# ---- design 1 ----
File: config.mk
export PLATFORM = sky130hd
export DESIGN_NAME = bgd_pixel_fetch_flat
export DESIGN_NICKNAME = d
export VERILOG_FILES = /design/src/rtl/bgd_pixel_fetch_if.sv /design/src/rtl/bgd_pixel_fetch.sv /design/src/flat_wrapper.sv
export SDC_FILE = /design/constraint.sdc
export NUM_CORES = 1
export LEC_CHECK = 0
export ABC_CLOCK_PERIOD_IN_PS = 4600
export CAP_MARGIN = 20
export CORE_ASPECT_RATIO = 1.1
export CORE_MARGIN = 2
export CORE_UTILIZATION = 45
export DETAILED_ROUTE_END_ITERATION = 10
export PLACE_DENSITY = 0.87
export RECOVER_POWER = 50
export SYNTH_ARGS = -nofsm -noshare
export SYNTH_HDL_FRONTEND = slang
export SYNTH_SLANG_ARGS = --single-unit
File: constraint.sdc
create_clock -name Clk -period 4.6 [get_ports Clk]
set_clock_uncertainty 0.2 [all_clocks]
set_input_delay 0.46 -clock Clk [delete_from_list [all_inputs] [get_ports Clk]]
set_output_delay 0.46 -clock Clk [all_outputs]
set_load 0.05 [all_outputs]
File: src/rtl/bgd_pixel_fetch_if.sv
// Raster-side and ROM-side signals of the background fetch stage.
// The slave side is the fetch stage itself; the master side is whatever
// drives the raster timing and hosts the background ROM.
interface bgd_pixel_fetch_if #(
  parameter int ADDR_W = 17
);
  logic [9:0]        DrawX;
  logic [9:0]        DrawY;
  logic              vde;
  logic              vs;
  logic              scroll_en;
  logic [3:0]        scroll_speed;
  logic [ADDR_W-1:0] rom_addr;
  logic [3:0]        rom_q;
  logic [3:0]        pix_index;
  logic              pix_valid;
  logic [8:0]        scroll_off;

  modport master (
    output DrawX, DrawY, vde, vs, scroll_en, scroll_speed, rom_q,
    input  rom_addr, pix_index, pix_valid, scroll_off
  );

  modport slave (
    input  DrawX, DrawY, vde, vs, scroll_en, scroll_speed, rom_q,
    output rom_addr, pix_index, pix_valid, scroll_off
  );
endinterface

File: src/rtl/bgd_pixel_fetch.sv
// Background pixel fetch: maps raster coordinates to a downscaled,
// horizontally scrolled 4bpp image ROM address and returns the palette
// index aligned to the raster with a fixed ROM_LAT+2 edge latency.
module bgd_pixel_fetch #(
  parameter int IMG_W       = 320,
  parameter int IMG_H       = 240,
  parameter int SCALE_SHIFT = 1,
  parameter int ROM_LAT     = 1,
  parameter int ADDR_W      = 17
) (
  input  logic             Clk,
  input  logic             Reset,
  bgd_pixel_fetch_if.slave bus
);

  localparam logic [9:0]  IMG_W_10 = 10'(IMG_W);
  localparam logic [10:0] IMG_W_11 = 11'(IMG_W);
  localparam logic [10:0] IMG_H_11 = 11'(IMG_H);

  logic              vs_d;
  logic              tick;
  logic [8:0]        scroll;
  logic [9:0]        scroll_sum;
  logic [8:0]        scroll_next;
  logic [10:0]       xi;
  logic [10:0]       yi;
  logic [10:0]       xs_sum;
  logic [10:0]       xs;
  logic              in_rng;
  logic [ADDR_W-1:0] lin_addr;
  logic [ADDR_W-1:0] addr_a;
  logic [ROM_LAT:0]  vchain;
  logic [3:0]        index_b;
  logic              valid_b;

  // Frame tick, scroll wrap and coordinate-to-address mapping.
  always_comb begin
    tick        = vs_d & ~bus.vs;
    scroll_sum  = {1'b0, scroll} + {6'b0, bus.scroll_speed};
    scroll_next = 9'((scroll_sum >= IMG_W_10) ? scroll_sum - IMG_W_10 : scroll_sum);
    xi          = {1'b0, bus.DrawX >> SCALE_SHIFT};
    yi          = {1'b0, bus.DrawY >> SCALE_SHIFT};
    in_rng      = bus.vde && (xi < IMG_W_11) && (yi < IMG_H_11);
    xs_sum      = xi + {2'b0, scroll};
    xs          = (xs_sum >= IMG_W_11) ? xs_sum - IMG_W_11 : xs_sum;
    // Modular arithmetic in ADDR_W bits is exact: in-range addresses are
    // below IMG_W*IMG_H, which fits ADDR_W by construction.
    lin_addr    = ADDR_W'(yi) * ADDR_W'(IMG_W) + ADDR_W'(xs);
  end

  // vs history and scroll offset, advanced once per vs falling edge.
  always_ff @(posedge Clk or posedge Reset) begin
    if (Reset) begin
      vs_d   <= 1'b1;
      scroll <= '0;
    end else begin
      vs_d <= bus.vs;
      if (tick && bus.scroll_en)
        scroll <= scroll_next;
    end
  end

  // Stage A address register and valid delay line matching ROM latency.
  always_ff @(posedge Clk or posedge Reset) begin
    if (Reset) begin
      addr_a <= '0;
      vchain <= '0;
    end else begin
      addr_a    <= in_rng ? lin_addr : '0;
      vchain[0] <= in_rng;
      for (int i = ROM_LAT; i > 0; i--)
        vchain[i] <= vchain[i-1];
    end
  end

  // Stage B: capture ROM data only for visible pixels, zero otherwise.
  always_ff @(posedge Clk or posedge Reset) begin
    if (Reset) begin
      index_b <= '0;
      valid_b <= 1'b0;
    end else begin
      index_b <= vchain[ROM_LAT] ? bus.rom_q : 4'h0;
      valid_b <= vchain[ROM_LAT];
    end
  end

  assign bus.rom_addr   = addr_a;
  assign bus.pix_index  = index_b;
  assign bus.pix_valid  = valid_b;
  assign bus.scroll_off = scroll;

endmodule
File: src/flat_wrapper.sv
// flat-port wrapper written by rule: the top's interface ports become plain ports
module bgd_pixel_fetch_flat 
#(
  parameter int IMG_W       = 320,
  parameter int IMG_H       = 240,
  parameter int SCALE_SHIFT = 1,
  parameter int ROM_LAT     = 1,
  parameter int ADDR_W      = 17
)
  (Clk, Reset, bus_DrawX, bus_DrawY, bus_vde, bus_vs, bus_scroll_en, bus_scroll_speed, bus_rom_q, bus_rom_addr, bus_pix_index, bus_pix_valid, bus_scroll_off);
  bgd_pixel_fetch_if #(.ADDR_W(ADDR_W)) bus_i ();
  input  logic Clk;
  input  logic Reset;
  input wire logic [$bits(bus_i.DrawX)-1:0] bus_DrawX;
  input wire logic [$bits(bus_i.DrawY)-1:0] bus_DrawY;
  input wire logic [$bits(bus_i.vde)-1:0] bus_vde;
  input wire logic [$bits(bus_i.vs)-1:0] bus_vs;
  input wire logic [$bits(bus_i.scroll_en)-1:0] bus_scroll_en;
  input wire logic [$bits(bus_i.scroll_speed)-1:0] bus_scroll_speed;
  input wire logic [$bits(bus_i.rom_q)-1:0] bus_rom_q;
  output wire logic [$bits(bus_i.rom_addr)-1:0] bus_rom_addr;
  output wire logic [$bits(bus_i.pix_index)-1:0] bus_pix_index;
  output wire logic [$bits(bus_i.pix_valid)-1:0] bus_pix_valid;
  output wire logic [$bits(bus_i.scroll_off)-1:0] bus_scroll_off;
  assign bus_i.DrawX = bus_DrawX;
  assign bus_i.DrawY = bus_DrawY;
  assign bus_i.vde = bus_vde;
  assign bus_i.vs = bus_vs;
  assign bus_i.scroll_en = bus_scroll_en;
  assign bus_i.scroll_speed = bus_scroll_speed;
  assign bus_i.rom_q = bus_rom_q;
  assign bus_rom_addr = bus_i.rom_addr;
  assign bus_pix_index = bus_i.pix_index;
  assign bus_pix_valid = bus_i.pix_valid;
  assign bus_scroll_off = bus_i.scroll_off;
  bgd_pixel_fetch #(.IMG_W(IMG_W), .IMG_H(IMG_H), .SCALE_SHIFT(SCALE_SHIFT), .ROM_LAT(ROM_LAT), .ADDR_W(ADDR_W)) u_core (.Clk(Clk), .Reset(Reset), .bus(bus_i));
endmodule
Figure 1. Met1 routing (design 1).
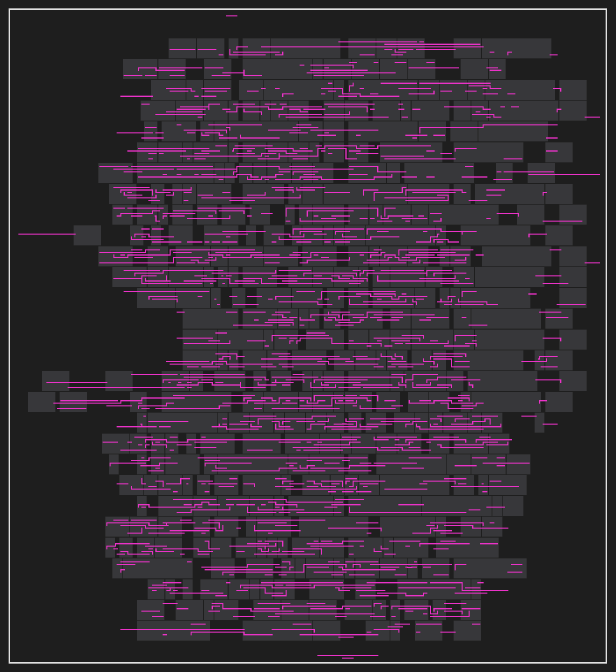
nets with wire on the layer: 429
main direction: horizontal
Vias: 2727
met1 track demand over resource in global routing: 0.269
Total Routed Length: 8320 um

==> run notes <==
Here are the numbers from the latest Yosys + OpenROAD run.

The worst ir drop on vdd came out at ~0.30 mV. The vertical extent of the die is ~85 um. The first detailed-routing pass ran for 4 iterations. The final report lists a non-filler cell total of approximately 480. The leading cell type by number of instances after synthesis is ha_1. The wire length of the first global-routing pass is about 13000 um. The critical path depth in cells is 23. In the final routed layout, each cell accounts on average for around 17 um. After synthesis the netlist holds a flip-flop and latch count of 34.

The final estimated routing congestion in global placement came out at about 0.85. The required time at the worst endpoint is listed as around 4.6 ns. The total setup violations reported at the end of the flow came out at 4. The critical path in the final layout is reported with a setup slack of -0.341 ns. The worst-case headroom to the max-slew limit came out at -0.192. The max-capacitance violation count is 1.

The pin count of the biggest net entering global routing is 35. The peak clock frequency supported by timing came out at 202 MHz. The pre-placement core utilization came out at 0.468. Of the post-synthesis cell area, the dominant cell type holds 0.306.

According to the hold report, the worst path is of the flop to flop type. In this run the worst path has a maximum fanout of 3. The cell total in the yosys stat output is 290. The global-route congestion overflow total is 0. The final cycle utilization of the critical path came out at 1.07. The checks that failed: max-capacitance violations, max-slew violations, negative setup slack. Synthesis produced 290 cells.

Setup repair after global routing could not meet its margin everywhere. The number of hold violations in the final report is 0. The launch instance of the worst register-to-register path is u_core.bus.scroll_off[1]. The total chip power is approximately 2.7 mW. The post-placement worst setup slack came out at -0.679 ns.

The clock network power consumption is between 200 and 300 uW. The power density relative to cell area is 679 nW/um^2. The fraction of synthesized cell area in xor and xnor cells came out at 0.0769. The number of warnings printed during yosys synthesis came out at 0.

The aggregate global-route resource usage is 0.238. Max-slew check failures listed in the final report amount to 35. The flow ran to the end, but the final reports show violations. The endpoint of the worst hold path is reported as u_core.vchain[1]. For this run, asynchronously set or reset flops after synthesis account for 1.00. The cell area that synthesis handed to floorplanning was 2700 um^2. The post-synth net total is approximately 360.
Figure 2. Metal 2 (design 1).
Bar = 20 um.
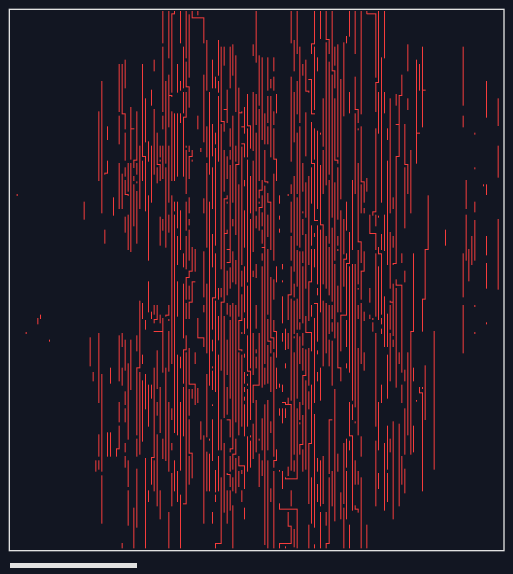
nets with wire on the layer: 434
share of all routed wire: 51%
longest straight run: 34.3 um
global-route track usage on met2: 0.425

## per-layer routing
metal | track usage | share of wire
met5 | 0 | 0
met4 | 0.122 | 0.046
met2 | 0.425 | 0.51
met3 | 0.0447 | 0.057
met1 | 0.269 | 0.39
## what timing repair did
action | in CTS | in global routing
hold buffers | 0 | 0
pin swaps | 13 | 19
buffers inserted | 17 | 9
gates resized | 22 | 14
setup endpoints to repair | 7 | 9

# ---- design 2 ----
Figure 3. Met1 routing (design 2).
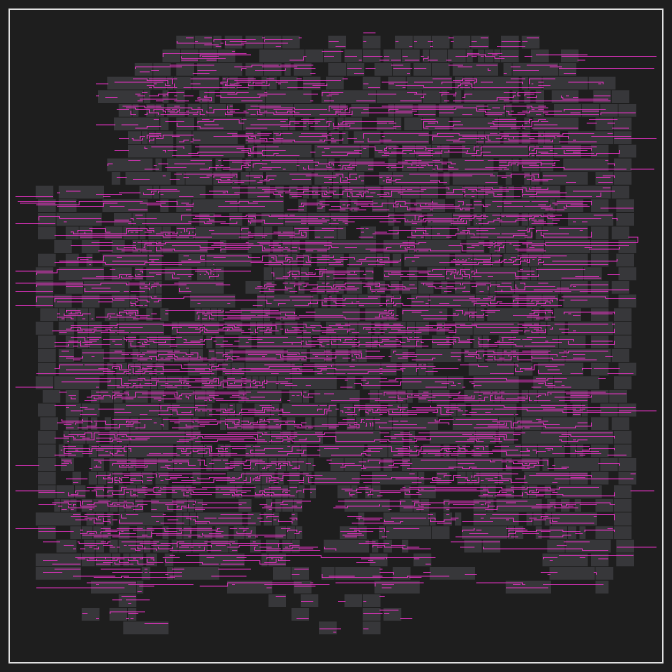
Figure 4. Clock routing (design 2).
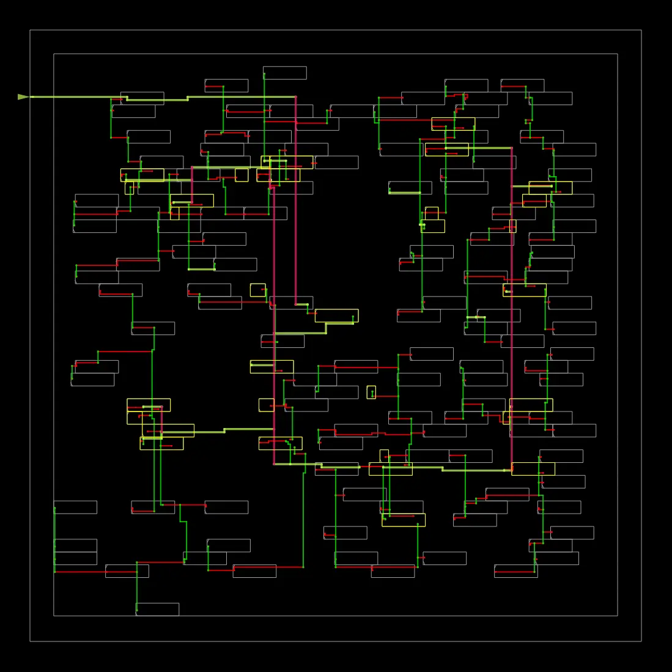
[src/rtl/kd_node_param.sv]
// kd-tree node: holds one DIMS-dimensional center, serves its parent and relays to two children.
// All outputs registered; every link uses a 4-phase command/response handshake.
module kd_node_param #(
   parameter int DIMS      = 3,
   parameter int COORD_W   = 8,
   parameter bit HAS_LEFT  = 1'b1,
   parameter bit HAS_RIGHT = 1'b1,
   parameter int CMD_W     = 5,
   localparam int DATA_W   = DIMS * COORD_W
) (
   input  logic              clk,
   input  logic              rst_n,
   input  logic [CMD_W-1:0]  cmd_from_top,
   input  logic [DATA_W-1:0] data_from_top,
   input  logic [CMD_W-1:0]  cmd_from_left,
   input  logic [DATA_W-1:0] data_from_left,
   input  logic [CMD_W-1:0]  cmd_from_right,
   input  logic [DATA_W-1:0] data_from_right,
   output logic [CMD_W-1:0]  cmd_to_top,
   output logic [DATA_W-1:0] data_to_top,
   output logic [CMD_W-1:0]  cmd_to_left,
   output logic [DATA_W-1:0] data_to_left,
   output logic [CMD_W-1:0]  cmd_to_right,
   output logic [DATA_W-1:0] data_to_right
);

   localparam int AW = $clog2(DIMS);

   localparam logic [CMD_W-1:0] NOP       = CMD_W'(5'b00000);
   localparam logic [CMD_W-1:0] RST       = CMD_W'(5'b11111);
   localparam logic [CMD_W-1:0] RST_DONE  = CMD_W'(5'b11110);
   localparam logic [CMD_W-1:0] FILL      = CMD_W'(5'b00001);
   localparam logic [CMD_W-1:0] FILL_ACK  = CMD_W'(5'b00110);
   localparam logic [CMD_W-1:0] FILL_DONE = CMD_W'(5'b00101);
   localparam logic [CMD_W-1:0] CFG       = CMD_W'(5'b00010);
   localparam logic [CMD_W-1:0] CFG_DONE  = CMD_W'(5'b00111);
   localparam logic [CMD_W-1:0] SORT      = CMD_W'(5'b01001);
   localparam logic [CMD_W-1:0] SORT_DONE = CMD_W'(5'b01010);
   localparam logic [CMD_W-1:0] XCHG      = CMD_W'(5'b00011);
   localparam logic [CMD_W-1:0] XCHG_ACK  = CMD_W'(5'b00100);
   localparam logic [CMD_W-1:0] DNE       = CMD_W'(5'b10000);

   typedef enum logic [2:0] {IDLE, RST_WAIT, FILL_L, FILL_R, CFG_WAIT, SORT_L, SORT_R, RESP} state_t;

   state_t            state_q;
   logic [DATA_W-1:0] center_q;
   logic [AW-1:0]     axis_q;
   logic              filled_q, left_full_q, right_full_q, swapped_q, xpend_q;
   logic              wait_l_q, wait_r_q;
   logic [CMD_W-1:0]  cmd_to_top_q, cmd_to_left_q, cmd_to_right_q;
   logic [DATA_W-1:0] data_to_top_q, data_to_left_q, data_to_right_q;

   function automatic logic [COORD_W-1:0] coord(input logic [DATA_W-1:0] d, input logic [AW-1:0] a);
      logic [COORD_W-1:0] r;
      r = '0;
      for (int i = 0; i < DIMS; i++)
         if (a == AW'(i)) r = d[i*COORD_W +: COORD_W];
      return r;
   endfunction

   // Absent children behave exactly like a stub that answers DNE forever.
   logic [CMD_W-1:0]  l_cmd, r_cmd;
   logic [DATA_W-1:0] l_dat, r_dat;
   assign l_cmd = HAS_LEFT  ? cmd_from_left   : DNE;
   assign r_cmd = HAS_RIGHT ? cmd_from_right  : DNE;
   assign l_dat = HAS_LEFT  ? data_from_left  : '0;
   assign r_dat = HAS_RIGHT ? data_from_right : '0;

   logic [AW-1:0]      cfg_raw, cfg_axis, child_axis;
   logic [CMD_W-1:0]   exp_rsp;
   logic               l_fin, r_fin, rst_req;
   logic [COORD_W-1:0] c_self, c_left, c_right;

   assign cfg_raw    = data_from_top[AW-1:0];
   assign cfg_axis   = ({1'b0, cfg_raw} >= (AW+1)'(DIMS)) ? cfg_raw - AW'(DIMS) : cfg_raw;
   assign child_axis = (cfg_axis == AW'(DIMS-1)) ? '0 : cfg_axis + AW'(1);
   assign exp_rsp    = (state_q == RST_WAIT) ? RST_DONE : CFG_DONE;
   assign l_fin      = !wait_l_q || l_cmd == exp_rsp || l_cmd == DNE;
   assign r_fin      = !wait_r_q || r_cmd == exp_rsp || r_cmd == DNE;
   assign c_self     = coord(center_q, axis_q);
   assign c_left     = coord(l_dat, axis_q);
   assign c_right    = coord(r_dat, axis_q);
   // A held RST (waiting or already answered) must not restart the reset sequence.
   assign rst_req    = cmd_from_top == RST && state_q != RST_WAIT &&
                       !(state_q == RESP && cmd_to_top_q == RST_DONE);

   always_ff @(posedge clk or negedge rst_n) begin
      if (!rst_n) begin
         state_q         <= IDLE;
         center_q        <= '0;
         axis_q          <= '0;
         filled_q        <= 1'b0;
         left_full_q     <= 1'b0;
         right_full_q    <= 1'b0;
         swapped_q       <= 1'b0;
         xpend_q         <= 1'b0;
         wait_l_q        <= 1'b0;
         wait_r_q        <= 1'b0;
         cmd_to_top_q    <= NOP;
         data_to_top_q   <= '0;
         cmd_to_left_q   <= NOP;
         data_to_left_q  <= '0;
         cmd_to_right_q  <= NOP;
         data_to_right_q <= '0;
      end else if (rst_req) begin
         state_q         <= RST_WAIT;
         center_q        <= '0;
         axis_q          <= '0;
         filled_q        <= 1'b0;
         left_full_q     <= 1'b0;
         right_full_q    <= 1'b0;
         swapped_q       <= 1'b0;
         xpend_q         <= 1'b0;
         wait_l_q        <= 1'b1;
         wait_r_q        <= 1'b1;
         cmd_to_top_q    <= NOP;
         data_to_top_q   <= '0;
         cmd_to_left_q   <= RST;
         data_to_left_q  <= '0;
         cmd_to_right_q  <= RST;
         data_to_right_q <= '0;
      end else begin
         case (state_q)
            IDLE: begin
               data_to_top_q <= center_q;
               case (cmd_from_top)
                  FILL: begin
                     if (!filled_q) begin
                        center_q      <= data_from_top;
                        filled_q      <= 1'b1;
                        cmd_to_top_q  <= FILL_ACK;
                        data_to_top_q <= '0;
                        state_q       <= RESP;
                     end else if (!left_full_q) begin
                        cmd_to_left_q  <= FILL;
                        data_to_left_q <= data_from_top;
                        state_q        <= FILL_L;
                     end else if (!right_full_q) begin
                        cmd_to_right_q  <= FILL;
                        data_to_right_q <= data_from_top;
                        state_q         <= FILL_R;
                     end else begin
                        cmd_to_top_q  <= FILL_DONE;
                        data_to_top_q <= '0;
                        state_q       <= RESP;
                     end
                  end
                  CFG: begin
                     axis_q          <= cfg_axis;
                     cmd_to_left_q   <= CFG;
                     data_to_left_q  <= DATA_W'(child_axis);
                     cmd_to_right_q  <= CFG;
                     data_to_right_q <= DATA_W'(child_axis);
                     wait_l_q        <= 1'b1;
                     wait_r_q        <= 1'b1;
                     state_q         <= CFG_WAIT;
                  end
                  SORT: begin
                     swapped_q <= 1'b0;
                     xpend_q   <= 1'b0;
                     state_q   <= SORT_L;
                  end
                  XCHG: begin
                     center_q      <= data_from_top;
                     cmd_to_top_q  <= XCHG_ACK;
                     data_to_top_q <= center_q;
                     state_q       <= RESP;
                  end
                  default: ;
               endcase
            end
            RST_WAIT, CFG_WAIT: begin
               if (wait_l_q && l_fin) begin
                  wait_l_q       <= 1'b0;
                  cmd_to_left_q  <= NOP;
                  data_to_left_q <= '0;
               end
               if (wait_r_q && r_fin) begin
                  wait_r_q        <= 1'b0;
                  cmd_to_right_q  <= NOP;
                  data_to_right_q <= '0;
               end
               if (l_fin && r_fin) begin
                  cmd_to_top_q  <= exp_rsp;
                  data_to_top_q <= '0;
                  state_q       <= RESP;
               end
            end
            FILL_L: begin
               if (l_cmd == FILL_ACK) begin
                  cmd_to_left_q  <= NOP;
                  data_to_left_q <= '0;
                  cmd_to_top_q   <= FILL_ACK;
                  data_to_top_q  <= '0;
                  state_q        <= RESP;
               end else if (l_cmd == FILL_DONE || l_cmd == DNE) begin
                  left_full_q    <= 1'b1;
                  cmd_to_left_q  <= NOP;
                  data_to_left_q <= '0;
                  if (right_full_q) begin
                     cmd_to_top_q  <= FILL_DONE;
                     data_to_top_q <= '0;
                     state_q       <= RESP;
                  end else begin
                     cmd_to_right_q  <= FILL;
                     data_to_right_q <= data_from_top;
                     state_q         <= FILL_R;
                  end
               end
            end
            FILL_R: begin
               if (r_cmd == FILL_ACK || r_cmd == FILL_DONE || r_cmd == DNE) begin
                  if (r_cmd != FILL_ACK) right_full_q <= 1'b1;
                  cmd_to_right_q  <= NOP;
                  data_to_right_q <= '0;
                  cmd_to_top_q    <= (r_cmd == FILL_ACK) ? FILL_ACK : FILL_DONE;
                  data_to_top_q   <= '0;
                  state_q         <= RESP;
               end
            end
            SORT_L: begin
               if (xpend_q) begin
                  if (l_cmd == XCHG_ACK) begin
                     center_q       <= l_dat;
                     swapped_q      <= 1'b1;
                     xpend_q        <= 1'b0;
                     cmd_to_left_q  <= NOP;
                     data_to_left_q <= '0;
                     state_q        <= SORT_R;
                  end
               end else if (l_cmd != DNE && c_left > c_self) begin
                  cmd_to_left_q  <= XCHG;
                  data_to_left_q <= center_q;
                  xpend_q        <= 1'b1;
               end else begin
                  state_q <= SORT_R;
               end
            end
            SORT_R: begin
               if (xpend_q) begin
                  if (r_cmd == XCHG_ACK) begin
                     center_q        <= r_dat;
                     swapped_q       <= 1'b1;
                     xpend_q         <= 1'b0;
                     cmd_to_right_q  <= NOP;
                     data_to_right_q <= '0;
                     cmd_to_top_q    <= SORT_DONE;
                     data_to_top_q   <= DATA_W'(1'b1);
                     state_q         <= RESP;
                  end
               end else if (r_cmd != DNE && c_right < c_self) begin
                  cmd_to_right_q  <= XCHG;
                  data_to_right_q <= center_q;
                  xpend_q         <= 1'b1;
               end else begin
                  cmd_to_top_q  <= SORT_DONE;
                  data_to_top_q <= DATA_W'(swapped_q);
                  state_q       <= RESP;
               end
            end
            RESP: begin
               if (cmd_from_top == NOP) begin
                  cmd_to_top_q  <= NOP;
                  data_to_top_q <= center_q;
                  state_q       <= IDLE;
               end
            end
            default: state_q <= IDLE;
         endcase
      end
   end

   assign cmd_to_top    = cmd_to_top_q;
   assign data_to_top   = data_to_top_q;
   assign cmd_to_left   = HAS_LEFT  ? cmd_to_left_q   : NOP;
   assign data_to_left  = HAS_LEFT  ? data_to_left_q  : '0;
   assign cmd_to_right  = HAS_RIGHT ? cmd_to_right_q  : NOP;
   assign data_to_right = HAS_RIGHT ? data_to_right_q : '0;

endmodule
[config.mk]
export PLATFORM = sky130hd
export DESIGN_NAME = kd_node_param
export DESIGN_NICKNAME = d
export VERILOG_FILES = /design/src/rtl/kd_node_param.sv
export SDC_FILE = /design/constraint.sdc
export NUM_CORES = 1
export LEC_CHECK = 0
export CORE_MARGIN = 5
export CORE_UTILIZATION = 55
export DETAILED_ROUTE_END_ITERATION = 10
export PLACE_DENSITY = 0.92
export SYNTH_ARGS = -nofsm -noshare
export SYNTH_HDL_FRONTEND = slang
export SYNTH_SLANG_ARGS = --single-unit
[constraint.sdc]
create_clock -name clk -period 6.15 [get_ports clk]
set_input_delay 0.615 -clock clk [delete_from_list [all_inputs] [get_ports clk]]
set_output_delay 0.615 -clock clk [all_outputs]
set_load 0.05 [all_outputs]
==> run notes <==
Here are the numbers from the latest Yosys + OpenROAD run.

In this run the standard cell core region covers 14400 um^2. Using the TritonRoute via totals, the vias-per-cell ratio works out to a little under 7. The proportion of synthesized area in mux cells is 0.116. The proportion of cell area spent on the clock network is 0.0541.

In this run, synthesis inferred 0 flip-flops with an integrated enable. The number of sinks driven by the clock tree came out at approximately 120. Per the detailed placement report, the placed cell area equals around 9700 um^2. The pre-placement core utilization came out at 0.553. The number of logged tool warnings is 28. TritonCTS built the clock tree. The leakage component of the power was reported as around 4.3 nW. According to the timing report, the critical path is captured at data_to_left[20]. The maximum buffer depth of the clock tree came out at 2. The number of different library cells in the post-synthesis netlist is ~69.

The total iterations of the first detailed-routing run came out at 7. The worst-case headroom to the max-slew limit came out at 0.0700. The top-level port count is between 150 and 200. The chip area in the Yosys report is approximately 7900 um^2. In this run the clock root is driven by a clkbuf_16. The share of synthesized cell area in and-or and or-and compound cells is 0.263.

Data arrives at the worst endpoint at roughly 4.9 ns. The fraction of synthesized cell area in xor and xnor cells is 0.00551. The worst ir drop on vdd is between 0.3 and 0.4 mV. The final estimated routing congestion in global placement came out at about 1. The post-synthesis cell area came out at a little under 8000 um^2. The filler cell count in the final layout is approximately 1000. The script extracted a net switching power of between 3 and 4 mW. Setup repair after global routing left no endpoint under its margin. Across the routed clock network, the largest skew measured is roughly 0.013 ns. In this run the critical register-to-register path is launched from axis_q[1]. The layout has 15 inverters outside the clock class. For this run, the top clock speed supported by timing is 217 MHz.

The via count of the first global-routing pass is 7882. The final period demand of the worst path is around 4.6 ns. The power density relative to cell area came out at roughly 590 nW/um^2. The main logic family after synthesis is AND-OR/OR-AND gates. The setup slack of the critical path after layout came out at ~1.5 ns. The post-placement worst setup slack came out at between 1.5 and 2 ns.

The flow ran to the end, and the final reports show no timing, DRC or antenna violations. The critical path endpoint category is a flop. The average instance area after synthesis is ~9 um^2. Per the synth stats, the flop cell with the highest instance count is dfrtp_1. The kind of cell with the highest combined delay along the critical path is AND-OR/OR-AND gates. The highest cell delay on the worst timing path came out at 0.85 ns.
## Picture notes: Figure 3
wire length on this layer: 10600 um
main direction: horizontal
Total Routed Length: 28500 um
met1 track demand over resource in global routing: 0.425

## Picture notes: Figure 4
clock tree buffer count of the final layout: 21
flip-flop and latch count: 121

## power by group through the flow
stage / clock (mW) / combinational [mW] / sequential, mW
after CTS: 0.953 / 3.54 / 1.46
after global routing: 0.987 / 3.80 / 1.51
after global placement: 0 / 3.40 / 1.46
after floorplan: 0 / 1.87 / 2.05
after detailed placement: 0 / 3.50 / 1.47
final: 0.954 / 3.60 / 1.48
## routing by layer
layer	wire [um]	vias up	global-route usage
met2	13000	718	0.524
met3	3720	129	0.0856
met1	10600	3969	0.425
met5	0	-	0
li1	-	3584	-
met4	1210	0	0.141

# ---- design 3 ----
Figure 5. Met1 routing (design 3).
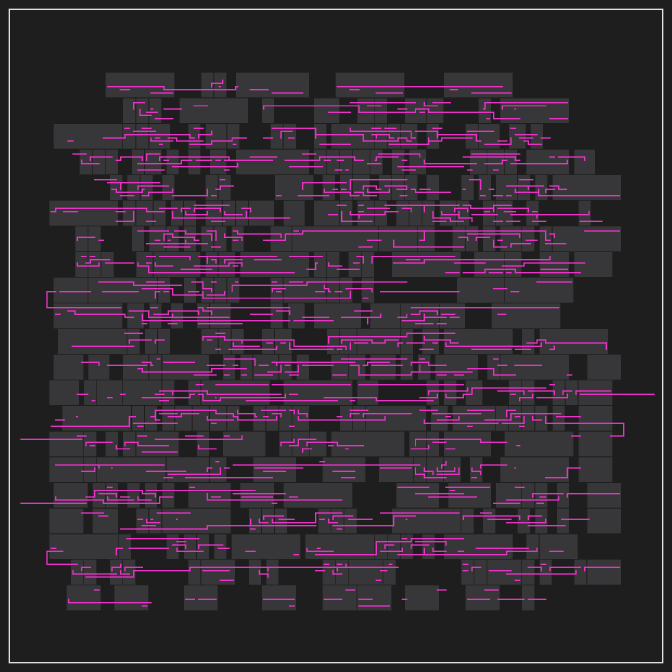
`src/rtl/servo_pwm_gen.sv`:
```
// servo_pwm_gen: two-axis servo PWM generator.
//   Produces one pulse per frame on each axis. Pulse width is
//   BASE_TICKS + duty code ticks, clamped to FRAME_TICKS-1 ticks so every
//   frame has at least one low tick. Duty codes are captured into shadow
//   registers once per frame, so a duty change mid-frame never alters the
//   pulse already in progress.
// Ports:
//   Clk, Rst        clock, synchronous active-high reset
//   En              1 = run frames; 0 = outputs low, counters held at 0
//   Duty_X, Duty_Y  requested duty codes (unsigned, DUTY_W bits)
//   Pwm_X, Pwm_Y    registered servo pulses
//   Frame_Start     combinational strobe on the duty-sampling cycle
//   Duty_X_Act,
//   Duty_Y_Act      shadow duty codes in use for the current frame
module servo_pwm_gen #(
    parameter int unsigned DUTY_W      = 6,
    parameter int unsigned TICK_CYCLES = 781,
    parameter int unsigned FRAME_TICKS = 1280,
    parameter int unsigned BASE_TICKS  = 64
) (
    input  logic              Clk,
    input  logic              Rst,
    input  logic              En,
    input  logic [DUTY_W-1:0] Duty_X,
    input  logic [DUTY_W-1:0] Duty_Y,
    output logic              Pwm_X,
    output logic              Pwm_Y,
    output logic              Frame_Start,
    output logic [DUTY_W-1:0] Duty_X_Act,
    output logic [DUTY_W-1:0] Duty_Y_Act
);

    localparam int unsigned PC_W  = (TICK_CYCLES > 1) ? $clog2(TICK_CYCLES) : 1;
    localparam int unsigned FC_W  = (FRAME_TICKS > 1) ? $clog2(FRAME_TICKS) : 1;
    localparam int unsigned LEN_W = DUTY_W + FC_W + 1;

    localparam logic [PC_W-1:0]  PC_MAX    = PC_W'(TICK_CYCLES - 1);
    localparam logic [FC_W-1:0]  FC_MAX    = FC_W'(FRAME_TICKS - 1);
    localparam logic [LEN_W-1:0] LEN_BASE  = LEN_W'(BASE_TICKS);
    localparam logic [LEN_W-1:0] LEN_CLAMP = LEN_W'(FRAME_TICKS - 1);

    logic [PC_W-1:0]  pc;
    logic [FC_W-1:0]  fc;
    logic [LEN_W-1:0] sum_x;
    logic [LEN_W-1:0] sum_y;
    logic [LEN_W-1:0] len_x;
    logic [LEN_W-1:0] len_y;
    logic [LEN_W-1:0] fc_ext;
    logic             pc_wrap;
    logic             frame_start;

    // Frame boundary detect and clamped pulse lengths from the shadows
    always_comb begin
        frame_start = En && !Rst && (pc == '0) && (fc == '0);
        pc_wrap     = (pc == PC_MAX);
        fc_ext      = LEN_W'(fc);
        sum_x       = LEN_BASE + LEN_W'(Duty_X_Act);
        sum_y       = LEN_BASE + LEN_W'(Duty_Y_Act);
        len_x       = (sum_x > LEN_CLAMP) ? LEN_CLAMP : sum_x;
        len_y       = (sum_y > LEN_CLAMP) ? LEN_CLAMP : sum_y;
    end

    assign Frame_Start = frame_start;

    // Prescaler, frame counter, duty shadows and pulse registers
    always_ff @(posedge Clk) begin
        if (Rst) begin
            pc         <= '0;
            fc         <= '0;
            Duty_X_Act <= '0;
            Duty_Y_Act <= '0;
            Pwm_X      <= 1'b0;
            Pwm_Y      <= 1'b0;
        end else if (!En) begin
            // Holding counters at 0 makes the first enabled cycle a frame start
            pc    <= '0;
            fc    <= '0;
            Pwm_X <= 1'b0;
            Pwm_Y <= 1'b0;
        end else begin
            pc <= pc_wrap ? '0 : pc + PC_W'(1);
            if (pc_wrap) begin
                fc <= (fc == FC_MAX) ? '0 : fc + FC_W'(1);
            end
            if (frame_start) begin
                Duty_X_Act <= Duty_X;
                Duty_Y_Act <= Duty_Y;
            end
            // fc==0 is below any length, so the stale shadow at the frame
            // start edge never affects the first pulse tick
            Pwm_X <= (fc_ext < len_x);
            Pwm_Y <= (fc_ext < len_y);
        end
    end

endmodule

```
`config.mk`:
```
export PLATFORM = sky130hd
export DESIGN_NAME = servo_pwm_gen
export DESIGN_NICKNAME = d
export VERILOG_FILES = /design/src/rtl/servo_pwm_gen.sv
export SDC_FILE = /design/constraint.sdc
export NUM_CORES = 1
export LEC_CHECK = 0
export ABC_AREA = 1
export CORE_MARGIN = 4
export CORE_UTILIZATION = 54
export DETAILED_ROUTE_END_ITERATION = 8
export PLACE_DENSITY_LB_ADDON = 0.05
export SLEW_MARGIN = 20
export SYNTH_ARGS = -nofsm -noshare
export SYNTH_HDL_FRONTEND = slang
export SYNTH_SLANG_ARGS = --single-unit
```
`constraint.sdc`:
```
create_clock -name Clk -period 2.2 [get_ports Clk]
set_input_delay 0.66 -clock Clk [delete_from_list [all_inputs] [get_ports Clk]]
set_output_delay 0.66 -clock Clk [all_outputs]
set_load 0.03 [all_outputs]
```
==> run notes <==
Here are the numbers from the latest Yosys + OpenROAD run.

The proportion of synthesized flip-flops having asynchronous set or reset came out at 0. The hold-fix buffer count after cts is 0. The cell-internal power is 967 uW. The clock H-tree reported by CTS has 2 levels. Looking at the hold checks, the worst path lands on pc[0].

Checking hold timing, the worst path is listed with class flop to flop. The required time at the worst endpoint is listed as between 1.5 and 2 ns. The critical path starts at Rst. The number of flip-flops under the largest register name is 11. The number of warnings printed during yosys synthesis is 0.

The run finished with clean final reports. According to the floorplan report, the total die area is roughly 4800 um^2. The count of non-filler cells in the finished layout is 396. Timing would allow up to approximately 470 MHz. The detailed placement HPWL is 3020 um. Entering global routing, the biggest net connects 25 pins. The proportion of synthesized area in mux cells came out at 0. The OpenROAD report gives the critical path a data arrival time of between 1 and 1.5 ns. The worst-case headroom to the max-slew limit came out at 0.642. Looking at the post-CTS report, the setup buffer insertion count equals 1. The portion of total power attributed to sequential cells is 0.506.

The total chip power came out at 1.31 mW. The aggregate global-route resource usage is 0.178. The gate count after technology mapping is between 300 and 400. During placement, the flow inserted port buffers numbering 29. The timing report shows that the slowest cell on the worst path is dlygate4sd2_1. The post-placement worst setup slack is -0.176 ns. The transition time at the pin with the least slew margin is between 0.5 and 0.6 ns. The chip area in the Yosys report came out at 2020 um^2. Once synthesis finished, the tally of register bits stood at 35. The capture point of the worst register-to-register path is recorded as fc[0]. Ranked by power, first place goes to sequential cells.

The highest cell delay on the worst timing path is 0.22 ns. The net switching power figure came out at roughly 350 uW. The max-slew violation count is 0.
Notes on Figure 5 above:
wire length on this layer: 2010 um
main direction: horizontal
longest straight run: 25.8 um
nets with wire on the layer: 343
Vias: 1905
Total Routed Length: 4090 um
met1 track demand over resource in global routing: 0.243

-- routing by layer --
layer	global-route usage	part of all wire
met5	0	0
met4	0.0477	0.0093
met2	0.283	0.47
met3	0.0407	0.032
met1	0.243	0.49
-- cell type report --
type | instances | area (um^2) | share of cell area
multi-input combinational | 221 | 1120 | 0.448
clock inverter | 1 | 5.00 | 0.00200
inverter | 48 | 180 | 0.0721
sequential | 35 | 704 | 0.282
clock buffer | 7 | 76.3 | 0.0305
tap | 46 | 57.6 | 0.0230
timing repair buffer | 38 | 357 | 0.143

# ---- design 4 ----
Figure 6. Met1 routing (design 4).
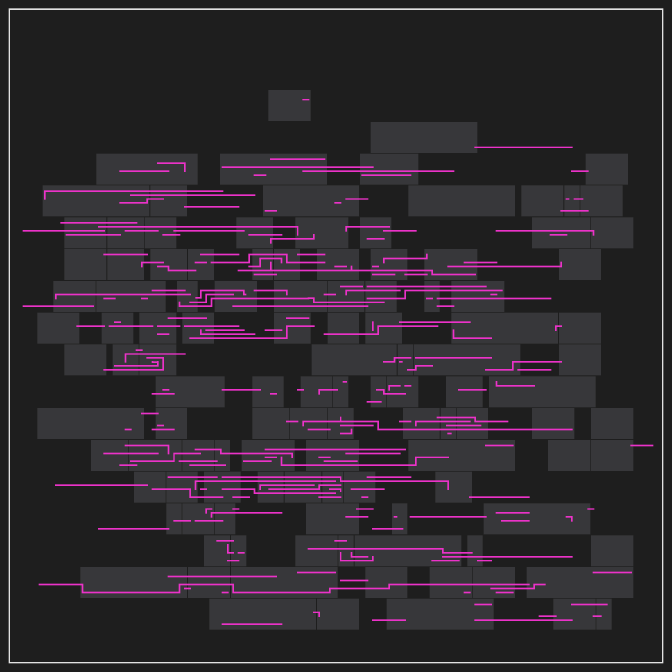
Figure 7. Metal 2 (design 4).
Bar = 20 um.
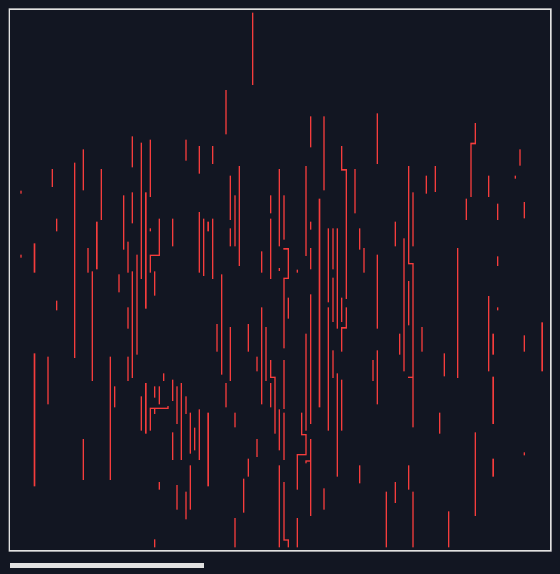
Figure 8. Metal 3 (design 4).
Bar = 20 um.
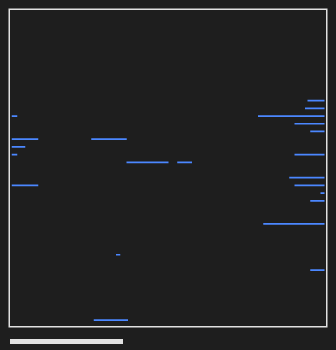
==> src/rtl/async_fifo_pkg.sv <==
// Shared helpers for the async FIFO write/read controllers.
// Pointer width rule: PTR_W = ADDR_WIDTH + 1 (the extra MSB separates full from empty).
package async_fifo_pkg;

  localparam int ADDR_WIDTH_DEF = 4;
  localparam int AF_GAP_DEF     = 2;

  function automatic int ptr_w(input int addr_width);
    return addr_width + 1;
  endfunction

  // Width-parameterized Gray conversions, called as gray_fn #(.W(n))::bin2gray(x).
  virtual class gray_fn #(parameter int W = 5);
    static function logic [W-1:0] bin2gray(input logic [W-1:0] b);
      return b ^ (b >> 1);
    endfunction

    static function logic [W-1:0] gray2bin(input logic [W-1:0] g);
      logic [W-1:0] b;
      b[W-1] = g[W-1];
      for (int i = W - 2; i >= 0; i--) begin
        b[i] = b[i+1] ^ g[i];
      end
      return b;
    endfunction
  endclass

endpackage

==> src/rtl/async_fifo_wr_ctrl_gray_to_bin.sv <==
// gray_to_bin: combinational Gray-to-binary XOR prefix, shared by the write and read controllers.
module gray_to_bin
  import async_fifo_pkg::*;
#(
  parameter int PTR_W = 5
) (
  input  logic [PTR_W-1:0] gray,
  output logic [PTR_W-1:0] bin
);

  always_comb begin
    bin            = '0;
    bin[PTR_W-1]   = gray[PTR_W-1];
    for (int i = PTR_W - 2; i >= 0; i--) begin
      bin[i] = bin[i+1] ^ gray[i];
    end
  end

endmodule

==> src/rtl/async_fifo_wr_ctrl.sv <==
// async_fifo_wr_ctrl: write pointer, Gray pointer export, full/almost_full and fill level.
// Define ASYNC_FIFO_OVERFLOW_CHK_EN to add the sticky overflow output.
module async_fifo_wr_ctrl
  import async_fifo_pkg::*;
#(
  parameter int ADDR_WIDTH = 4,
  parameter int AF_GAP     = 2
) (
  input  logic                  clk,
  input  logic                  rst,
  input  logic                  wr_en,
  output logic                  wr_ready,
  output logic                  ram_we,
  output logic [ADDR_WIDTH-1:0] ram_waddr,
  output logic [ADDR_WIDTH:0]   wr_ptr_gray,
  input  logic [ADDR_WIDTH:0]   rd_ptr_gray_sync,
  output logic                  full,
  output logic                  almost_full,
  output logic [ADDR_WIDTH:0]   wr_count
`ifdef ASYNC_FIFO_OVERFLOW_CHK_EN
  ,
  output logic                  overflow
`endif
);

  localparam int PTR_W = ADDR_WIDTH + 1;
  localparam int DEPTH = 1 << ADDR_WIDTH;
  localparam logic [PTR_W-1:0] AF_THRESH = PTR_W'(DEPTH - AF_GAP);

  logic [PTR_W-1:0] wr_bin_q, wr_bin_d;
  logic [PTR_W-1:0] wr_gray_q, wr_gray_d;
  logic             full_q, full_d;
  logic             almost_full_q, almost_full_d;
  logic [PTR_W-1:0] wr_count_q, wr_count_d;
  logic [PTR_W-1:0] rd_bin;
  logic [PTR_W-1:0] rd_full_pat;
  logic [PTR_W-1:0] fill_next;
  logic             acc;

  gray_to_bin #(.PTR_W(PTR_W)) u_rd_g2b (
    .gray (rd_ptr_gray_sync),
    .bin  (rd_bin)
  );

  // Write pointer a full lap ahead of the read pointer: top two Gray bits inverted.
  assign rd_full_pat = {~rd_ptr_gray_sync[ADDR_WIDTH -: 2], rd_ptr_gray_sync[ADDR_WIDTH-2:0]};

  always_comb begin
    acc           = wr_en & ~full_q;
    wr_bin_d      = wr_bin_q + PTR_W'(acc);
    wr_gray_d     = gray_fn #(.W(PTR_W))::bin2gray(wr_bin_d);
    fill_next     = wr_bin_d - rd_bin;
    full_d        = (wr_gray_d == rd_full_pat);
    almost_full_d = (fill_next >= AF_THRESH);
    wr_count_d    = fill_next;
  end

  always_ff @(posedge clk or posedge rst) begin
    if (rst) begin
      wr_bin_q      <= '0;
      wr_gray_q     <= '0;
      full_q        <= 1'b0;
      almost_full_q <= 1'b0;
      wr_count_q    <= '0;
    end else begin
      wr_bin_q      <= wr_bin_d;
      wr_gray_q     <= wr_gray_d;
      full_q        <= full_d;
      almost_full_q <= almost_full_d;
      wr_count_q    <= wr_count_d;
    end
  end

  assign wr_ready    = ~full_q;
  assign ram_we      = wr_en & ~full_q;
  assign ram_waddr   = wr_bin_q[ADDR_WIDTH-1:0];
  assign wr_ptr_gray = wr_gray_q;
  assign full        = full_q;
  assign almost_full = almost_full_q;
  assign wr_count    = wr_count_q;

`ifdef ASYNC_FIFO_OVERFLOW_CHK_EN
  logic overflow_q, overflow_d;

  always_comb begin
    overflow_d = overflow_q | (wr_en & full_q);
  end

  always_ff @(posedge clk or posedge rst) begin
    if (rst) begin
      overflow_q <= 1'b0;
    end else begin
      overflow_q <= overflow_d;
    end
  end

  assign overflow = overflow_q;
`endif

endmodule

==> config.mk <==
export PLATFORM = sky130hd
export DESIGN_NAME = async_fifo_wr_ctrl
export DESIGN_NICKNAME = d
export VERILOG_FILES = /design/src/rtl/async_fifo_pkg.sv /design/src/rtl/async_fifo_wr_ctrl_gray_to_bin.sv /design/src/rtl/async_fifo_wr_ctrl.sv
export SDC_FILE = /design/constraint.sdc
export NUM_CORES = 1
export LEC_CHECK = 0
export ABC_CLOCK_PERIOD_IN_PS = 3100
export CAP_MARGIN = 15
export CORE_MARGIN = 2
export CORE_UTILIZATION = 35
export CTS_CLUSTER_DIAMETER = 30
export CTS_CLUSTER_SIZE = 20
export DETAILED_ROUTE_END_ITERATION = 16
export GPL_TIMING_DRIVEN = 1
export PLACE_DENSITY = 0.69
export SLEW_MARGIN = 10
export SYNTH_ARGS = -nofsm -noshare
export SYNTH_HDL_FRONTEND = slang
export SYNTH_SLANG_ARGS = --single-unit
export TNS_END_PERCENT = 20
==> constraint.sdc <==
create_clock -name clk -period 3.1 [get_ports clk]
set_clock_uncertainty 0.2 [all_clocks]
set_input_delay 0.31 -clock clk [delete_from_list [all_inputs] [get_ports clk]]
set_output_delay 0.31 -clock clk [all_outputs]
set_load 0.05 [all_outputs]
==> run notes <==
Here are the numbers from the latest Yosys + OpenROAD run.

The final worst hold slack is 0.188 ns. The gate count after technology mapping came out at 80. Counting cells, the worst reg-to-reg path comes to 9.

The max-capacitance violation count came out at 0. The area fraction in full adders, half adders and majority gates is 0.101. The flow ran to the end, and the final reports show no timing, DRC or antenna violations. The CTS root buffer is clkbuf_4. For this sky-water flow run, the detailed-routed wirelength per cell is reported as between 10 and 15 um. The number of warnings printed during yosys synthesis is 0.

The average instance area after synthesis is 11.7 um^2. In this run, synthesis produced a sequential element count of 16. The class of the worst hold path is primary input to asynchronous set/reset pin. The synthesized design contains 0 enable-type register cells. The commonest cells after synthesis are dfrtp_1 (16), xnor2_1 (13), inv_1 (9). According to the timing report, the critical path is launched from rd_ptr_gray_sync[4].

The post-placement cell count is between 100 and 150. The total of cells resized after clock tree synthesis came out at 0.

The overall die width is about 56 um. The met1 routed wirelength after detailed routing is about 850 um. The area growth from synthesis to final layout is 41.5%. The timing report shows that the slowest cell on the worst path is clkdlybuf4s50_1. The share of synthesized area in the top cell type comes to 0.427. For this run, the register share of the synthesized area comes to 0.427.

After synthesis, the chip area reported by Yosys is 938 um^2. The chip footprint is roughly 3100 um^2. The transition time at the pin with the least slew margin is approximately 0.63 ns. The core area came out at approximately 2500 um^2. STA classifies the critical path endpoint as a flop. The post-placement worst setup slack came out at -0.0459 ns. The detailed route wirelength on metal2 is 774 um.

The H-tree depth came out at 1. The net count of the finished layout came out at roughly 130. The setup slack of the critical path after layout came out at ~0.31 ns.
Notes on Figure 6 above:
share of all routed wire: 48%
main direction: horizontal
wire length on this layer: 854 um
Total Routed Length: 1770 um
Vias: 693

Notes on Figure 7 above:
main direction: vertical
nets with wire on the layer: 121
longest straight run: 21.4 um
share of all routed wire: 44%
wire length on this layer: 775 um
global-route track usage on met2: 0.192

Notes on Figure 8 above:
main direction: horizontal
wire length on this layer: 89.6 um
met3 usage in global routing: 0.0186

sequential cells by signal (all words and copies together) (netlist names):
register     count
wr_ptr_gray      4
almost_full      1
full             1
wr_bin_q         5
wr_count         5
final cells by class:
| type | instances | area [um^2] | area share |
|---|---|---|---|
| inverters | 9 | 33.8 | 0.0254 |
| multi-input cells | 53 | 502 | 0.378 |
| well taps | 30 | 37.5 | 0.0283 |
| repair buffers | 34 | 318 | 0.239 |
| flip-flops and latches | 16 | 400 | 0.302 |
| clock buffers | 4 | 36.3 | 0.0273 |

# ---- design 5 ----
### src/rtl/rr_enc16.sv
// rr_enc16 -- sequential round-robin encoder for N pulsed request lines.
//
// Request pulses are OR-ed into a pending register. One pending index at a
// time is presented on code/valid. The consumer takes it with ready. The
// search for the next grant starts one past the last accepted index, so every
// pending line is served within N accepts.
//
// Ports
//   clk       in   rising-edge clock for all state
//   rst       in   synchronous, active-high reset
//   e         in   capture enable for req (pending state kept when low)
//   req       in   [0:N-1] request lines, req[i] asks for code i
//   ready     in   consumer accepts the presented code this cycle
//   valid     out  code holds a pending request index
//   code      out  [W-1:0] granted index
//   pend_cnt  out  [W:0] number of pending requests (0..N)

module rr_enc16 #(
  parameter int unsigned N = 16,
  parameter int unsigned W = 4
) (
  input  logic           clk,
  input  logic           rst,
  input  logic           e,
  input  logic [0:N-1]   req,
  input  logic           ready,
  output logic           valid,
  output logic [W-1:0]   code,
  output logic [W:0]     pend_cnt
);

  logic [N-1:0] pend_q, pend_d;
  logic [W-1:0] ptr_q, ptr_d;
  logic         valid_q, valid_d;
  logic [W-1:0] code_q, code_d;
  logic [W:0]   cnt_q, cnt_d;

  logic         accept;
  logic [N-1:0] clr;
  logic [N-1:0] set;
  logic         found;
  logic [W-1:0] sel;
  logic [W-1:0] idx;

  always_comb begin
    accept = valid_q & ready;

    clr = '0;
    if (accept) clr[code_q] = 1'b1;

    set = '0;
    for (int i = 0; i < N; i++) set[i] = e & req[i];

    // Set is applied after clear so a re-asserted served bit stays armed.
    pend_d = (pend_q & ~clr) | set;

    // W-bit add wraps N-1 back to 0.
    ptr_d = accept ? code_q + W'(1) : ptr_q;

    cnt_d = '0;
    for (int i = 0; i < N; i++) cnt_d = cnt_d + (W+1)'(pend_d[i]);

    // Rotating priority search starting at ptr_d, wrapping through 0.
    found = 1'b0;
    sel   = '0;
    idx   = '0;
    for (int k = 0; k < N; k++) begin
      idx = ptr_d + W'(k);
      if (!found && pend_d[idx]) begin
        found = 1'b1;
        sel   = idx;
      end
    end

    // Under backpressure the presented code must not move.
    valid_d = valid_q;
    code_d  = code_q;
    if (!valid_q || ready) begin
      valid_d = found;
      code_d  = sel;
    end
  end

  always_ff @(posedge clk) begin
    if (rst) begin
      pend_q  <= '0;
      ptr_q   <= '0;
      valid_q <= 1'b0;
      code_q  <= '0;
      cnt_q   <= '0;
    end else begin
      pend_q  <= pend_d;
      ptr_q   <= ptr_d;
      valid_q <= valid_d;
      code_q  <= code_d;
      cnt_q   <= cnt_d;
    end
  end

  assign valid    = valid_q;
  assign code     = code_q;
  assign pend_cnt = cnt_q;

endmodule

### config.mk
export PLATFORM = sky130hd
export DESIGN_NAME = rr_enc16
export DESIGN_NICKNAME = d
export VERILOG_FILES = /design/src/rtl/rr_enc16.sv
export SDC_FILE = /design/constraint.sdc
export NUM_CORES = 1
export LEC_CHECK = 0
export CELL_PAD_IN_SITES_DETAIL_PLACEMENT = 0
export CELL_PAD_IN_SITES_GLOBAL_PLACEMENT = 2
export CORE_MARGIN = 4
export CORE_UTILIZATION = 36
export CTS_CLUSTER_SIZE = 14
export DETAILED_ROUTE_END_ITERATION = 8
export PLACE_DENSITY_LB_ADDON = 0.1
export SLEW_MARGIN = 20
export SYNTH_ARGS = -nofsm -noshare
export SYNTH_HDL_FRONTEND = slang
export SYNTH_SLANG_ARGS = --single-unit
### constraint.sdc
create_clock -name clk -period 6 [get_ports clk]
set_clock_uncertainty 0.2 [all_clocks]
set_input_delay 0.6 -clock clk [delete_from_list [all_inputs] [get_ports clk]]
set_output_delay 0.6 -clock clk [all_outputs]
set_load 0.01 [all_outputs]
Figure 9. Met1 routing (design 5).
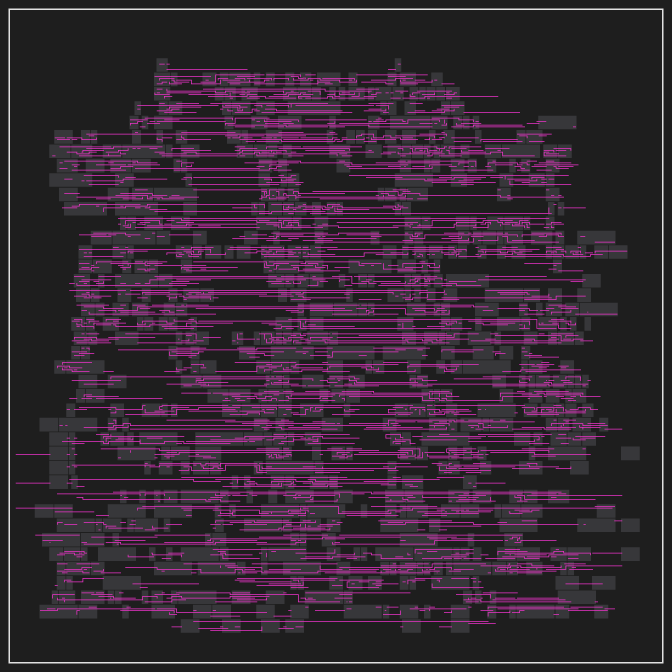
main direction: horizontal
wire length on this layer: 9020 um
share of all routed wire: 45%
nets with wire on the layer: 675
Vias: 5325
met1 track demand over resource in global routing: 0.391
Total Routed Length: 19900 um

==> run notes <==
Here are the numbers from the latest Yosys + OpenROAD run.

The power density relative to cell area is 508 nW/um^2. The number of buffers and inverters on the critical path is 4. The routed layout reports a DRC error count of 0. The post-route setup TNS came out at 0 ns. The peak clock frequency supported by timing came out at around 180 MHz.

Setup repair after global routing left no endpoint under its margin. The highest metal layer used by the detailed router is met4. The most common logic cells in the final layout are nand2_1 (63), nor2_1 (56), a21oi_1 (49). The report lists the cells along the critical path as clkdlybuf4s50_1, buf_4, a21boi_2, nor2_4, ha_1, inv_1, o211ai_1, a211o_1, o22ai_1, o22ai_1, a211oi_2, o2111ai_1, nor4_4, buf_4, o31a_1, nor3_1, a221oi_1, o31a_1. The share of total power consumed by net switching came out at 0.542. The cell count of the worst reg-to-reg path came out at 15. The total of cells resized after clock tree synthesis is 0. The required arrival time at the worst endpoint is about 6.0 ns.

The proportion of synthesized flip-flops having asynchronous set or reset came out at 0. The post-synth net total came out at roughly 680. The report counts max-capacitance violations totalling 0. The gate-level netlist out of Yosys references between 80 and 90 unique cell types.

The multi-input combinational gate total is ~530. As reported, the later end of the worst-skew pair has a clock insertion delay of ~0.29 ns. For this run, the script counts the antenna cells in the layout as 0. The main logic family after synthesis is AND-OR/OR-AND gates.

The portion of total power attributed to sequential cells came out at 0.096. At the floorplan stage, the core utilization is reported as 0.373. The post-route standard cell area excluding fillers is 5550 um^2. The flow ran to the end, and the final reports show no timing, DRC or antenna violations. The highest cell delay on the worst timing path is ~0.59 ns. The start-to-end type of the worst setup path is primary input to flop.

The top-level port count came out at 30. The sequential cell area in the final layout came out at around 600 um^2.
-- flip-flops by register name, summed over array words and instances, names as in the netlist --
signal,flops
pend_q,16
ptr_q,4
code,4
valid,1
pend_cnt,5
-- worst max-delay path by stage --
stage               startpoint          end  depth (start not counted)
floorplan                ready      code[3]                         20
global placement         ready  pend_cnt[4]                         16
detailed placement       ready  pend_cnt[4]                         16
CTS                      ready  pend_cnt[4]                         16
global route             ready  pend_cnt[4]                         16
finish                   ready      code[0]                         18

# ---- design 6 ----
Figure 10. Met1 routing (design 6).
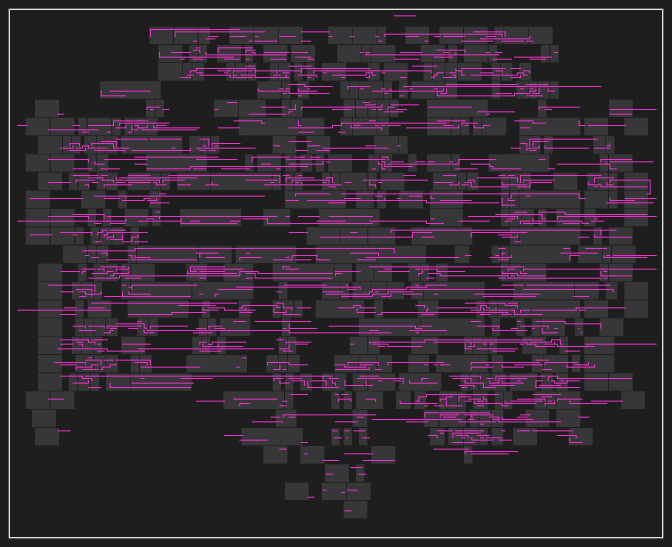
Figure 11. Metal 3 (design 6).
Bar = 20 um.
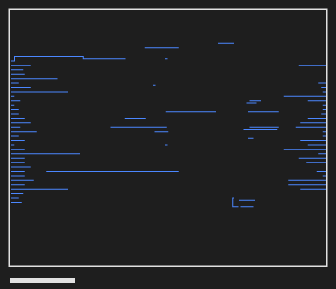
Figure 12. Routed metal per tile (design 6).
Bar = 20 um. 19 x 16 tiles, from dark purple (low) to yellow (high), scaled to the fullest tile. Values are wire area over tile area, all layers added.
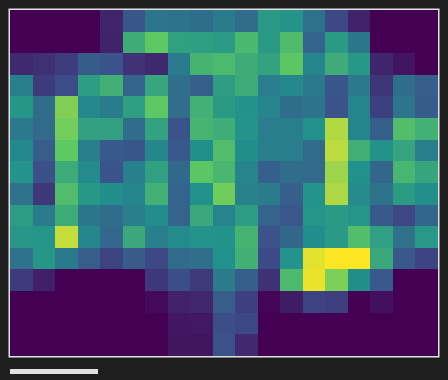
### config.mk
export PLATFORM = sky130hd
export DESIGN_NAME = reg_write_arbiter_flat
export DESIGN_NICKNAME = d
export VERILOG_FILES = /design/src/rtl/reg_write_arbiter_if.sv /design/src/rtl/reg_write_arbiter.sv /design/src/flat_wrapper.sv
export SDC_FILE = /design/constraint.sdc
export NUM_CORES = 1
export LEC_CHECK = 0
export ABC_AREA = 1
export ABC_CLOCK_PERIOD_IN_PS = 2300
export CORE_ASPECT_RATIO = 0.8
export CORE_MARGIN = 2
export CORE_UTILIZATION = 30
export CTS_CLUSTER_SIZE = 25
export DETAILED_ROUTE_END_ITERATION = 8
export GPL_TIMING_DRIVEN = 0
export PLACE_DENSITY = 0.73
export RECOVER_POWER = 100
export SYNTH_ARGS = -nofsm -noshare
export SYNTH_HDL_FRONTEND = slang
export SYNTH_SLANG_ARGS = --single-unit
### constraint.sdc
create_clock -name clk -period 2.3 [get_ports clk]
set_clock_uncertainty 0.15 [all_clocks]
set_input_delay 0.46 -clock clk [delete_from_list [all_inputs] [get_ports clk]]
set_output_delay 0.46 -clock clk [all_outputs]
set_load 0.05 [all_outputs]
### src/rtl/reg_write_arbiter_if.sv
// Bus between four register-write requesters and the write arbiter.
// The slave side is the arbiter; the master side drives requests and observes grants.
interface reg_write_arbiter_if #(
   parameter int n  = 16,
   parameter int AW = 3
);
   logic [3:0]      req;
   logic [4*AW-1:0] req_addr;
   logic [4*n-1:0]  req_data;
   logic            clr_all;
   logic [3:0]      gnt;
   logic            wr_en;
   logic [AW-1:0]   wr_addr;
   logic [n-1:0]    wr_data;
   logic            busy;

   modport master (
      output req, req_addr, req_data, clr_all,
      input  gnt, wr_en, wr_addr, wr_data, busy
   );

   modport slave (
      input  req, req_addr, req_data, clr_all,
      output gnt, wr_en, wr_addr, wr_data, busy
   );
endinterface

### src/rtl/reg_write_arbiter.sv
// Round-robin arbiter for four register-bank writers, with a bank-clear walk
// that writes zero to every address when clr_all is seen.
module reg_write_arbiter #(
   parameter int n  = 16,
   parameter int AW = 3
) (
   input  logic                 clk,
   input  logic                 reset,
   reg_write_arbiter_if.slave   bus
);

   typedef enum logic {ARB, CLEAR} state_e;

   localparam logic [AW-1:0] LAST_ADDR = '1;

   state_e          state_q, state_d;
   logic [1:0]      ptr_q, ptr_d;
   logic [AW-1:0]   cnt_q, cnt_d;
   logic [3:0]      gnt_q, gnt_d;
   logic            wr_en_q, wr_en_d;
   logic [AW-1:0]   wr_addr_q, wr_addr_d;
   logic [n-1:0]    wr_data_q, wr_data_d;
   logic            busy_q, busy_d;

   logic [AW-1:0]   addr_arr [4];
   logic [n-1:0]    data_arr [4];
   logic [3:0]      elig;
   logic            found;
   logic [1:0]      win;
   logic [1:0]      idx;

   genvar gi;
   generate
      for (gi = 0; gi < 4; gi++) begin : g_unpack
         assign addr_arr[gi] = bus.req_addr[gi*AW +: AW];
         assign data_arr[gi] = bus.req_data[gi*n +: n];
      end
   endgenerate

   // A requester granted last cycle sits out this edge.
   assign elig = bus.req & ~gnt_q;

   always_comb begin
      found = 1'b0;
      win   = 2'd0;
      idx   = 2'd0;
      for (int k = 0; k < 4; k++) begin
         idx = ptr_q + 2'(k);
         if (!found && elig[idx]) begin
            found = 1'b1;
            win   = idx;
         end
      end
   end

   always_comb begin
      state_d   = state_q;
      ptr_d     = ptr_q;
      cnt_d     = cnt_q;
      gnt_d     = 4'b0000;
      wr_en_d   = 1'b0;
      wr_addr_d = wr_addr_q;
      wr_data_d = wr_data_q;
      busy_d    = 1'b0;

      case (state_q)
         ARB: begin
            if (bus.clr_all) begin
               state_d = CLEAR;
               cnt_d   = '0;
               busy_d  = 1'b1;
            end else if (found) begin
               gnt_d     = 4'b0001 << win;
               wr_en_d   = 1'b1;
               wr_addr_d = addr_arr[win];
               wr_data_d = data_arr[win];
               ptr_d     = win + 2'd1;
            end
         end
         CLEAR: begin
            // busy stays high through the edge issuing the last address.
            wr_en_d   = 1'b1;
            wr_addr_d = cnt_q;
            wr_data_d = '0;
            busy_d    = 1'b1;
            cnt_d     = cnt_q + AW'(1);
            if (cnt_q == LAST_ADDR) begin
               state_d = ARB;
            end
         end
         default: begin
            state_d = ARB;
         end
      endcase
   end

   always_ff @(posedge clk or negedge reset) begin
      if (!reset) begin
         state_q   <= ARB;
         ptr_q     <= 2'd0;
         cnt_q     <= '0;
         gnt_q     <= 4'b0000;
         wr_en_q   <= 1'b0;
         wr_addr_q <= '0;
         wr_data_q <= '0;
         busy_q    <= 1'b0;
      end else begin
         state_q   <= state_d;
         ptr_q     <= ptr_d;
         cnt_q     <= cnt_d;
         gnt_q     <= gnt_d;
         wr_en_q   <= wr_en_d;
         wr_addr_q <= wr_addr_d;
         wr_data_q <= wr_data_d;
         busy_q    <= busy_d;
      end
   end

   assign bus.gnt     = gnt_q;
   assign bus.wr_en   = wr_en_q;
   assign bus.wr_addr = wr_addr_q;
   assign bus.wr_data = wr_data_q;
   assign bus.busy    = busy_q;

endmodule
### src/flat_wrapper.sv
// flat-port wrapper written by rule: the top's interface ports become plain ports
module reg_write_arbiter_flat 
#(
   parameter int n  = 16,
   parameter int AW = 3
)
  (clk, reset, bus_req, bus_req_addr, bus_req_data, bus_clr_all, bus_gnt, bus_wr_en, bus_wr_addr, bus_wr_data, bus_busy);
  reg_write_arbiter_if #(.n(n), .AW(AW)) bus_i ();
  input  logic clk;
  input  logic reset;
  input wire logic [$bits(bus_i.req)-1:0] bus_req;
  input wire logic [$bits(bus_i.req_addr)-1:0] bus_req_addr;
  input wire logic [$bits(bus_i.req_data)-1:0] bus_req_data;
  input wire logic [$bits(bus_i.clr_all)-1:0] bus_clr_all;
  output wire logic [$bits(bus_i.gnt)-1:0] bus_gnt;
  output wire logic [$bits(bus_i.wr_en)-1:0] bus_wr_en;
  output wire logic [$bits(bus_i.wr_addr)-1:0] bus_wr_addr;
  output wire logic [$bits(bus_i.wr_data)-1:0] bus_wr_data;
  output wire logic [$bits(bus_i.busy)-1:0] bus_busy;
  assign bus_i.req = bus_req;
  assign bus_i.req_addr = bus_req_addr;
  assign bus_i.req_data = bus_req_data;
  assign bus_i.clr_all = bus_clr_all;
  assign bus_gnt = bus_i.gnt;
  assign bus_wr_en = bus_i.wr_en;
  assign bus_wr_addr = bus_i.wr_addr;
  assign bus_wr_data = bus_i.wr_data;
  assign bus_busy = bus_i.busy;
  reg_write_arbiter #(.n(n), .AW(AW)) u_core (.clk(clk), .reset(reset), .bus(bus_i));
endmodule
==> run notes <==
Here are the numbers from the latest Yosys + OpenROAD run.

The clock tree from TritonCTS is done. The logic share of the area is 0.346. The flip-flop and latch count after synthesis is 31. Per the final layout report, the fraction of cells sized above drive strength 1 comes to 0.125.

The average instance area after synthesis is 6.77 um^2. The part of the power in combinational logic is 0.765. Across the run, the number of max-cap violations was 1. The routed length on met3 is roughly 480 um.

The flow reported a cell area power density of 1500 nW/um^2. The internal power of the cells totals approximately 2.4 mW. The chip area in the Yosys report is ~2100 um^2. The total setup violations reported at the end of the flow is 0. The fraction of synthesized cell area in xor and xnor cells is 0. The run finished, with violations left.

The maximum buffer depth of the clock tree came out at 2. The number of cells reported by Yosys stat comes to between 300 and 400. The multi-input combinational gate total came out at around 240.

Detailed-route iteration 0 reported a violation count of ~96. The max-slew violation count is 32. The final reports fail on max-capacitance violations, max-slew violations. The number of antenna diodes in the final layout is 0. Of the post-synthesis cell area, the dominant cell type holds 0.372. The start-to-end type of the worst setup path is primary input to flop. The worst-case headroom to the max-slew limit is -0.102. The highest cell delay on the worst timing path came out at slightly above 0.5 ns. The min-delay analysis places its worst path in the category flop to flop. In the routed design, unresolved DRC markers number 0. The worst reg-to-reg setup slack came out at ~0.15 ns. The total of cells resized after clock tree synthesis came out at 2. The critical hold path startpoint is u_core.bus.wr_data[10]. Looking at the reg2reg group, the worst path starts from u_core.ptr_q[0].

Measured against the total synthesized area, the mux share comes to 0. The endpoint of the worst-slack reg-to-reg timing path is u_core.bus.wr_data[4]. On the critical path the largest part of the delay comes from simple AND/OR/NAND/NOR gates.

The met1 routed wirelength after detailed routing came out at approximately 3200 um. The proportion of cell area spent on the clock network is 0.0209. At the worst endpoint, the required time is ~2.3 ns. The area fraction in and, or, nand and nor cells is 0.501. The synthesis run identifies the leading combinational cell family as simple AND/OR/NAND/NOR gates. Of the total synthesized cell area, the portion taken by AND-OR and OR-AND cells is 0.0252.

Walking the worst path, the cells encountered are clkdlybuf4s50_1, nand3_2, nand3_2, nand2_4, nand2_2, nand2_2, nand2_4, nand3_2, buf_6, buf_6, nand2_1, nand3_1, nand3_1, nand2_1. The largest individual stage delay along the critical path comes from the cell clkdlybuf4s50_1.
About Figure 10:
main direction: horizontal
nets with wire on the layer: 438
longest straight run: 38.6 um
Total Routed Length: 6960 um
met1 track demand over resource in global routing: 0.238
Vias: 2464

About Figure 11:
nets with wire on the layer: 73
share of all routed wire: 6.9%
longest straight run: 40.5 um
met3 usage in global routing: 0.0516

About Figure 12:
mean over tiles: 0.15
fullest tile: 0.42
nearly empty tiles: 20%
emptiest ninth of the die: bottom left
tiles over half the peak: 30%
GRT Overall Usage: 0.177
average routed wire per standard cell: 13.6 um

==> power by group through the flow <==
stage | Sequential (mW) | Clock [mW] | Combinational (mW)
after floorplan | 1.22 | 0 | 2.21
after global placement | 0.834 | 0 | 3.56
after detailed placement | 0.843 | 0 | 3.63
after CTS | 0.837 | 0.395 | 3.66
after global routing | 0.868 | 0.430 | 4.41
final | 0.843 | 0.384 | 4.00
==> stage by stage <==
stage,utilization,area [um^2]
floorplan,-,2090
global placement,0.479,3270
detailed placement,0.478,3260
CTS,0.490,3340
global route,0.510,3480
finish,0.510,3480

# ---- design 7 ----
Figure 13. Met1 routing (design 7).
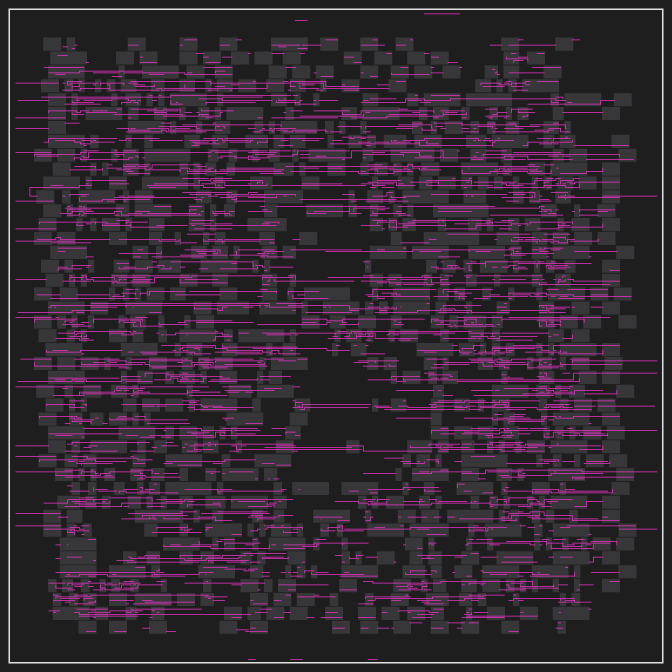
Figure 14. Metal 2 (design 7).
Bar = 50 um.
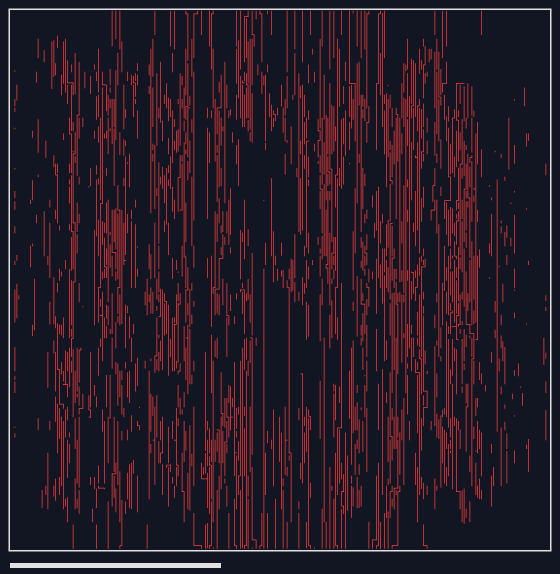
### src/rtl/pc_sequencer.sv
// Fetch PC sequencer: sequential advance, EX-stage jump/branch redirects and
// jump-via-memory (JM) indirection, with a saturating count of taken redirects.
module pc_sequencer #(
  parameter int              PC_W     = 32,
  parameter int              PC_INC   = 1,
  parameter logic [PC_W-1:0] RESET_PC = '0,
  parameter int              CNT_W    = 16
) (
  input  logic              clk,
  input  logic              rst,
  input  logic              stall,
  input  logic              redirect_valid,
  input  logic [1:0]        pc_sel,
  input  logic              br_z,
  input  logic              br_n,
  input  logic              z,
  input  logic              n,
  input  logic [PC_W-1:0]   rs_val,
  input  logic [PC_W-1:0]   jm_rdata,
  input  logic              jm_rvalid,
  output logic [PC_W-1:0]   pc,
  output logic [PC_W-1:0]   pc_plus,
  output logic              fetch_valid,
  output logic              flush,
  output logic              jm_req,
  output logic [PC_W-1:0]   jm_addr,
  output logic [CNT_W-1:0]  redirect_count
);

  typedef enum logic {RUN, JM_WAIT} state_t;

  state_t             state_q, state_d;
  logic [PC_W-1:0]    pc_q, pc_d;
  logic               jm_req_q, jm_req_d;
  logic [PC_W-1:0]    jm_addr_q, jm_addr_d;
  logic [CNT_W-1:0]   cnt_q, cnt_d;

  logic accepted;
  logic br_taken;
  logic take_j;
  logic take_jm;

  function automatic logic [CNT_W-1:0] sat_inc(input logic [CNT_W-1:0] v);
    return (&v) ? v : v + CNT_W'(1);
  endfunction

  always_comb begin
    accepted = (state_q == RUN) && redirect_valid && !stall;
    // Both enables clear means an unconditional jump.
    br_taken = (!br_z && !br_n) || (br_z && z) || (br_n && n);
    take_j   = accepted && (pc_sel == 2'b01) && br_taken;
    take_jm  = accepted && (pc_sel == 2'b10);
  end

  always_comb begin
    state_d   = state_q;
    pc_d      = pc_q;
    jm_req_d  = jm_req_q;
    jm_addr_d = jm_addr_q;
    cnt_d     = cnt_q;
    case (state_q)
      RUN: begin
        if (!stall) begin
          if (take_j) begin
            pc_d  = rs_val;
            cnt_d = sat_inc(cnt_q);
          end else if (take_jm) begin
            state_d   = JM_WAIT;
            jm_req_d  = 1'b1;
            jm_addr_d = rs_val;
          end else begin
            pc_d = pc_plus;
          end
        end
      end
      JM_WAIT: begin
        // Waits indefinitely for the pointer read; only reset can abort it.
        if (jm_rvalid) begin
          pc_d     = jm_rdata;
          jm_req_d = 1'b0;
          state_d  = RUN;
          cnt_d    = sat_inc(cnt_q);
        end
      end
      default: state_d = RUN;
    endcase
  end

  always_ff @(posedge clk) begin
    if (rst) begin
      state_q   <= RUN;
      pc_q      <= RESET_PC;
      jm_req_q  <= 1'b0;
      jm_addr_q <= '0;
      cnt_q     <= '0;
    end else begin
      state_q   <= state_d;
      pc_q      <= pc_d;
      jm_req_q  <= jm_req_d;
      jm_addr_q <= jm_addr_d;
      cnt_q     <= cnt_d;
    end
  end

  assign pc             = pc_q;
  assign pc_plus        = pc_q + PC_W'(PC_INC);
  assign fetch_valid    = (state_q == RUN);
  assign flush          = take_j || take_jm;
  assign jm_req         = jm_req_q;
  assign jm_addr        = jm_addr_q;
  assign redirect_count = cnt_q;

endmodule
### config.mk
export PLATFORM = sky130hd
export DESIGN_NAME = pc_sequencer
export DESIGN_NICKNAME = d
export VERILOG_FILES = /design/src/rtl/pc_sequencer.sv
export SDC_FILE = /design/constraint.sdc
export NUM_CORES = 1
export LEC_CHECK = 0
export CELL_PAD_IN_SITES_DETAIL_PLACEMENT = 1
export CELL_PAD_IN_SITES_GLOBAL_PLACEMENT = 1
export CORE_MARGIN = 4
export CORE_UTILIZATION = 33
export DETAILED_ROUTE_END_ITERATION = 6
export GPL_ROUTABILITY_DRIVEN = 0
export PLACE_DENSITY_LB_ADDON = 0.1
export SKIP_CTS_REPAIR_TIMING = 1
export SYNTH_ARGS = -nofsm -noshare
export SYNTH_HDL_FRONTEND = slang
export SYNTH_SLANG_ARGS = --single-unit
### constraint.sdc
create_clock -name clk -period 6.05 [get_ports clk]
set_input_delay 1.21 -clock clk [delete_from_list [all_inputs] [get_ports clk]]
set_output_delay 1.21 -clock clk [all_outputs]
set_load 0.005 [all_outputs]
==> run notes <==
Here are the numbers from the latest Yosys + OpenROAD run.

The critical path endpoint category is an output port. The site row count came out at about 43. The total sequential power came out at 599 uW.

The routed length on met3 came out at roughly 1400 um. The net switching power figure came out at roughly 390 uW. The post-placement cell count came out at 938. The flip-flop and latch count after synthesis is ~82. The DRC violation count after routing is 0. The post-route standard cell area excluding fillers came out at between 7000 and 8000 um^2. The run finished with clean final reports. The worst-case IR drop observed on VDD is slightly above 0.1 mV.

The launch instance of the worst register-to-register path is state_q. The buffering stage count on the worst path with inverters included came out at 2. The worst-case headroom to the max-slew limit came out at 0.187. TritonCTS built the clock tree. The placement-stage cell area came out at ~6700 um^2. The net count of the finished layout is ~850.

Per the final report, the share of cell area in non-clock buffers is 0.277. The worst-case hold path end point is jm_addr[30]. Of the total power, registers draw 0.409.

The skew report gives the latency at the later pin of the worst-skew pair as 0.35 ns. The max-slew violation count came out at 0.
About Figure 13:
wire length on this layer: 8050 um
longest straight run: 40.9 um
share of all routed wire: 42%
met1 track demand over resource in global routing: 0.278
Vias: 5327
Total Routed Length: 19100 um

About Figure 14:
nets with wire on the layer: 778
share of all routed wire: 48%
longest straight run: 69.4 um
global-route track usage on met2: 0.393

[worst max-delay path by stage]
stage	start	end	slack, ns	depth (start not counted)
5_1_grt	br_z	flush	1.44	5
6_report	br_z	flush	1.64	5
4_1_cts	br_z	flush	1.62	5
2_1_floorplan	stall	flush	2.68	4
3_3_place_gp	z	flush	1.69	5
3_5_place_dp	br_z	flush	1.63	5

# ---- design 8 ----
Figure 15. Clock routing (design 8).
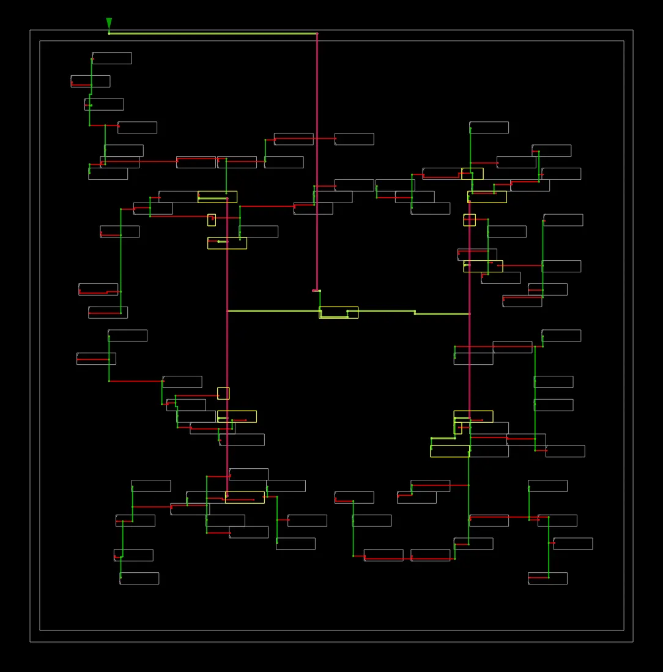
Figure 16. Met1 routing (design 8).
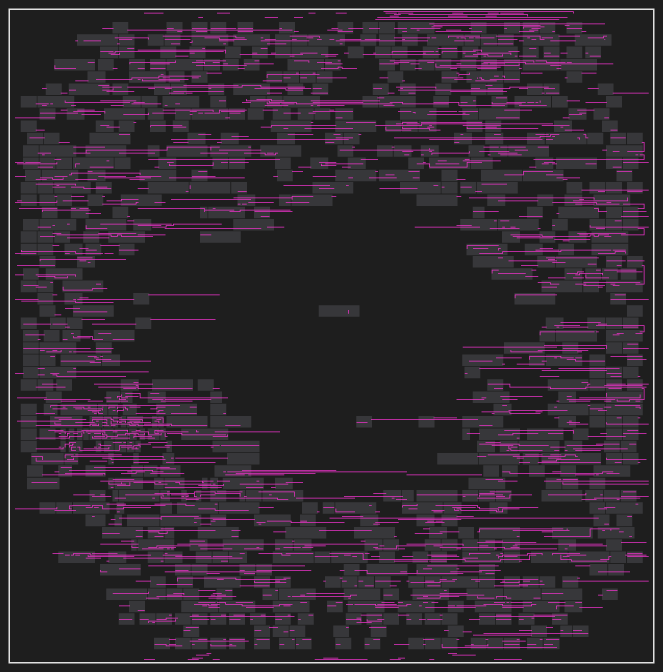
==> src/rtl/packet_rr_arbiter.sv <==
// Packet-granular round-robin arbiter: merges NUM_SRC Avalon-ST sinks into
// one registered Avalon-ST source; a grant is held from sop through eop.
//
// Ports:
//   clk_i, arst_n_i            clock, asynchronous active-low reset
//   sink_*_i / sink_ready_o    NUM_SRC packed sink streams (port k = slice k)
//   src_*_o / src_ready_i      merged registered source stream
//   src_id_o                   index of the port that sourced the output word
//   drop_cnt_o                 flushed orphan-word counter, present only when
//                              PKT_RR_ARBITER_DROP_CNT_EN is defined
module packet_rr_arbiter #(
    parameter int NUM_SRC       = 4,
    parameter int AST_DWIDTH    = 64,
    parameter int CHANNEL_WIDTH = 1,
    parameter int EMPTY_WIDTH   = $clog2(AST_DWIDTH/8),
    parameter int ID_WIDTH      = $clog2(NUM_SRC)
) (
    input  logic                             clk_i,
    input  logic                             arst_n_i,
    input  logic [NUM_SRC*AST_DWIDTH-1:0]    sink_data_i,
    input  logic [NUM_SRC-1:0]               sink_valid_i,
    input  logic [NUM_SRC-1:0]               sink_startofpacket_i,
    input  logic [NUM_SRC-1:0]               sink_endofpacket_i,
    input  logic [NUM_SRC*EMPTY_WIDTH-1:0]   sink_empty_i,
    input  logic [NUM_SRC*CHANNEL_WIDTH-1:0] sink_channel_i,
    output logic [NUM_SRC-1:0]               sink_ready_o,
    input  logic                             src_ready_i,
    output logic [AST_DWIDTH-1:0]            src_data_o,
    output logic                             src_valid_o,
    output logic                             src_startofpacket_o,
    output logic                             src_endofpacket_o,
    output logic [EMPTY_WIDTH-1:0]           src_empty_o,
    output logic [CHANNEL_WIDTH-1:0]         src_channel_o,
`ifdef PKT_RR_ARBITER_DROP_CNT_EN
    output logic [15:0]                      drop_cnt_o,
`endif
    output logic [ID_WIDTH-1:0]              src_id_o
);

    localparam logic [0:0] ST_IDLE = 1'b0;
    localparam logic [0:0] ST_BUSY = 1'b1;

    logic [0:0]               state_q, state_d;
    logic [ID_WIDTH-1:0]      ptr_q, ptr_d;
    logic [ID_WIDTH-1:0]      gnt_q, gnt_d;
    logic [ID_WIDTH-1:0]      gnt_inc;
    logic [ID_WIDTH-1:0]      pick;
    logic                     found;
    logic [NUM_SRC-1:0]       req;
    logic [NUM_SRC-1:0]       flush;
    logic                     ld;
    logic                     acc;

    logic                     sel_valid;
    logic                     sel_sop;
    logic                     sel_eop;
    logic [AST_DWIDTH-1:0]    sel_data;
    logic [EMPTY_WIDTH-1:0]   sel_empty;
    logic [CHANNEL_WIDTH-1:0] sel_channel;

    logic [AST_DWIDTH-1:0]    data_q;
    logic                     valid_q;
    logic                     sop_q;
    logic                     eop_q;
    logic [EMPTY_WIDTH-1:0]   empty_q;
    logic [CHANNEL_WIDTH-1:0] channel_q;
    logic [ID_WIDTH-1:0]      id_q;

    assign ld    = !valid_q || src_ready_i;
    assign req   = sink_valid_i & sink_startofpacket_i;
    assign flush = (state_q == ST_IDLE) ?
                   (sink_valid_i & ~sink_startofpacket_i) : '0;

    assign sel_valid   = sink_valid_i[gnt_q];
    assign sel_sop     = sink_startofpacket_i[gnt_q];
    assign sel_eop     = sink_endofpacket_i[gnt_q];
    assign sel_data    = sink_data_i[int'(gnt_q)*AST_DWIDTH +: AST_DWIDTH];
    assign sel_empty   = sink_empty_i[int'(gnt_q)*EMPTY_WIDTH +: EMPTY_WIDTH];
    assign sel_channel =
        sink_channel_i[int'(gnt_q)*CHANNEL_WIDTH +: CHANNEL_WIDTH];

    assign acc = (state_q == ST_BUSY) && sel_valid && ld;

    // Explicit wrap keeps the increment inside 0..NUM_SRC-1 for any NUM_SRC.
    assign gnt_inc = (gnt_q == ID_WIDTH'(NUM_SRC-1)) ?
                     '0 : gnt_q + ID_WIDTH'(1);

    // Round-robin scan starting at ptr, wrapping modulo NUM_SRC.
    always_comb begin
        int j;
        j     = 0;
        found = 1'b0;
        pick  = '0;
        for (int i = 0; i < NUM_SRC; i++) begin
            j = int'(ptr_q) + i;
            if (j >= NUM_SRC) j = j - NUM_SRC;
            if (!found && req[j]) begin
                found = 1'b1;
                pick  = ID_WIDTH'(j);
            end
        end
    end

    always_comb begin
        sink_ready_o = '0;
        if (state_q == ST_IDLE) begin
            sink_ready_o = flush;
        end else begin
            sink_ready_o[gnt_q] = ld;
        end
    end

    always_comb begin
        state_d = state_q;
        ptr_d   = ptr_q;
        gnt_d   = gnt_q;
        case (state_q)
            ST_IDLE: begin
                if (found) begin
                    gnt_d   = pick;
                    state_d = ST_BUSY;
                end
            end
            ST_BUSY: begin
                if (acc && sel_eop) begin
                    state_d = ST_IDLE;
                    ptr_d   = gnt_inc;
                end
            end
            default: state_d = ST_IDLE;
        endcase
    end

    always_ff @(posedge clk_i or negedge arst_n_i) begin
        if (!arst_n_i) begin
            state_q   <= ST_IDLE;
            ptr_q     <= '0;
            gnt_q     <= '0;
            data_q    <= '0;
            valid_q   <= 1'b0;
            sop_q     <= 1'b0;
            eop_q     <= 1'b0;
            empty_q   <= '0;
            channel_q <= '0;
            id_q      <= '0;
        end else begin
            state_q <= state_d;
            ptr_q   <= ptr_d;
            gnt_q   <= gnt_d;
            if (acc) begin
                data_q    <= sel_data;
                valid_q   <= 1'b1;
                sop_q     <= sel_sop;
                eop_q     <= sel_eop;
                empty_q   <= sel_empty;
                channel_q <= sel_channel;
                id_q      <= gnt_q;
            end else if (ld) begin
                valid_q <= 1'b0;
            end
        end
    end

`ifdef PKT_RR_ARBITER_DROP_CNT_EN
    logic [15:0] drop_cnt_q, drop_cnt_d;
    logic [4:0]  n_flush;
    logic [16:0] drop_sum;

    always_comb begin
        n_flush = '0;
        for (int k = 0; k < NUM_SRC; k++) begin
            n_flush = n_flush + 5'(flush[k]);
        end
        drop_sum   = {1'b0, drop_cnt_q} + 17'(n_flush);
        drop_cnt_d = drop_sum[16] ? 16'hFFFF : drop_sum[15:0];
    end

    always_ff @(posedge clk_i or negedge arst_n_i) begin
        if (!arst_n_i) begin
            drop_cnt_q <= '0;
        end else begin
            drop_cnt_q <= drop_cnt_d;
        end
    end

    assign drop_cnt_o = drop_cnt_q;
`endif

    assign src_data_o          = data_q;
    assign src_valid_o         = valid_q;
    assign src_startofpacket_o = sop_q;
    assign src_endofpacket_o   = eop_q;
    assign src_empty_o         = empty_q;
    assign src_channel_o       = channel_q;
    assign src_id_o            = id_q;

endmodule

==> config.mk <==
export PLATFORM = sky130hd
export DESIGN_NAME = packet_rr_arbiter
export DESIGN_NICKNAME = d
export VERILOG_FILES = /design/src/rtl/packet_rr_arbiter.sv
export SDC_FILE = /design/constraint.sdc
export NUM_CORES = 1
export LEC_CHECK = 0
export CORE_AREA = 2 2 140 142
export DETAILED_ROUTE_END_ITERATION = 8
export DIE_AREA = 0 0 142 144
export HOLD_SLACK_MARGIN = 0.08
export PLACE_DENSITY = 0.67
export SLEW_MARGIN = 0
export SYNTH_ARGS = -nofsm -noshare
export SYNTH_HDL_FRONTEND = slang
export SYNTH_SLANG_ARGS = --single-unit
==> constraint.sdc <==
create_clock -name clk_i -period 3.9 [get_ports clk_i]
set_input_delay 1.17 -clock clk_i [delete_from_list [all_inputs] [get_ports clk_i]]
set_output_delay 1.17 -clock clk_i [all_outputs]
set_load 0.05 [all_outputs]
==> run notes <==
Here are the numbers from the latest Yosys + OpenROAD run.

The worst reg-to-reg setup slack is around 1.2 ns. The number of antenna-violating nets in the routed design is 0. The inverter count of the layout excluding clock inverters is 2. The logic share of the area came out at 0.305. The worst setup path is captured at an output port. Subtracting the final worst setup slack from the clock period gives between 3 and 4 ns. The critical path arrival is 2.42 ns. The average instance area after synthesis came out at roughly 16 um^2. Data on the critical path is required at its endpoint by ~2.7 ns. The transition time at the pin with the least slew margin came out at between 1 and 1.5 ns.

The register share after synthesis came out at 0.404. Per the placement report, the placed cell count is between 800 and 900. The number of flip-flops under the largest register name is roughly 64. Per the detail_route report, the via count comes to ~4400. STA shows the worst min-delay path finishing at src_endofpacket_o. The cell count of the worst reg-to-reg path is 3. Hold-check failures listed in the final report amount to 0. The startpoint type of the worst setup path is a primary input. Across all setup checks in the final design, the least slack found is 0.310 ns. Total power normalized to cell area comes to approximately 770 nW/um^2. The flow ran to the end, and the final reports show no timing, DRC or antenna violations. The post-route standard cell area excluding fillers came out at between 9000 and 10000 um^2.
Notes on Figure 15 above:
Clk Latency, worst-skew pair: 0.34 ns
power consumed by the clock network: 758 uW
clock buffers created by TritonCTS: 9
clock sink total: 78
flip-flop and latch count: 78

Notes on Figure 16 above:
longest straight run: 59.3 um
main direction: horizontal
met1 track demand over resource in global routing: 0.202
Total Routed Length: 18300 um

-- worst max-delay path, cell delays in order --
cell	delay, ns
clkdlybuf4s50_1	0.42
nand2b_1	0.17
and2_1	0.21
a22o_1	0.29
buf_12	0.16
-- routing by layer --
| layer | track usage | part of all wire |
|---|---|---|
| met5 | 0 | 0 |
| met4 | 0.0542 | 0.017 |
| met2 | 0.324 | 0.53 |
| met3 | 0.0364 | 0.065 |
| met1 | 0.202 | 0.39 |
-- report_power, final --
group,total (mW),switching (mW),internal [mW]
combinational,4.56,2.51,2.05
sequential,1.60,0.351,1.25
clock,0.758,0.320,0.438
total,6.91,3.18,3.73

# ---- design 9 ----
Figure 17. Met1 routing (design 9).
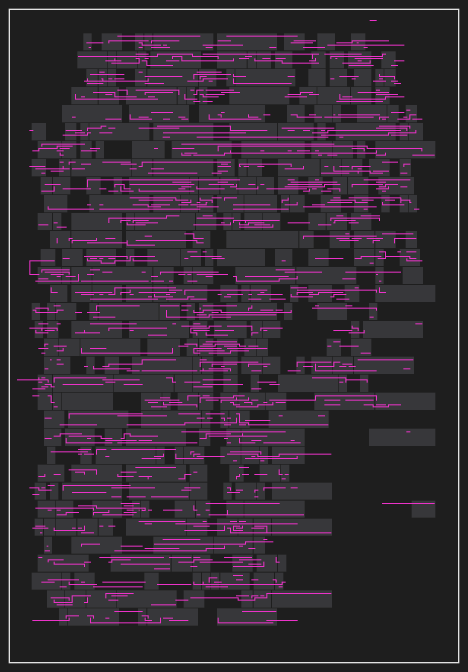
Figure 18. Metal 2 (design 9).
Bar = 20 um.
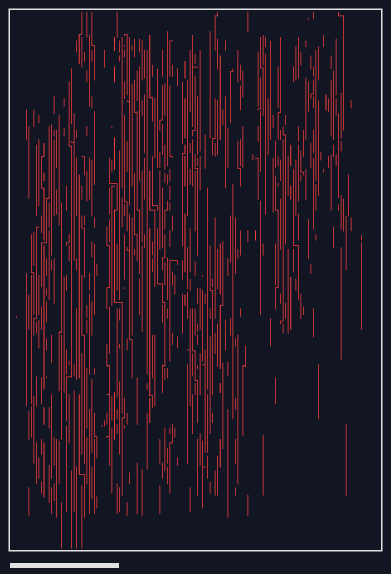
Figure 19. Metal 3 (design 9).
Bar = 20 um.
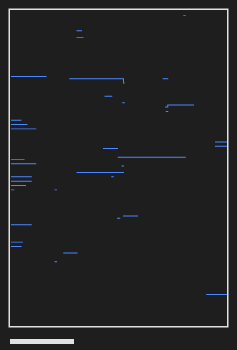
**src/rtl/uart_pkg.sv**
```systemverilog
// rtl/uart_pkg.sv - shared widths, default oversample ratio and run state for the UART baud generator
package uart_pkg;

    localparam int UART_DIV_W            = 16;
    localparam int UART_OS_W             = 5;
    localparam int UART_FRAC_W           = 4;
    localparam int UART_OS_RATIO_DEFAULT = 16;

    typedef enum logic [0:0] {
        ST_IDLE = 1'b0,
        ST_RUN  = 1'b1
    } baud_state_e;

endpackage

```
**src/rtl/uart_prescaler.sv**
```systemverilog
// rtl/uart_prescaler.sv - prescale counter producing os_tick; UART_BAUD_FRAC_EN adds the fractional accumulator
module uart_prescaler
    import uart_pkg::*;
#(
    parameter int DIV_W  = UART_DIV_W
`ifdef UART_BAUD_FRAC_EN
    ,
    parameter int FRAC_W = UART_FRAC_W
`endif
) (
    input  logic              clk,
    input  logic              rst,
    input  logic              count,
    input  logic [DIV_W-1:0]  n_m1,
`ifdef UART_BAUD_FRAC_EN
    input  logic [FRAC_W-1:0] frac,
`endif
    output logic              os_wrap,
    output logic              os_tick
);

    logic [DIV_W-1:0] pcnt_q, pcnt_d;
    logic             os_tick_q, os_tick_d;
    logic [DIV_W-1:0] limit;

`ifdef UART_BAUD_FRAC_EN
    logic [FRAC_W-1:0] acc_q, acc_d;
    logic              ext_q, ext_d;

    // A carry out of the accumulator stretches the following period by one clk.
    assign limit = n_m1 + DIV_W'(ext_q);

    always_comb begin
        acc_d = acc_q;
        ext_d = ext_q;
        if (!count) begin
            acc_d = '0;
            ext_d = 1'b0;
        end else if (os_wrap) begin
            {ext_d, acc_d} = {1'b0, acc_q} + {1'b0, frac};
        end
    end

    always_ff @(posedge clk or negedge rst) begin
        if (!rst) begin
            acc_q <= '0;
            ext_q <= 1'b0;
        end else begin
            acc_q <= acc_d;
            ext_q <= ext_d;
        end
    end
`else
    assign limit = n_m1;
`endif

    assign os_wrap = count && (pcnt_q == limit);

    always_comb begin
        pcnt_d    = pcnt_q + DIV_W'(1);
        if (!count || os_wrap) begin
            pcnt_d = '0;
        end
        os_tick_d = os_wrap;
    end

    always_ff @(posedge clk or negedge rst) begin
        if (!rst) begin
            pcnt_q    <= '0;
            os_tick_q <= 1'b0;
        end else begin
            pcnt_q    <= pcnt_d;
            os_tick_q <= os_tick_d;
        end
    end

    assign os_tick = os_tick_q;

endmodule

```
**src/rtl/uart_baud_gen.sv**
```systemverilog
// rtl/uart_baud_gen.sv - UART oversample/mid-bit/bit strobe generator; UART_BAUD_FRAC_EN enables fractional divisor
module uart_baud_gen
    import uart_pkg::*;
#(
    parameter int DIV_W  = UART_DIV_W,
    parameter int OS_W   = UART_OS_W,
    parameter int FRAC_W = UART_FRAC_W
) (
    input  logic              clk,
    input  logic              rst,
    input  logic              en,
    input  logic [DIV_W-1:0]  div,
    input  logic [OS_W-1:0]   os_ratio,
`ifdef UART_BAUD_FRAC_EN
    input  logic [FRAC_W-1:0] frac,
`endif
    input  logic              resync,
    output logic              os_tick,
    output logic              mid_tick,
    output logic              bit_tick
);

    if (DIV_W < 1 || OS_W < 2 || FRAC_W < 1) begin : g_param_check
        $error("uart_baud_gen: invalid parameter widths");
    end

    baud_state_e       state_q, state_d;
    logic [DIV_W-1:0]  n_m1_q, n_m1_d;
    logic [OS_W-1:0]   r_m1_q, r_m1_d;
    logic [OS_W-1:0]   oscnt_q, oscnt_d;
    logic              mid_tick_q, mid_tick_d;
    logic              bit_tick_q, bit_tick_d;
    logic              count, os_wrap, bit_wrap, mid_hit, load;
    logic [OS_W-1:0]   r_half;

    // resync suppresses counting so the realigning edge itself emits no strobe.
    assign count    = (state_q == ST_RUN) && en && !resync;
    assign r_half   = (r_m1_q + OS_W'(1)) >> 1;
    assign bit_wrap = os_wrap && (oscnt_q == r_m1_q);
    assign mid_hit  = os_wrap && ((r_half == '0) ? (oscnt_q == r_m1_q)
                                                 : (oscnt_q == r_half - OS_W'(1)));
    assign load     = en && ((state_q == ST_IDLE) || resync || bit_wrap);

`ifdef UART_BAUD_FRAC_EN
    logic [FRAC_W-1:0] frac_q, frac_d;

    always_comb begin
        frac_d = frac_q;
        if (load) begin
            frac_d = frac;
        end
    end

    always_ff @(posedge clk or negedge rst) begin
        if (!rst) begin
            frac_q <= '0;
        end else begin
            frac_q <= frac_d;
        end
    end
`endif

    uart_prescaler #(
        .DIV_W  (DIV_W)
`ifdef UART_BAUD_FRAC_EN
        ,
        .FRAC_W (FRAC_W)
`endif
    ) u_prescaler (
        .clk     (clk),
        .rst     (rst),
        .count   (count),
        .n_m1    (n_m1_q),
`ifdef UART_BAUD_FRAC_EN
        .frac    (frac_q),
`endif
        .os_wrap (os_wrap),
        .os_tick (os_tick)
    );

    always_comb begin
        state_d = en ? ST_RUN : ST_IDLE;
        n_m1_d  = n_m1_q;
        r_m1_d  = r_m1_q;
        // Shadows hold N-1 and R-1 with zero already mapped to one.
        if (load) begin
            n_m1_d = (div == '0) ? '0 : div - DIV_W'(1);
            r_m1_d = (os_ratio == '0) ? '0 : os_ratio - OS_W'(1);
        end
        oscnt_d = oscnt_q;
        if (!count || bit_wrap) begin
            oscnt_d = '0;
        end else if (os_wrap) begin
            oscnt_d = oscnt_q + OS_W'(1);
        end
        mid_tick_d = mid_hit;
        bit_tick_d = bit_wrap;
    end

    always_ff @(posedge clk or negedge rst) begin
        if (!rst) begin
            state_q    <= ST_IDLE;
            n_m1_q     <= '0;
            r_m1_q     <= '0;
            oscnt_q    <= '0;
            mid_tick_q <= 1'b0;
            bit_tick_q <= 1'b0;
        end else begin
            state_q    <= state_d;
            n_m1_q     <= n_m1_d;
            r_m1_q     <= r_m1_d;
            oscnt_q    <= oscnt_d;
            mid_tick_q <= mid_tick_d;
            bit_tick_q <= bit_tick_d;
        end
    end

    assign mid_tick = mid_tick_q;
    assign bit_tick = bit_tick_q;

endmodule

```
**config.mk**
```make
export PLATFORM = sky130hd
export DESIGN_NAME = uart_baud_gen
export DESIGN_NICKNAME = d
export VERILOG_FILES = /design/src/rtl/uart_pkg.sv /design/src/rtl/uart_prescaler.sv /design/src/rtl/uart_baud_gen.sv
export SDC_FILE = /design/constraint.sdc
export NUM_CORES = 1
export LEC_CHECK = 0
export CAP_MARGIN = 10
export CORE_ASPECT_RATIO = 1.5
export CORE_MARGIN = 3
export CORE_UTILIZATION = 50
export CTS_CLUSTER_DIAMETER = 50
export DETAILED_ROUTE_END_ITERATION = 10
export DONT_BUFFER_PORTS = 1
export PLACE_DENSITY_LB_ADDON = 0.2
export SKIP_CTS_REPAIR_TIMING = 1
export SLEW_MARGIN = 20
export SYNTH_ARGS = -nofsm -noshare
export SYNTH_HDL_FRONTEND = slang
export SYNTH_HIERARCHICAL = 1
export SYNTH_SLANG_ARGS = --single-unit
```
**constraint.sdc**
```tcl
create_clock -name clk -period 2.1 [get_ports clk]
set_clock_uncertainty 0.1 [all_clocks]
set_input_delay 0.525 -clock clk [delete_from_list [all_inputs] [get_ports clk]]
set_output_delay 0.525 -clock clk [all_outputs]
set_load 0.05 [all_outputs]
```
==> run notes <==
Here are the numbers from the latest Yosys + OpenROAD run.

The run finished, with violations left. The checks that failed: negative setup slack. STA classifies the critical path endpoint as a flop. The number of sinks driven by the clock tree is roughly 46. The multi-input combinational gate total is roughly 240. For reference, the critical path cell chain is ha_2, nand2b_4, and2_4, ha_4, xor2_1, nand2_1, a311oi_1, o21ai_1, a221oi_2. The setup slack of the critical path after layout is -0.00840 ns. The chip footprint is between 6000 and 7000 um^2. The floorplan step defined a core boundary enclosing ~5500 um^2. After synthesis, the design contains ~310 cells according to Yosys.

The largest registers in the layout are n_m1_q x16, u_prescaler/pcnt_q x16. The total setup violations reported at the end of the flow is 1. The fraction of layout cells with a size suffix above 1 came out at 0.273. The pre-placement core utilization came out at 0.521. The multi-input combinational cell area came out at between 1500 and 2000 um^2.

Per the final report, the share of cell area in clock cells is 0.0304. Per the layout area report, the register area comes to around 1200 um^2. STA shows the worst reg2reg path with a cell count of 9. The buffer share of cell area came out at 0.121.
Notes on Figure 17 above:
longest straight run: 23.0 um
share of all routed wire: 38%
met1 track demand over resource in global routing: 0.239
Vias: 2325

Notes on Figure 18 above:
nets with wire on the layer: 326
wire length on this layer: 4010 um
longest straight run: 59.2 um
global-route track usage on met2: 0.340
Total Routed Length: 6970 um

Notes on Figure 19 above:
wire length on this layer: 166 um
nets with wire on the layer: 26
met3 usage in global routing: 0.0388

## placed cells by master (no fill, tap or decap), types with 4 or more instances in the layout
cell type	count
o21ai_1	5
nand2_1	35
nand4_1	11
mux2i_1	4
clkbuf_8	6
nor3_1	8
buf_4	35
nor4_1	7
o31ai_2	5
ha_1	5
nor2_1	30
nand2_2	5
xnor2_1	41
inv_1	11
o31ai_4	11
xor2_1	14
nand3_1	8
nand2b_1	4
dfrtp_1	45
## routing by layer
layer | global-route usage | vias up
met1 | 0.239 | 1137
met2 | 0.340 | 42
met3 | 0.0388 | 14
met4 | 0.0766 | 0
li1 | - | 1132
met5 | 0 | -

# ---- design 10 ----
Figure 20. Met1 routing (design 10).
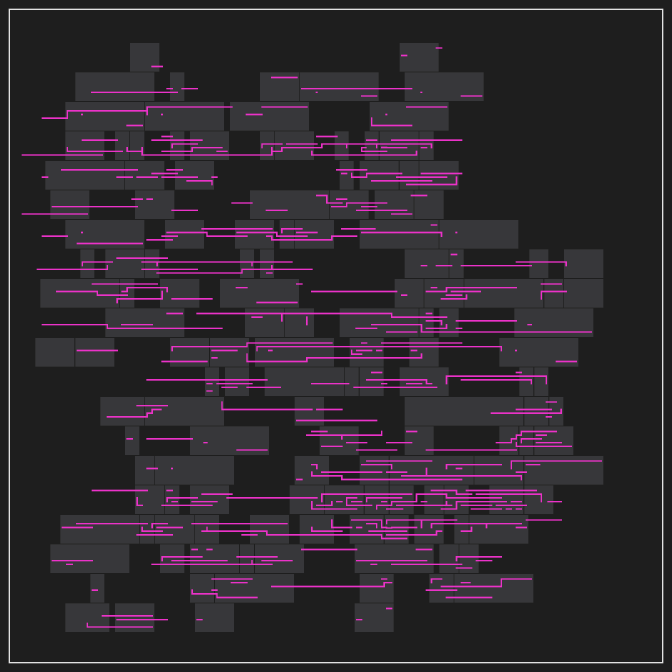
Figure 21. Metal 2 (design 10).
Bar = 20 um.
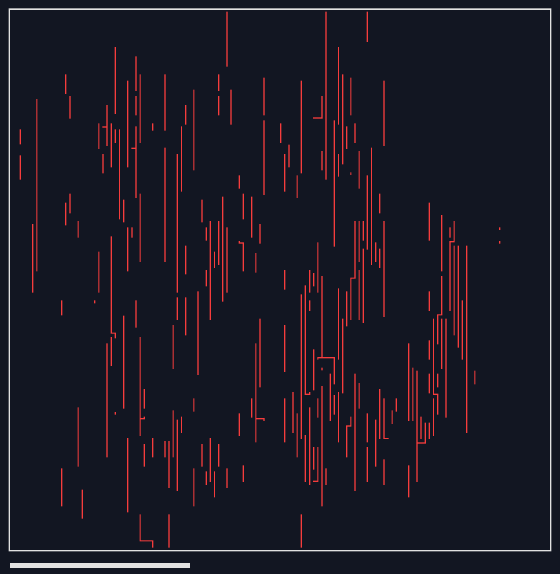
`src/rtl/uart_pkg.sv`:
```
// Shared UART definitions: FSM state encoding and oversampling constants,
// used by both the receiver and the transmitter.
package uart_pkg;

  typedef enum logic [1:0] {
    IDLE  = 2'd0,
    START = 2'd1,
    DATA  = 2'd2,
    STOP  = 2'd3
  } state_t;

  localparam int OSR       = 16;
  localparam int MID_TICK  = 7;
  localparam int LAST_TICK = 15;

  function automatic int max_int(input int a, input int b);
    if (a > b) begin
      return a;
    end else begin
      return b;
    end
  endfunction

endpackage

```
`src/rtl/uart_sync.sv`:
```
// Two-flop synchronizer for asynchronous inputs; the reset value is an input
// so idle-high and idle-low pins can share the same block.
module uart_sync #(
  parameter int WIDTH = 1
) (
  input  logic             clk,
  input  logic             reset,
  input  logic [WIDTH-1:0] rst_val,
  input  logic [WIDTH-1:0] d,
  output logic [WIDTH-1:0] q
);

  logic [WIDTH-1:0] meta;

  // Metastability filter: two back-to-back flops.
  always_ff @(posedge clk) begin
    if (reset) begin
      meta <= rst_val;
      q    <= rst_val;
    end else begin
      meta <= d;
      q    <= meta;
    end
  end

endmodule

```
`src/rtl/uart_rx.sv`:
```
// Oversampling UART receiver: 16 ticks per bit, LSB-first frames with one
// start bit, D_BITS data bits and a stop period of S_TICKS ticks.
module uart_rx
  import uart_pkg::*;
#(
  parameter int D_BITS  = 8,
  parameter int S_TICKS = 16
) (
  input  logic              clk,
  input  logic              reset,
  input  logic              rx,
  input  logic              tick,
  output logic [D_BITS-1:0] rx_dout,
  output logic              rx_done_tick,
  output logic              frame_err
);

  localparam int SW = $clog2(max_int(OSR, S_TICKS));
  localparam int NW = $clog2(D_BITS);

  localparam logic [SW-1:0] S_ZERO = SW'(0);
  localparam logic [SW-1:0] S_ONE  = SW'(1);
  localparam logic [SW-1:0] S_MID  = SW'(MID_TICK);
  localparam logic [SW-1:0] S_LAST = SW'(LAST_TICK);
  localparam logic [SW-1:0] S_STOP = SW'(S_TICKS - 1);
  localparam logic [NW-1:0] N_ZERO = NW'(0);
  localparam logic [NW-1:0] N_ONE  = NW'(1);
  localparam logic [NW-1:0] N_LAST = NW'(D_BITS - 1);

  state_t            state, state_next;
  logic [SW-1:0]     s, s_next;
  logic [NW-1:0]     n, n_next;
  logic [D_BITS-1:0] b, b_next;
  logic [D_BITS-1:0] dout_next;
  logic              err_next;
  logic              done_next;
  logic              rx_s;
  logic              rx_prev;
  logic              fall;

  uart_sync #(.WIDTH(1)) u_sync (
    .clk     (clk),
    .reset   (reset),
    .rst_val (1'b1),
    .d       (rx),
    .q       (rx_s)
  );

  assign fall = rx_prev & ~rx_s;

  // State, counters, shift register and registered outputs.
  always_ff @(posedge clk) begin
    if (reset) begin
      state        <= IDLE;
      s            <= S_ZERO;
      n            <= N_ZERO;
      b            <= {D_BITS{1'b0}};
      rx_dout      <= {D_BITS{1'b0}};
      frame_err    <= 1'b0;
      rx_done_tick <= 1'b0;
      rx_prev      <= 1'b1;
    end else begin
      state        <= state_next;
      s            <= s_next;
      n            <= n_next;
      b            <= b_next;
      rx_dout      <= dout_next;
      frame_err    <= err_next;
      rx_done_tick <= done_next;
      rx_prev      <= rx_s;
    end
  end

  // Next-state logic; non-tick cycles hold everything outside IDLE.
  always_comb begin
    state_next = state;
    s_next     = s;
    n_next     = n;
    b_next     = b;
    dout_next  = rx_dout;
    err_next   = frame_err;
    done_next  = 1'b0;

    case (state)
      IDLE: begin
        if (fall) begin
          s_next     = S_ZERO;
          state_next = START;
        end else begin
          state_next = IDLE;
        end
      end

      START: begin
        if (tick) begin
          if (s == S_MID) begin
            s_next = S_ZERO;
            if (!rx_s) begin
              n_next     = N_ZERO;
              state_next = DATA;
            end else begin
              state_next = IDLE;
            end
          end else begin
            s_next = s + S_ONE;
          end
        end else begin
          state_next = START;
        end
      end

      DATA: begin
        if (tick) begin
          if (s == S_LAST) begin
            s_next = S_ZERO;
            b_next = {rx_s, b[D_BITS-1:1]};
            if (n == N_LAST) begin
              state_next = STOP;
            end else begin
              n_next = n + N_ONE;
            end
          end else begin
            s_next = s + S_ONE;
          end
        end else begin
          state_next = DATA;
        end
      end

      STOP: begin
        if (tick) begin
          if (s == S_STOP) begin
            // Byte is delivered even on a bad stop bit; the consumer decides.
            dout_next  = b;
            err_next   = ~rx_s;
            done_next  = 1'b1;
            s_next     = S_ZERO;
            state_next = IDLE;
          end else begin
            s_next = s + S_ONE;
          end
        end else begin
          state_next = STOP;
        end
      end

      default: begin
        s_next     = S_ZERO;
        state_next = IDLE;
      end
    endcase
  end

endmodule
```
`config.mk`:
```
export PLATFORM = sky130hd
export DESIGN_NAME = uart_rx
export DESIGN_NICKNAME = d
export VERILOG_FILES = /design/src/rtl/uart_pkg.sv /design/src/rtl/uart_sync.sv /design/src/rtl/uart_rx.sv
export SDC_FILE = /design/constraint.sdc
export NUM_CORES = 1
export LEC_CHECK = 0
export CAP_MARGIN = 20
export CORE_MARGIN = 2
export CORE_UTILIZATION = 41
export DETAILED_ROUTE_END_ITERATION = 8
export PLACE_DENSITY = 0.66
export SLEW_MARGIN = 20
export SYNTH_ARGS = -nofsm -noshare
export SYNTH_HDL_FRONTEND = slang
export SYNTH_HIERARCHICAL = 1
export SYNTH_SLANG_ARGS = --single-unit
```
`constraint.sdc`:
```
create_clock -name clk -period 2.83 [get_ports clk]
set_input_delay 0.283 -clock clk [delete_from_list [all_inputs] [get_ports clk]]
set_output_delay 0.283 -clock clk [all_outputs]
set_load 0.03 [all_outputs]
```
==> run notes <==
Here are the numbers from the latest Yosys + OpenROAD run.

For this run the aggregate overflow at the end of global routing stands at 0. Once routing completed, OpenROAD measured the worst setup slack at around 1.2 ns. Of the total synthesized cell area, the portion taken by AND, OR, NAND and NOR gates is 0.205. The layout report lists the combined flip-flop and latch area as between 600 and 700 um^2. After clock tree synthesis, the repair step resized 0 gates. The pre-placement core utilization is 0.426. The report puts the cell count of the worst reg-to-reg path at 6. The final period demand of the worst path came out at roughly 1.7 ns. The largest fanout of any net on the critical path came out at 8. The power density relative to cell area came out at 525 nW/um^2. The gate count after technology mapping came out at ~130.

Sorting the synthesized cells by area gives the leading types as dfxtp_1 (47%), mux2i_1 (16%), nor2_1 (7.0%). The run finished with clean final reports. OpenSTA lists the critical path endpoint as b[6]. The buffers inserted during post-CTS setup optimization came out at 0. The largest registers in the layout are b x8, rx_dout x8, s x4. The root buffer cell chosen for the clock tree is clkbuf_4. The net count of the finished layout is approximately 150. The leakage power is between 0.5 and 0.6 nW.

The critical path is of the flop to flop type. The wire length of the first global-routing pass is a little under 4000 um. The worst reg-to-reg setup slack came out at around 1.2 ns. The total of buffers placed on input and output ports is 13. The chip footprint came out at 3610 um^2. The area growth from synthesis to final layout came out at 18.7%. The average wire per standard cell is about 12 um. The tree built by TritonCTS fans out to 30 sinks.

The post-placement cell count came out at roughly 180. Per the synthesis report, the adder-cell share of the synthesized area is 0.0291. In the synthesized netlist the dominant register cell turns out to be dfxtp_1.
About Figure 20:
main direction: horizontal
longest straight run: 22.5 um
share of all routed wire: 50%
wire length on this layer: 1120 um
nets with wire on the layer: 137
Vias: 928
Total Routed Length: 2250 um
met1 track demand over resource in global routing: 0.182

About Figure 21:
main direction: vertical
nets with wire on the layer: 126
share of all routed wire: 43%
global-route track usage on met2: 0.227

-- per-layer routing --
metal,routed length (um),share of wire,GRT usage
met1,1120,0.50,0.182
met2,970,0.43,0.227
met3,94,0.042,0.0519
met4,65,0.029,0.105
met5,0,0,0
-- final cells by class --
class | instances | area share
sequential | 30 | 0.392
timing repair buffer | 15 | 0.0947
inverter | 1 | 0.00245
clock inverter | 3 | 0.0261
multi-input combinational | 89 | 0.424
clock buffer | 5 | 0.0245
tap | 44 | 0.0359

# ---- design 11 ----
Figure 22. Met1 routing (design 11).
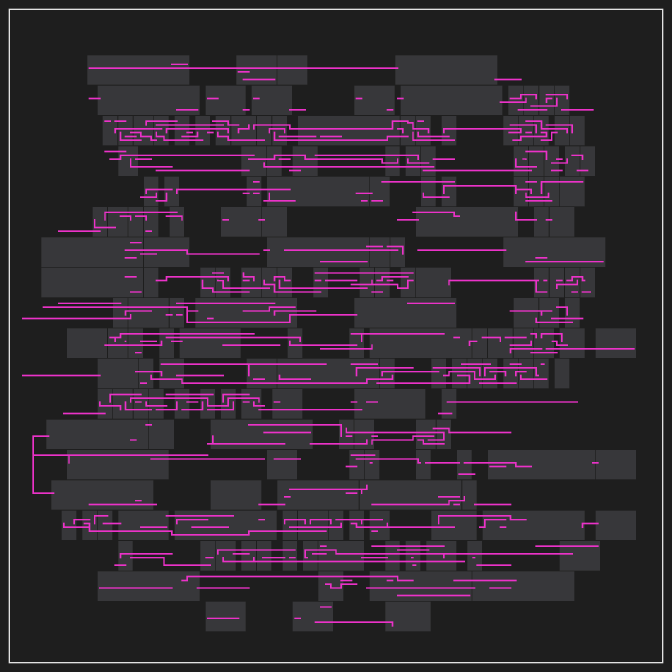
Figure 23. Metal 2 (design 11).
Bar = 20 um.
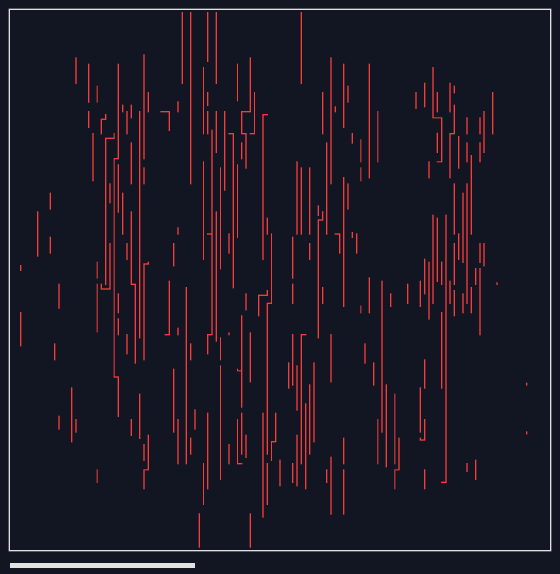
$ cat src/rtl/uart_tx_ctrl_pkg.sv
// +------------------------------------------------------------------+
// | uart_tx_ctrl_pkg : shared types/constants for the UART transmitter |
// | Rev 1.0                                                           |
// +------------------------------------------------------------------+
`default_nettype none

package uart_tx_ctrl_pkg;

  localparam int DATA_WIDTH_DEF = 8;

  localparam logic PAR_EVEN = 1'b0;
  localparam logic PAR_ODD  = 1'b1;

  typedef enum logic [2:0] {
    ST_IDLE   = 3'd0,
    ST_START  = 3'd1,
    ST_DATA   = 3'd2,
    ST_PARITY = 3'd3,
    ST_STOP   = 3'd4
  } state_t;

endpackage

`default_nettype wire

$ cat src/rtl/tx_par_gen.sv
// +------------------------------------------------------------------+
// | tx_par_gen : combinational parity bit for the latched payload     |
// | Rev 1.0                                                           |
// +------------------------------------------------------------------+
`default_nettype none

module tx_par_gen
  import uart_tx_ctrl_pkg::*;
#(
  parameter int DATA_WIDTH = DATA_WIDTH_DEF
) (
  input  logic [DATA_WIDTH-1:0] data,
  input  logic                  par_typ,
  output logic                  par_bit
);

  logic w_xor;

  assign w_xor   = ^data;
  assign par_bit = (par_typ == PAR_ODD) ? ~w_xor : w_xor;

endmodule

`default_nettype wire

$ cat src/rtl/uart_tx_ctrl.sv
// +------------------------------------------------------------------+
// | uart_tx_ctrl : UART frame serialiser, one line bit per clk        |
// | Rev 1.0                                                           |
// +------------------------------------------------------------------+
`default_nettype none

module uart_tx_ctrl
  import uart_tx_ctrl_pkg::*;
#(
  parameter int DATA_WIDTH = DATA_WIDTH_DEF
) (
  input  logic                  clk,
  input  logic                  rst,
  input  logic [DATA_WIDTH-1:0] p_data,
  input  logic                  data_valid,
  input  logic                  par_en,
  input  logic                  par_typ,
  output logic                  tx_out,
  output logic                  busy
);

  localparam int                c_cnt_w    = (DATA_WIDTH > 1) ? $clog2(DATA_WIDTH) : 1;
  localparam logic [c_cnt_w-1:0] c_last_bit = c_cnt_w'(DATA_WIDTH - 1);
  localparam logic [c_cnt_w-1:0] c_cnt_one  = c_cnt_w'(1);

  state_t                r_state;
  state_t                w_next;
  logic [DATA_WIDTH-1:0] r_data;
  logic [DATA_WIDTH-1:0] r_shift;
  logic [c_cnt_w-1:0]    r_cnt;
  logic                  r_par_en;
  logic                  r_par_typ;
  logic                  r_tx;
  logic                  r_busy;
  logic                  w_accept;
  logic                  w_last;
  logic                  w_par;
  logic                  w_tx_nxt;
  logic                  w_busy_nxt;

  assign w_accept = data_valid && ((r_state == ST_IDLE) || (r_state == ST_STOP));
  assign w_last   = (r_cnt == c_last_bit);

  tx_par_gen #(
    .DATA_WIDTH (DATA_WIDTH)
  ) u_par_gen (
    .data    (r_data),
    .par_typ (r_par_typ),
    .par_bit (w_par)
  );

  always_ff @(posedge clk or negedge rst) begin
    if (!rst) r_state <= ST_IDLE;
    else      r_state <= w_next;
  end

  always_comb begin
    w_next = ST_IDLE;
    case (r_state)
      ST_IDLE:   w_next = w_accept ? ST_START : ST_IDLE;
      ST_START:  w_next = ST_DATA;
      ST_DATA:   w_next = !w_last ? ST_DATA : (r_par_en ? ST_PARITY : ST_STOP);
      ST_PARITY: w_next = ST_STOP;
      ST_STOP:   w_next = w_accept ? ST_START : ST_IDLE;
      default:   w_next = ST_IDLE;
    endcase
  end

  // Line value is decoded from the upcoming state so tx_out itself is a flop.
  always_comb begin
    w_tx_nxt   = 1'b1;
    w_busy_nxt = 1'b0;
    case (w_next)
      ST_START:  begin w_tx_nxt = 1'b0;       w_busy_nxt = 1'b1; end
      ST_DATA:   begin w_tx_nxt = r_shift[0]; w_busy_nxt = 1'b1; end
      ST_PARITY: begin w_tx_nxt = w_par;      w_busy_nxt = 1'b1; end
      ST_STOP:   begin w_tx_nxt = 1'b1;       w_busy_nxt = 1'b1; end
      default:   begin w_tx_nxt = 1'b1;       w_busy_nxt = 1'b0; end
    endcase
  end

  always_ff @(posedge clk or negedge rst) begin
    if (!rst) begin
      r_tx      <= 1'b1;
      r_busy    <= 1'b0;
      r_data    <= '0;
      r_shift   <= '0;
      r_cnt     <= '0;
      r_par_en  <= 1'b0;
      r_par_typ <= 1'b0;
    end else begin
      r_tx   <= w_tx_nxt;
      r_busy <= w_busy_nxt;
      if (w_accept) begin
        r_data    <= p_data;
        r_shift   <= p_data;
        r_par_en  <= par_en;
        r_par_typ <= par_typ;
      end else if (w_next == ST_DATA) begin
        // Bit 0 is loaded into r_tx on this same edge, so advance to the next bit.
        r_shift <= r_shift >> 1;
      end
      if ((r_state == ST_DATA) && !w_last) r_cnt <= r_cnt + c_cnt_one;
      else                                 r_cnt <= '0;
    end
  end

  assign tx_out = r_tx;
  assign busy   = r_busy;

endmodule

`default_nettype wire

$ cat config.mk
export PLATFORM = sky130hd
export DESIGN_NAME = uart_tx_ctrl
export DESIGN_NICKNAME = d
export VERILOG_FILES = /design/src/rtl/uart_tx_ctrl_pkg.sv /design/src/rtl/tx_par_gen.sv /design/src/rtl/uart_tx_ctrl.sv
export SDC_FILE = /design/constraint.sdc
export NUM_CORES = 1
export LEC_CHECK = 0
export ABC_AREA = 1
export CAP_MARGIN = 25
export CORE_MARGIN = 2
export CORE_UTILIZATION = 45
export CTS_CLUSTER_DIAMETER = 80
export DETAILED_ROUTE_END_ITERATION = 10
export GPL_TIMING_DRIVEN = 0
export PLACE_DENSITY_LB_ADDON = 0.05
export SYNTH_ARGS = -nofsm -noshare
export SYNTH_HDL_FRONTEND = slang
export SYNTH_HIERARCHICAL = 1
export SYNTH_SLANG_ARGS = --single-unit
$ cat constraint.sdc
create_clock -name clk -period 2.72 [get_ports clk]
set_input_delay 0.544 -clock clk [delete_from_list [all_inputs] [get_ports clk]]
set_output_delay 0.544 -clock clk [all_outputs]
set_load 0.05 [all_outputs]
==> run notes <==
Here are the numbers from the latest Yosys + OpenROAD run.

The buffering stage count on the worst path with inverters included came out at 1. The number of warnings printed during yosys synthesis is 6. In this run the critical register-to-register path is captured at r_shift[5]. Per the OpenROAD floorplan log, the area of the die is 3410 um^2. The final cycle utilization of the critical path came out at 0.801.

After its last routability iteration, the placer logged a weighted congestion of roughly 0.75. The flow ran to the end, and the final reports show no timing, DRC or antenna violations. The worst reg-to-reg setup slack is approximately 1.2 ns.

The timing report gives the clock slew at the launch and capture registers of the worst setup and hold paths as approximately 0.13 ns. Clock latency on the worst-skew pair, taken at its later pin, is about 0.32 ns. Summing internal, switching and leakage power gives 1.69 mW.

Power attributed to sequential cells is ~670 uW. Yosys reports a chip area of between 1000 and 1500 um^2. Ranking logic cells in the layout by count gives the top entries nand2_1 (79), dfrtp_1 (25), inv_1 (17). After synthesis, the cell types taking the most area are dfrtp_1 (47%), nand2_1 (22%), nand3_1 (4.9%). The final period demand of the worst path came out at roughly 2.2 ns. The post-placement cell count is around 210. The number of cells traversed by the worst hold path is 1. The cell total in the yosys stat output came out at between 150 and 200. The share of synthesized cell area in and-or and or-and compound cells came out at 0.0131.

The post-synthesis cell area is about 1300 um^2. The tool flagged a number of max-cap violations equal to 0. The worst-case hold path end point is r_cnt[0].

The library cell used most frequently in the layout, excluding fill and tap cells, is nand2_1. The gate count after technology mapping is about 170. The via count of the first global-routing pass is approximately 1000. Among the non-sequential cells, simple AND/OR/NAND/NOR gates take the most area.
Notes on Figure 22 above:
nets with wire on the layer: 183
longest straight run: 27.6 um
Vias: 1018
Total Routed Length: 2400 um
met1 track demand over resource in global routing: 0.223

Notes on Figure 23 above:
nets with wire on the layer: 144
main direction: vertical
share of all routed wire: 44%
wire length on this layer: 1060 um
longest straight run: 28.9 um
global-route track usage on met2: 0.268

==> metal layers <==
| metal | GRT usage | up-vias | wire length [um] |
|---|---|---|---|
| met4 | 0.0797 | 0 | 49 |
| met2 | 0.268 | 14 | 1060 |
| met3 | 0.0198 | 4 | 64 |
| met1 | 0.223 | 449 | 1230 |
| met5 | 0 | - | 0 |
| li1 | - | 551 | - |

# ---- design 12 ----
Figure 24. Met1 routing (design 12).
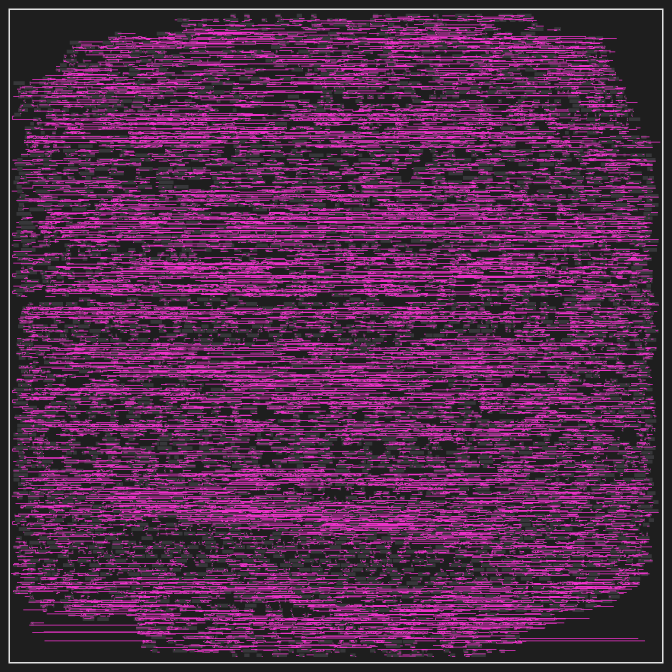
Figure 25. Metal 2 (design 12).
Bar = 100 um.
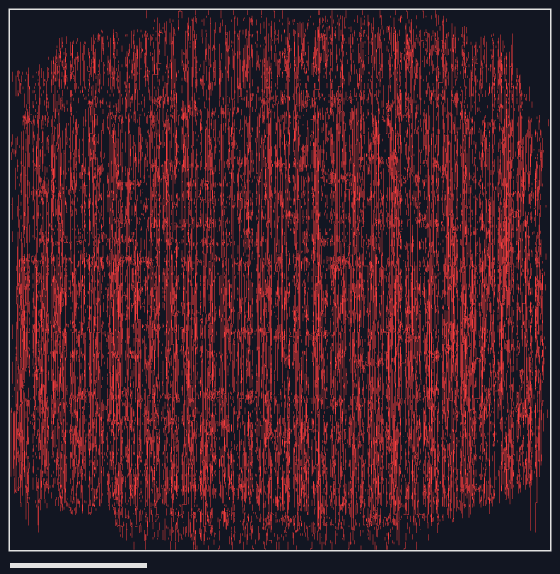
--- src/rtl/hb2_intp_filter.sv ---
// 23-tap half-band x2 polyphase interpolator: odd phase from a 12-entry delay line, even phase is d5.
// Optional build macro HB2_INTP_SAT_EN saturates the odd output instead of wrapping it.
//
// state  | meaning
// S_IDLE | no output pending; waiting for an input strobe
// S_ODD  | drive odd (midpoint) sample; a strobe here is an overrun and is dropped
// S_EVEN | drive even sample (d5); a strobe here is accepted back-to-back
module hb2_intp_filter #(
    parameter int DW = 35
) (
    input  logic                 clk,
    input  logic                 rstn,
    input  logic                 clk_vld_in,
    input  logic signed [DW-1:0] dat_in,
    output logic                 clk_vld_out,
    output logic signed [DW-1:0] dat_out,
    output logic                 ovr_err
);

    localparam int SW = DW + 20;
    localparam logic signed [17:0] COEF [6] = '{18'sd82025, -18'sd23934, 18'sd11193,
                                                -18'sd5190, 18'sd2176, -18'sd734};

    typedef enum logic [1:0] {S_IDLE, S_ODD, S_EVEN} state_t;

    state_t state, state_nxt;
    logic shift_en, drop;
    logic signed [DW-1:0] dly [12];
    logic signed [DW:0] pre [6];
    logic signed [SW-1:0] acc, rnd;
    logic signed [DW+2:0] odd_full;
    logic signed [DW-1:0] odd_q;
    logic unused_lsb;

    always_comb begin
        state_nxt = state;
        shift_en  = 1'b0;
        drop      = 1'b0;
        case (state)
            S_IDLE: begin
                if (clk_vld_in) begin
                    shift_en  = 1'b1;
                    state_nxt = S_ODD;
                end
            end
            S_ODD: begin
                drop      = clk_vld_in;
                state_nxt = S_EVEN;
            end
            S_EVEN: begin
                if (clk_vld_in) begin
                    shift_en  = 1'b1;
                    state_nxt = S_ODD;
                end else begin
                    state_nxt = S_IDLE;
                end
            end
            default: state_nxt = S_IDLE;
        endcase
    end

    // Symmetric pre-add pairs taps around the d5/d6 midpoint, then full-precision MAC.
    always_comb begin
        acc = '0;
        for (int k = 0; k < 6; k++) begin
            pre[k] = {dly[5-k][DW-1], dly[5-k]} + {dly[6+k][DW-1], dly[6+k]};
            acc    = acc + SW'(pre[k]) * SW'(COEF[k]);
        end
        rnd      = acc + SW'(65536);
        odd_full = rnd[SW-1:17];
    end

    assign unused_lsb = ^rnd[16:0];

`ifdef HB2_INTP_SAT_EN
    always_comb begin
        if (odd_full[DW+2:DW-1] != {4{odd_full[DW+2]}}) begin
            odd_q = odd_full[DW+2] ? {1'b1, {(DW-1){1'b0}}} : {1'b0, {(DW-1){1'b1}}};
        end else begin
            odd_q = odd_full[DW-1:0];
        end
    end
`else
    logic unused_hi;
    assign odd_q     = odd_full[DW-1:0];
    assign unused_hi = ^odd_full[DW+2:DW];
`endif

    always_ff @(posedge clk or negedge rstn) begin
        if (!rstn) begin
            state       <= S_IDLE;
            dat_out     <= '0;
            clk_vld_out <= 1'b0;
            ovr_err     <= 1'b0;
            for (int i = 0; i < 12; i++) dly[i] <= '0;
        end else begin
            state       <= state_nxt;
            clk_vld_out <= 1'b0;
            if (drop) ovr_err <= 1'b1;
            if (shift_en) begin
                dly[0] <= dat_in;
                for (int i = 11; i > 0; i--) dly[i] <= dly[i-1];
            end
            // Even reads d5 before this edge's shift, so back-to-back inputs stay gap-free.
            case (state)
                S_ODD: begin
                    clk_vld_out <= 1'b1;
                    dat_out     <= odd_q;
                end
                S_EVEN: begin
                    clk_vld_out <= 1'b1;
                    dat_out     <= dly[5];
                end
                default: ;
            endcase
        end
    end

endmodule

--- config.mk ---
export PLATFORM = sky130hd
export DESIGN_NAME = hb2_intp_filter
export DESIGN_NICKNAME = d
export VERILOG_FILES = /design/src/rtl/hb2_intp_filter.sv
export SDC_FILE = /design/constraint.sdc
export NUM_CORES = 2
export LEC_CHECK = 0
export CORE_MARGIN = 1.5
export CORE_UTILIZATION = 50
export CTS_CLUSTER_SIZE = 20
export DETAILED_ROUTE_END_ITERATION = 8
export PLACE_DENSITY_LB_ADDON = 0.08
export SLEW_MARGIN = 20
export SYNTH_ARGS = -nofsm -noshare
export SYNTH_HDL_FRONTEND = slang
export SYNTH_SLANG_ARGS = --single-unit
--- constraint.sdc ---
create_clock -name clk -period 15.76 [get_ports clk]
set_input_delay 3.152 -clock clk [delete_from_list [all_inputs] [get_ports clk]]
set_output_delay 3.152 -clock clk [all_outputs]
set_load 0.01 [all_outputs]
==> run notes <==
Here are the numbers from the latest Yosys + OpenROAD run.

The final timing report derives a shortest allowable period of roughly 15 ns. The violation count after the first detailed-route iteration came out at about 2900. The fraction of layout cells with a size suffix above 1 came out at 0.0943. The number of flops mapped to enable cells by yosys is 0. A synthesized cell averages 10.3 um^2. The clock insertion delay at the later pin of the skew report came out at about 0.69 ns. The detailed router used layers up to and including met4.

The met1 routed wirelength after detailed routing is about 90000 um. The run finished with clean final reports. Per the timing report, the most critical flop-to-flop path originates at dly[71]. The gate count after technology mapping is ~7400. The chip area in the Yosys report came out at roughly 76000 um^2.

The buffers inserted during post-CTS setup optimization is 0. STA shows the worst min-delay path finishing at ovr_err. The gate-level netlist out of Yosys references approximately 94 unique cell types. The met1 track demand over resource is 0.360. Registers take roughly 11000 um^2. The class of the worst hold path is flop to flop. The via count of the first global-routing pass is 51700. The endpoint of the worst-slack reg-to-reg timing path is dat_out[34].
## Picture notes: Figure 24
share of all routed wire: 44%
longest straight run: 77.7 um
nets with wire on the layer: 9560
main direction: horizontal
wire length on this layer: 89.9 mm
Vias: 50500
Total Routed Length: 204000 um

## Picture notes: Figure 25
wire length on this layer: 101 mm
share of all routed wire: 49%
longest straight run: 181 um
nets with wire on the layer: 8362
main direction: vertical
global-route track usage on met2: 0.457

==> logic make-up after synthesis <==
group | share of synthesized area
compound gates | 0.0949
xor+xnor | 0.0501
fa+ha+maj | 0.506
buf+inv | 0.0896
flops | 0.150
mux | 0.0639
simple gates | 0.0447
==> cell type report <==
class                      count  area share
sequential                   459       0.139
inverter                    1744      0.0794
multi-input combinational   5113       0.706
timing repair buffer         184      0.0194
clock buffer                  79      0.0207
clock inverter                34     0.00442
antenna                        1   0.0000303
tap                         2030      0.0308
==> registers in the layout, indices dropped and copies added (netlist names) <==
register,flops
dly,420
dat_out,35
state,2
clk_vld_out,1
ovr_err,1

# ---- design 13 ----
Figure 26. Met1 routing (design 13).
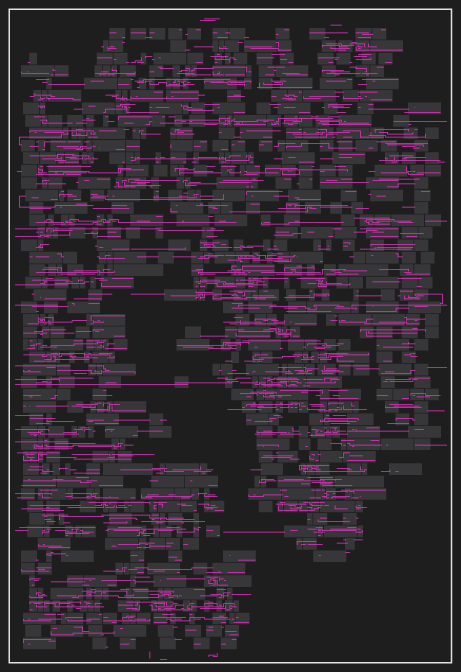
Figure 27. Metal 2 (design 13).
Bar = 20 um.
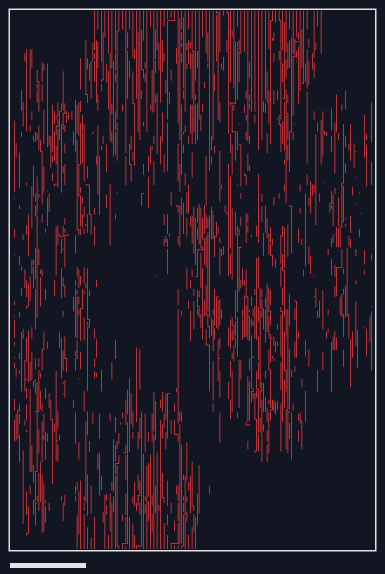
[config.mk]
export PLATFORM = sky130hd
export DESIGN_NAME = apb3_cmd_master
export DESIGN_NICKNAME = d
export VERILOG_FILES = /design/src/rtl/apb3_pkg.sv /design/src/rtl/apb3_timeout_ctr.sv /design/src/rtl/apb3_cmd_master.sv
export SDC_FILE = /design/constraint.sdc
export NUM_CORES = 1
export LEC_CHECK = 0
export CAP_MARGIN = 20
export CORE_ASPECT_RATIO = 1.5
export CORE_MARGIN = 2
export CORE_UTILIZATION = 35
export CTS_BUF_LIST = sky130_fd_sc_hd__clkbuf_8
export CTS_CLUSTER_SIZE = 28
export DETAILED_ROUTE_END_ITERATION = 8
export PLACE_DENSITY = 0.7
export SETUP_SLACK_MARGIN = 0.15
export SLEW_MARGIN = 10
export SYNTH_ARGS = -nofsm -noshare
export SYNTH_HDL_FRONTEND = slang
export SYNTH_SLANG_ARGS = --single-unit
[constraint.sdc]
create_clock -name PCLK -period 2.1 [get_ports PCLK]
set_input_delay 0.63 -clock PCLK [delete_from_list [all_inputs] [get_ports PCLK]]
set_output_delay 0.63 -clock PCLK [all_outputs]
set_load 0.02 [all_outputs]
[src/rtl/apb3_pkg.sv]
// Shared types and constants for the APB3 command master.
// State encoding, bus widths and the response bundle.
package apb3_pkg;

  localparam int APB_DWIDTH = 32;
  localparam int TMO_WIDTH  = 16;

  typedef enum logic [1:0] {
    IDLE,
    SETUP,
    ACCESS,
    RESP
  } apb_state_e;

  typedef struct packed {
    logic [APB_DWIDTH-1:0] rdata;
    logic                  err;
    logic                  timeout;
  } rsp_t;

  localparam rsp_t RSP_TMO = '{
    rdata:   '0,
    err:     1'b1,
    timeout: 1'b1
  };

  function automatic rsp_t mk_rsp(
    input logic                  is_write,
    input logic [APB_DWIDTH-1:0] prdata,
    input logic                  pslverr
  );
    rsp_t r;
    r.rdata   = is_write ? '0 : prdata;
    r.err     = pslverr;
    r.timeout = 1'b0;
    return r;
  endfunction

endpackage

[src/rtl/apb3_timeout_ctr.sv]
// ACCESS-phase wait counter for the APB3 command master.
// Flags expiry on the last permitted wait cycle; limit 0 disables.
module apb3_timeout_ctr
  import apb3_pkg::*;
(
  input  logic                 clk,
  input  logic                 rst,
  input  logic                 clear,
  input  logic                 enable,
  input  logic [TMO_WIDTH-1:0] limit,
  output logic                 expired
);

  logic [TMO_WIDTH-1:0] cnt;

  always_ff @(posedge clk) begin
    if (rst) begin
      cnt <= '0;
    end else if (clear) begin
      cnt <= '0;
    end else if (enable) begin
      cnt <= cnt + {{(TMO_WIDTH-1){1'b0}}, 1'b1};
    end
  end

  assign expired = (limit != '0) &&
                   (cnt == limit - {{(TMO_WIDTH-1){1'b0}}, 1'b1});

endmodule

[src/rtl/apb3_cmd_master.sv]
// APB3 master driven by a valid/ready command channel.
// One transfer in flight; response held until RSP_READY.
module apb3_cmd_master #(
  parameter int TIMEOUT_CYCLES = 256,
  parameter int APB_DWIDTH     = 32
) (
  input  logic                  PCLK,
  input  logic                  PRESET,
  input  logic                  CMD_VALID,
  output logic                  CMD_READY,
  input  logic                  CMD_WRITE,
  input  logic [APB_DWIDTH-1:0] CMD_ADDR,
  input  logic [APB_DWIDTH-1:0] CMD_WDATA,
  output logic                  RSP_VALID,
  input  logic                  RSP_READY,
  output logic [APB_DWIDTH-1:0] RSP_RDATA,
  output logic                  RSP_ERR,
  output logic                  RSP_TIMEOUT,
  output logic [APB_DWIDTH-1:0] PADDR,
  output logic                  PSEL,
  output logic                  PENABLE,
  output logic                  PWRITE,
  output logic [APB_DWIDTH-1:0] PWDATA,
  input  logic [APB_DWIDTH-1:0] PRDATA,
  input  logic                  PREADY,
  input  logic                  PSLVERR
);

  import apb3_pkg::*;

  localparam logic [TMO_WIDTH-1:0] TMO_LIMIT =
    TMO_WIDTH'(TIMEOUT_CYCLES);

  apb_state_e            state;
  logic                  cmd_ready;
  logic                  psel;
  logic                  penable;
  logic                  pwrite;
  logic [APB_DWIDTH-1:0] paddr;
  logic [APB_DWIDTH-1:0] pwdata;
  logic                  rsp_valid;
  rsp_t                  rsp;

  logic tmo_clear;
  logic tmo_en;
  logic tmo_expired;

  // Counter restarts in SETUP so it reads 0 on the first ACCESS cycle.
  assign tmo_clear = (state == SETUP);
  assign tmo_en    = (state == ACCESS) && !PREADY;

  apb3_timeout_ctr u_tmo (
    .clk     (PCLK),
    .rst     (PRESET),
    .clear   (tmo_clear),
    .enable  (tmo_en),
    .limit   (TMO_LIMIT),
    .expired (tmo_expired)
  );

  always_ff @(posedge PCLK) begin
    if (PRESET) begin
      state     <= IDLE;
      cmd_ready <= 1'b1;
      psel      <= 1'b0;
      penable   <= 1'b0;
      pwrite    <= 1'b0;
      paddr     <= '0;
      pwdata    <= '0;
      rsp_valid <= 1'b0;
      rsp       <= '0;
    end else begin
      unique case (state)
        IDLE: begin
          if (CMD_VALID && cmd_ready) begin
            paddr     <= CMD_ADDR;
            pwdata    <= CMD_WDATA;
            pwrite    <= CMD_WRITE;
            cmd_ready <= 1'b0;
            psel      <= 1'b1;
            state     <= SETUP;
          end
        end
        SETUP: begin
          penable <= 1'b1;
          state   <= ACCESS;
        end
        ACCESS: begin
          // PREADY beats the timeout when both land on one cycle.
          if (PREADY) begin
            rsp       <= mk_rsp(pwrite, PRDATA, PSLVERR);
            psel      <= 1'b0;
            penable   <= 1'b0;
            rsp_valid <= 1'b1;
            state     <= RESP;
          end else if (tmo_expired) begin
            rsp       <= RSP_TMO;
            psel      <= 1'b0;
            penable   <= 1'b0;
            rsp_valid <= 1'b1;
            state     <= RESP;
          end
        end
        RESP: begin
          if (RSP_READY) begin
            rsp_valid <= 1'b0;
            cmd_ready <= 1'b1;
            state     <= IDLE;
          end
        end
        default: begin
          state <= IDLE;
        end
      endcase
    end
  end

  assign CMD_READY   = cmd_ready;
  assign PSEL        = psel;
  assign PENABLE     = penable;
  assign PWRITE      = pwrite;
  assign PADDR       = paddr;
  assign PWDATA      = pwdata;
  assign RSP_VALID   = rsp_valid;
  assign RSP_RDATA   = rsp.rdata;
  assign RSP_ERR     = rsp.err;
  assign RSP_TIMEOUT = rsp.timeout;

endmodule

==> run notes <==
Here are the numbers from the latest Yosys + OpenROAD run.

The flow ran to the end, and the final reports show no timing, DRC or antenna violations. The capture point of the worst register-to-register path is recorded as u_tmo.cnt[14]. The routed length on met3 came out at around 1100 um.

The number of different library cells in the post-synthesis netlist came out at between 40 and 50. The number of antenna-violating nets in the routed design is 0. The met1 routed wirelength after detailed routing came out at slightly below 5000 um. The startpoint identified for the worst register-to-register timing path is state[0]. The peak clock frequency supported by timing is between 500 and 600 MHz. The routed design shows a via density per instance of slightly below 5. The count of buffers not belonging to the clock network in the layout came out at 224. The top-level port count came out at 206.

The via count of the first global-routing pass is between 4000 and 5000. The count of non-filler cells in the finished layout is just under 900. The most critical setup path has its startpoint at PREADY. Routed signal wires occupy layers up through met4. The multi-input combinational cell area came out at around 1900 um^2. STA classifies the critical path startpoint as a primary input. The biggest slice of the total power is consumed by sequential cells. For reference, the top cells by count after synthesis are nand2_1 (138), dfxtp_1 (121), a21oi_1 (77). Summed over all sequential cells, the power is between 2 and 3 mW. Ranked by total cell area, the synthesized netlist is headed by dfxtp_1 (54%), nand2_1 (12%), a21oi_1 (8.6%). The total of cells resized after clock tree synthesis came out at between 100 and 150.

The flow measured a signed area growth from synthesis to layout of 57.8%. The core region is between 10000 and 15000 um^2. The count of sequential standard cells is 121. The largest clock skew in the final design came out at 0.0105 ns. The critical path is of the primary input to flop type. The pre-placement core utilization came out at 0.358.

The post-route setup TNS came out at 0 ns. The cell count of the worst reg-to-reg path is 6. The number of cells traversed by the worst hold path is 2. Buffers placed on the I/O ports in this run total slightly above 200.

The clock insertion delay at the later pin of the skew report came out at around 0.43 ns. Global route summary, busiest routing layer listed as met2. The met3 demand-to-capacity share in global routing came out at 0.0784. The logic share of the area is 0.268. The clock tree from TritonCTS is done. The number of flops mapped to enable cells by yosys came out at 0. The aggregate global-route resource usage came out at 0.189.
## Picture notes: Figure 26
main direction: horizontal
longest straight run: 37.7 um
wire length on this layer: 4900 um
met1 track demand over resource in global routing: 0.203
Vias: 4312
Total Routed Length: 13000 um

## Picture notes: Figure 27
wire length on this layer: 6700 um
share of all routed wire: 52%
main direction: vertical
longest straight run: 42.2 um
nets with wire on the layer: 695
global-route track usage on met2: 0.321

==> logic make-up (layout without fill, tap and decap cells) <==
family / Yosys count / in the layout / share of synthesized area
and+or+nand+nor: 197 / 197 / 0.201
AOI/OAI and AO/OA: 125 / 125 / 0.177
DFF: 121 / 121 / 0.541
buffers and inverters: 41 / 262 / 0.0399
xor gates and xnor gates: 10 / 10 / 0.0196
adders and majority gates: 6 / 6 / 0.0168
muxes: 2 / 2 / 0.00447
==> worst max-delay path: cells and delay by family <==
kind	cells	cell delay, ns
AND-OR/OR-AND	1	0.13
AND/OR/NAND/NOR	3	1.09
buffers and inverters	1	0.43

# ---- design 14 ----
File: src/rtl/stopwatch_pkg.sv
// Shared types and constants for the multiplexed-display stopwatch.
// Digit radices, seven-segment patterns, FSM states and counter width helpers.
package stopwatch_pkg;

    localparam int unsigned DIGIT_W    = 4;
    localparam int unsigned SEG_W      = 7;
    localparam int unsigned BLANK_CODE = 10;

    typedef enum logic [1:0] {
        IDLE = 2'd0,
        RUN  = 2'd1,
        STOP = 2'd2,
        LAP  = 2'd3
    } sw_state_t;

    // Active-high {a,b,c,d,e,f,g}; index 10 is the blank pattern.
    localparam logic [10:0][SEG_W-1:0] SEG_LUT = {
        7'b0000000,  // blank
        7'b1111011,  // 9
        7'b1111111,  // 8
        7'b1110000,  // 7
        7'b1011111,  // 6
        7'b1011011,  // 5
        7'b0110011,  // 4
        7'b1111001,  // 3
        7'b1101101,  // 2
        7'b0110000,  // 1
        7'b1111110   // 0
    };

    // Tens-of-seconds and tens-of-minutes positions count to 6, the rest to 10.
    function automatic int unsigned digit_radix(input int pos);
        return (pos == 3 || pos == 5) ? 32'd6 : 32'd10;
    endfunction

    function automatic int unsigned cnt_width(input int unsigned n);
        return (n <= 1) ? 32'd1 : 32'($clog2(n));
    endfunction

endpackage

File: src/rtl/stopwatch_mux_display_bcd_digit_cnt.sv
// One BCD digit of the stopwatch count with wrap or hold-at-maximum behaviour.
// at_max is registered alongside the digit so the carry chain reads flops only.
module bcd_digit_cnt
    import stopwatch_pkg::*;
#(
    parameter int unsigned RADIX = 10
) (
    input  logic               clk,
    input  logic               rst,
    input  logic               inc,
    input  logic               clr,
    input  logic               hold_max,
    output logic [DIGIT_W-1:0] digit,
    output logic               at_max
);

    localparam logic [DIGIT_W-1:0] MAX_VAL = DIGIT_W'(RADIX - 1);

    logic [DIGIT_W-1:0] digit_nx;

    always_comb begin
        digit_nx = digit;
        if (clr) begin
            digit_nx = '0;
        end else if (inc) begin
            if (digit != MAX_VAL) begin
                digit_nx = digit + DIGIT_W'(1);
            end else if (!hold_max) begin
                digit_nx = '0;
            end
        end
    end

    always_ff @(posedge clk or posedge rst) begin
        if (rst) begin
            digit  <= '0;
            at_max <= 1'b0;
        end else begin
            digit  <= digit_nx;
            at_max <= (digit_nx == MAX_VAL);
        end
    end

endmodule

File: src/rtl/stopwatch_mux_display.sv
// Stopwatch with start/stop, lap freeze and clear, counting in cascaded BCD digits
// and scanning an N-digit multiplexed seven-segment display with registered pins.
module stopwatch_mux_display
    import stopwatch_pkg::*;
#(
    parameter int unsigned CLK_FREQ   = 100_000_000,
    parameter int unsigned TICK_HZ    = 100,
    parameter int unsigned NUM_DIGITS = 4,
    parameter int unsigned REFRESH_HZ = 1000,
    parameter bit          ACTIVE_LOW = 1'b1,
    parameter bit          BLANK_LZ   = 1'b1,
    parameter bit          WRAP       = 1'b1
) (
    input  logic                  clk,
    input  logic                  rst,
    input  logic                  start_stop,
    input  logic                  lap,
    input  logic                  clear,
    output logic [NUM_DIGITS-1:0] digit_sel,
    output logic [SEG_W-1:0]      segment_out,
    output logic                  dp_out,
    output logic                  running,
    output logic                  overflow
);

    localparam int unsigned TICK_DIV = CLK_FREQ / TICK_HZ;
    localparam int unsigned SCAN_DIV = CLK_FREQ / (REFRESH_HZ * NUM_DIGITS);
    localparam int unsigned PRESC_W  = cnt_width(TICK_DIV);
    localparam int unsigned SCAN_W   = cnt_width(SCAN_DIV);
    localparam int unsigned IDX_W    = cnt_width(NUM_DIGITS);

    sw_state_t state, state_nx;
    logic      frozen, frozen_nx, capture_c;

    logic [PRESC_W-1:0] presc;
    logic               counting_c, tick_c;

    logic [NUM_DIGITS-1:0][DIGIT_W-1:0] cnt, frz_val, disp_c;
    logic [NUM_DIGITS-1:0]              at_max, inc_c, blank_c;
    logic                               all_max_c, hold_max_c;

    logic [SCAN_W-1:0]     scan_cnt;
    logic [IDX_W-1:0]      scan_idx;
    logic [DIGIT_W-1:0]    sel_digit_c;
    logic [NUM_DIGITS-1:0] sel_onehot_c;
    logic [SEG_W-1:0]      seg_c;
    logic                  dp_c, zero_run;

    // Next state and freeze control; clear beats start_stop beats lap.
    always_comb begin
        state_nx  = state;
        frozen_nx = frozen;
        capture_c = 1'b0;
        if (clear) begin
            state_nx  = IDLE;
            frozen_nx = 1'b0;
        end else if (start_stop) begin
            case (state)
                IDLE: state_nx = RUN;
                RUN:  state_nx = STOP;
                LAP:  state_nx = STOP;
                STOP: begin
                    state_nx  = RUN;
                    frozen_nx = 1'b0;
                end
            endcase
        end else if (lap) begin
            case (state)
                RUN: begin
                    state_nx  = LAP;
                    frozen_nx = 1'b1;
                    capture_c = 1'b1;
                end
                LAP: begin
                    state_nx  = RUN;
                    frozen_nx = 1'b0;
                end
                STOP:    frozen_nx = 1'b0;
                default: ;
            endcase
        end
    end

    always_ff @(posedge clk or posedge rst) begin
        if (rst) begin
            state   <= IDLE;
            frozen  <= 1'b0;
            running <= 1'b0;
            frz_val <= '0;
        end else begin
            state   <= state_nx;
            frozen  <= frozen_nx;
            running <= (state_nx == RUN) || (state_nx == LAP);
            if (capture_c) begin
                frz_val <= cnt;
            end
        end
    end

    assign counting_c = (state == RUN) || (state == LAP);
    assign tick_c     = counting_c && (presc == PRESC_W'(TICK_DIV - 1));

    // Prescaler holds while stopped so a resume loses no partial tick.
    always_ff @(posedge clk or posedge rst) begin
        if (rst) begin
            presc <= '0;
        end else if (clear) begin
            presc <= '0;
        end else if (counting_c) begin
            presc <= tick_c ? '0 : presc + PRESC_W'(1);
        end
    end

    always_comb begin
        inc_c[0] = tick_c;
        for (int k = 1; k < int'(NUM_DIGITS); k++) begin
            inc_c[k] = inc_c[k-1] && at_max[k-1];
        end
    end

    assign all_max_c  = &at_max;
    assign hold_max_c = !WRAP && all_max_c;

    for (genvar k = 0; k < NUM_DIGITS; k++) begin : g_digit
        bcd_digit_cnt #(
            .RADIX(digit_radix(k))
        ) u_digit (
            .clk      (clk),
            .rst      (rst),
            .inc      (inc_c[k]),
            .clr      (clear),
            .hold_max (hold_max_c),
            .digit    (cnt[k]),
            .at_max   (at_max[k])
        );
    end

    always_ff @(posedge clk or posedge rst) begin
        if (rst) begin
            overflow <= 1'b0;
        end else if (clear) begin
            overflow <= 1'b0;
        end else if (tick_c && all_max_c) begin
            overflow <= 1'b1;
        end
    end

    always_ff @(posedge clk or posedge rst) begin
        if (rst) begin
            scan_cnt <= '0;
            scan_idx <= '0;
        end else if (scan_cnt == SCAN_W'(SCAN_DIV - 1)) begin
            scan_cnt <= '0;
            scan_idx <= (scan_idx == IDX_W'(NUM_DIGITS - 1)) ? '0 : scan_idx + IDX_W'(1);
        end else begin
            scan_cnt <= scan_cnt + SCAN_W'(1);
        end
    end

    // Blank a digit at position 3 or above when it and everything above it is zero.
    always_comb begin
        disp_c   = frozen ? frz_val : cnt;
        zero_run = 1'b1;
        blank_c  = '0;
        for (int k = int'(NUM_DIGITS) - 1; k >= 0; k--) begin
            zero_run   = zero_run && (disp_c[k] == '0);
            blank_c[k] = BLANK_LZ && (k >= 3) && zero_run;
        end
        sel_digit_c  = disp_c[scan_idx];
        seg_c        = blank_c[scan_idx] ? SEG_LUT[BLANK_CODE] : SEG_LUT[sel_digit_c];
        sel_onehot_c = NUM_DIGITS'(1) << scan_idx;
        dp_c         = (scan_idx == IDX_W'(2));
    end

    always_ff @(posedge clk or posedge rst) begin
        if (rst) begin
            digit_sel   <= NUM_DIGITS'(1) ^ {NUM_DIGITS{ACTIVE_LOW}};
            segment_out <= SEG_LUT[0] ^ {SEG_W{ACTIVE_LOW}};
            dp_out      <= ACTIVE_LOW;
        end else begin
            digit_sel   <= sel_onehot_c ^ {NUM_DIGITS{ACTIVE_LOW}};
            segment_out <= seg_c ^ {SEG_W{ACTIVE_LOW}};
            dp_out      <= dp_c ^ ACTIVE_LOW;
        end
    end

endmodule
File: config.mk
export PLATFORM = sky130hd
export DESIGN_NAME = stopwatch_mux_display
export DESIGN_NICKNAME = d
export VERILOG_FILES = /design/src/rtl/stopwatch_pkg.sv /design/src/rtl/stopwatch_mux_display_bcd_digit_cnt.sv /design/src/rtl/stopwatch_mux_display.sv
export SDC_FILE = /design/constraint.sdc
export NUM_CORES = 1
export LEC_CHECK = 0
export ABC_AREA = 0
export CORE_MARGIN = 5
export CORE_UTILIZATION = 26
export DETAILED_ROUTE_END_ITERATION = 10
export PLACE_DENSITY_LB_ADDON = 0.3
export SYNTH_ARGS = -nofsm -noshare
export SYNTH_HDL_FRONTEND = slang
export SYNTH_HIERARCHICAL = 1
export SYNTH_SLANG_ARGS = --single-unit
File: constraint.sdc
create_clock -name clk -period 3.45 [get_ports clk]
set_input_delay 0.345 -clock clk [delete_from_list [all_inputs] [get_ports clk]]
set_output_delay 0.345 -clock clk [all_outputs]
set_load 0.05 [all_outputs]
Figure 28. Met1 routing (design 14).
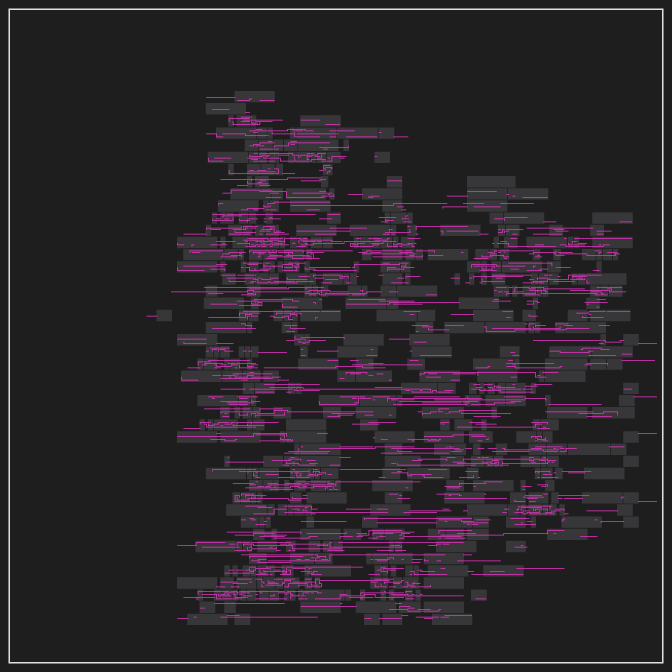
nets with wire on the layer: 464
share of all routed wire: 48%
longest straight run: 28.5 um
wire length on this layer: 4580 um
main direction: horizontal
Vias: 3350
met1 track demand over resource in global routing: 0.127
Total Routed Length: 9530 um

Figure 29. Metal 2 (design 14).
Bar = 50 um.
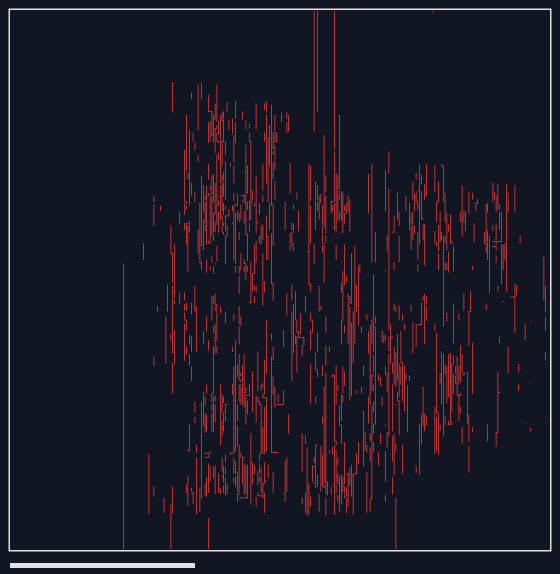
wire length on this layer: 4530 um
longest straight run: 77.0 um
nets with wire on the layer: 408
share of all routed wire: 47%
global-route track usage on met2: 0.154

Figure 30. Metal 3 (design 14).
Bar = 50 um.
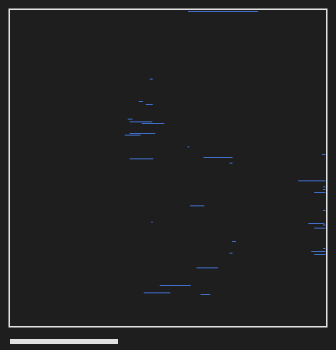
longest straight run: 32.0 um
nets with wire on the layer: 22
met3 usage in global routing: 0.0118

kinds of logic (layout without fill, tap and decap cells):
logic type / Yosys count / in the layout / synth area share
AOI/OAI and AO/OA: 59 / 59 / 0.0892
xor gates and xnor gates: 27 / 27 / 0.0493
adders and majority gates: 23 / 23 / 0.0600
buffers and inverters: 40 / 68 / 0.0375
DFF: 88 / 88 / 0.460
muxes: 32 / 32 / 0.0920
other: 1 / 8 / 0.000782
and+or+nand+nor: 186 / 186 / 0.211
==> run notes <==
Here are the numbers from the latest Yosys + OpenROAD run.

The run finished with clean final reports. The part of the power in combinational logic is 0.046. After filler insertion, the fill cell instance count of the layout stands at 1791.

The routed length on met3 came out at 198 um. The peak clock frequency supported by timing is 332 MHz. The number of antenna-violating nets in the routed design is 0. The cell type with the highest aggregate area in the netlist is dfrtp_1. The inverter count of the layout excluding clock inverters is 28. The dominant power group in this design is sequential cells. The clock transition time at the flip-flop clock pins of the worst setup and hold paths came out at approximately 0.060 ns. The proportion of synthesized flip-flops having asynchronous set or reset came out at 1.00. The number of flip-flops under the largest register name is 20. The highest metal layer used by the detailed router is met4.

After synthesis, the chip area reported by Yosys is 4800 um^2. The core occupancy in the finished layout came out at 0.308. The aggregate global-route resource usage came out at 0.0957. The number of multi-input combinational cells in the layout is roughly 340. The pin closest to its max-slew limit shows a slew of about 0.86 ns.

The setup slack of the critical path after layout is 0.435 ns. The chip footprint came out at 21300 um^2. The slowest library cell on the worst path is or3_1. The post-synthesis cell area is 4800 um^2. The number of inserted diodes is 0. The flip-flop and latch count after synthesis is approximately 88.

The proportion of cell area spent on the clock network is 0.0539.

# ---- design 15 ----
File: src/rtl/enc_pkg.sv
// Shared definitions for the synchronous priority encoder.
// Holds the FSM state type, the request/code widths and the
// highest-set-bit helper used to pick the presented request.
package enc_pkg;

  localparam int N_REQ  = 8;
  localparam int CODE_W = 3;

  typedef enum logic {
    IDLE    = 1'b0,
    PRESENT = 1'b1
  } enc_state_e;

  // Highest set index of vec; returns 0 for an all-zero vector, so the
  // caller must qualify with vec != 0.
  function automatic logic [CODE_W-1:0] prio8(input logic [N_REQ-1:0] vec);
    logic [CODE_W-1:0] idx;
    idx = '0;
    for (int i = 0; i < N_REQ; i++) begin
      if (vec[i]) idx = CODE_W'(i);
    end
    return idx;
  endfunction

endpackage

File: src/rtl/sync_edge_detect.sv
// Multi-flop synchronizer with falling-edge detect for active-low lines.
// Ports:
//   clk   - sampling clock
//   rst_n - async active-low reset; every flop presets to 1 (line inactive)
//   d     - asynchronous active-low inputs
//   s     - synchronized copy of d
//   fall  - one-cycle pulse per bit when s goes 1 -> 0
module sync_edge_detect #(
  parameter int WIDTH  = 8,
  parameter int STAGES = 2
) (
  input  logic             clk,
  input  logic             rst_n,
  input  logic [WIDTH-1:0] d,
  output logic [WIDTH-1:0] s,
  output logic [WIDTH-1:0] fall
);

  logic [WIDTH-1:0] chain [STAGES];
  logic [WIDTH-1:0] prev;

  always_ff @(posedge clk or negedge rst_n) begin
    if (!rst_n) begin
      for (int i = 0; i < STAGES; i++) chain[i] <= '1;
      prev <= '1;
    end else begin
      chain[0] <= d;
      for (int i = 1; i < STAGES; i++) chain[i] <= chain[i-1];
      prev <= chain[STAGES-1];
    end
  end

  assign s    = chain[STAGES-1];
  // Presetting prev and the chain to 1 means a line already low at reset
  // release still produces exactly one event once it propagates.
  assign fall = prev & ~s;

endmodule

File: src/rtl/sync_priority_encoder.sv
// Registered 8-to-3 priority encoder (74x148 style) with sticky request
// events and a VALID/ACK handshake toward the consumer.
// Ports:
//   CLK     - system clock
//   RESET_N - async active-low reset
//   EI_L    - active-low enable, gates IDLE->PRESENT only
//   I_L     - async active-low requests, bit 7 highest priority
//   ACK     - consumer accepts the presented code (used only in PRESENT)
//   A_L     - active-low code of the presented request
//   GS_L    - active-low group select, low while VALID
//   VALID   - a code is presented and held stable
//   EO_L    - active-low cascade enable-out
//   PEND    - pending event vector
//
// state   | meaning
// --------+-------------------------------------------------------------
// IDLE    | nothing presented; picks highest pending event when enabled
// PRESENT | idx frozen and driven on A_L until ACK clears its event
module sync_priority_encoder
  import enc_pkg::*;
#(
  parameter int SYNC_STAGES = 2
) (
  input  logic              CLK,
  input  logic              RESET_N,
  input  logic              EI_L,
  input  logic [N_REQ-1:0]  I_L,
  input  logic              ACK,
  output logic [CODE_W-1:0] A_L,
  output logic              GS_L,
  output logic              VALID,
  output logic              EO_L,
  output logic [N_REQ-1:0]  PEND
);

  logic [N_REQ-1:0]  s_req;
  logic [N_REQ-1:0]  fall;
  logic [N_REQ-1:0]  pend_q;
  logic [N_REQ-1:0]  pend_next;
  logic [N_REQ-1:0]  clr;
  logic [CODE_W-1:0] idx_q;
  logic [CODE_W-1:0] idx_next;
  logic              eo_l_q;
  enc_state_e        state_q;
  enc_state_e        state_next;

  sync_edge_detect #(
    .WIDTH  (N_REQ),
    .STAGES (SYNC_STAGES)
  ) u_sync (
    .clk   (CLK),
    .rst_n (RESET_N),
    .d     (I_L),
    .s     (s_req),
    .fall  (fall)
  );

  always_comb begin
    state_next = state_q;
    idx_next   = idx_q;
    clr        = '0;
    case (state_q)
      IDLE: begin
        if (!EI_L && (pend_q != '0)) begin
          idx_next   = prio8(pend_q);
          state_next = PRESENT;
        end
      end
      PRESENT: begin
        if (ACK) begin
          clr[idx_q] = 1'b1;
          state_next = IDLE;
        end
      end
      default: state_next = IDLE;
    endcase
    // A new fall on the bit being acknowledged wins over the clear.
    pend_next = (pend_q & ~clr) | fall;
  end

  always_ff @(posedge CLK or negedge RESET_N) begin
    if (!RESET_N) begin
      state_q <= IDLE;
      idx_q   <= '0;
      pend_q  <= '0;
      eo_l_q  <= 1'b1;
    end else begin
      state_q <= state_next;
      idx_q   <= idx_next;
      pend_q  <= pend_next;
      eo_l_q  <= ~(~EI_L & (pend_next == '0) & (state_next == IDLE));
    end
  end

  // Outputs are decoded from registered state only.
  assign VALID = (state_q == PRESENT);
  assign GS_L  = ~VALID;
  assign A_L   = VALID ? ~idx_q : '1;
  assign EO_L  = eo_l_q;
  assign PEND  = pend_q;

  // s_req is kept for visibility; only the edge pulses drive the logic.
  logic unused_s;
  assign unused_s = ^s_req;

endmodule

File: config.mk
export PLATFORM = sky130hd
export DESIGN_NAME = sync_priority_encoder
export DESIGN_NICKNAME = d
export VERILOG_FILES = /design/src/rtl/enc_pkg.sv /design/src/rtl/sync_edge_detect.sv /design/src/rtl/sync_priority_encoder.sv
export SDC_FILE = /design/constraint.sdc
export NUM_CORES = 1
export LEC_CHECK = 0
export CAP_MARGIN = 20
export CELL_PAD_IN_SITES_DETAIL_PLACEMENT = 0
export CELL_PAD_IN_SITES_GLOBAL_PLACEMENT = 2
export CORE_MARGIN = 5
export CORE_UTILIZATION = 33
export CTS_CLUSTER_DIAMETER = 40
export DETAILED_ROUTE_END_ITERATION = 10
export PLACE_DENSITY_LB_ADDON = 0.1
export SYNTH_ARGS = -nofsm -noshare
export SYNTH_HDL_FRONTEND = slang
export SYNTH_SLANG_ARGS = --single-unit
File: constraint.sdc
create_clock -name CLK -period 1.4 [get_ports CLK]
set_input_delay 0.21 -clock CLK [delete_from_list [all_inputs] [get_ports CLK]]
set_output_delay 0.21 -clock CLK [all_outputs]
set_load 0.005 [all_outputs]
==> run notes <==
Here are the numbers from the latest Yosys + OpenROAD run.

The number of setup buffers added after CTS is 9. The final cycle utilization of the critical path came out at 1.01. STA classifies the critical path startpoint as a flop. The area fraction in full adders, half adders and majority gates is 0.

The cell-internal power came out at 1.77 mW. The DRC violation count after routing is 0. The first global-routing pass estimated between 4000 and 5000 um of wire.

The total setup violations reported at the end of the flow is 2. The clock insertion delay at the later pin of the skew report is approximately 0.28 ns. The average instance area after synthesis is around 13 um^2. The multi-input combinational cell area is roughly 330 um^2. The synthesis report names the predominant flop master as dfstp_2. The placement-stage cell area came out at 1740 um^2. The worst hold path belongs to the class primary input to flop. The cell count of the worst reg-to-reg path came out at 5. The core occupancy in the finished layout is 0.514. On the final layout, the worst hold slack is about 0.22 ns. The setup slack of the critical path after layout is -0.0171 ns. The checks that failed: negative setup slack. The run finished, with violations left. The number of clock buffers in the layout is 5. The cell class contributing the biggest share of worst-path delay is flip-flops. The fraction of layout cells with a size suffix above 1 came out at 0.500. Counting tap cells, the placed design contains a total of roughly 190 instances.

The most frequently used library cell after synthesis is dfstp_2. The net switching power figure came out at 617 uW. The vertical die dimension reported for this design is between 70 and 80 um.
==> power by group through the flow <==
stage | logic [mW] | registers (mW) | clock network, mW
floorplan | 0.113 | 1.25 | 0
global placement | 0.389 | 1.25 | 0
detailed placement | 0.393 | 1.25 | 0
CTS | 0.435 | 1.23 | 0.762
global route | 0.480 | 1.25 | 0.812
finish | 0.427 | 1.23 | 0.724
==> sequential cells by signal, indices dropped and copies added, names as in the netlist <==
signal        flops
PEND              8
idx_q             3
u_sync.prev       8
VALID             1
u_sync.chain      8
EO_L              1
u_sync.s          8
Figure 31. Met1 routing (design 15).
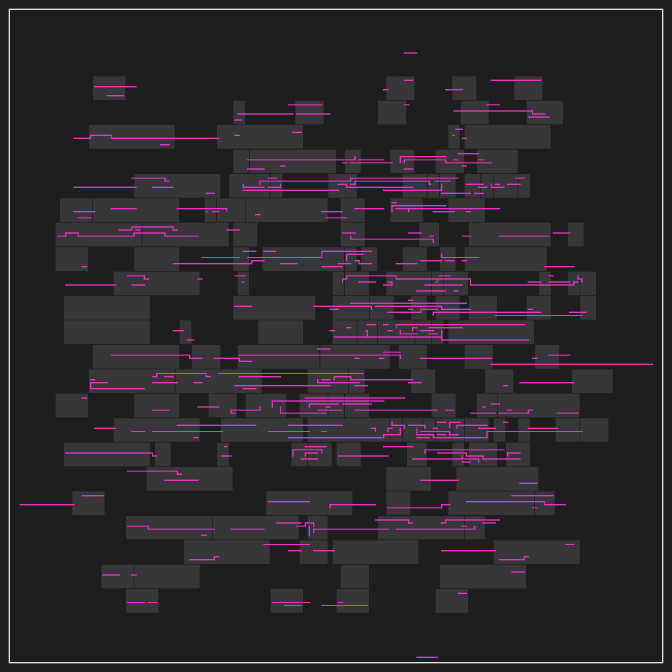
nets with wire on the layer: 148
longest straight run: 17.9 um
share of all routed wire: 41%
main direction: horizontal
wire length on this layer: 1040 um
Total Routed Length: 2540 um
met1 track demand over resource in global routing: 0.139
Vias: 890

Figure 32. Metal 2 (design 15).
Bar = 20 um.
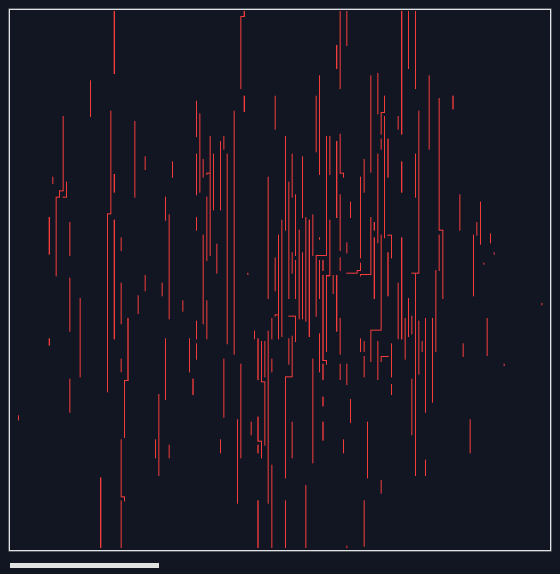
wire length on this layer: 1340 um
longest straight run: 32.6 um
main direction: vertical
nets with wire on the layer: 142
share of all routed wire: 53%
global-route track usage on met2: 0.197

Figure 33. Metal 3 (design 15).
Bar = 20 um.
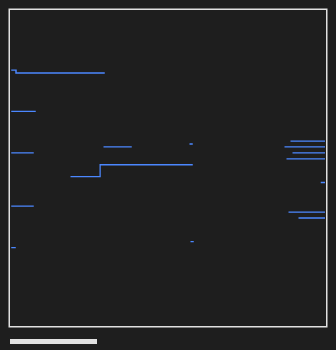
wire length on this layer: 121 um
longest straight run: 21.2 um
main direction: horizontal
met3 usage in global routing: 0.0331


# ---- design 16 ----
Figure 34. Met1 routing (design 16).
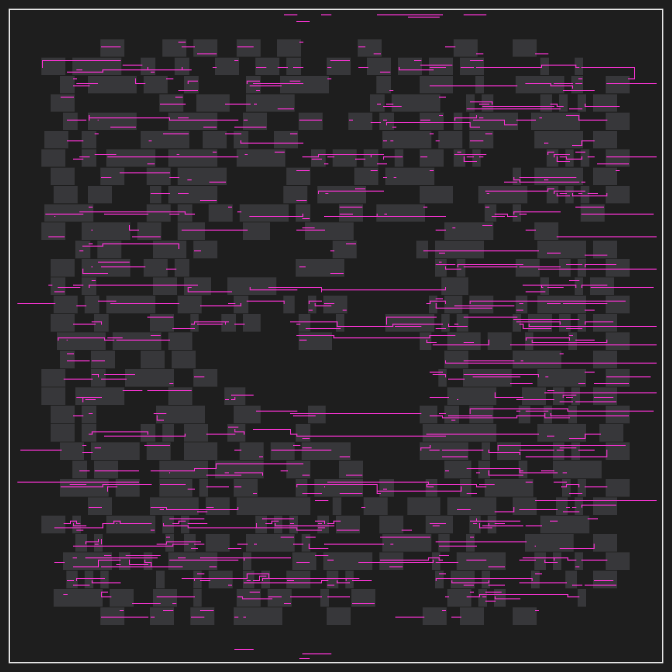
Figure 35. Metal 2 (design 16).
Bar = 20 um.
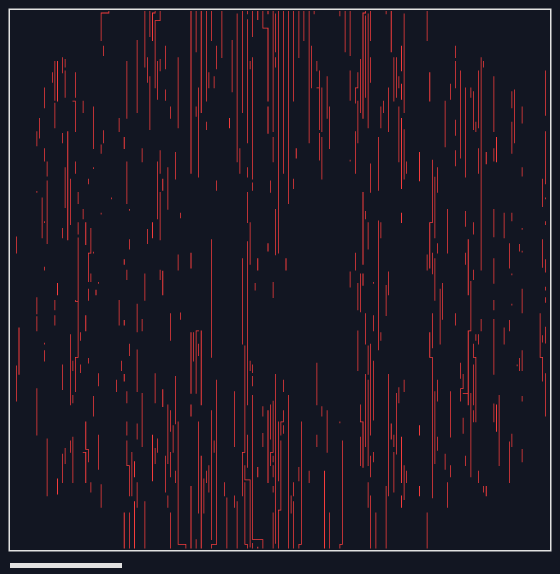
Figure 36. Metal 3 (design 16).
Bar = 20 um.
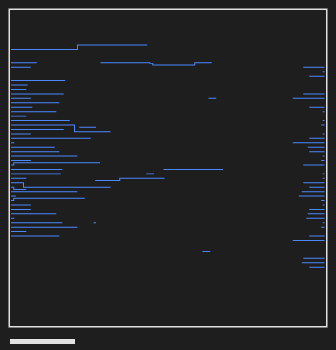
File: src/rtl/rv_pipe_pkg.sv
// Shared pipeline constants for the 5-stage RV32I core.
// Holds the PC width default, the bubble encoding and the IF/ID FSM state encoding.
// Reused by the stall controller and the ID/EX register.
package rv_pipe_pkg;

    localparam int          XLEN      = 32;
    localparam logic [31:0] NOP_INSTR = 32'h0000_0013;  // ADDI x0,x0,0

    typedef enum logic [1:0] {
        ST_RUN    = 2'b00,  // normal capture
        ST_SQUASH = 2'b01,  // wrong-path bubbles being injected
        ST_RESUME = 2'b10   // first correct-path capture after a squash
    } state_e;

endpackage

File: src/rtl/sat_counter.sv
// Saturating up-counter with synchronous clear.
// Latency: count updates on the edge after inc; clr wins over inc.
// Backpressure: none; holds at all-ones once saturated.
module sat_counter #(
    parameter int WIDTH = 16
) (
    input  logic             clk,
    input  logic             clr,
    input  logic             inc,
    output logic [WIDTH-1:0] cnt_o
);

    logic [WIDTH-1:0] cnt_q;
    logic [WIDTH-1:0] cnt_d;

    // Next count: clear, saturating increment, or hold.
    always_comb begin
        cnt_d = cnt_q;
        if (clr) begin
            cnt_d = '0;
        end else if (inc && (cnt_q != {WIDTH{1'b1}})) begin
            cnt_d = cnt_q + 1'b1;
        end
    end

    // Count register.
    always_ff @(posedge clk) begin
        cnt_q <= cnt_d;
    end

    assign cnt_o = cnt_q;

endmodule

File: src/rtl/if_id_stage_reg.sv
// IF/ID pipeline register with bubble injection on redirect/stall.
// Latency: one cycle f_* -> d_*; no combinational path from f_instr to d_instr.
// Backpressure: stall freezes the PC (pc_we=0) and injects NOPs; a redirect always writes the PC.
// Optional: define IF_ID_BUBBLE_CNT_EN to add a saturating bubble_cnt output.
module if_id_stage_reg #(
    parameter int              XLEN      = rv_pipe_pkg::XLEN,
    parameter logic [31:0]     NOP_INSTR = rv_pipe_pkg::NOP_INSTR,
    parameter logic [XLEN-1:0] RESET_PC  = '0
) (
    input  logic            clk,
    input  logic            rst,
    input  logic            pc_sel,
    input  logic            stall,
    input  logic [XLEN-1:0] f_pc,
    input  logic [31:0]     f_instr,
    output logic            pc_we,
    output logic [XLEN-1:0] d_pc,
    output logic [31:0]     d_instr,
    output logic            d_valid,
`ifdef IF_ID_BUBBLE_CNT_EN
    output logic [15:0]     bubble_cnt,
`endif
    output logic [1:0]      state_o
);

    import rv_pipe_pkg::*;

    state_e          state_q,   state_d;
    logic [XLEN-1:0] d_pc_q,    d_pc_d;
    logic [31:0]     d_instr_q, d_instr_d;
    logic            d_valid_q, d_valid_d;

    // Next state and next IF/ID contents: redirect > stall > capture.
    always_comb begin
        state_d   = state_q;
        d_pc_d    = d_pc_q;
        d_instr_d = d_instr_q;
        d_valid_d = d_valid_q;
        case (state_q)
            ST_RUN, ST_SQUASH, ST_RESUME: begin
                if (!pc_sel || stall) begin
                    // Wrong-path or frozen fetch: inject a bubble, keep the old PC.
                    state_d   = ST_SQUASH;
                    d_instr_d = NOP_INSTR;
                    d_valid_d = 1'b0;
                end else begin
                    state_d   = (state_q == ST_SQUASH) ? ST_RESUME : ST_RUN;
                    d_pc_d    = f_pc;
                    d_instr_d = f_instr;
                    d_valid_d = 1'b1;
                end
            end
            default: begin
                // Unreachable encoding: recover to the reset picture.
                state_d   = ST_RUN;
                d_pc_d    = RESET_PC;
                d_instr_d = NOP_INSTR;
                d_valid_d = 1'b0;
            end
        endcase
    end

    // Pipeline register with synchronous reset.
    always_ff @(posedge clk) begin
        if (rst) begin
            state_q   <= ST_RUN;
            d_pc_q    <= RESET_PC;
            d_instr_q <= NOP_INSTR;
            d_valid_q <= 1'b0;
        end else begin
            state_q   <= state_d;
            d_pc_q    <= d_pc_d;
            d_instr_q <= d_instr_d;
            d_valid_q <= d_valid_d;
        end
    end

    // A redirect target must land even while stalled.
    assign pc_we   = ~stall | ~pc_sel;
    assign d_pc    = d_pc_q;
    assign d_instr = d_instr_q;
    assign d_valid = d_valid_q;
    assign state_o = state_q;

`ifdef IF_ID_BUBBLE_CNT_EN
    sat_counter #(
        .WIDTH (16)
    ) u_bubble_cnt (
        .clk   (clk),
        .clr   (rst),
        .inc   (~d_valid_d),
        .cnt_o (bubble_cnt)
    );
`endif

endmodule
File: config.mk
export PLATFORM = sky130hd
export DESIGN_NAME = if_id_stage_reg
export DESIGN_NICKNAME = d
export VERILOG_FILES = /design/src/rtl/rv_pipe_pkg.sv /design/src/rtl/sat_counter.sv /design/src/rtl/if_id_stage_reg.sv
export SDC_FILE = /design/constraint.sdc
export NUM_CORES = 1
export LEC_CHECK = 0
export CAP_MARGIN = 20
export CELL_PAD_IN_SITES_DETAIL_PLACEMENT = 1
export CELL_PAD_IN_SITES_GLOBAL_PLACEMENT = 1
export CORE_MARGIN = 4
export CORE_UTILIZATION = 27
export DETAILED_ROUTE_END_ITERATION = 10
export GPL_ROUTABILITY_DRIVEN = 0
export GPL_TIMING_DRIVEN = 0
export PLACE_DENSITY_LB_ADDON = 0.12
export SLEW_MARGIN = 20
export SYNTH_ARGS = -nofsm -noshare
export SYNTH_HDL_FRONTEND = slang
export SYNTH_SLANG_ARGS = --single-unit
File: constraint.sdc
create_clock -name clk -period 2.7 [get_ports clk]
set_input_delay 0.54 -clock clk [delete_from_list [all_inputs] [get_ports clk]]
set_output_delay 0.54 -clock clk [all_outputs]
set_load 0.01 [all_outputs]
==> run notes <==
Here are the numbers from the latest Yosys + OpenROAD run.

The run finished with clean final reports. The main logic family after synthesis is simple AND/OR/NAND/NOR gates. The multi-input combinational cell area came out at about 660 um^2.

The run reported a max-capacitance violation count of 0. Looking at the hold checks, the worst path lands on d_pc[9]. The critical path depth in cells is 3. The final period demand of the worst path came out at roughly 2.1 ns. OpenSTA lists the critical path startpoint as pc_sel. The H-tree depth came out at 3.

The buffering stage count on the worst path with inverters included came out at 2. The worst reg-to-reg setup slack came out at ~1.6 ns. The highest cell delay on the worst timing path came out at 0.55 ns. The leakage power is 1.46 nW. The leading power group is sequential cells. The via count of the first global-routing pass is 2048.

The report puts the cell count of the worst reg-to-reg path at 3. The final timing report lists a hold violation count of 0. The DRC violation count after routing is 0. 136 I/O pins were placed.

The post-route standard cell area excluding fillers came out at 3810 um^2. The share of synthesized cell area in and-or and or-and compound cells is 0.0788. Looking at area per cell type in the netlist, the leader is dfxtp_1. The area growth from synthesis to final layout came out at 79.3%. Note that the worst hold path type here is flop to flop. The largest clock skew in the final design is 0.00390 ns. The proportion of synthesized flip-flops having asynchronous set or reset came out at 0.

The pre-placement core utilization is 0.277. The share of total power consumed by net switching came out at 0.219. The cell total in the yosys stat output is about 220. The clock transition time at the flip-flop clock pins of the worst setup and hold paths is ~0.07 ns. The number of buffers inserted during clock tree synthesis is 9. Using the TritonRoute via totals, the vias-per-cell ratio works out to about 4.1.

The region available for standard cell placement spans roughly 7700 um^2. The post-synth net total came out at about 290.
## Picture notes: Figure 34
main direction: horizontal
longest straight run: 31.3 um
met1 track demand over resource in global routing: 0.139
Total Routed Length: 6170 um

## Picture notes: Figure 35
nets with wire on the layer: 372
longest straight run: 43.3 um
main direction: vertical
wire length on this layer: 2900 um
share of all routed wire: 47%
Vias: 1950
global-route track usage on met2: 0.215

## Picture notes: Figure 36
longest straight run: 26.4 um
wire length on this layer: 735 um
nets with wire on the layer: 75
share of all routed wire: 12%
met3 usage in global routing: 0.0750

## stage by stage
step,utilization,cells
6_report,0.496,470
5_1_grt,0.496,470
4_1_cts,0.496,470
3_5_place_dp,0.469,454
3_3_place_gp,0.469,454
2_1_floorplan,-,217
## layout make-up
type                            count  area share
Buffer                             15      0.0338
Clock buffer                       10      0.0335
Clock inverter                      6      0.0210
Multi-Input combinational cell    135       0.172
Sequential cell                    67       0.352
Tap cell                          102      0.0335
Timing Repair Buffer              135       0.354
## flip-flops by register name (all words and copies together) (netlist names)
register / count
d_instr: 32
d_pc: 32
d_valid: 1
state_o: 2

# ---- design 17 ----
Figure 37. Met1 routing (design 17).
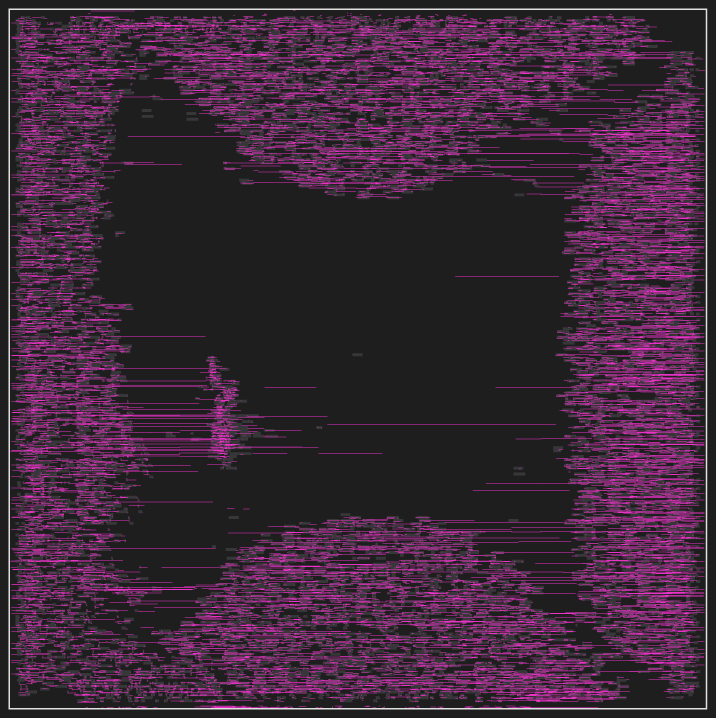
Figure 38. Metal 2 (design 17).
Bar = 200 um.
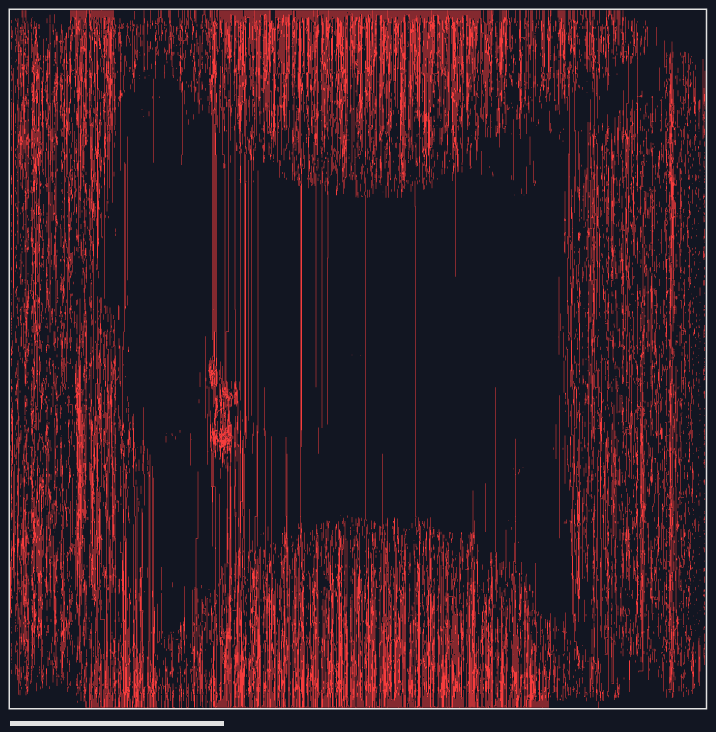
Figure 39. Metal 3 (design 17).
Bar = 200 um.
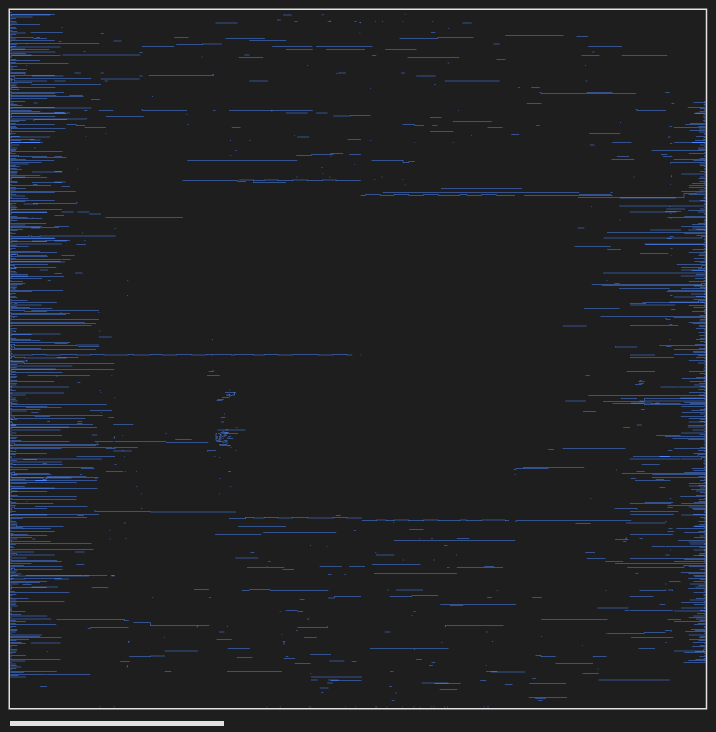
<file path="src/rtl/bash_hash_params_pkg.sv">
// rtl/bash_hash_params_pkg.sv - shared bash_hash word sizes, round count and controller state type
package bash_hash_params_pkg;

  localparam int SLEN           = 64;
  localparam int BASH_ROUNDS    = 24;
  localparam int BASH_IN_WORDS  = 16;
  localparam int BASH_OUT_WORDS = 8;

  typedef enum logic [2:0] {
    ST_LOAD,
    ST_START,
    ST_ROUND,
    ST_CAPTURE,
    ST_DRAIN
  } bash_ctrl_state_t;

endpackage

</file>
<file path="src/rtl/bash_ctrl_oser.sv">
// rtl/bash_ctrl_oser.sv - 8-word load-parallel, shift-out result serializer with valid/ready/last
module bash_ctrl_oser #(
  parameter int SLEN = 64,
  parameter int NW   = 8
) (
  input  logic                     clk_i,
  input  logic                     rst_i,
  input  logic                     load_i,
  input  logic [NW-1:0][SLEN-1:0]  par_i,
  output logic                     out_valid_o,
  input  logic                     out_ready_i,
  output logic [SLEN-1:0]          out_data_o,
  output logic                     out_last_o,
  output logic                     done_o
);

  localparam int CW = $clog2(NW);

  logic [NW-1:0][SLEN-1:0] sreg;
  logic [CW-1:0]           ocnt;
  logic                    valid_q;
  logic                    fire;

  // Valid is forced low during reset so nothing escapes from an abandoned job.
  assign out_valid_o = valid_q && !rst_i;
  assign fire        = out_valid_o && out_ready_i;
  assign out_last_o  = out_valid_o && (ocnt == CW'(NW - 1));
  assign out_data_o  = out_valid_o ? sreg[0] : '0;
  assign done_o      = fire && out_last_o;

  // Word counter and valid flag: armed by load, cleared by the last handshake.
  always_ff @(posedge clk_i) begin
    if (rst_i) begin
      valid_q <= 1'b0;
      ocnt    <= '0;
    end else if (load_i) begin
      valid_q <= 1'b1;
      ocnt    <= '0;
    end else if (fire) begin
      ocnt <= ocnt + 1'b1;
      if (ocnt == CW'(NW - 1)) begin
        valid_q <= 1'b0;
      end
    end
  end

  // Data shifts toward slot 0 on each handshake; contents are only visible while valid.
  always_ff @(posedge clk_i) begin
    if (load_i) begin
      sreg <= par_i;
    end else if (fire) begin
      sreg <= {SLEN'(0), sreg[NW-1:1]};
    end
  end

endmodule

</file>
<file path="src/rtl/bash_hash_ctrl.sv">
// rtl/bash_hash_ctrl.sv - job sequencer feeding the bash_hash round core and serializing its result
module bash_hash_ctrl #(
  parameter int SLEN        = bash_hash_params_pkg::SLEN,
  parameter int BASH_ROUNDS = bash_hash_params_pkg::BASH_ROUNDS
) (
  input  logic                                                clk_i,
  input  logic                                                rst_i,
  input  logic                                                in_valid_i,
  output logic                                                in_ready_o,
  input  logic [SLEN-1:0]                                     in_data_i,
  input  logic [1:0]                                          lvl_i,
  input  logic                                                prep_i,
  output logic                                                out_valid_o,
  input  logic                                                out_ready_i,
  output logic [SLEN-1:0]                                     out_data_o,
  output logic                                                out_last_o,
  output logic                                                busy_o,
  output logic                                                core_prep_o,
  output logic                                                core_start_o,
  output logic                                                core_work_o,
  output logic [1:0]                                          core_l_o,
  output logic [bash_hash_params_pkg::BASH_IN_WORDS-1:0][SLEN-1:0]  core_x_o,
  input  logic [bash_hash_params_pkg::BASH_OUT_WORDS-1:0][SLEN-1:0] core_y_i
);

  import bash_hash_params_pkg::*;

  localparam int RW = $clog2(BASH_ROUNDS);

  bash_ctrl_state_t                   state_q, state_n;
  logic [3:0]                         wcnt;
  logic [RW-1:0]                      rcnt;
  logic [1:0]                         lvl_q, l_hold;
  logic                               prep_q;
  logic [BASH_IN_WORDS-1:0][SLEN-1:0] xbuf, x_hold;
  logic                               in_fire;
  logic                               cap;
  logic                               drain_done;

  assign in_ready_o = (state_q == ST_LOAD) && !rst_i;
  assign in_fire    = in_valid_i && in_ready_o;
  assign busy_o     = !rst_i && ((state_q != ST_LOAD) || (wcnt != 4'd0));

  // The core sees the live buffer in START, then a held copy so the next LOAD cannot disturb it.
  assign core_x_o = (state_q == ST_START) ? xbuf  : x_hold;
  assign core_l_o = (state_q == ST_START) ? lvl_q : l_hold;

  // State register and work-cycle counter.
  always_ff @(posedge clk_i) begin
    if (rst_i) begin
      state_q <= ST_LOAD;
      rcnt    <= '0;
    end else begin
      state_q <= state_n;
      if (state_q == ST_START) begin
        rcnt <= '0;
      end else if (state_q == ST_ROUND) begin
        rcnt <= rcnt + 1'b1;
      end
    end
  end

  // Input word counter; wraps to zero on the 16th word, ready for the next job.
  always_ff @(posedge clk_i) begin
    if (rst_i) begin
      wcnt <= '0;
    end else if (in_fire) begin
      wcnt <= wcnt + 1'b1;
    end
  end

  // Message buffer, job parameters from word 0, and the core-side hold copy taken in START.
  always_ff @(posedge clk_i) begin
    if (in_fire) begin
      xbuf[wcnt] <= in_data_i;
      if (wcnt == 4'd0) begin
        lvl_q  <= lvl_i;
        prep_q <= prep_i;
      end
    end
    if (state_q == ST_START && !rst_i) begin
      x_hold <= xbuf;
      l_hold <= lvl_q;
    end
  end

  // Next state and core strobes; reset silences every strobe in the same cycle.
  always_comb begin
    state_n      = state_q;
    core_start_o = 1'b0;
    core_prep_o  = 1'b0;
    core_work_o  = 1'b0;
    cap          = 1'b0;
    case (state_q)
      ST_LOAD: begin
        if (in_fire && wcnt == 4'(BASH_IN_WORDS - 1)) state_n = ST_START;
      end
      ST_START: begin
        core_start_o = 1'b1;
        core_prep_o  = prep_q;
        state_n      = ST_ROUND;
      end
      ST_ROUND: begin
        core_work_o = 1'b1;
        if (rcnt == RW'(BASH_ROUNDS - 2)) state_n = ST_CAPTURE;
      end
      ST_CAPTURE: begin
        cap     = 1'b1;
        state_n = ST_DRAIN;
      end
      ST_DRAIN: begin
        if (drain_done) state_n = ST_LOAD;
      end
      default: state_n = ST_LOAD;
    endcase
    if (rst_i) begin
      core_start_o = 1'b0;
      core_prep_o  = 1'b0;
      core_work_o  = 1'b0;
      cap          = 1'b0;
    end
  end

  bash_ctrl_oser #(
    .SLEN (SLEN),
    .NW   (BASH_OUT_WORDS)
  ) u_oser (
    .clk_i       (clk_i),
    .rst_i       (rst_i),
    .load_i      (cap),
    .par_i       (core_y_i),
    .out_valid_o (out_valid_o),
    .out_ready_i (out_ready_i),
    .out_data_o  (out_data_o),
    .out_last_o  (out_last_o),
    .done_o      (drain_done)
  );

endmodule

</file>
<file path="config.mk">
export PLATFORM = sky130hd
export DESIGN_NAME = bash_hash_ctrl
export DESIGN_NICKNAME = d
export VERILOG_FILES = /design/src/rtl/bash_hash_params_pkg.sv /design/src/rtl/bash_ctrl_oser.sv /design/src/rtl/bash_hash_ctrl.sv
export SDC_FILE = /design/constraint.sdc
export NUM_CORES = 2
export LEC_CHECK = 0
export ABC_AREA = 1
export CAP_MARGIN = 25
export CORE_AREA = 5 5 646 648
export DETAILED_ROUTE_END_ITERATION = 8
export DIE_AREA = 0 0 651 653
export GPL_TIMING_DRIVEN = 0
export PLACE_DENSITY = 0.47
export REMOVE_ABC_BUFFERS = 1
export SLEW_MARGIN = 20
export SYNTH_ARGS = -nofsm -noshare
export SYNTH_HDL_FRONTEND = slang
export SYNTH_SLANG_ARGS = --single-unit
export TNS_END_PERCENT = 30
</file>
<file path="constraint.sdc">
create_clock -name clk_i -period 95.1 [get_ports clk_i]
set_input_delay 9.51 -clock clk_i [delete_from_list [all_inputs] [get_ports clk_i]]
set_output_delay 9.51 -clock clk_i [all_outputs]
set_load 0.05 [all_outputs]
</file>
==> run notes <==
Here are the numbers from the latest Yosys + OpenROAD run.

From the final report, the count of setup violators was given as 0. TritonCTS built the clock tree. The critical hold path startpoint is xbuf[179].

Per the synthesis report, the adder-cell share of the synthesized area is 0.00103. Entering global routing, the biggest net connects roughly 63 pins. The required arrival time at the worst endpoint came out at between 80 and 90 ns. The met1 routed wirelength after detailed routing came out at ~120000 um. The number of buffers inserted during clock tree synthesis came out at about 300. The largest registers in the layout are x_hold x1024, xbuf x1024, u_oser.sreg x512. The cell total in the yosys stat output is 5558. At the end of the flow the core is filled with cells to 0.326. The main logic family after synthesis is multiplexers. The leakage power came out at 46.8 nW. The register share after synthesis came out at 0.795. The largest clock skew in the final design came out at roughly 0.045 ns. The clock insertion delay at the later pin of the skew report came out at between 0.8 and 0.9 ns.

Routability-driven placement finished with a final weighted congestion of roughly 0.8. The critical path depth in cells is 9. The internal power of the cells totals between 2 and 2.5 mW. Sorting the synthesized cells by how often they occur yields edfxtp_1 (2565), mux2_1 (697), inv_1 (591). Across all hold checks on the routed design, the worst slack comes to between 0.4 and 0.5 ns. The chip area in the Yosys report came out at slightly below 100000 um^2. Looking at the group totals, the largest power group turns out to be sequential cells. The top-level port count is approximately 1700. The fraction of layout cells with a size suffix above 1 is 0.127.

The run finished with clean final reports. The maximum buffer depth of the clock tree came out at 4. The most used logic cell in the final layout is edfxtp_1. The buffering stage count on the worst path with inverters included came out at 8.
## Picture notes: Figure 37
main direction: horizontal
nets with wire on the layer: 7539
wire length on this layer: 122 mm
Vias: 53600
Total Routed Length: 319000 um
met1 track demand over resource in global routing: 0.162

## Picture notes: Figure 38
main direction: vertical
wire length on this layer: 161 mm
nets with wire on the layer: 7036
longest straight run: 309 um
global-route track usage on met2: 0.253

## Picture notes: Figure 39
longest straight run: 184 um
share of all routed wire: 7.5%
main direction: horizontal
met3 usage in global routing: 0.0449

-- final cells by class --
| class | instances | area [um^2] |
|---|---|---|
| tap | 5474 | 6850 |
| timing repair buffer | 1894 | 21700 |
| antenna | 21 | 52.6 |
| fill | 39900 | 277000 |
| clock inverter | 175 | 1610 |
| inverter | 593 | 2230 |
| clock buffer | 361 | 7800 |
| multi-input combinational | 2155 | 16700 |
| sequential | 2581 | 77300 |

# ---- design 18 ----
Figure 40. Metal 3 (design 18).
Bar = 20 um.
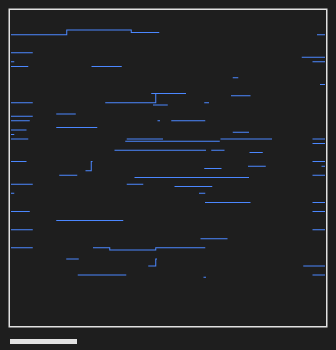
Figure 41. Routed metal per tile (design 18).
Bar = 20 um. 19 x 19 tiles, from dark purple (low) to yellow (high), scaled to the fullest tile. Values are wire area over tile area, all layers added.
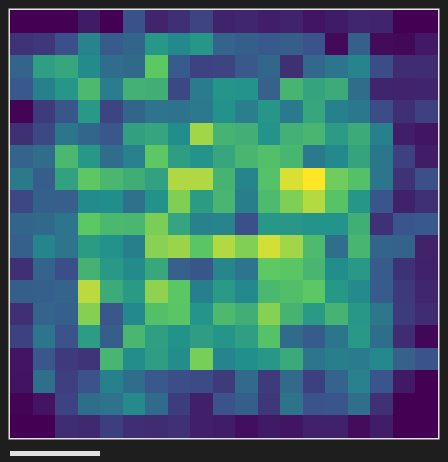
--- src/rtl/sti_if.sv ---
// STI receive-side bundle: serial bit stream + frame config in, held parallel word out.
// Carries po_payload only when PAYLOAD_EXTRACT_EN is defined.
interface sti_if #(parameter int FRAME_CNT_W = 16);
  logic                   si_data;
  logic                   si_valid;
  logic [1:0]             cfg_length;
  logic                   cfg_msb;
  logic                   cfg_fill;
  logic                   cfg_low;
  logic [31:0]            po_data;
  logic [1:0]             po_len;
  logic                   po_valid;
  logic                   po_ready;
  logic                   frame_err;
  logic                   overrun;
  logic [FRAME_CNT_W-1:0] frame_cnt;
`ifdef PAYLOAD_EXTRACT_EN
  logic [15:0]            po_payload;
`endif

  // master = link/consumer side, slave = deserializer
  modport master (
    output si_data, si_valid, cfg_length, cfg_msb, cfg_fill, cfg_low, po_ready,
    input  po_data, po_len, po_valid, frame_err, overrun, frame_cnt
`ifdef PAYLOAD_EXTRACT_EN
    , input po_payload
`endif
  );
  modport slave (
    input  si_data, si_valid, cfg_length, cfg_msb, cfg_fill, cfg_low, po_ready,
    output po_data, po_len, po_valid, frame_err, overrun, frame_cnt
`ifdef PAYLOAD_EXTRACT_EN
    , output po_payload
`endif
  );
endinterface

--- src/rtl/sti_deserializer.sv ---
// STI serial-to-parallel receiver: 8/16/24/32-bit frames, one-entry held output with valid/ready.
// Optional PAYLOAD_EXTRACT_EN adds a 16-bit payload view of each received word.
module sti_deserializer #(
  parameter int FRAME_CNT_W = 16
) (
  input  logic clk,
  input  logic reset,
  sti_if.slave bus
);
  typedef enum logic {IDLE, RECV} state_t;

  state_t                 state_q, state_d;
  logic [5:0]             cnt_q, cnt_d;
  logic [31:0]            sr_q, sr_d;
  logic [1:0]             len_q;
  logic                   msb_q;
  logic                   done, trunc;
  logic [5:0]             n_bits;
  logic [31:0]            po_data_q;
  logic [1:0]             po_len_q;
  logic                   po_valid_q, frame_err_q, overrun_q;
  logic [FRAME_CNT_W-1:0] frame_cnt_q;

  assign n_bits = {1'b0, len_q, 3'b000} + 6'd8;

  // Shift register starts each frame zeroed apart from the first bit, so bits above N stay 0
  always_comb begin
    state_d = state_q;
    cnt_d   = cnt_q;
    sr_d    = sr_q;
    done    = 1'b0;
    trunc   = 1'b0;
    case (state_q)
      IDLE: if (bus.si_valid) begin
        state_d = RECV;
        cnt_d   = 6'd1;
        sr_d    = {31'b0, bus.si_data};
      end
      RECV: if (bus.si_valid) begin
        if (msb_q) sr_d = {sr_q[30:0], bus.si_data};
        else       sr_d[cnt_q[4:0]] = bus.si_data;
        cnt_d = cnt_q + 6'd1;
        if (cnt_q + 6'd1 == n_bits) begin
          done    = 1'b1;
          state_d = IDLE;
          cnt_d   = 6'd0;
        end
      end else begin
        trunc   = 1'b1;
        state_d = IDLE;
        cnt_d   = 6'd0;
      end
      default: state_d = IDLE;
    endcase
  end

  always_ff @(posedge clk or posedge reset) begin
    if (reset) begin
      state_q     <= IDLE;
      cnt_q       <= '0;
      sr_q        <= '0;
      len_q       <= '0;
      msb_q       <= 1'b0;
      po_data_q   <= '0;
      po_len_q    <= '0;
      po_valid_q  <= 1'b0;
      frame_err_q <= 1'b0;
      overrun_q   <= 1'b0;
      frame_cnt_q <= '0;
    end else begin
      state_q     <= state_d;
      cnt_q       <= cnt_d;
      sr_q        <= sr_d;
      frame_err_q <= trunc;
      overrun_q   <= done && po_valid_q && !bus.po_ready;
      if (state_q == IDLE && bus.si_valid) begin
        len_q <= bus.cfg_length;
        msb_q <= bus.cfg_msb;
      end
      // A completing word wins over a same-cycle accept
      if (done) begin
        po_data_q   <= sr_d;
        po_len_q    <= len_q;
        po_valid_q  <= 1'b1;
        frame_cnt_q <= frame_cnt_q + 1'b1;
      end else if (po_valid_q && bus.po_ready) begin
        po_valid_q  <= 1'b0;
      end
    end
  end

  assign bus.po_data   = po_data_q;
  assign bus.po_len    = po_len_q;
  assign bus.po_valid  = po_valid_q;
  assign bus.frame_err = frame_err_q;
  assign bus.overrun   = overrun_q;
  assign bus.frame_cnt = frame_cnt_q;

`ifdef PAYLOAD_EXTRACT_EN
  logic        fill_q, low_q;
  logic [15:0] payload_d, payload_q;

  always_comb begin
    payload_d = sr_d[15:0];
    case (len_q)
      2'd0: payload_d = low_q  ? {sr_d[7:0], 8'h00} : {8'h00, sr_d[7:0]};
      2'd1: payload_d = sr_d[15:0];
      2'd2: payload_d = fill_q ? sr_d[23:8]  : sr_d[15:0];
      2'd3: payload_d = fill_q ? sr_d[31:16] : sr_d[15:0];
      default: payload_d = sr_d[15:0];
    endcase
  end

  always_ff @(posedge clk or posedge reset) begin
    if (reset) begin
      fill_q    <= 1'b0;
      low_q     <= 1'b0;
      payload_q <= '0;
    end else begin
      if (state_q == IDLE && bus.si_valid) begin
        fill_q <= bus.cfg_fill;
        low_q  <= bus.cfg_low;
      end
      if (done) payload_q <= payload_d;
    end
  end

  assign bus.po_payload = payload_q;
`endif
endmodule

--- src/flat_wrapper.sv ---
// flat-port wrapper written by rule: the top's interface ports become plain ports
module sti_deserializer_flat 
#(
  parameter int FRAME_CNT_W = 16
)
  (clk, reset, bus_si_data, bus_si_valid, bus_cfg_length, bus_cfg_msb, bus_cfg_fill, bus_cfg_low, bus_po_ready, bus_po_data, bus_po_len, bus_po_valid, bus_frame_err, bus_overrun, bus_frame_cnt);
  sti_if #(.FRAME_CNT_W(FRAME_CNT_W)) bus_i ();
  input  logic clk;
  input  logic reset;
  input wire logic [$bits(bus_i.si_data)-1:0] bus_si_data;
  input wire logic [$bits(bus_i.si_valid)-1:0] bus_si_valid;
  input wire logic [$bits(bus_i.cfg_length)-1:0] bus_cfg_length;
  input wire logic [$bits(bus_i.cfg_msb)-1:0] bus_cfg_msb;
  input wire logic [$bits(bus_i.cfg_fill)-1:0] bus_cfg_fill;
  input wire logic [$bits(bus_i.cfg_low)-1:0] bus_cfg_low;
  input wire logic [$bits(bus_i.po_ready)-1:0] bus_po_ready;
  output wire logic [$bits(bus_i.po_data)-1:0] bus_po_data;
  output wire logic [$bits(bus_i.po_len)-1:0] bus_po_len;
  output wire logic [$bits(bus_i.po_valid)-1:0] bus_po_valid;
  output wire logic [$bits(bus_i.frame_err)-1:0] bus_frame_err;
  output wire logic [$bits(bus_i.overrun)-1:0] bus_overrun;
  output wire logic [$bits(bus_i.frame_cnt)-1:0] bus_frame_cnt;
  assign bus_i.si_data = bus_si_data;
  assign bus_i.si_valid = bus_si_valid;
  assign bus_i.cfg_length = bus_cfg_length;
  assign bus_i.cfg_msb = bus_cfg_msb;
  assign bus_i.cfg_fill = bus_cfg_fill;
  assign bus_i.cfg_low = bus_cfg_low;
  assign bus_i.po_ready = bus_po_ready;
  assign bus_po_data = bus_i.po_data;
  assign bus_po_len = bus_i.po_len;
  assign bus_po_valid = bus_i.po_valid;
  assign bus_frame_err = bus_i.frame_err;
  assign bus_overrun = bus_i.overrun;
  assign bus_frame_cnt = bus_i.frame_cnt;
  sti_deserializer #(.FRAME_CNT_W(FRAME_CNT_W)) u_core (.clk(clk), .reset(reset), .bus(bus_i));
endmodule
--- config.mk ---
export PLATFORM = sky130hd
export DESIGN_NAME = sti_deserializer_flat
export DESIGN_NICKNAME = d
export VERILOG_FILES = /design/src/rtl/sti_if.sv /design/src/rtl/sti_deserializer.sv /design/src/flat_wrapper.sv
export SDC_FILE = /design/constraint.sdc
export NUM_CORES = 1
export LEC_CHECK = 0
export CAP_MARGIN = 30
export CORE_UTILIZATION = 58
export CTS_BUF_LIST = sky130_fd_sc_hd__clkbuf_8
export DETAILED_ROUTE_END_ITERATION = 6
export PLACE_DENSITY_LB_ADDON = 0.08
export REMOVE_ABC_BUFFERS = 1
export SYNTH_ARGS = -nofsm -noshare
export SYNTH_HDL_FRONTEND = slang
export SYNTH_SLANG_ARGS = --single-unit
export TNS_END_PERCENT = 50
--- constraint.sdc ---
create_clock -name clk -period 3.1 [get_ports clk]
set_input_delay 0.31 -clock clk [delete_from_list [all_inputs] [get_ports clk]]
set_output_delay 0.31 -clock clk [all_outputs]
set_load 0.01 [all_outputs]
==> run notes <==
Here are the numbers from the latest Yosys + OpenROAD run.

The worst reg-to-reg setup slack is between 0.5 and 0.6 ns. The number of inserted diodes came out at 0. According to the floorplan report, the placeable core area is about 8300 um^2. The global-route congestion overflow total came out at 0. After synthesis, the cell types taking the most area are dfrtp_1 (48%), mux2i_1 (7.6%), o21ai_0 (7.6%). The main logic family after synthesis is simple AND/OR/NAND/NOR gates. Grouping stages by cell kind, the critical path spends the most delay in AND-OR/OR-AND gates. Summing all multiplexer cells gives an area fraction of 0.0942. The number of flops mapped to enable cells by yosys is 0.

Leaving out the clock tree, the finished layout contains an inverter count of 67. The required arrival time at the worst endpoint is approximately 3.4 ns. The leakage power is between 2 and 3 nW. The worst ir drop on vdd is approximately 0.27 mV. Of the post-synthesis cell area, the dominant cell type holds 0.476.

In the synthesized netlist the async set-or-reset flop fraction comes to 1.00. The report lists the cells along the critical path as ha_1, xnor2_1, or3_1, a2111oi_4, buf_4, nor2_1, a221o_1. The fraction of synthesized cell area in xor and xnor cells is 0.0383. The netlist uses 37 different library cells. The flow ran to the end, and the final reports show no timing, DRC or antenna violations. The area growth from synthesis to final layout is 17.3%. In this run the post-CTS setup repair buffer count came out at 0. The proportion of cell area spent on the clock network is 0.0318. The count of sequential standard cells is around 95. The number of antenna-violating nets in the routed design is 0.

The register share after synthesis is 0.476. The average instance area after synthesis came out at 9.26 um^2.
Notes on Figure 40 above:
wire length on this layer: 500 um
nets with wire on the layer: 47
share of all routed wire: 4.9%
Total Routed Length: 10300 um
met3 usage in global routing: 0.0322
Vias: 3836

Notes on Figure 41 above:
tiles over half the peak: 34%
densest ninth of the die: middle
mean over tiles: 0.18
GRT Overall Usage: 0.249
average routed wire per standard cell: 14.9 um

## through the flow
step	power (mW)	hold WS (ns)	setup WS, ns	setup TNS, ns	util
3_3_place_gp	1.61	0.464	0.609	0	0.686
6_report	2.39	0.334	0.569	0	0.709
2_1_floorplan	1.49	0.376	-1.12	-38.36	-
4_1_cts	2.40	0.360	0.585	0	0.709
3_5_place_dp	1.62	0.468	0.599	0	0.686
5_1_grt	2.48	0.387	0.378	0	0.709
## routing by layer
metal	share of wire	routed length (um)	global-route usage
met5	0	0	0
met4	0.012	122	0.0947
met3	0.049	500	0.0322
met2	0.47	4860	0.404
met1	0.47	4830	0.342

# ---- design 19 ----
--- src/rtl/pcie_consts.sv ---
// Shared constants and record types for the PCIe queue-management tables.
// Latency: n/a (package only).
// Backpressure: n/a (package only).
package pcie_consts;

  // Index width of every queue-state BRAM table.
  localparam int BRAM_TABLE_IDX_WIDTH = 10;

  // Default widths of the queue-table accessor records.
  localparam int QT_DATA_WIDTH = 32;
  localparam int QT_TAG_WIDTH  = 8;

  // Lookup side-band carried alongside a read.
  typedef struct packed {
    logic [BRAM_TABLE_IDX_WIDTH-1:0] addr;
    logic [QT_TAG_WIDTH-1:0]         tag;
  } qt_lookup_meta_t;

  // One lookup response as held in the response FIFO.
  typedef struct packed {
    logic [BRAM_TABLE_IDX_WIDTH-1:0] addr;
    logic [QT_DATA_WIDTH-1:0]        data;
    logic [QT_TAG_WIDTH-1:0]         tag;
  } qt_resp_t;

  // Occupancy counter width able to hold 0..depth inclusive.
  function automatic int qt_cnt_width(input int depth);
    return $clog2(depth) + 1;
  endfunction

endpackage

--- src/rtl/bram_interface_io.sv ---
// User/owner connection to a single-port table BRAM.
// Latency: rd_data is valid RD_LATENCY cycles after the cycle rd_en is driven.
// Backpressure: none; the owner accepts one access per cycle.
interface bram_interface_io
  import pcie_consts::*;
#(
  parameter int ADDR_WIDTH = BRAM_TABLE_IDX_WIDTH,
  parameter int DATA_WIDTH = 32
);

  logic                  rd_en;
  logic                  wr_en;
  logic [ADDR_WIDTH-1:0] addr;
  logic [DATA_WIDTH-1:0] wr_data;
  logic [DATA_WIDTH-1:0] rd_data;

  modport user  (output rd_en, wr_en, addr, wr_data, input  rd_data);
  modport owner (input  rd_en, wr_en, addr, wr_data, output rd_data);

endinterface

--- src/rtl/queue_table_resp_fifo.sv ---
// First-word-fall-through response FIFO with an occupancy count for credit checks.
// Latency: an entry pushed at a clock edge is visible on out_* right after that edge.
// Backpressure: out_rdy holds the head; the writer must never push while full.
module queue_table_resp_fifo
  import pcie_consts::*;
#(
  parameter type entry_t = qt_resp_t,
  parameter int  DEPTH   = 8,
  parameter int  CW      = qt_cnt_width(DEPTH)
) (
  input  logic          clk,
  input  logic          rst_n,
  input  logic          push_vld,
  input  entry_t        push_dat,
  output logic          out_vld,
  output entry_t        out_dat,
  input  logic          out_rdy,
  output logic [CW-1:0] count
);

  localparam int PW = $clog2(DEPTH);

  entry_t        mem_q [DEPTH];
  logic [PW-1:0] wr_ptr_q, wr_ptr_d;
  logic [PW-1:0] rd_ptr_q, rd_ptr_d;
  logic [CW-1:0] count_q, count_d;
  logic          pop;

  // Next pointer/count values; push and pop together leave the count unchanged.
  always_comb begin
    pop      = (count_q != '0) && out_rdy;
    wr_ptr_d = wr_ptr_q + PW'(push_vld);
    rd_ptr_d = rd_ptr_q + PW'(pop);
    count_d  = count_q + CW'(push_vld) - CW'(pop);
  end

  // Storage is not reset; only the pointers decide what is valid.
  always_ff @(posedge clk) begin
    if (push_vld) begin
      mem_q[wr_ptr_q] <= push_dat;
    end
  end

  // Pointer and occupancy registers, cleared asynchronously.
  always_ff @(posedge clk or negedge rst_n) begin
    if (!rst_n) begin
      wr_ptr_q <= '0;
      rd_ptr_q <= '0;
      count_q  <= '0;
    end else begin
      wr_ptr_q <= wr_ptr_d;
      rd_ptr_q <= rd_ptr_d;
      count_q  <= count_d;
    end
  end

  assign out_vld = (count_q != '0);
  assign out_dat = mem_q[rd_ptr_q];
  assign count   = count_q;

endmodule

--- src/rtl/queue_table_accessor.sv ---
// Merges table lookups and pointer updates onto one BRAM port, forwarding in-flight writes.
// Latency: response appears 1 + RD_LATENCY + 1 cycles after the lookup handshake cycle.
// Backpressure: lookup_ready drops on any update or when in-flight reads plus FIFO fill reach OUT_DEPTH.
module queue_table_accessor
  import pcie_consts::*;
#(
  parameter int ADDR_WIDTH = BRAM_TABLE_IDX_WIDTH,
  parameter int DATA_WIDTH = 32,
  parameter int TAG_WIDTH  = 8,
  parameter int RD_LATENCY = 2,
  parameter int OUT_DEPTH  = 8
) (
  input  logic                  clk,
  input  logic                  rst_n,
  input  logic                  lookup_valid,
  input  logic [ADDR_WIDTH-1:0] lookup_addr,
  input  logic [TAG_WIDTH-1:0]  lookup_tag,
  output logic                  lookup_ready,
  input  logic                  upd_valid,
  input  logic [ADDR_WIDTH-1:0] upd_addr,
  input  logic [DATA_WIDTH-1:0] upd_data,
  output logic                  resp_valid,
  output logic [ADDR_WIDTH-1:0] resp_addr,
  output logic [DATA_WIDTH-1:0] resp_data,
  output logic [TAG_WIDTH-1:0]  resp_tag,
  input  logic                  resp_ready,
  bram_interface_io.user        bram
);

  localparam int CW = qt_cnt_width(OUT_DEPTH);
  localparam int SW = CW + 1;

  // One slot of the read pipeline; fwd_* capture writes that land after the BRAM read.
  typedef struct packed {
    logic                  vld;
    logic [ADDR_WIDTH-1:0] addr;
    logic [TAG_WIDTH-1:0]  tag;
    logic                  fwd_hit;
    logic [DATA_WIDTH-1:0] fwd_data;
  } stage_t;

  typedef struct packed {
    logic [ADDR_WIDTH-1:0] addr;
    logic [DATA_WIDTH-1:0] data;
    logic [TAG_WIDTH-1:0]  tag;
  } resp_t;

  // Registered BRAM drive plus the tag of the read currently presented.
  logic                  run_q;
  logic                  rd_en_q, rd_en_d;
  logic                  wr_en_q, wr_en_d;
  logic [ADDR_WIDTH-1:0] addr_q, addr_d;
  logic [DATA_WIDTH-1:0] wr_data_q, wr_data_d;
  logic [TAG_WIDTH-1:0]  iss_tag_q, iss_tag_d;

  stage_t                pipe_q [RD_LATENCY];
  stage_t                pipe_d [RD_LATENCY];
  stage_t                src    [RD_LATENCY];

  logic [CW-1:0]         inflight_q, inflight_d;
  logic [CW-1:0]         fifo_count;
  logic [SW-1:0]         credit_sum;
  logic                  credit_ok;
  logic                  accept;

  stage_t                exit_stage;
  logic                  push_vld;
  resp_t                 push_dat;
  resp_t                 head;

  // Credit rule: every accepted read already owns a FIFO slot, so the FIFO cannot overflow.
  always_comb begin
    credit_sum = SW'(inflight_q) + SW'(fifo_count);
    credit_ok  = credit_sum < SW'(OUT_DEPTH);
  end

  assign lookup_ready = run_q && !upd_valid && credit_ok;
  assign accept       = lookup_valid && lookup_ready;

  // Port arbitration: updates always win; address/data hold their last value when idle.
  always_comb begin
    rd_en_d   = 1'b0;
    wr_en_d   = 1'b0;
    addr_d    = addr_q;
    wr_data_d = wr_data_q;
    iss_tag_d = iss_tag_q;
    if (upd_valid) begin
      wr_en_d   = 1'b1;
      addr_d    = upd_addr;
      wr_data_d = upd_data;
    end else if (accept) begin
      rd_en_d   = 1'b1;
      addr_d    = lookup_addr;
      iss_tag_d = lookup_tag;
    end
  end

  // Advance the read pipeline, latching any update that targets a read already sent to the BRAM.
  always_comb begin
    src[0] = '{vld: rd_en_q, addr: addr_q, tag: iss_tag_q, fwd_hit: 1'b0, fwd_data: '0};
    for (int k = 1; k < RD_LATENCY; k++) begin
      src[k] = pipe_q[k-1];
    end
    for (int k = 0; k < RD_LATENCY; k++) begin
      pipe_d[k] = src[k];
      if (src[k].vld && upd_valid && (src[k].addr == upd_addr)) begin
        pipe_d[k].fwd_hit  = 1'b1;
        pipe_d[k].fwd_data = upd_data;
      end
    end
  end

  // Pipeline exit: forwarded data overrides the stale BRAM value.
  always_comb begin
    exit_stage    = pipe_q[RD_LATENCY-1];
    push_vld      = exit_stage.vld;
    push_dat.addr = exit_stage.addr;
    push_dat.tag  = exit_stage.tag;
    push_dat.data = exit_stage.fwd_hit ? exit_stage.fwd_data : bram.rd_data;
  end

  // Reads issued but not yet written into the FIFO.
  always_comb begin
    inflight_d = inflight_q + CW'(accept) - CW'(push_vld);
  end

  // BRAM drive registers and the post-reset enable for lookup_ready.
  always_ff @(posedge clk or negedge rst_n) begin
    if (!rst_n) begin
      run_q     <= 1'b0;
      rd_en_q   <= 1'b0;
      wr_en_q   <= 1'b0;
      addr_q    <= '0;
      wr_data_q <= '0;
      iss_tag_q <= '0;
    end else begin
      run_q     <= 1'b1;
      rd_en_q   <= rd_en_d;
      wr_en_q   <= wr_en_d;
      addr_q    <= addr_d;
      wr_data_q <= wr_data_d;
      iss_tag_q <= iss_tag_d;
    end
  end

  // Read pipeline registers; reset discards every read in flight.
  always_ff @(posedge clk or negedge rst_n) begin
    if (!rst_n) begin
      for (int k = 0; k < RD_LATENCY; k++) begin
        pipe_q[k] <= '0;
      end
    end else begin
      for (int k = 0; k < RD_LATENCY; k++) begin
        pipe_q[k] <= pipe_d[k];
      end
    end
  end

  // In-flight read counter.
  always_ff @(posedge clk or negedge rst_n) begin
    if (!rst_n) begin
      inflight_q <= '0;
    end else begin
      inflight_q <= inflight_d;
    end
  end

  assign bram.rd_en   = rd_en_q;
  assign bram.wr_en   = wr_en_q;
  assign bram.addr    = addr_q;
  assign bram.wr_data = wr_data_q;

  queue_table_resp_fifo #(
    .entry_t (resp_t),
    .DEPTH   (OUT_DEPTH),
    .CW      (CW)
  ) u_resp_fifo (
    .clk      (clk),
    .rst_n    (rst_n),
    .push_vld (push_vld),
    .push_dat (push_dat),
    .out_vld  (resp_valid),
    .out_dat  (head),
    .out_rdy  (resp_ready),
    .count    (fifo_count)
  );

  assign resp_addr = head.addr;
  assign resp_data = head.data;
  assign resp_tag  = head.tag;

endmodule

--- src/flat_wrapper.sv ---
// flat-port wrapper written by rule: the top's interface ports become plain ports
module queue_table_accessor_flat import pcie_consts::*;
#(
  parameter int ADDR_WIDTH = BRAM_TABLE_IDX_WIDTH,
  parameter int DATA_WIDTH = 32,
  parameter int TAG_WIDTH  = 8,
  parameter int RD_LATENCY = 2,
  parameter int OUT_DEPTH  = 8
)
  (clk, rst_n, lookup_valid, lookup_addr, lookup_tag, lookup_ready, upd_valid, upd_addr, upd_data, resp_valid, resp_addr, resp_data, resp_tag, resp_ready, bram_rd_en, bram_wr_en, bram_addr, bram_wr_data, bram_rd_data);
  bram_interface_io #(.ADDR_WIDTH(ADDR_WIDTH), .DATA_WIDTH(DATA_WIDTH)) bram_i ();
  input  logic clk;
  input  logic rst_n;
  input  logic lookup_valid;
  input  logic [ADDR_WIDTH-1:0] lookup_addr;
  input  logic [TAG_WIDTH-1:0] lookup_tag;
  output logic lookup_ready;
  input  logic upd_valid;
  input  logic [ADDR_WIDTH-1:0] upd_addr;
  input  logic [DATA_WIDTH-1:0] upd_data;
  output logic resp_valid;
  output logic [ADDR_WIDTH-1:0] resp_addr;
  output logic [DATA_WIDTH-1:0] resp_data;
  output logic [TAG_WIDTH-1:0] resp_tag;
  input  logic resp_ready;
  output wire logic [$bits(bram_i.rd_en)-1:0] bram_rd_en;
  output wire logic [$bits(bram_i.wr_en)-1:0] bram_wr_en;
  output wire logic [$bits(bram_i.addr)-1:0] bram_addr;
  output wire logic [$bits(bram_i.wr_data)-1:0] bram_wr_data;
  input wire logic [$bits(bram_i.rd_data)-1:0] bram_rd_data;
  assign bram_rd_en = bram_i.rd_en;
  assign bram_wr_en = bram_i.wr_en;
  assign bram_addr = bram_i.addr;
  assign bram_wr_data = bram_i.wr_data;
  assign bram_i.rd_data = bram_rd_data;
  queue_table_accessor #(.ADDR_WIDTH(ADDR_WIDTH), .DATA_WIDTH(DATA_WIDTH), .TAG_WIDTH(TAG_WIDTH), .RD_LATENCY(RD_LATENCY), .OUT_DEPTH(OUT_DEPTH)) u_core (.clk(clk), .rst_n(rst_n), .lookup_valid(lookup_valid), .lookup_addr(lookup_addr), .lookup_tag(lookup_tag), .lookup_ready(lookup_ready), .upd_valid(upd_valid), .upd_addr(upd_addr), .upd_data(upd_data), .resp_valid(resp_valid), .resp_addr(resp_addr), .resp_data(resp_data), .resp_tag(resp_tag), .resp_ready(resp_ready), .bram(bram_i));
endmodule
--- config.mk ---
export PLATFORM = sky130hd
export DESIGN_NAME = queue_table_accessor_flat
export DESIGN_NICKNAME = d
export VERILOG_FILES = /design/src/rtl/pcie_consts.sv /design/src/rtl/bram_interface_io.sv /design/src/rtl/queue_table_resp_fifo.sv /design/src/rtl/queue_table_accessor.sv /design/src/flat_wrapper.sv
export SDC_FILE = /design/constraint.sdc
export NUM_CORES = 1
export LEC_CHECK = 0
export CORE_MARGIN = 3
export CORE_UTILIZATION = 30
export CTS_CLUSTER_DIAMETER = 120
export DETAILED_ROUTE_END_ITERATION = 12
export GPL_ROUTABILITY_DRIVEN = 0
export PLACE_DENSITY = 0.46
export SYNTH_ARGS = -nofsm -noshare
export SYNTH_HDL_FRONTEND = slang
export SYNTH_SLANG_ARGS = --single-unit
--- constraint.sdc ---
create_clock -name clk -period 4.2 [get_ports clk]
set_input_delay 0.84 -clock clk [delete_from_list [all_inputs] [get_ports clk]]
set_output_delay 0.84 -clock clk [all_outputs]
set_load 0.02 [all_outputs]
Figure 42. Met1 routing (design 19).
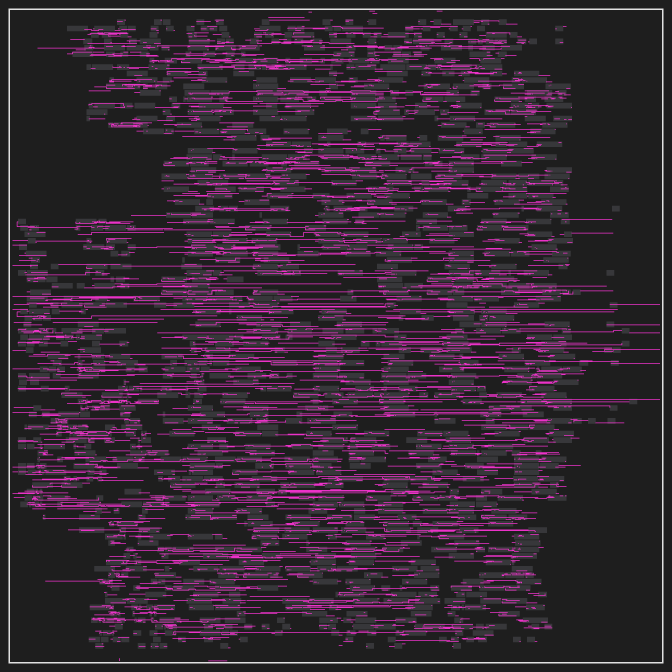
wire length on this layer: 22.1 mm
share of all routed wire: 44%
main direction: horizontal
longest straight run: 94.8 um
Vias: 10300
Total Routed Length: 50300 um
met1 track demand over resource in global routing: 0.180

Figure 43. Metal 2 (design 19).
Bar = 100 um.
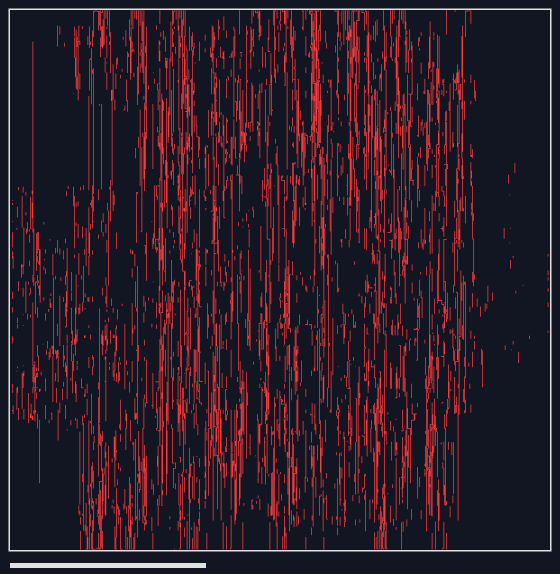
main direction: vertical
share of all routed wire: 49%
longest straight run: 97.2 um
nets with wire on the layer: 1242
wire length on this layer: 24.8 mm
global-route track usage on met2: 0.224

## cell usage after synthesis, drive strengths merged (4+ instances only)
library cell / instances / area (um^2)
nand2: 25 / 93.8
mux2: 154 / 1840
clkbuf: 26 / 97.6
buf: 31 / 200
nor2: 7 / 26.3
dfrtp: 171 / 4280
o311ai: 10 / 87.6
xor2: 15 / 131
nand2b: 4 / 25.0
xnor2: 12 / 105
edfxtp: 400 / 12000
nor4: 4 / 37.5
ha: 16 / 200
and2: 33 / 206
inv: 22 / 82.6
mux4: 100 / 2250
==> run notes <==
Here are the numbers from the latest Yosys + OpenROAD run.

Of the total power, the share spent switching nets is 0.282. For this run, design rule violations remaining after detail routing come to 0. The capture point of the worst register-to-register path is recorded as u_core.iss_tag_q[6]. The global-route congestion overflow total is 0. The number of sinks driven by the clock tree is ~570. As reported, the later end of the worst-skew pair has a clock insertion delay of a little over 0.6 ns.

The cell-internal power is 12.0 mW. The register share after synthesis came out at 0.746. The final period demand of the worst path came out at 3.99 ns. The maximum buffer depth of the clock tree came out at 3.

Checking max transition, the worst relative margin is 0.331. The portion of total power attributed to sequential cells came out at 0.422. The main flop type after synthesis is edfxtp_1. Of all the cell area in the finished design, the clock network holds 0.0730. The area fraction in full adders, half adders and majority gates is 0.0110. The post-placement worst setup slack is 0.779 ns. The total sequential power came out at between 7 and 8 mW. The cell sitting at the root of the clock tree is a clkbuf_16. The count of non-filler cells in the finished layout came out at roughly 2300. The detailed router finished its first iteration with roughly 500 violations. The number of logged tool warnings came out at 29. The power density relative to cell area is around 620 nW/um^2. The flow ran to the end, and the final reports show no timing, DRC or antenna violations. The fraction of synthesized cell area in xor and xnor cells came out at 0.0108. The number of flops mapped to enable cells by yosys is 400. The most heavily used metal layer in global routing is met2. Non-clock buffers in the final layout number between 200 and 250. The pre-placement core utilization is 0.304.

The worst setup path is launched from a flop. As logged by OpenROAD, the buffers inserted on ports number 192. Once layout is done, the placed cells without fillers occupy about 27000 um^2.

# ---- design 20 ----
Figure 44. Met1 routing (design 20).
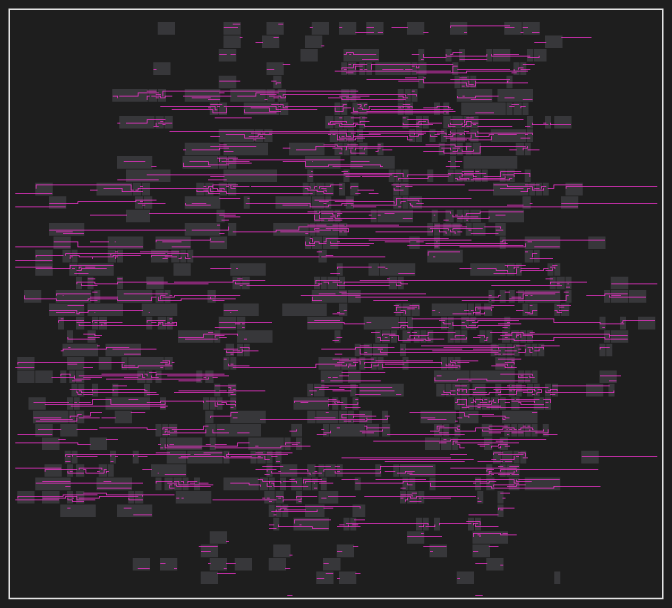
Figure 45. Metal 2 (design 20).
Bar = 50 um.
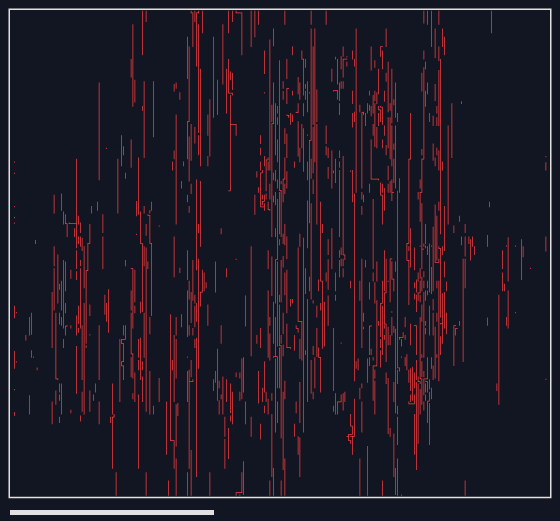
## src/rtl/ram_loader.sv

```systemverilog
// ram_loader -- byte-stream to 16-bit word RAM loader.
//
// Takes a host byte stream, packs each pair of bytes big-endian into a
// 16-bit word, and writes the words to consecutive RAM addresses starting
// at a base captured on an accepted start. Addresses wrap modulo 2^ADDR_W.
//
// Build option: define LOADER_CHECKSUM_EN to add a trailing checksum byte.
// That byte is compared against the modulo-256 sum of all data bytes in
// the load, and a mismatch sets the sticky error flag. When the macro is
// undefined, error is tied low and no sum logic exists.
//
// Ports:
//   clk          system clock, rising edge
//   rst_n        synchronous active-low reset
//   start        load request, honoured only in IDLE
//   base_addr    first RAM address, captured on accepted start
//   word_count   number of words to load, captured on accepted start
//   byte_valid   byte_data is valid
//   byte_data    incoming byte
//   byte_ready   loader accepts a byte this cycle
//   ram_load     RAM write enable (WRITE state only)
//   ram_address  RAM address, held between writes
//   ram_in       RAM write data, held between writes
//   busy         high in HI/LO/WRITE/CHK
//   done         one-cycle pulse at end of load
//   error        sticky checksum mismatch flag
module ram_loader #(
  parameter int ADDR_W = 14,
  parameter int CNT_W  = 15
) (
  input  logic              clk,
  input  logic              rst_n,
  input  logic              start,
  input  logic [ADDR_W-1:0] base_addr,
  input  logic [CNT_W-1:0]  word_count,
  input  logic              byte_valid,
  input  logic [7:0]        byte_data,
  output logic              byte_ready,
  output logic              ram_load,
  output logic [ADDR_W-1:0] ram_address,
  output logic [15:0]       ram_in,
  output logic              busy,
  output logic              done,
  output logic              error
);

  typedef enum logic [2:0] {
    S_IDLE,
    S_HI,
    S_LO,
    S_WRITE,
`ifdef LOADER_CHECKSUM_EN
    S_CHK,
`endif
    S_DONE
  } state_t;

  state_t            state, state_n;
  logic [ADDR_W-1:0] addr;
  logic [CNT_W-1:0]  cnt;
  logic [7:0]        hi;

`ifdef LOADER_CHECKSUM_EN
  logic [7:0] sum;
  logic       error_q;
  assign error = error_q;
`else
  assign error = 1'b0;
`endif

  // Write strobe is decoded from state. Address and data are registered
  // on the low-byte transfer, so they hold their values after the write.
  assign ram_load = (state == S_WRITE);

  always_comb begin
    state_n    = state;
    byte_ready = 1'b0;
    busy       = 1'b0;
    done       = 1'b0;
    case (state)
      S_IDLE: begin
        if (start) begin
          if (word_count == '0) begin
`ifdef LOADER_CHECKSUM_EN
            state_n = S_CHK;
`else
            state_n = S_DONE;
`endif
          end else begin
            state_n = S_HI;
          end
        end
      end
      S_HI: begin
        byte_ready = 1'b1;
        busy       = 1'b1;
        if (byte_valid) state_n = S_LO;
      end
      S_LO: begin
        byte_ready = 1'b1;
        busy       = 1'b1;
        if (byte_valid) state_n = S_WRITE;
      end
      S_WRITE: begin
        busy = 1'b1;
        if (cnt == CNT_W'(1)) begin
`ifdef LOADER_CHECKSUM_EN
          state_n = S_CHK;
`else
          state_n = S_DONE;
`endif
        end else begin
          state_n = S_HI;
        end
      end
`ifdef LOADER_CHECKSUM_EN
      S_CHK: begin
        byte_ready = 1'b1;
        busy       = 1'b1;
        if (byte_valid) state_n = S_DONE;
      end
`endif
      S_DONE: begin
        done    = 1'b1;
        state_n = S_IDLE;
      end
      default: state_n = S_IDLE;
    endcase
  end

  always_ff @(posedge clk) begin
    if (!rst_n) begin
      state       <= S_IDLE;
      addr        <= '0;
      cnt         <= '0;
      hi          <= '0;
      ram_address <= '0;
      ram_in      <= '0;
`ifdef LOADER_CHECKSUM_EN
      sum         <= '0;
      error_q     <= 1'b0;
`endif
    end else begin
      state <= state_n;
      case (state)
        S_IDLE: begin
          if (start) begin
            addr <= base_addr;
            cnt  <= word_count;
`ifdef LOADER_CHECKSUM_EN
            sum     <= '0;
            error_q <= 1'b0;
`endif
          end
        end
        S_HI: begin
          if (byte_valid) begin
            hi <= byte_data;
`ifdef LOADER_CHECKSUM_EN
            sum <= sum + byte_data;
`endif
          end
        end
        S_LO: begin
          if (byte_valid) begin
            ram_address <= addr;
            ram_in      <= {hi, byte_data};
`ifdef LOADER_CHECKSUM_EN
            sum <= sum + byte_data;
`endif
          end
        end
        S_WRITE: begin
          addr <= addr + ADDR_W'(1);
          cnt  <= cnt - CNT_W'(1);
        end
`ifdef LOADER_CHECKSUM_EN
        S_CHK: begin
          if (byte_valid && (byte_data != sum)) error_q <= 1'b1;
        end
`endif
        default: ;
      endcase
    end
  end

endmodule

```

## config.mk

```make
export PLATFORM = sky130hd
export DESIGN_NAME = ram_loader
export DESIGN_NICKNAME = d
export VERILOG_FILES = /design/src/rtl/ram_loader.sv
export SDC_FILE = /design/constraint.sdc
export NUM_CORES = 1
export LEC_CHECK = 0
export ABC_AREA = 1
export CORE_ASPECT_RATIO = 0.9
export CORE_MARGIN = 1
export CORE_UTILIZATION = 23
export CTS_CLUSTER_SIZE = 16
export DETAILED_ROUTE_END_ITERATION = 7
export PLACE_DENSITY_LB_ADDON = 0.12
export SKIP_LAST_GASP = 1
export SLEW_MARGIN = 10
export SYNTH_ARGS = -nofsm -noshare
export SYNTH_HDL_FRONTEND = slang
export SYNTH_SLANG_ARGS = --single-unit
```

## constraint.sdc

```tcl
create_clock -name clk -period 2.7 [get_ports clk]
set_input_delay 0.54 -clock clk [delete_from_list [all_inputs] [get_ports clk]]
set_output_delay 0.54 -clock clk [all_outputs]
set_load 0.02 [all_outputs]
```

==> run notes <==
Here are the numbers from the latest Yosys + OpenROAD run.

The filler cell count in the final layout came out at around 1600. The required arrival time at the worst endpoint is ~2.2 ns. The violation count after the first detailed-route iteration is between 200 and 250. The area growth from synthesis to final layout came out at 34.1%. The aggregate global-route resource usage came out at 0.147. By instance count after routing, the leading logic cell type is nand2_1.

The power density relative to cell area is ~900 nW/um^2. The net count of the finished layout is between 600 and 700. The inverter count of the layout excluding clock inverters is between 50 and 60.

The final timing report lists a max-slew violation count of 0. The wire length of the first global-routing pass is 17800 um. The chip footprint came out at between 15000 and 20000 um^2. The chip area in the Yosys report is between 3000 and 4000 um^2. The largest clock skew in the final design came out at between 0.003 and 0.004 ns.

OpenROAD emitted warnings numbering 28. The die is about 120 um tall. The number of different library cells in the post-synthesis netlist came out at 33. The portion of total power attributed to sequential cells is 0.339. The DRC violation count after routing came out at 0. The share of synthesized cell area in and-or and or-and compound cells came out at 0.150. The cell count of the worst reg-to-reg path came out at 8.

The fraction of layout cells with a size suffix above 1 is 0.0629. The proportion of synthesized flip-flops having asynchronous set or reset is 0. The critical path arrival is 1.74 ns. The main logic family after synthesis is simple AND/OR/NAND/NOR gates. The flow ran to the end, and the final reports show no timing, DRC or antenna violations. The critical path endpoint category is an output port.

The number of antenna-violating nets in the routed design is 0. The register with the most flip-flops is ram_in. Per the post-synthesis report, the nets total a little under 600.

The cell type with the highest aggregate area in the netlist is dfxtp_1. According to the hold report, the worst path is of the flop to flop type. The post-synthesis cell area came out at about 3500 um^2.

The worst-case headroom to the max-slew limit came out at 0.441.
## Picture notes: Figure 44
nets with wire on the layer: 590
main direction: horizontal
longest straight run: 55.7 um
share of all routed wire: 49%
wire length on this layer: 5460 um
Total Routed Length: 11100 um
Vias: 3517
met1 track demand over resource in global routing: 0.192

## Picture notes: Figure 45
nets with wire on the layer: 477
longest straight run: 47.6 um
global-route track usage on met2: 0.223

[routing by layer]
layer  share of wire  GRT usage  up-vias
met5               0          0        -
met4           0.015     0.0489        0
met3           0.065     0.0524       13
met2            0.43      0.223       85
met1            0.49      0.192     1576
li1                -          -     1843
[stage by stage]
stage,instances,util,worst slack (ns),power (mW),cell area [um^2]
after global routing,802,0.318,0.331,4.56,4720
after global placement,786,0.297,0.662,2.98,4390
after CTS,802,0.318,0.402,4.30,4720
final,802,0.318,0.424,4.25,4720
after detailed placement,786,0.297,0.609,2.98,4390
after floorplan,532,-,1.23,2.47,3520

# ---- design 21 ----
Figure 46. Met1 routing (design 21).
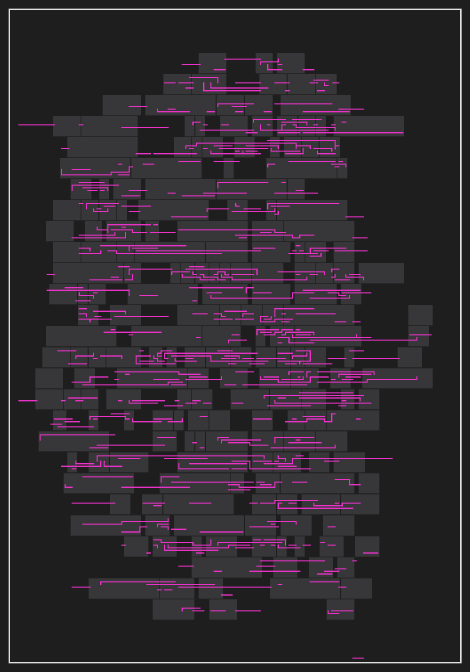
Figure 47. Metal 2 (design 21).
Bar = 20 um.
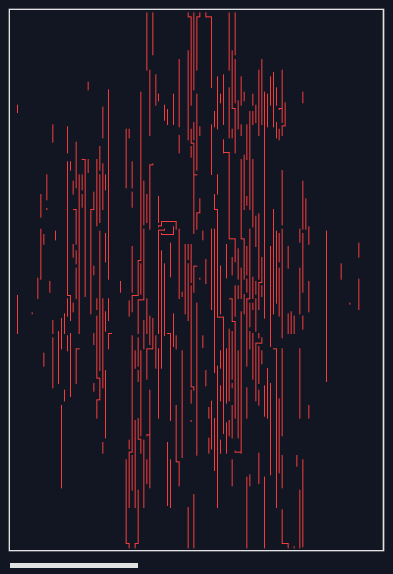
--- config.mk ---
export PLATFORM = sky130hd
export DESIGN_NAME = serial_magnitude_compare
export DESIGN_NICKNAME = d
export VERILOG_FILES = /design/src/rtl/cmp_pkg.sv /design/src/rtl/bit_cmp_cell.sv /design/src/rtl/serial_magnitude_compare.sv
export SDC_FILE = /design/constraint.sdc
export NUM_CORES = 1
export LEC_CHECK = 0
export CAP_MARGIN = 5
export CORE_ASPECT_RATIO = 1.5
export CORE_MARGIN = 3
export CORE_UTILIZATION = 35
export DETAILED_ROUTE_END_ITERATION = 10
export PLACE_DENSITY = 0.61
export SLEW_MARGIN = 15
export SYNTH_ARGS = -nofsm -noshare
export SYNTH_HDL_FRONTEND = slang
export SYNTH_SLANG_ARGS = --single-unit
--- constraint.sdc ---
create_clock -name clk -period 1.3 [get_ports clk]
set_input_delay 0.13 -clock clk [delete_from_list [all_inputs] [get_ports clk]]
set_output_delay 0.13 -clock clk [all_outputs]
set_load 0.01 [all_outputs]
--- src/rtl/cmp_pkg.sv ---
// Shared definitions for the bit-serial magnitude comparator: FSM state
// encoding and the one-hot {gt,eq,lt} result codes.
package cmp_pkg;

   typedef enum logic [1:0] {
      S_IDLE  = 2'd0,
      S_SHIFT = 2'd1,
      S_DONE  = 2'd2
   } state_t;

   localparam logic [2:0] RES_GT = 3'b100;
   localparam logic [2:0] RES_EQ = 3'b010;
   localparam logic [2:0] RES_LT = 3'b001;

endpackage

--- src/rtl/bit_cmp_cell.sv ---
// One bit-pair decision cell: flags a difference and tells whether operand A
// is the larger, honouring the inverted weight of a two's-complement sign bit.
module bit_cmp_cell (
   input  logic a,
   input  logic b,
   input  logic msb_signed,
   output logic differ,
   output logic a_wins
);

   // On a signed sign bit a set bit marks the negative (smaller) operand,
   // so the winning bit value flips.
   assign differ = a ^ b;
   assign a_wins = differ & (a ^ msb_signed);

endmodule

--- src/rtl/serial_magnitude_compare.sv ---
// Bit-serial MSB-first magnitude comparator with start/busy/done handshake;
// unsigned or two's-complement per operation, results held until the next one.
module serial_magnitude_compare
   import cmp_pkg::*;
#(
   parameter  int WIDTH = 8,
   localparam int CNT_W = $clog2(WIDTH + 1)
) (
   input  logic             clk,
   input  logic             rst_n,
   input  logic             start,
   input  logic [WIDTH-1:0] a,
   input  logic [WIDTH-1:0] b,
   input  logic             is_signed,
   output logic             busy,
   output logic             done,
   output logic             gt,
   output logic             eq,
   output logic             lt,
   output logic [CNT_W-1:0] bits_used
);

   state_t           state;
   state_t           state_next;
   logic [WIDTH-1:0] ra;
   logic [WIDTH-1:0] rb;
   logic             rs;
   logic [CNT_W-1:0] cnt;
   logic             load;
   logic             decide;
   logic             equal;
   logic             last;
   logic             msb_signed;
   logic             differ;
   logic             a_wins;

   // The operands shift left each SHIFT cycle, so the bit under test is
   // always the top bit; cnt doubles as the bit index (0 = sign bit).
   assign last       = (cnt == CNT_W'(WIDTH - 1));
   assign msb_signed = rs & (cnt == '0);

   bit_cmp_cell u_cell (
      .a          (ra[WIDTH-1]),
      .b          (rb[WIDTH-1]),
      .msb_signed (msb_signed),
      .differ     (differ),
      .a_wins     (a_wins)
   );

   always_ff @(posedge clk or negedge rst_n) begin
      if (!rst_n) begin
         state <= S_IDLE;
      end else begin
         state <= state_next;
      end
   end

   always_comb begin
      state_next = state;
      load       = 1'b0;
      decide     = 1'b0;
      equal      = 1'b0;
      case (state)
         S_IDLE: begin
            if (start) begin
               load       = 1'b1;
               state_next = S_SHIFT;
            end
         end
         S_SHIFT: begin
            if (differ) begin
               decide     = 1'b1;
               state_next = S_DONE;
            end else if (last) begin
               equal      = 1'b1;
               state_next = S_DONE;
            end
         end
         S_DONE:  state_next = S_IDLE;
         default: state_next = S_IDLE;
      endcase
   end

   // Results load on the edge entering DONE so they are valid alongside done.
   always_ff @(posedge clk or negedge rst_n) begin
      if (!rst_n) begin
         ra        <= '0;
         rb        <= '0;
         rs        <= 1'b0;
         cnt       <= '0;
         gt        <= 1'b0;
         eq        <= 1'b0;
         lt        <= 1'b0;
         bits_used <= '0;
      end else begin
         if (load) begin
            ra  <= a;
            rb  <= b;
            rs  <= is_signed;
            cnt <= '0;
         end else if (state == S_SHIFT) begin
            ra  <= ra << 1;
            rb  <= rb << 1;
            cnt <= cnt + 1'b1;
         end
         if (decide) begin
            {gt, eq, lt} <= a_wins ? RES_GT : RES_LT;
            bits_used    <= cnt + 1'b1;
         end else if (equal) begin
            {gt, eq, lt} <= RES_EQ;
            bits_used    <= CNT_W'(WIDTH);
         end
      end
   end

   assign busy = (state != S_IDLE);
   assign done = (state == S_DONE);

endmodule

==> run notes <==
Here are the numbers from the latest Yosys + OpenROAD run.

The routed length on met3 is 123 um. The chip area in the Yosys report is between 1000 and 1500 um^2. met2 is the most crowded layer. The final cycle utilization of the critical path came out at 1.10. The met1 routed wirelength after detailed routing is approximately 1500 um. The number of antenna violations at the first check in global routing is 0. The number of inserted diodes is 0. The logic share of the area is 0.336.

The multi-input combinational gate total came out at roughly 100. The largest registers in the layout are ra x8, rb x8. The final reports fail on negative setup slack. The core occupancy in the finished layout came out at 0.605. For reference, the most critical setup path is categorized as flop to flop. According to the hold report, the worst path is of the primary input to asynchronous set/reset pin type. TritonCTS built the clock tree. The core area is about 3800 um^2.

The wire-length estimate of the detail-placed layout is 2470 um. The most used logic cell in the final layout is dfrtp_1. The launch point of the critical path was reported as cnt[0]. Listed in order, past its start point the critical path passes ha_2, and3b_2, nand2_2, a221oi_2, o211ai_1.

The detailed route wirelength on metal2 came out at between 2000 and 2500 um. The total iterations of the first detailed-routing run is 4. The STA report counts the stages on the worst setup path as 5. At the pin with the least slew margin, the transition time is between 0.3 and 0.4 ns. The buffering stage count on the worst path with inverters included is 0. After routing, the total negative slack on setup checks comes to -0.983 ns. No sink is reached through more buffers than the 2 on the longest clock path. The total setup violations reported at the end of the flow is 21. The flip-flop and latch count after synthesis is 30. The proportion of cell area spent on the clock network is 0.0412. In this run, the synthesized area fraction spent on adder and majority cells is recorded as 0.0175.

The H-tree depth came out at 2. The run finished, with violations left. The fraction of layout cells with a size suffix above 1 came out at 0.454. The power report attributes to the clock group a share of 0.137. The chip footprint is 4920 um^2. The setup slack of the critical path after layout came out at -0.131 ns. The longest incremental delay of any stage on the critical path is reported as ~0.40 ns. In this run, the synthesized area fraction spent on xor and xnor cells is recorded as 0.0183. Looking at the critical path, the single cell with the biggest stage delay is dfrtp_1. The global-route congestion overflow total is 0. The count of sequential standard cells came out at 30.
Notes on Figure 46 above:
share of all routed wire: 40%
longest straight run: 21.6 um
wire length on this layer: 1460 um
Vias: 1270
met1 track demand over resource in global routing: 0.182
Total Routed Length: 3680 um

Notes on Figure 47 above:
longest straight run: 35.4 um
nets with wire on the layer: 196
main direction: vertical
wire length on this layer: 2020 um
global-route track usage on met2: 0.270

## synth_stat cells (all sizes together)
cell type and n:
a221o 1, and2 1, a22o 2, nor2 6, o21ai 5, nor3b 3
nand3 3, a2bb2oi 1, xor2 2, o211ai 1, mux2 1, ha 2
nand2b 1, o32ai 1, nand3b 2, a21oi 3, a22oi 14, o22ai 1
and3b 1, xnor2 1, buf 9, dfrtp 30, nor3 1, nor2b 2
nand2 39, o31ai 1, a221oi 1, inv 3, nor4b 1, and4bb 1
or2 2

# ---- design 22 ----
Figure 48. Met1 routing (design 22).
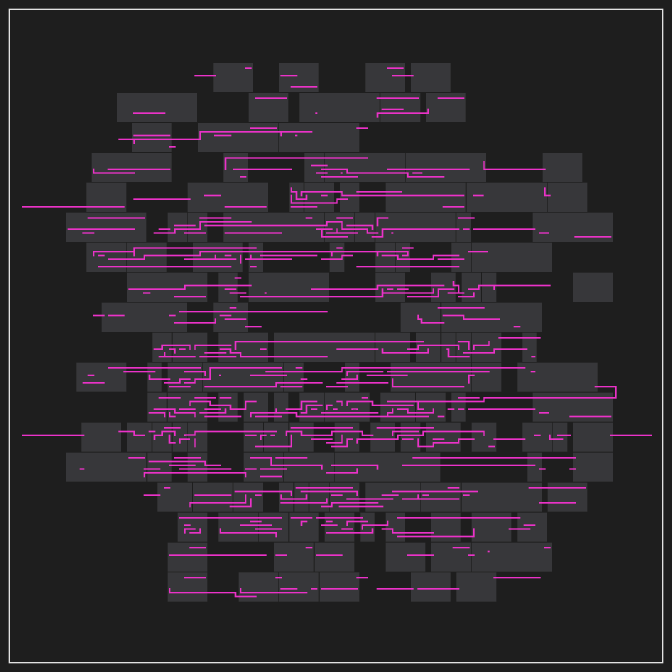
Figure 49. Metal 2 (design 22).
Bar = 20 um.
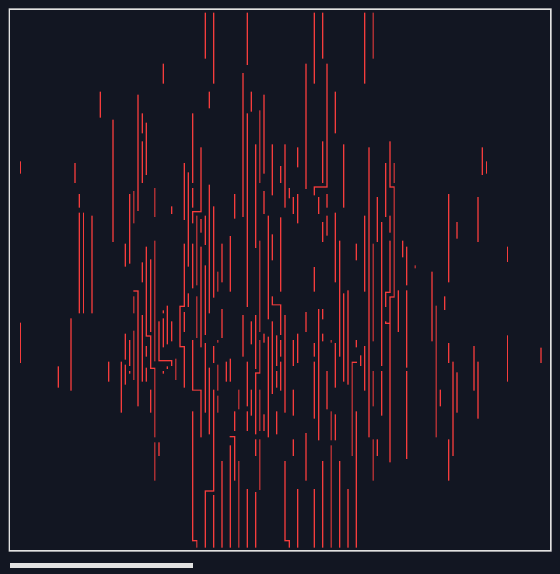
Figure 50. Metal 3 (design 22).
Bar = 20 um.
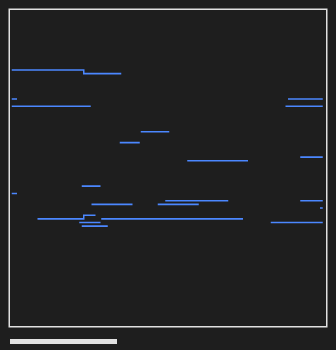
File: src/rtl/interrupt_controller.sv
// rtl/interrupt_controller.sv - priority interrupt controller with ack handshake and in-service tracking
// Optional nesting of higher-priority sources is enabled by defining INT_CTRL_NESTING_EN.
module interrupt_controller #(
    parameter int N     = 8,
    parameter int VEC_W = 3
) (
    input  logic             clk,
    input  logic             rst_n,
    input  logic [N-1:0]     int_request,
    output logic [N-1:0]     int_handled,
    input  logic [N-1:0]     int_mask,
    output logic             irq,
    output logic [VEC_W-1:0] irq_vector,
    input  logic             cpu_ack,
    input  logic             cpu_eoi,
    output logic             busy
);

    typedef enum logic [1:0] {
        ST_IDLE    = 2'd0,
        ST_PENDING = 2'd1,
        ST_ACK     = 2'd2
    } state_t;

    state_t           state_q, state_d;
    logic             irq_q, irq_d;
    logic [VEC_W-1:0] vec_q, vec_d;
    logic [N-1:0]     handled_q, handled_d;
    logic [N-1:0]     in_service_q, in_service_d;
    logic             busy_q, busy_d;

    logic [N-1:0]     is_lowest;
    logic [N-1:0]     allowed;
    logic [N-1:0]     eligible;
    logic [N-1:0]     ack_set;
    logic [N-1:0]     eoi_clear;
    logic [VEC_W-1:0] top_vec;

    // Lowest set in-service bit isolates both the EOI target and the preemption threshold.
    always_comb begin
        is_lowest = in_service_q & (~in_service_q + N'(1));
`ifdef INT_CTRL_NESTING_EN
        allowed = (in_service_q == '0) ? '1 : (is_lowest - N'(1));
`else
        allowed = (in_service_q == '0) ? '1 : '0;
`endif
        eligible  = int_request & ~int_mask & ~in_service_q & allowed;
        eoi_clear = cpu_eoi ? is_lowest : '0;
        top_vec   = '0;
        for (int i = N - 1; i >= 0; i--) begin
            if (eligible[i]) begin
                top_vec = VEC_W'(i);
            end
        end
    end

    always_comb begin
        state_d   = state_q;
        irq_d     = irq_q;
        vec_d     = vec_q;
        handled_d = '0;
        ack_set   = '0;
        case (state_q)
            ST_IDLE: begin
                irq_d = 1'b0;
                if (eligible != '0) begin
                    state_d = ST_PENDING;
                    irq_d   = 1'b1;
                    vec_d   = top_vec;
                end
            end
            ST_PENDING: begin
                if (eligible == '0) begin
                    state_d = ST_IDLE;
                    irq_d   = 1'b0;
                end else if (cpu_ack) begin
                    // Acknowledge the vector the CPU saw, not a freshly re-evaluated one.
                    state_d   = ST_ACK;
                    irq_d     = 1'b0;
                    handled_d = N'(1) << vec_q;
                    ack_set   = N'(1) << vec_q;
                end else begin
                    vec_d = top_vec;
                end
            end
            ST_ACK: begin
                state_d = ST_IDLE;
                irq_d   = 1'b0;
            end
            default: begin
                state_d = ST_IDLE;
                irq_d   = 1'b0;
            end
        endcase
        in_service_d = (in_service_q & ~eoi_clear) | ack_set;
        busy_d       = |in_service_d;
    end

    always_ff @(posedge clk) begin
        if (!rst_n) begin
            state_q      <= ST_IDLE;
            irq_q        <= 1'b0;
            vec_q        <= '0;
            handled_q    <= '0;
            in_service_q <= '0;
            busy_q       <= 1'b0;
        end else begin
            state_q      <= state_d;
            irq_q        <= irq_d;
            vec_q        <= vec_d;
            handled_q    <= handled_d;
            in_service_q <= in_service_d;
            busy_q       <= busy_d;
        end
    end

    assign irq         = irq_q;
    assign irq_vector  = vec_q;
    assign int_handled = handled_q;
    assign busy        = busy_q;

endmodule

File: config.mk
export PLATFORM = sky130hd
export DESIGN_NAME = interrupt_controller
export DESIGN_NICKNAME = d
export VERILOG_FILES = /design/src/rtl/interrupt_controller.sv
export SDC_FILE = /design/constraint.sdc
export NUM_CORES = 1
export LEC_CHECK = 0
export CORE_MARGIN = 4
export CORE_UTILIZATION = 40
export CTS_BUF_LIST = sky130_fd_sc_hd__clkbuf_16
export DETAILED_ROUTE_END_ITERATION = 10
export PLACE_DENSITY = 0.7
export SETUP_SLACK_MARGIN = 0.15
export SLEW_MARGIN = 0
export SYNTH_ARGS = -nofsm -noshare
export SYNTH_HDL_FRONTEND = slang
export SYNTH_SLANG_ARGS = --single-unit
File: constraint.sdc
create_clock -name clk -period 2.43 [get_ports clk]
set_input_delay 0.243 -clock clk [delete_from_list [all_inputs] [get_ports clk]]
set_output_delay 0.243 -clock clk [all_outputs]
set_load 0.05 [all_outputs]
==> run notes <==
Here are the numbers from the latest Yosys + OpenROAD run.

The flow ran to the end, and the final reports show no timing, DRC or antenna violations. The area fraction in and, or, nand and nor cells is 0.307. The multi-input combinational gate total came out at 80. The largest fanout of any net on the critical path is 4.

The script computed a power per unit cell area of 694 nW/um^2. The overall die width is 59.2 um. The total iterations of the first detailed-routing run is 4.

The core occupancy in the finished layout is 0.596. Dividing the detail-routed via count by the number of cells gives roughly 5.6. The global-route congestion overflow total is 0. The count of non-filler cells in the finished layout came out at approximately 170.

The sequential cell area in the final layout is 460 um^2. The worst setup path is launched from a primary input. Setup slack on the worst path after placement came out at between 0.2 and 0.3 ns. The total setup violations reported at the end of the flow is 0. The buffer share of cell area came out at 0.227. The worst-case headroom to the max-slew limit is 0.658. The cell-internal power is 726 uW.

The clock network power consumption came out at 343 uW. Sorting the Yosys area breakdown by cell type puts at the top dfxtp_1. STA lists the endpoint of the worst register-to-register path as in_service_q[2]. The highest cell delay on the worst timing path is around 0.62 ns. The register share after synthesis came out at 0.440. The portion of total power attributed to sequential cells is 0.409. The post-route setup TNS is 0 ns. The chip footprint came out at ~3500 um^2. The count of sequential standard cells came out at 23.

STA classifies the critical path endpoint as a flop. The post-route standard cell area excluding fillers came out at 1480 um^2. The flip-flop and latch count after synthesis came out at 23.

The number of warnings printed during yosys synthesis came out at 0. Per the cell usage report, the commonest logic cells after layout are clkdlybuf4s50_1 (32), dfxtp_1 (23), nor2_1 (10). The multi-input combinational cell area came out at around 560 um^2.

The worst ir drop on vdd is between 0.5 and 0.6 mV. The area fraction in full adders, half adders and majority gates came out at 0.00956. The DRC violation count after routing is 0. For reference, the critical path cell chain is clkdlybuf4s50_1, nand2b_1, or4b_1, maj3_1, nor2_1, o211ai_1.
## Picture notes: Figure 48
wire length on this layer: 1120 um
longest straight run: 18.9 um
main direction: horizontal
nets with wire on the layer: 149
share of all routed wire: 44%
Total Routed Length: 2540 um
Vias: 962

## Picture notes: Figure 49
share of all routed wire: 49%
main direction: vertical
nets with wire on the layer: 144
global-route track usage on met2: 0.263

## Picture notes: Figure 50
main direction: horizontal
wire length on this layer: 162 um
longest straight run: 26.2 um
nets with wire on the layer: 19
met3 usage in global routing: 0.0479

-- metal layers --
layer / share of wire / GRT usage / vias to the layer above / wire [um]
li1: - / - / 479 / -
met5: 0 / 0 / - / 0
met1: 0.44 / 0.196 / 451 / 1120
met4: 0.0047 / 0.0388 / 0 / 12
met3: 0.063 / 0.0479 / 2 / 161
met2: 0.49 / 0.263 / 30 / 1240
-- worst max path at each step --
stage,start,end,depth (start not counted)
after detailed placement,cpu_eoi,busy,6
after CTS,cpu_eoi,busy,6
after floorplan,in_service_q[6],in_service_q[2],6
after global placement,cpu_eoi,busy,6
final,cpu_eoi,busy,6
after global routing,in_service_q[3],irq,5

# ---- design 23 ----
File: src/rtl/amul_pkg.sv
// Shared defaults and parameter legality check for the approximate multiplier pipeline.
package amul_pkg;

  localparam int AMUL_N_DEF = 8;
  localparam int AMUL_K_DEF = 2;
  localparam int AMUL_T_DEF = 6;

  function automatic bit amul_params_ok(input int n, input int k, input int t);
    return (n >= 3) && (n <= 32) && (k >= 1) && (k < n) && (t >= k) && (t <= n + k - 2);
  endfunction

endpackage

File: src/rtl/amul_lowrow_compress.sv
// Combinational OR-compression of the K low multiplier rows; columns below T are dropped.
module amul_lowrow_compress
  import amul_pkg::*;
#(
  parameter int N = AMUL_N_DEF,
  parameter int K = AMUL_K_DEF,
  parameter int T = AMUL_T_DEF
) (
  input  logic [N-1:0]   x,
  input  logic [N-1:0]   y,
  output logic [2*N-1:0] c
);

  for (genvar col = 0; col < 2 * N; col++) begin : g_col
    if (col >= T && col <= N + K - 2) begin : g_keep
      logic [K-1:0] terms;
      for (genvar r = 0; r < K; r++) begin : g_row
        // col >= T >= K > r, so col - r never goes negative
        if (col - r < N) begin : g_in
          assign terms[r] = x[r] & y[col-r];
        end else begin : g_out
          assign terms[r] = 1'b0;
        end
      end
      assign c[col] = |terms;
    end else begin : g_zero
      assign c[col] = 1'b0;
    end
  end

endmodule

File: src/rtl/approx_mul_pipe.sv
// Two-stage valid/ready approximate unsigned multiplier (exact high rows, OR-compressed low rows).
// Optional per-item exact product via macro AMUL_EXACT_MODE_EN.
module approx_mul_pipe
  import amul_pkg::*;
#(
  parameter int N = AMUL_N_DEF,
  parameter int K = AMUL_K_DEF,
  parameter int T = AMUL_T_DEF
) (
  input  logic           clk,
  input  logic           rst_n,
  input  logic           in_valid,
  output logic           in_ready,
  input  logic [N-1:0]   x,
  input  logic [N-1:0]   y,
`ifdef AMUL_EXACT_MODE_EN
  input  logic           exact,
`endif
  output logic           out_valid,
  input  logic           out_ready,
  output logic [2*N-1:0] z
);

  localparam int W = 2 * N;

  if (!amul_params_ok(N, K, T)) begin : g_bad_params
    $error("approx_mul_pipe: illegal N/K/T combination");
  end

  logic [W-1:0] h_approx;
  logic [W-1:0] c_vec;
  logic [W-1:0] h_next;
  logic [W-1:0] c_next;

  assign h_approx = ({{N{1'b0}}, y} * {{(N+K){1'b0}}, x[N-1:K]}) << K;

  amul_lowrow_compress #(
    .N(N),
    .K(K),
    .T(T)
  ) u_compress (
    .x(x),
    .y(y),
    .c(c_vec)
  );

`ifdef AMUL_EXACT_MODE_EN
  logic [W-1:0] h_exact;
  assign h_exact = {{N{1'b0}}, x} * {{N{1'b0}}, y};
  // exact items ride the same S1 slot: full product in H, compressed term zeroed
  assign h_next  = exact ? h_exact : h_approx;
  assign c_next  = exact ? '0 : c_vec;
`else
  assign h_next  = h_approx;
  assign c_next  = c_vec;
`endif

  logic         ready_en_q;
  logic         s1_valid;
  logic [W-1:0] s1_h;
  logic [W-1:0] s1_c;
  logic         s2_ready;

  assign s2_ready = !out_valid || out_ready;
  // ready_en_q holds in_ready low during reset and until the first clock afterwards
  assign in_ready = ready_en_q && (!s1_valid || s2_ready);

  always_ff @(posedge clk or negedge rst_n) begin
    if (!rst_n) begin
      ready_en_q <= 1'b0;
      s1_valid   <= 1'b0;
      s1_h       <= '0;
      s1_c       <= '0;
      out_valid  <= 1'b0;
      z          <= '0;
    end else begin
      ready_en_q <= 1'b1;
      if (in_ready) begin
        s1_valid <= in_valid;
        if (in_valid) begin
          s1_h <= h_next;
          s1_c <= c_next;
        end
      end
      if (s2_ready) begin
        out_valid <= s1_valid;
        if (s1_valid) begin
          z <= s1_h + s1_c;
        end
      end
    end
  end

endmodule

File: config.mk
export PLATFORM = sky130hd
export DESIGN_NAME = approx_mul_pipe
export DESIGN_NICKNAME = d
export VERILOG_FILES = /design/src/rtl/amul_pkg.sv /design/src/rtl/amul_lowrow_compress.sv /design/src/rtl/approx_mul_pipe.sv
export SDC_FILE = /design/constraint.sdc
export NUM_CORES = 1
export LEC_CHECK = 0
export CAP_MARGIN = 15
export CELL_PAD_IN_SITES_DETAIL_PLACEMENT = 1
export CELL_PAD_IN_SITES_GLOBAL_PLACEMENT = 2
export CORE_UTILIZATION = 32
export DETAILED_ROUTE_END_ITERATION = 10
export GPL_ROUTABILITY_DRIVEN = 0
export PLACE_DENSITY = 0.89
export SETUP_SLACK_MARGIN = 0.2
export SYNTH_ARGS = -nofsm -noshare
export SYNTH_HDL_FRONTEND = slang
export SYNTH_SLANG_ARGS = --single-unit
File: constraint.sdc
create_clock -name clk -period 1.7 [get_ports clk]
set_input_delay 0.34 -clock clk [delete_from_list [all_inputs] [get_ports clk]]
set_output_delay 0.34 -clock clk [all_outputs]
set_load 0.05 [all_outputs]
==> run notes <==
Here are the numbers from the latest Yosys + OpenROAD run.

The run finished, with violations left. The checks that failed: design-rule violations, negative setup slack. The area fraction in full adders, half adders and majority gates came out at 0.280. The final cycle utilization of the critical path came out at 1.94. For reference, the top logic cell family by area is adder cells. 38 I/O pins were placed. The registers of the reported paths see a clock transition of 0.07 ns. The setup slack of the critical path after layout came out at -1.60 ns. The main flop type after synthesis is dfrtp_1. The share of the synthesized area in the top cell type came out at 0.286. The overall die width came out at 98.4 um. The root buffer cell chosen for the clock tree is clkbuf_8.

A synthesized cell averages slightly above 9 um^2. The layout report lists the combined flip-flop and latch area as roughly 850 um^2. The DRC violation count after routing is 2.

The count of non-filler cells in the finished layout came out at 540. For reference, the critical path is captured by s1_h[11]. The post-route standard cell area excluding fillers is around 4600 um^2. The detailed placement HPWL is around 6300 um. The post-route setup TNS came out at -13.72 ns. The post-placement cell count came out at about 510. The clock tree from TritonCTS is done. Per the finish-stage timing summary, setup violations number 11. The maximum buffer depth of the clock tree is 2. The total iterations of the first detailed-routing run came out at 9. Among the stages of the critical path, the cell type that occurs most often is fa_1.

The final worst hold slack came out at approximately 0.44 ns.
[sequential cells by signal (all words and copies together) (netlist names)]
name,cells
out_valid,1
ready_en_q,1
s1_c,3
s1_h,14
s1_valid,1
z,14
[power breakdown]
part / total (mW) / leakage, nW / switching, mW / internal (mW)
clock network: 0.634 / 0.0472 / 0.309 / 0.325
logic: 4.01 / 1.70 / 2.10 / 1.91
registers: 1.33 / 0.424 / 0.233 / 1.10
Figure 51. Met1 routing (design 23).
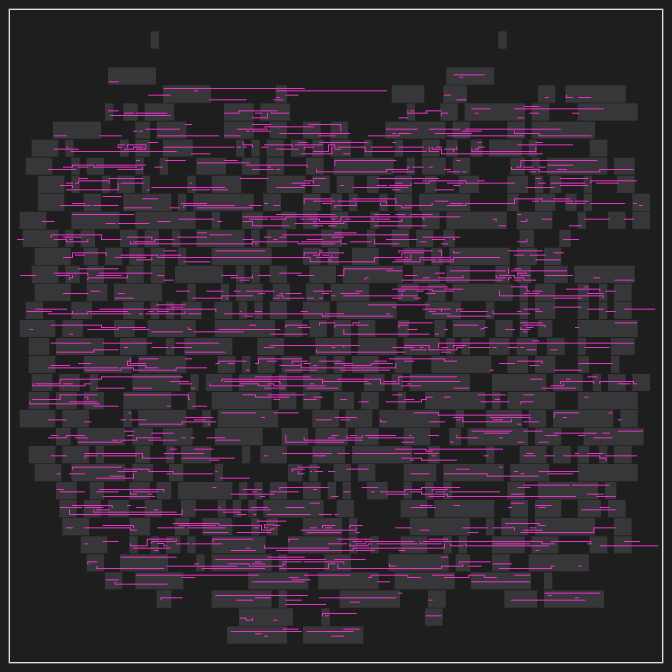
longest straight run: 29.4 um
nets with wire on the layer: 439
share of all routed wire: 40%
wire length on this layer: 3480 um
main direction: horizontal
Total Routed Length: 8660 um
Vias: 2657
met1 track demand over resource in global routing: 0.209

Figure 52. Metal 2 (design 23).
Bar = 20 um.
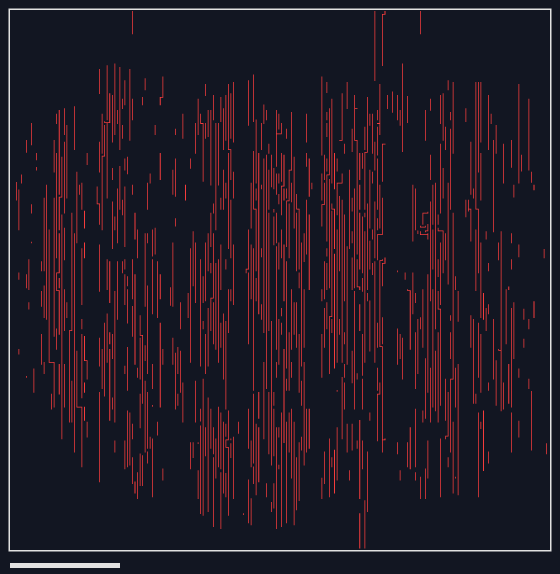
main direction: vertical
nets with wire on the layer: 460
longest straight run: 42.5 um
global-route track usage on met2: 0.357

Figure 53. Metal 3 (design 23).
Bar = 20 um.
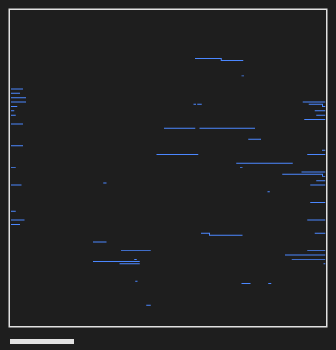
nets with wire on the layer: 43
wire length on this layer: 265 um
met3 usage in global routing: 0.0200



==> gallery <==
Routed metal per tile.
picture 1
Bar = 20 um. 12 x 12 tiles, from dark purple (low) to yellow (high), scaled to the fullest tile. Values are wire area over tile area, all layers added.
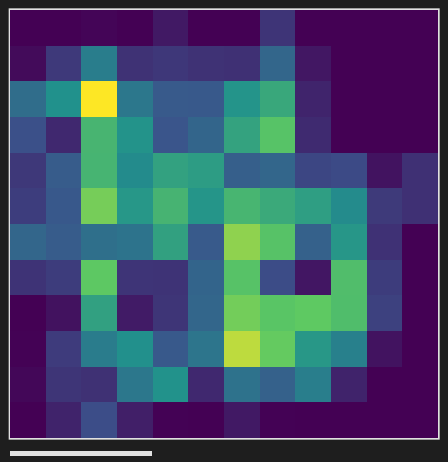
picture 2
Bar = 50 um. 26 x 24 tiles, from dark purple (low) to yellow (high), scaled to the fullest tile. Values are wire area over tile area, all layers added.
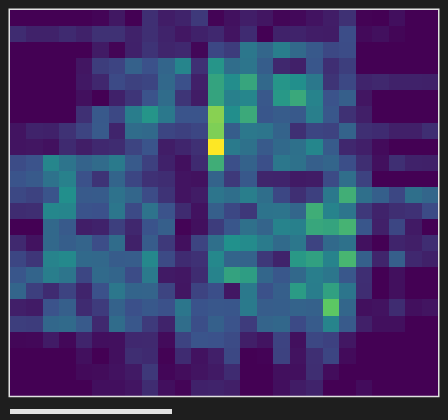
picture 3
Bar = 20 um. 15 x 15 tiles, from dark purple (low) to yellow (high), scaled to the fullest tile. Values are wire area over tile area, all layers added.
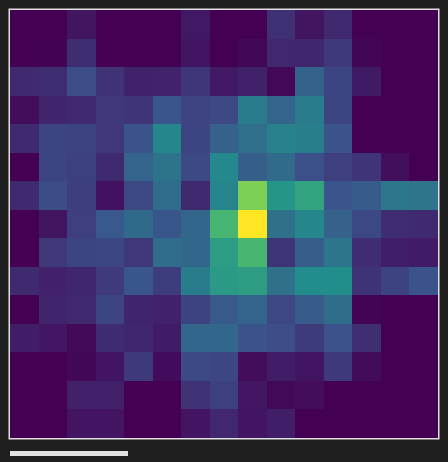
picture 4
Bar = 20 um. 14 x 14 tiles, from dark purple (low) to yellow (high), scaled to the fullest tile. Values are wire area over tile area, all layers added.
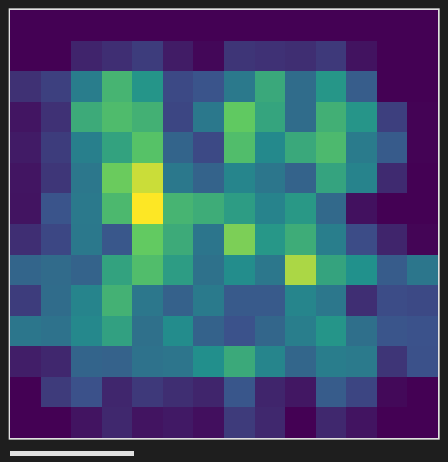
picture 5
Bar = 20 um. 12 x 12 tiles, from dark purple (low) to yellow (high), scaled to the fullest tile. Values are wire area over tile area, all layers added.
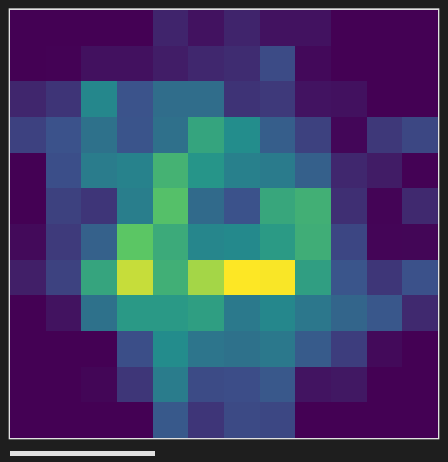
picture 6
Bar = 20 um. 12 x 17 tiles, from dark purple (low) to yellow (high), scaled to the fullest tile. Values are wire area over tile area, all layers added.
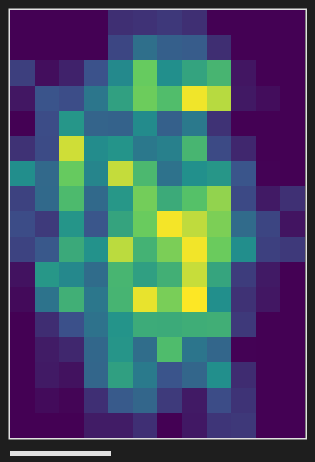
- largest die: picture 2
Design 15 is picture 3.
Design 21 is picture 6.
Design 20 is picture 2.
Design 10 is picture 1.
Design 22 is picture 5.
Design 3 is picture 4.


==> gallery <==
Metal 3.
image #1
Bar = 100 um.
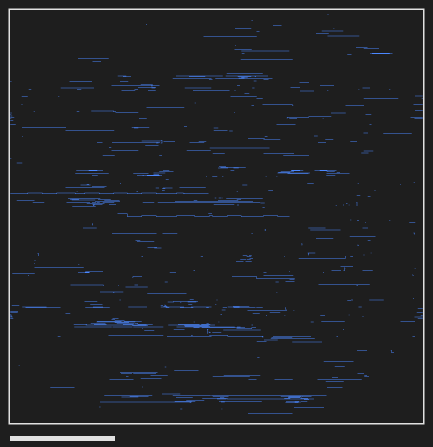
image #2
Bar = 20 um.
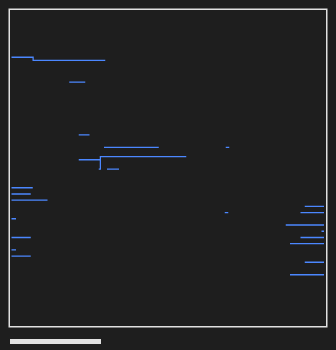
image #3
Bar = 50 um.
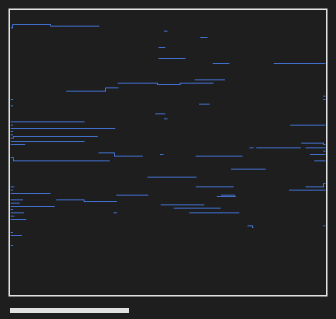
image #4
Bar = 20 um.
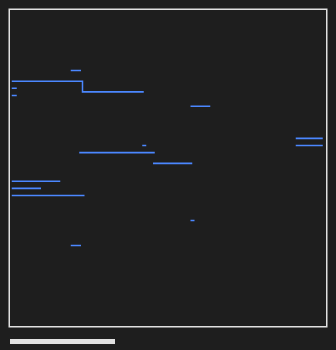
image #5
Bar = 20 um.
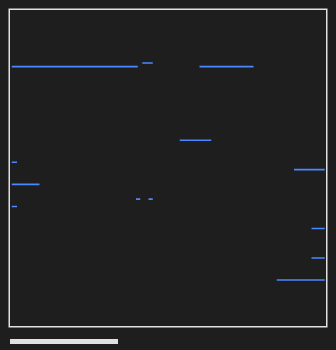
image #6
Bar = 20 um.
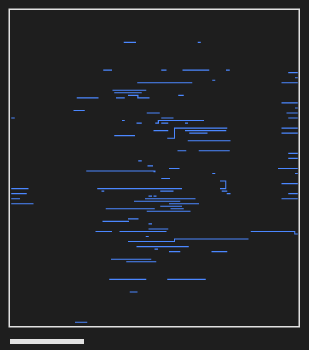
- design 11 = image #5
- design 3 = image #2
- design 10 = image #4
- design 12 = image #1
- design 20 = image #3
- design 1 = image #6
The one with the largest die is image #1.

Key to image #1:
longest straight run: 110 um
nets with wire on the layer: 377
main direction: horizontal
share of all routed wire: 3.2%
wire length on this layer: 6530 um

No activity file was given, so power comes from the tool's default toggle rates.
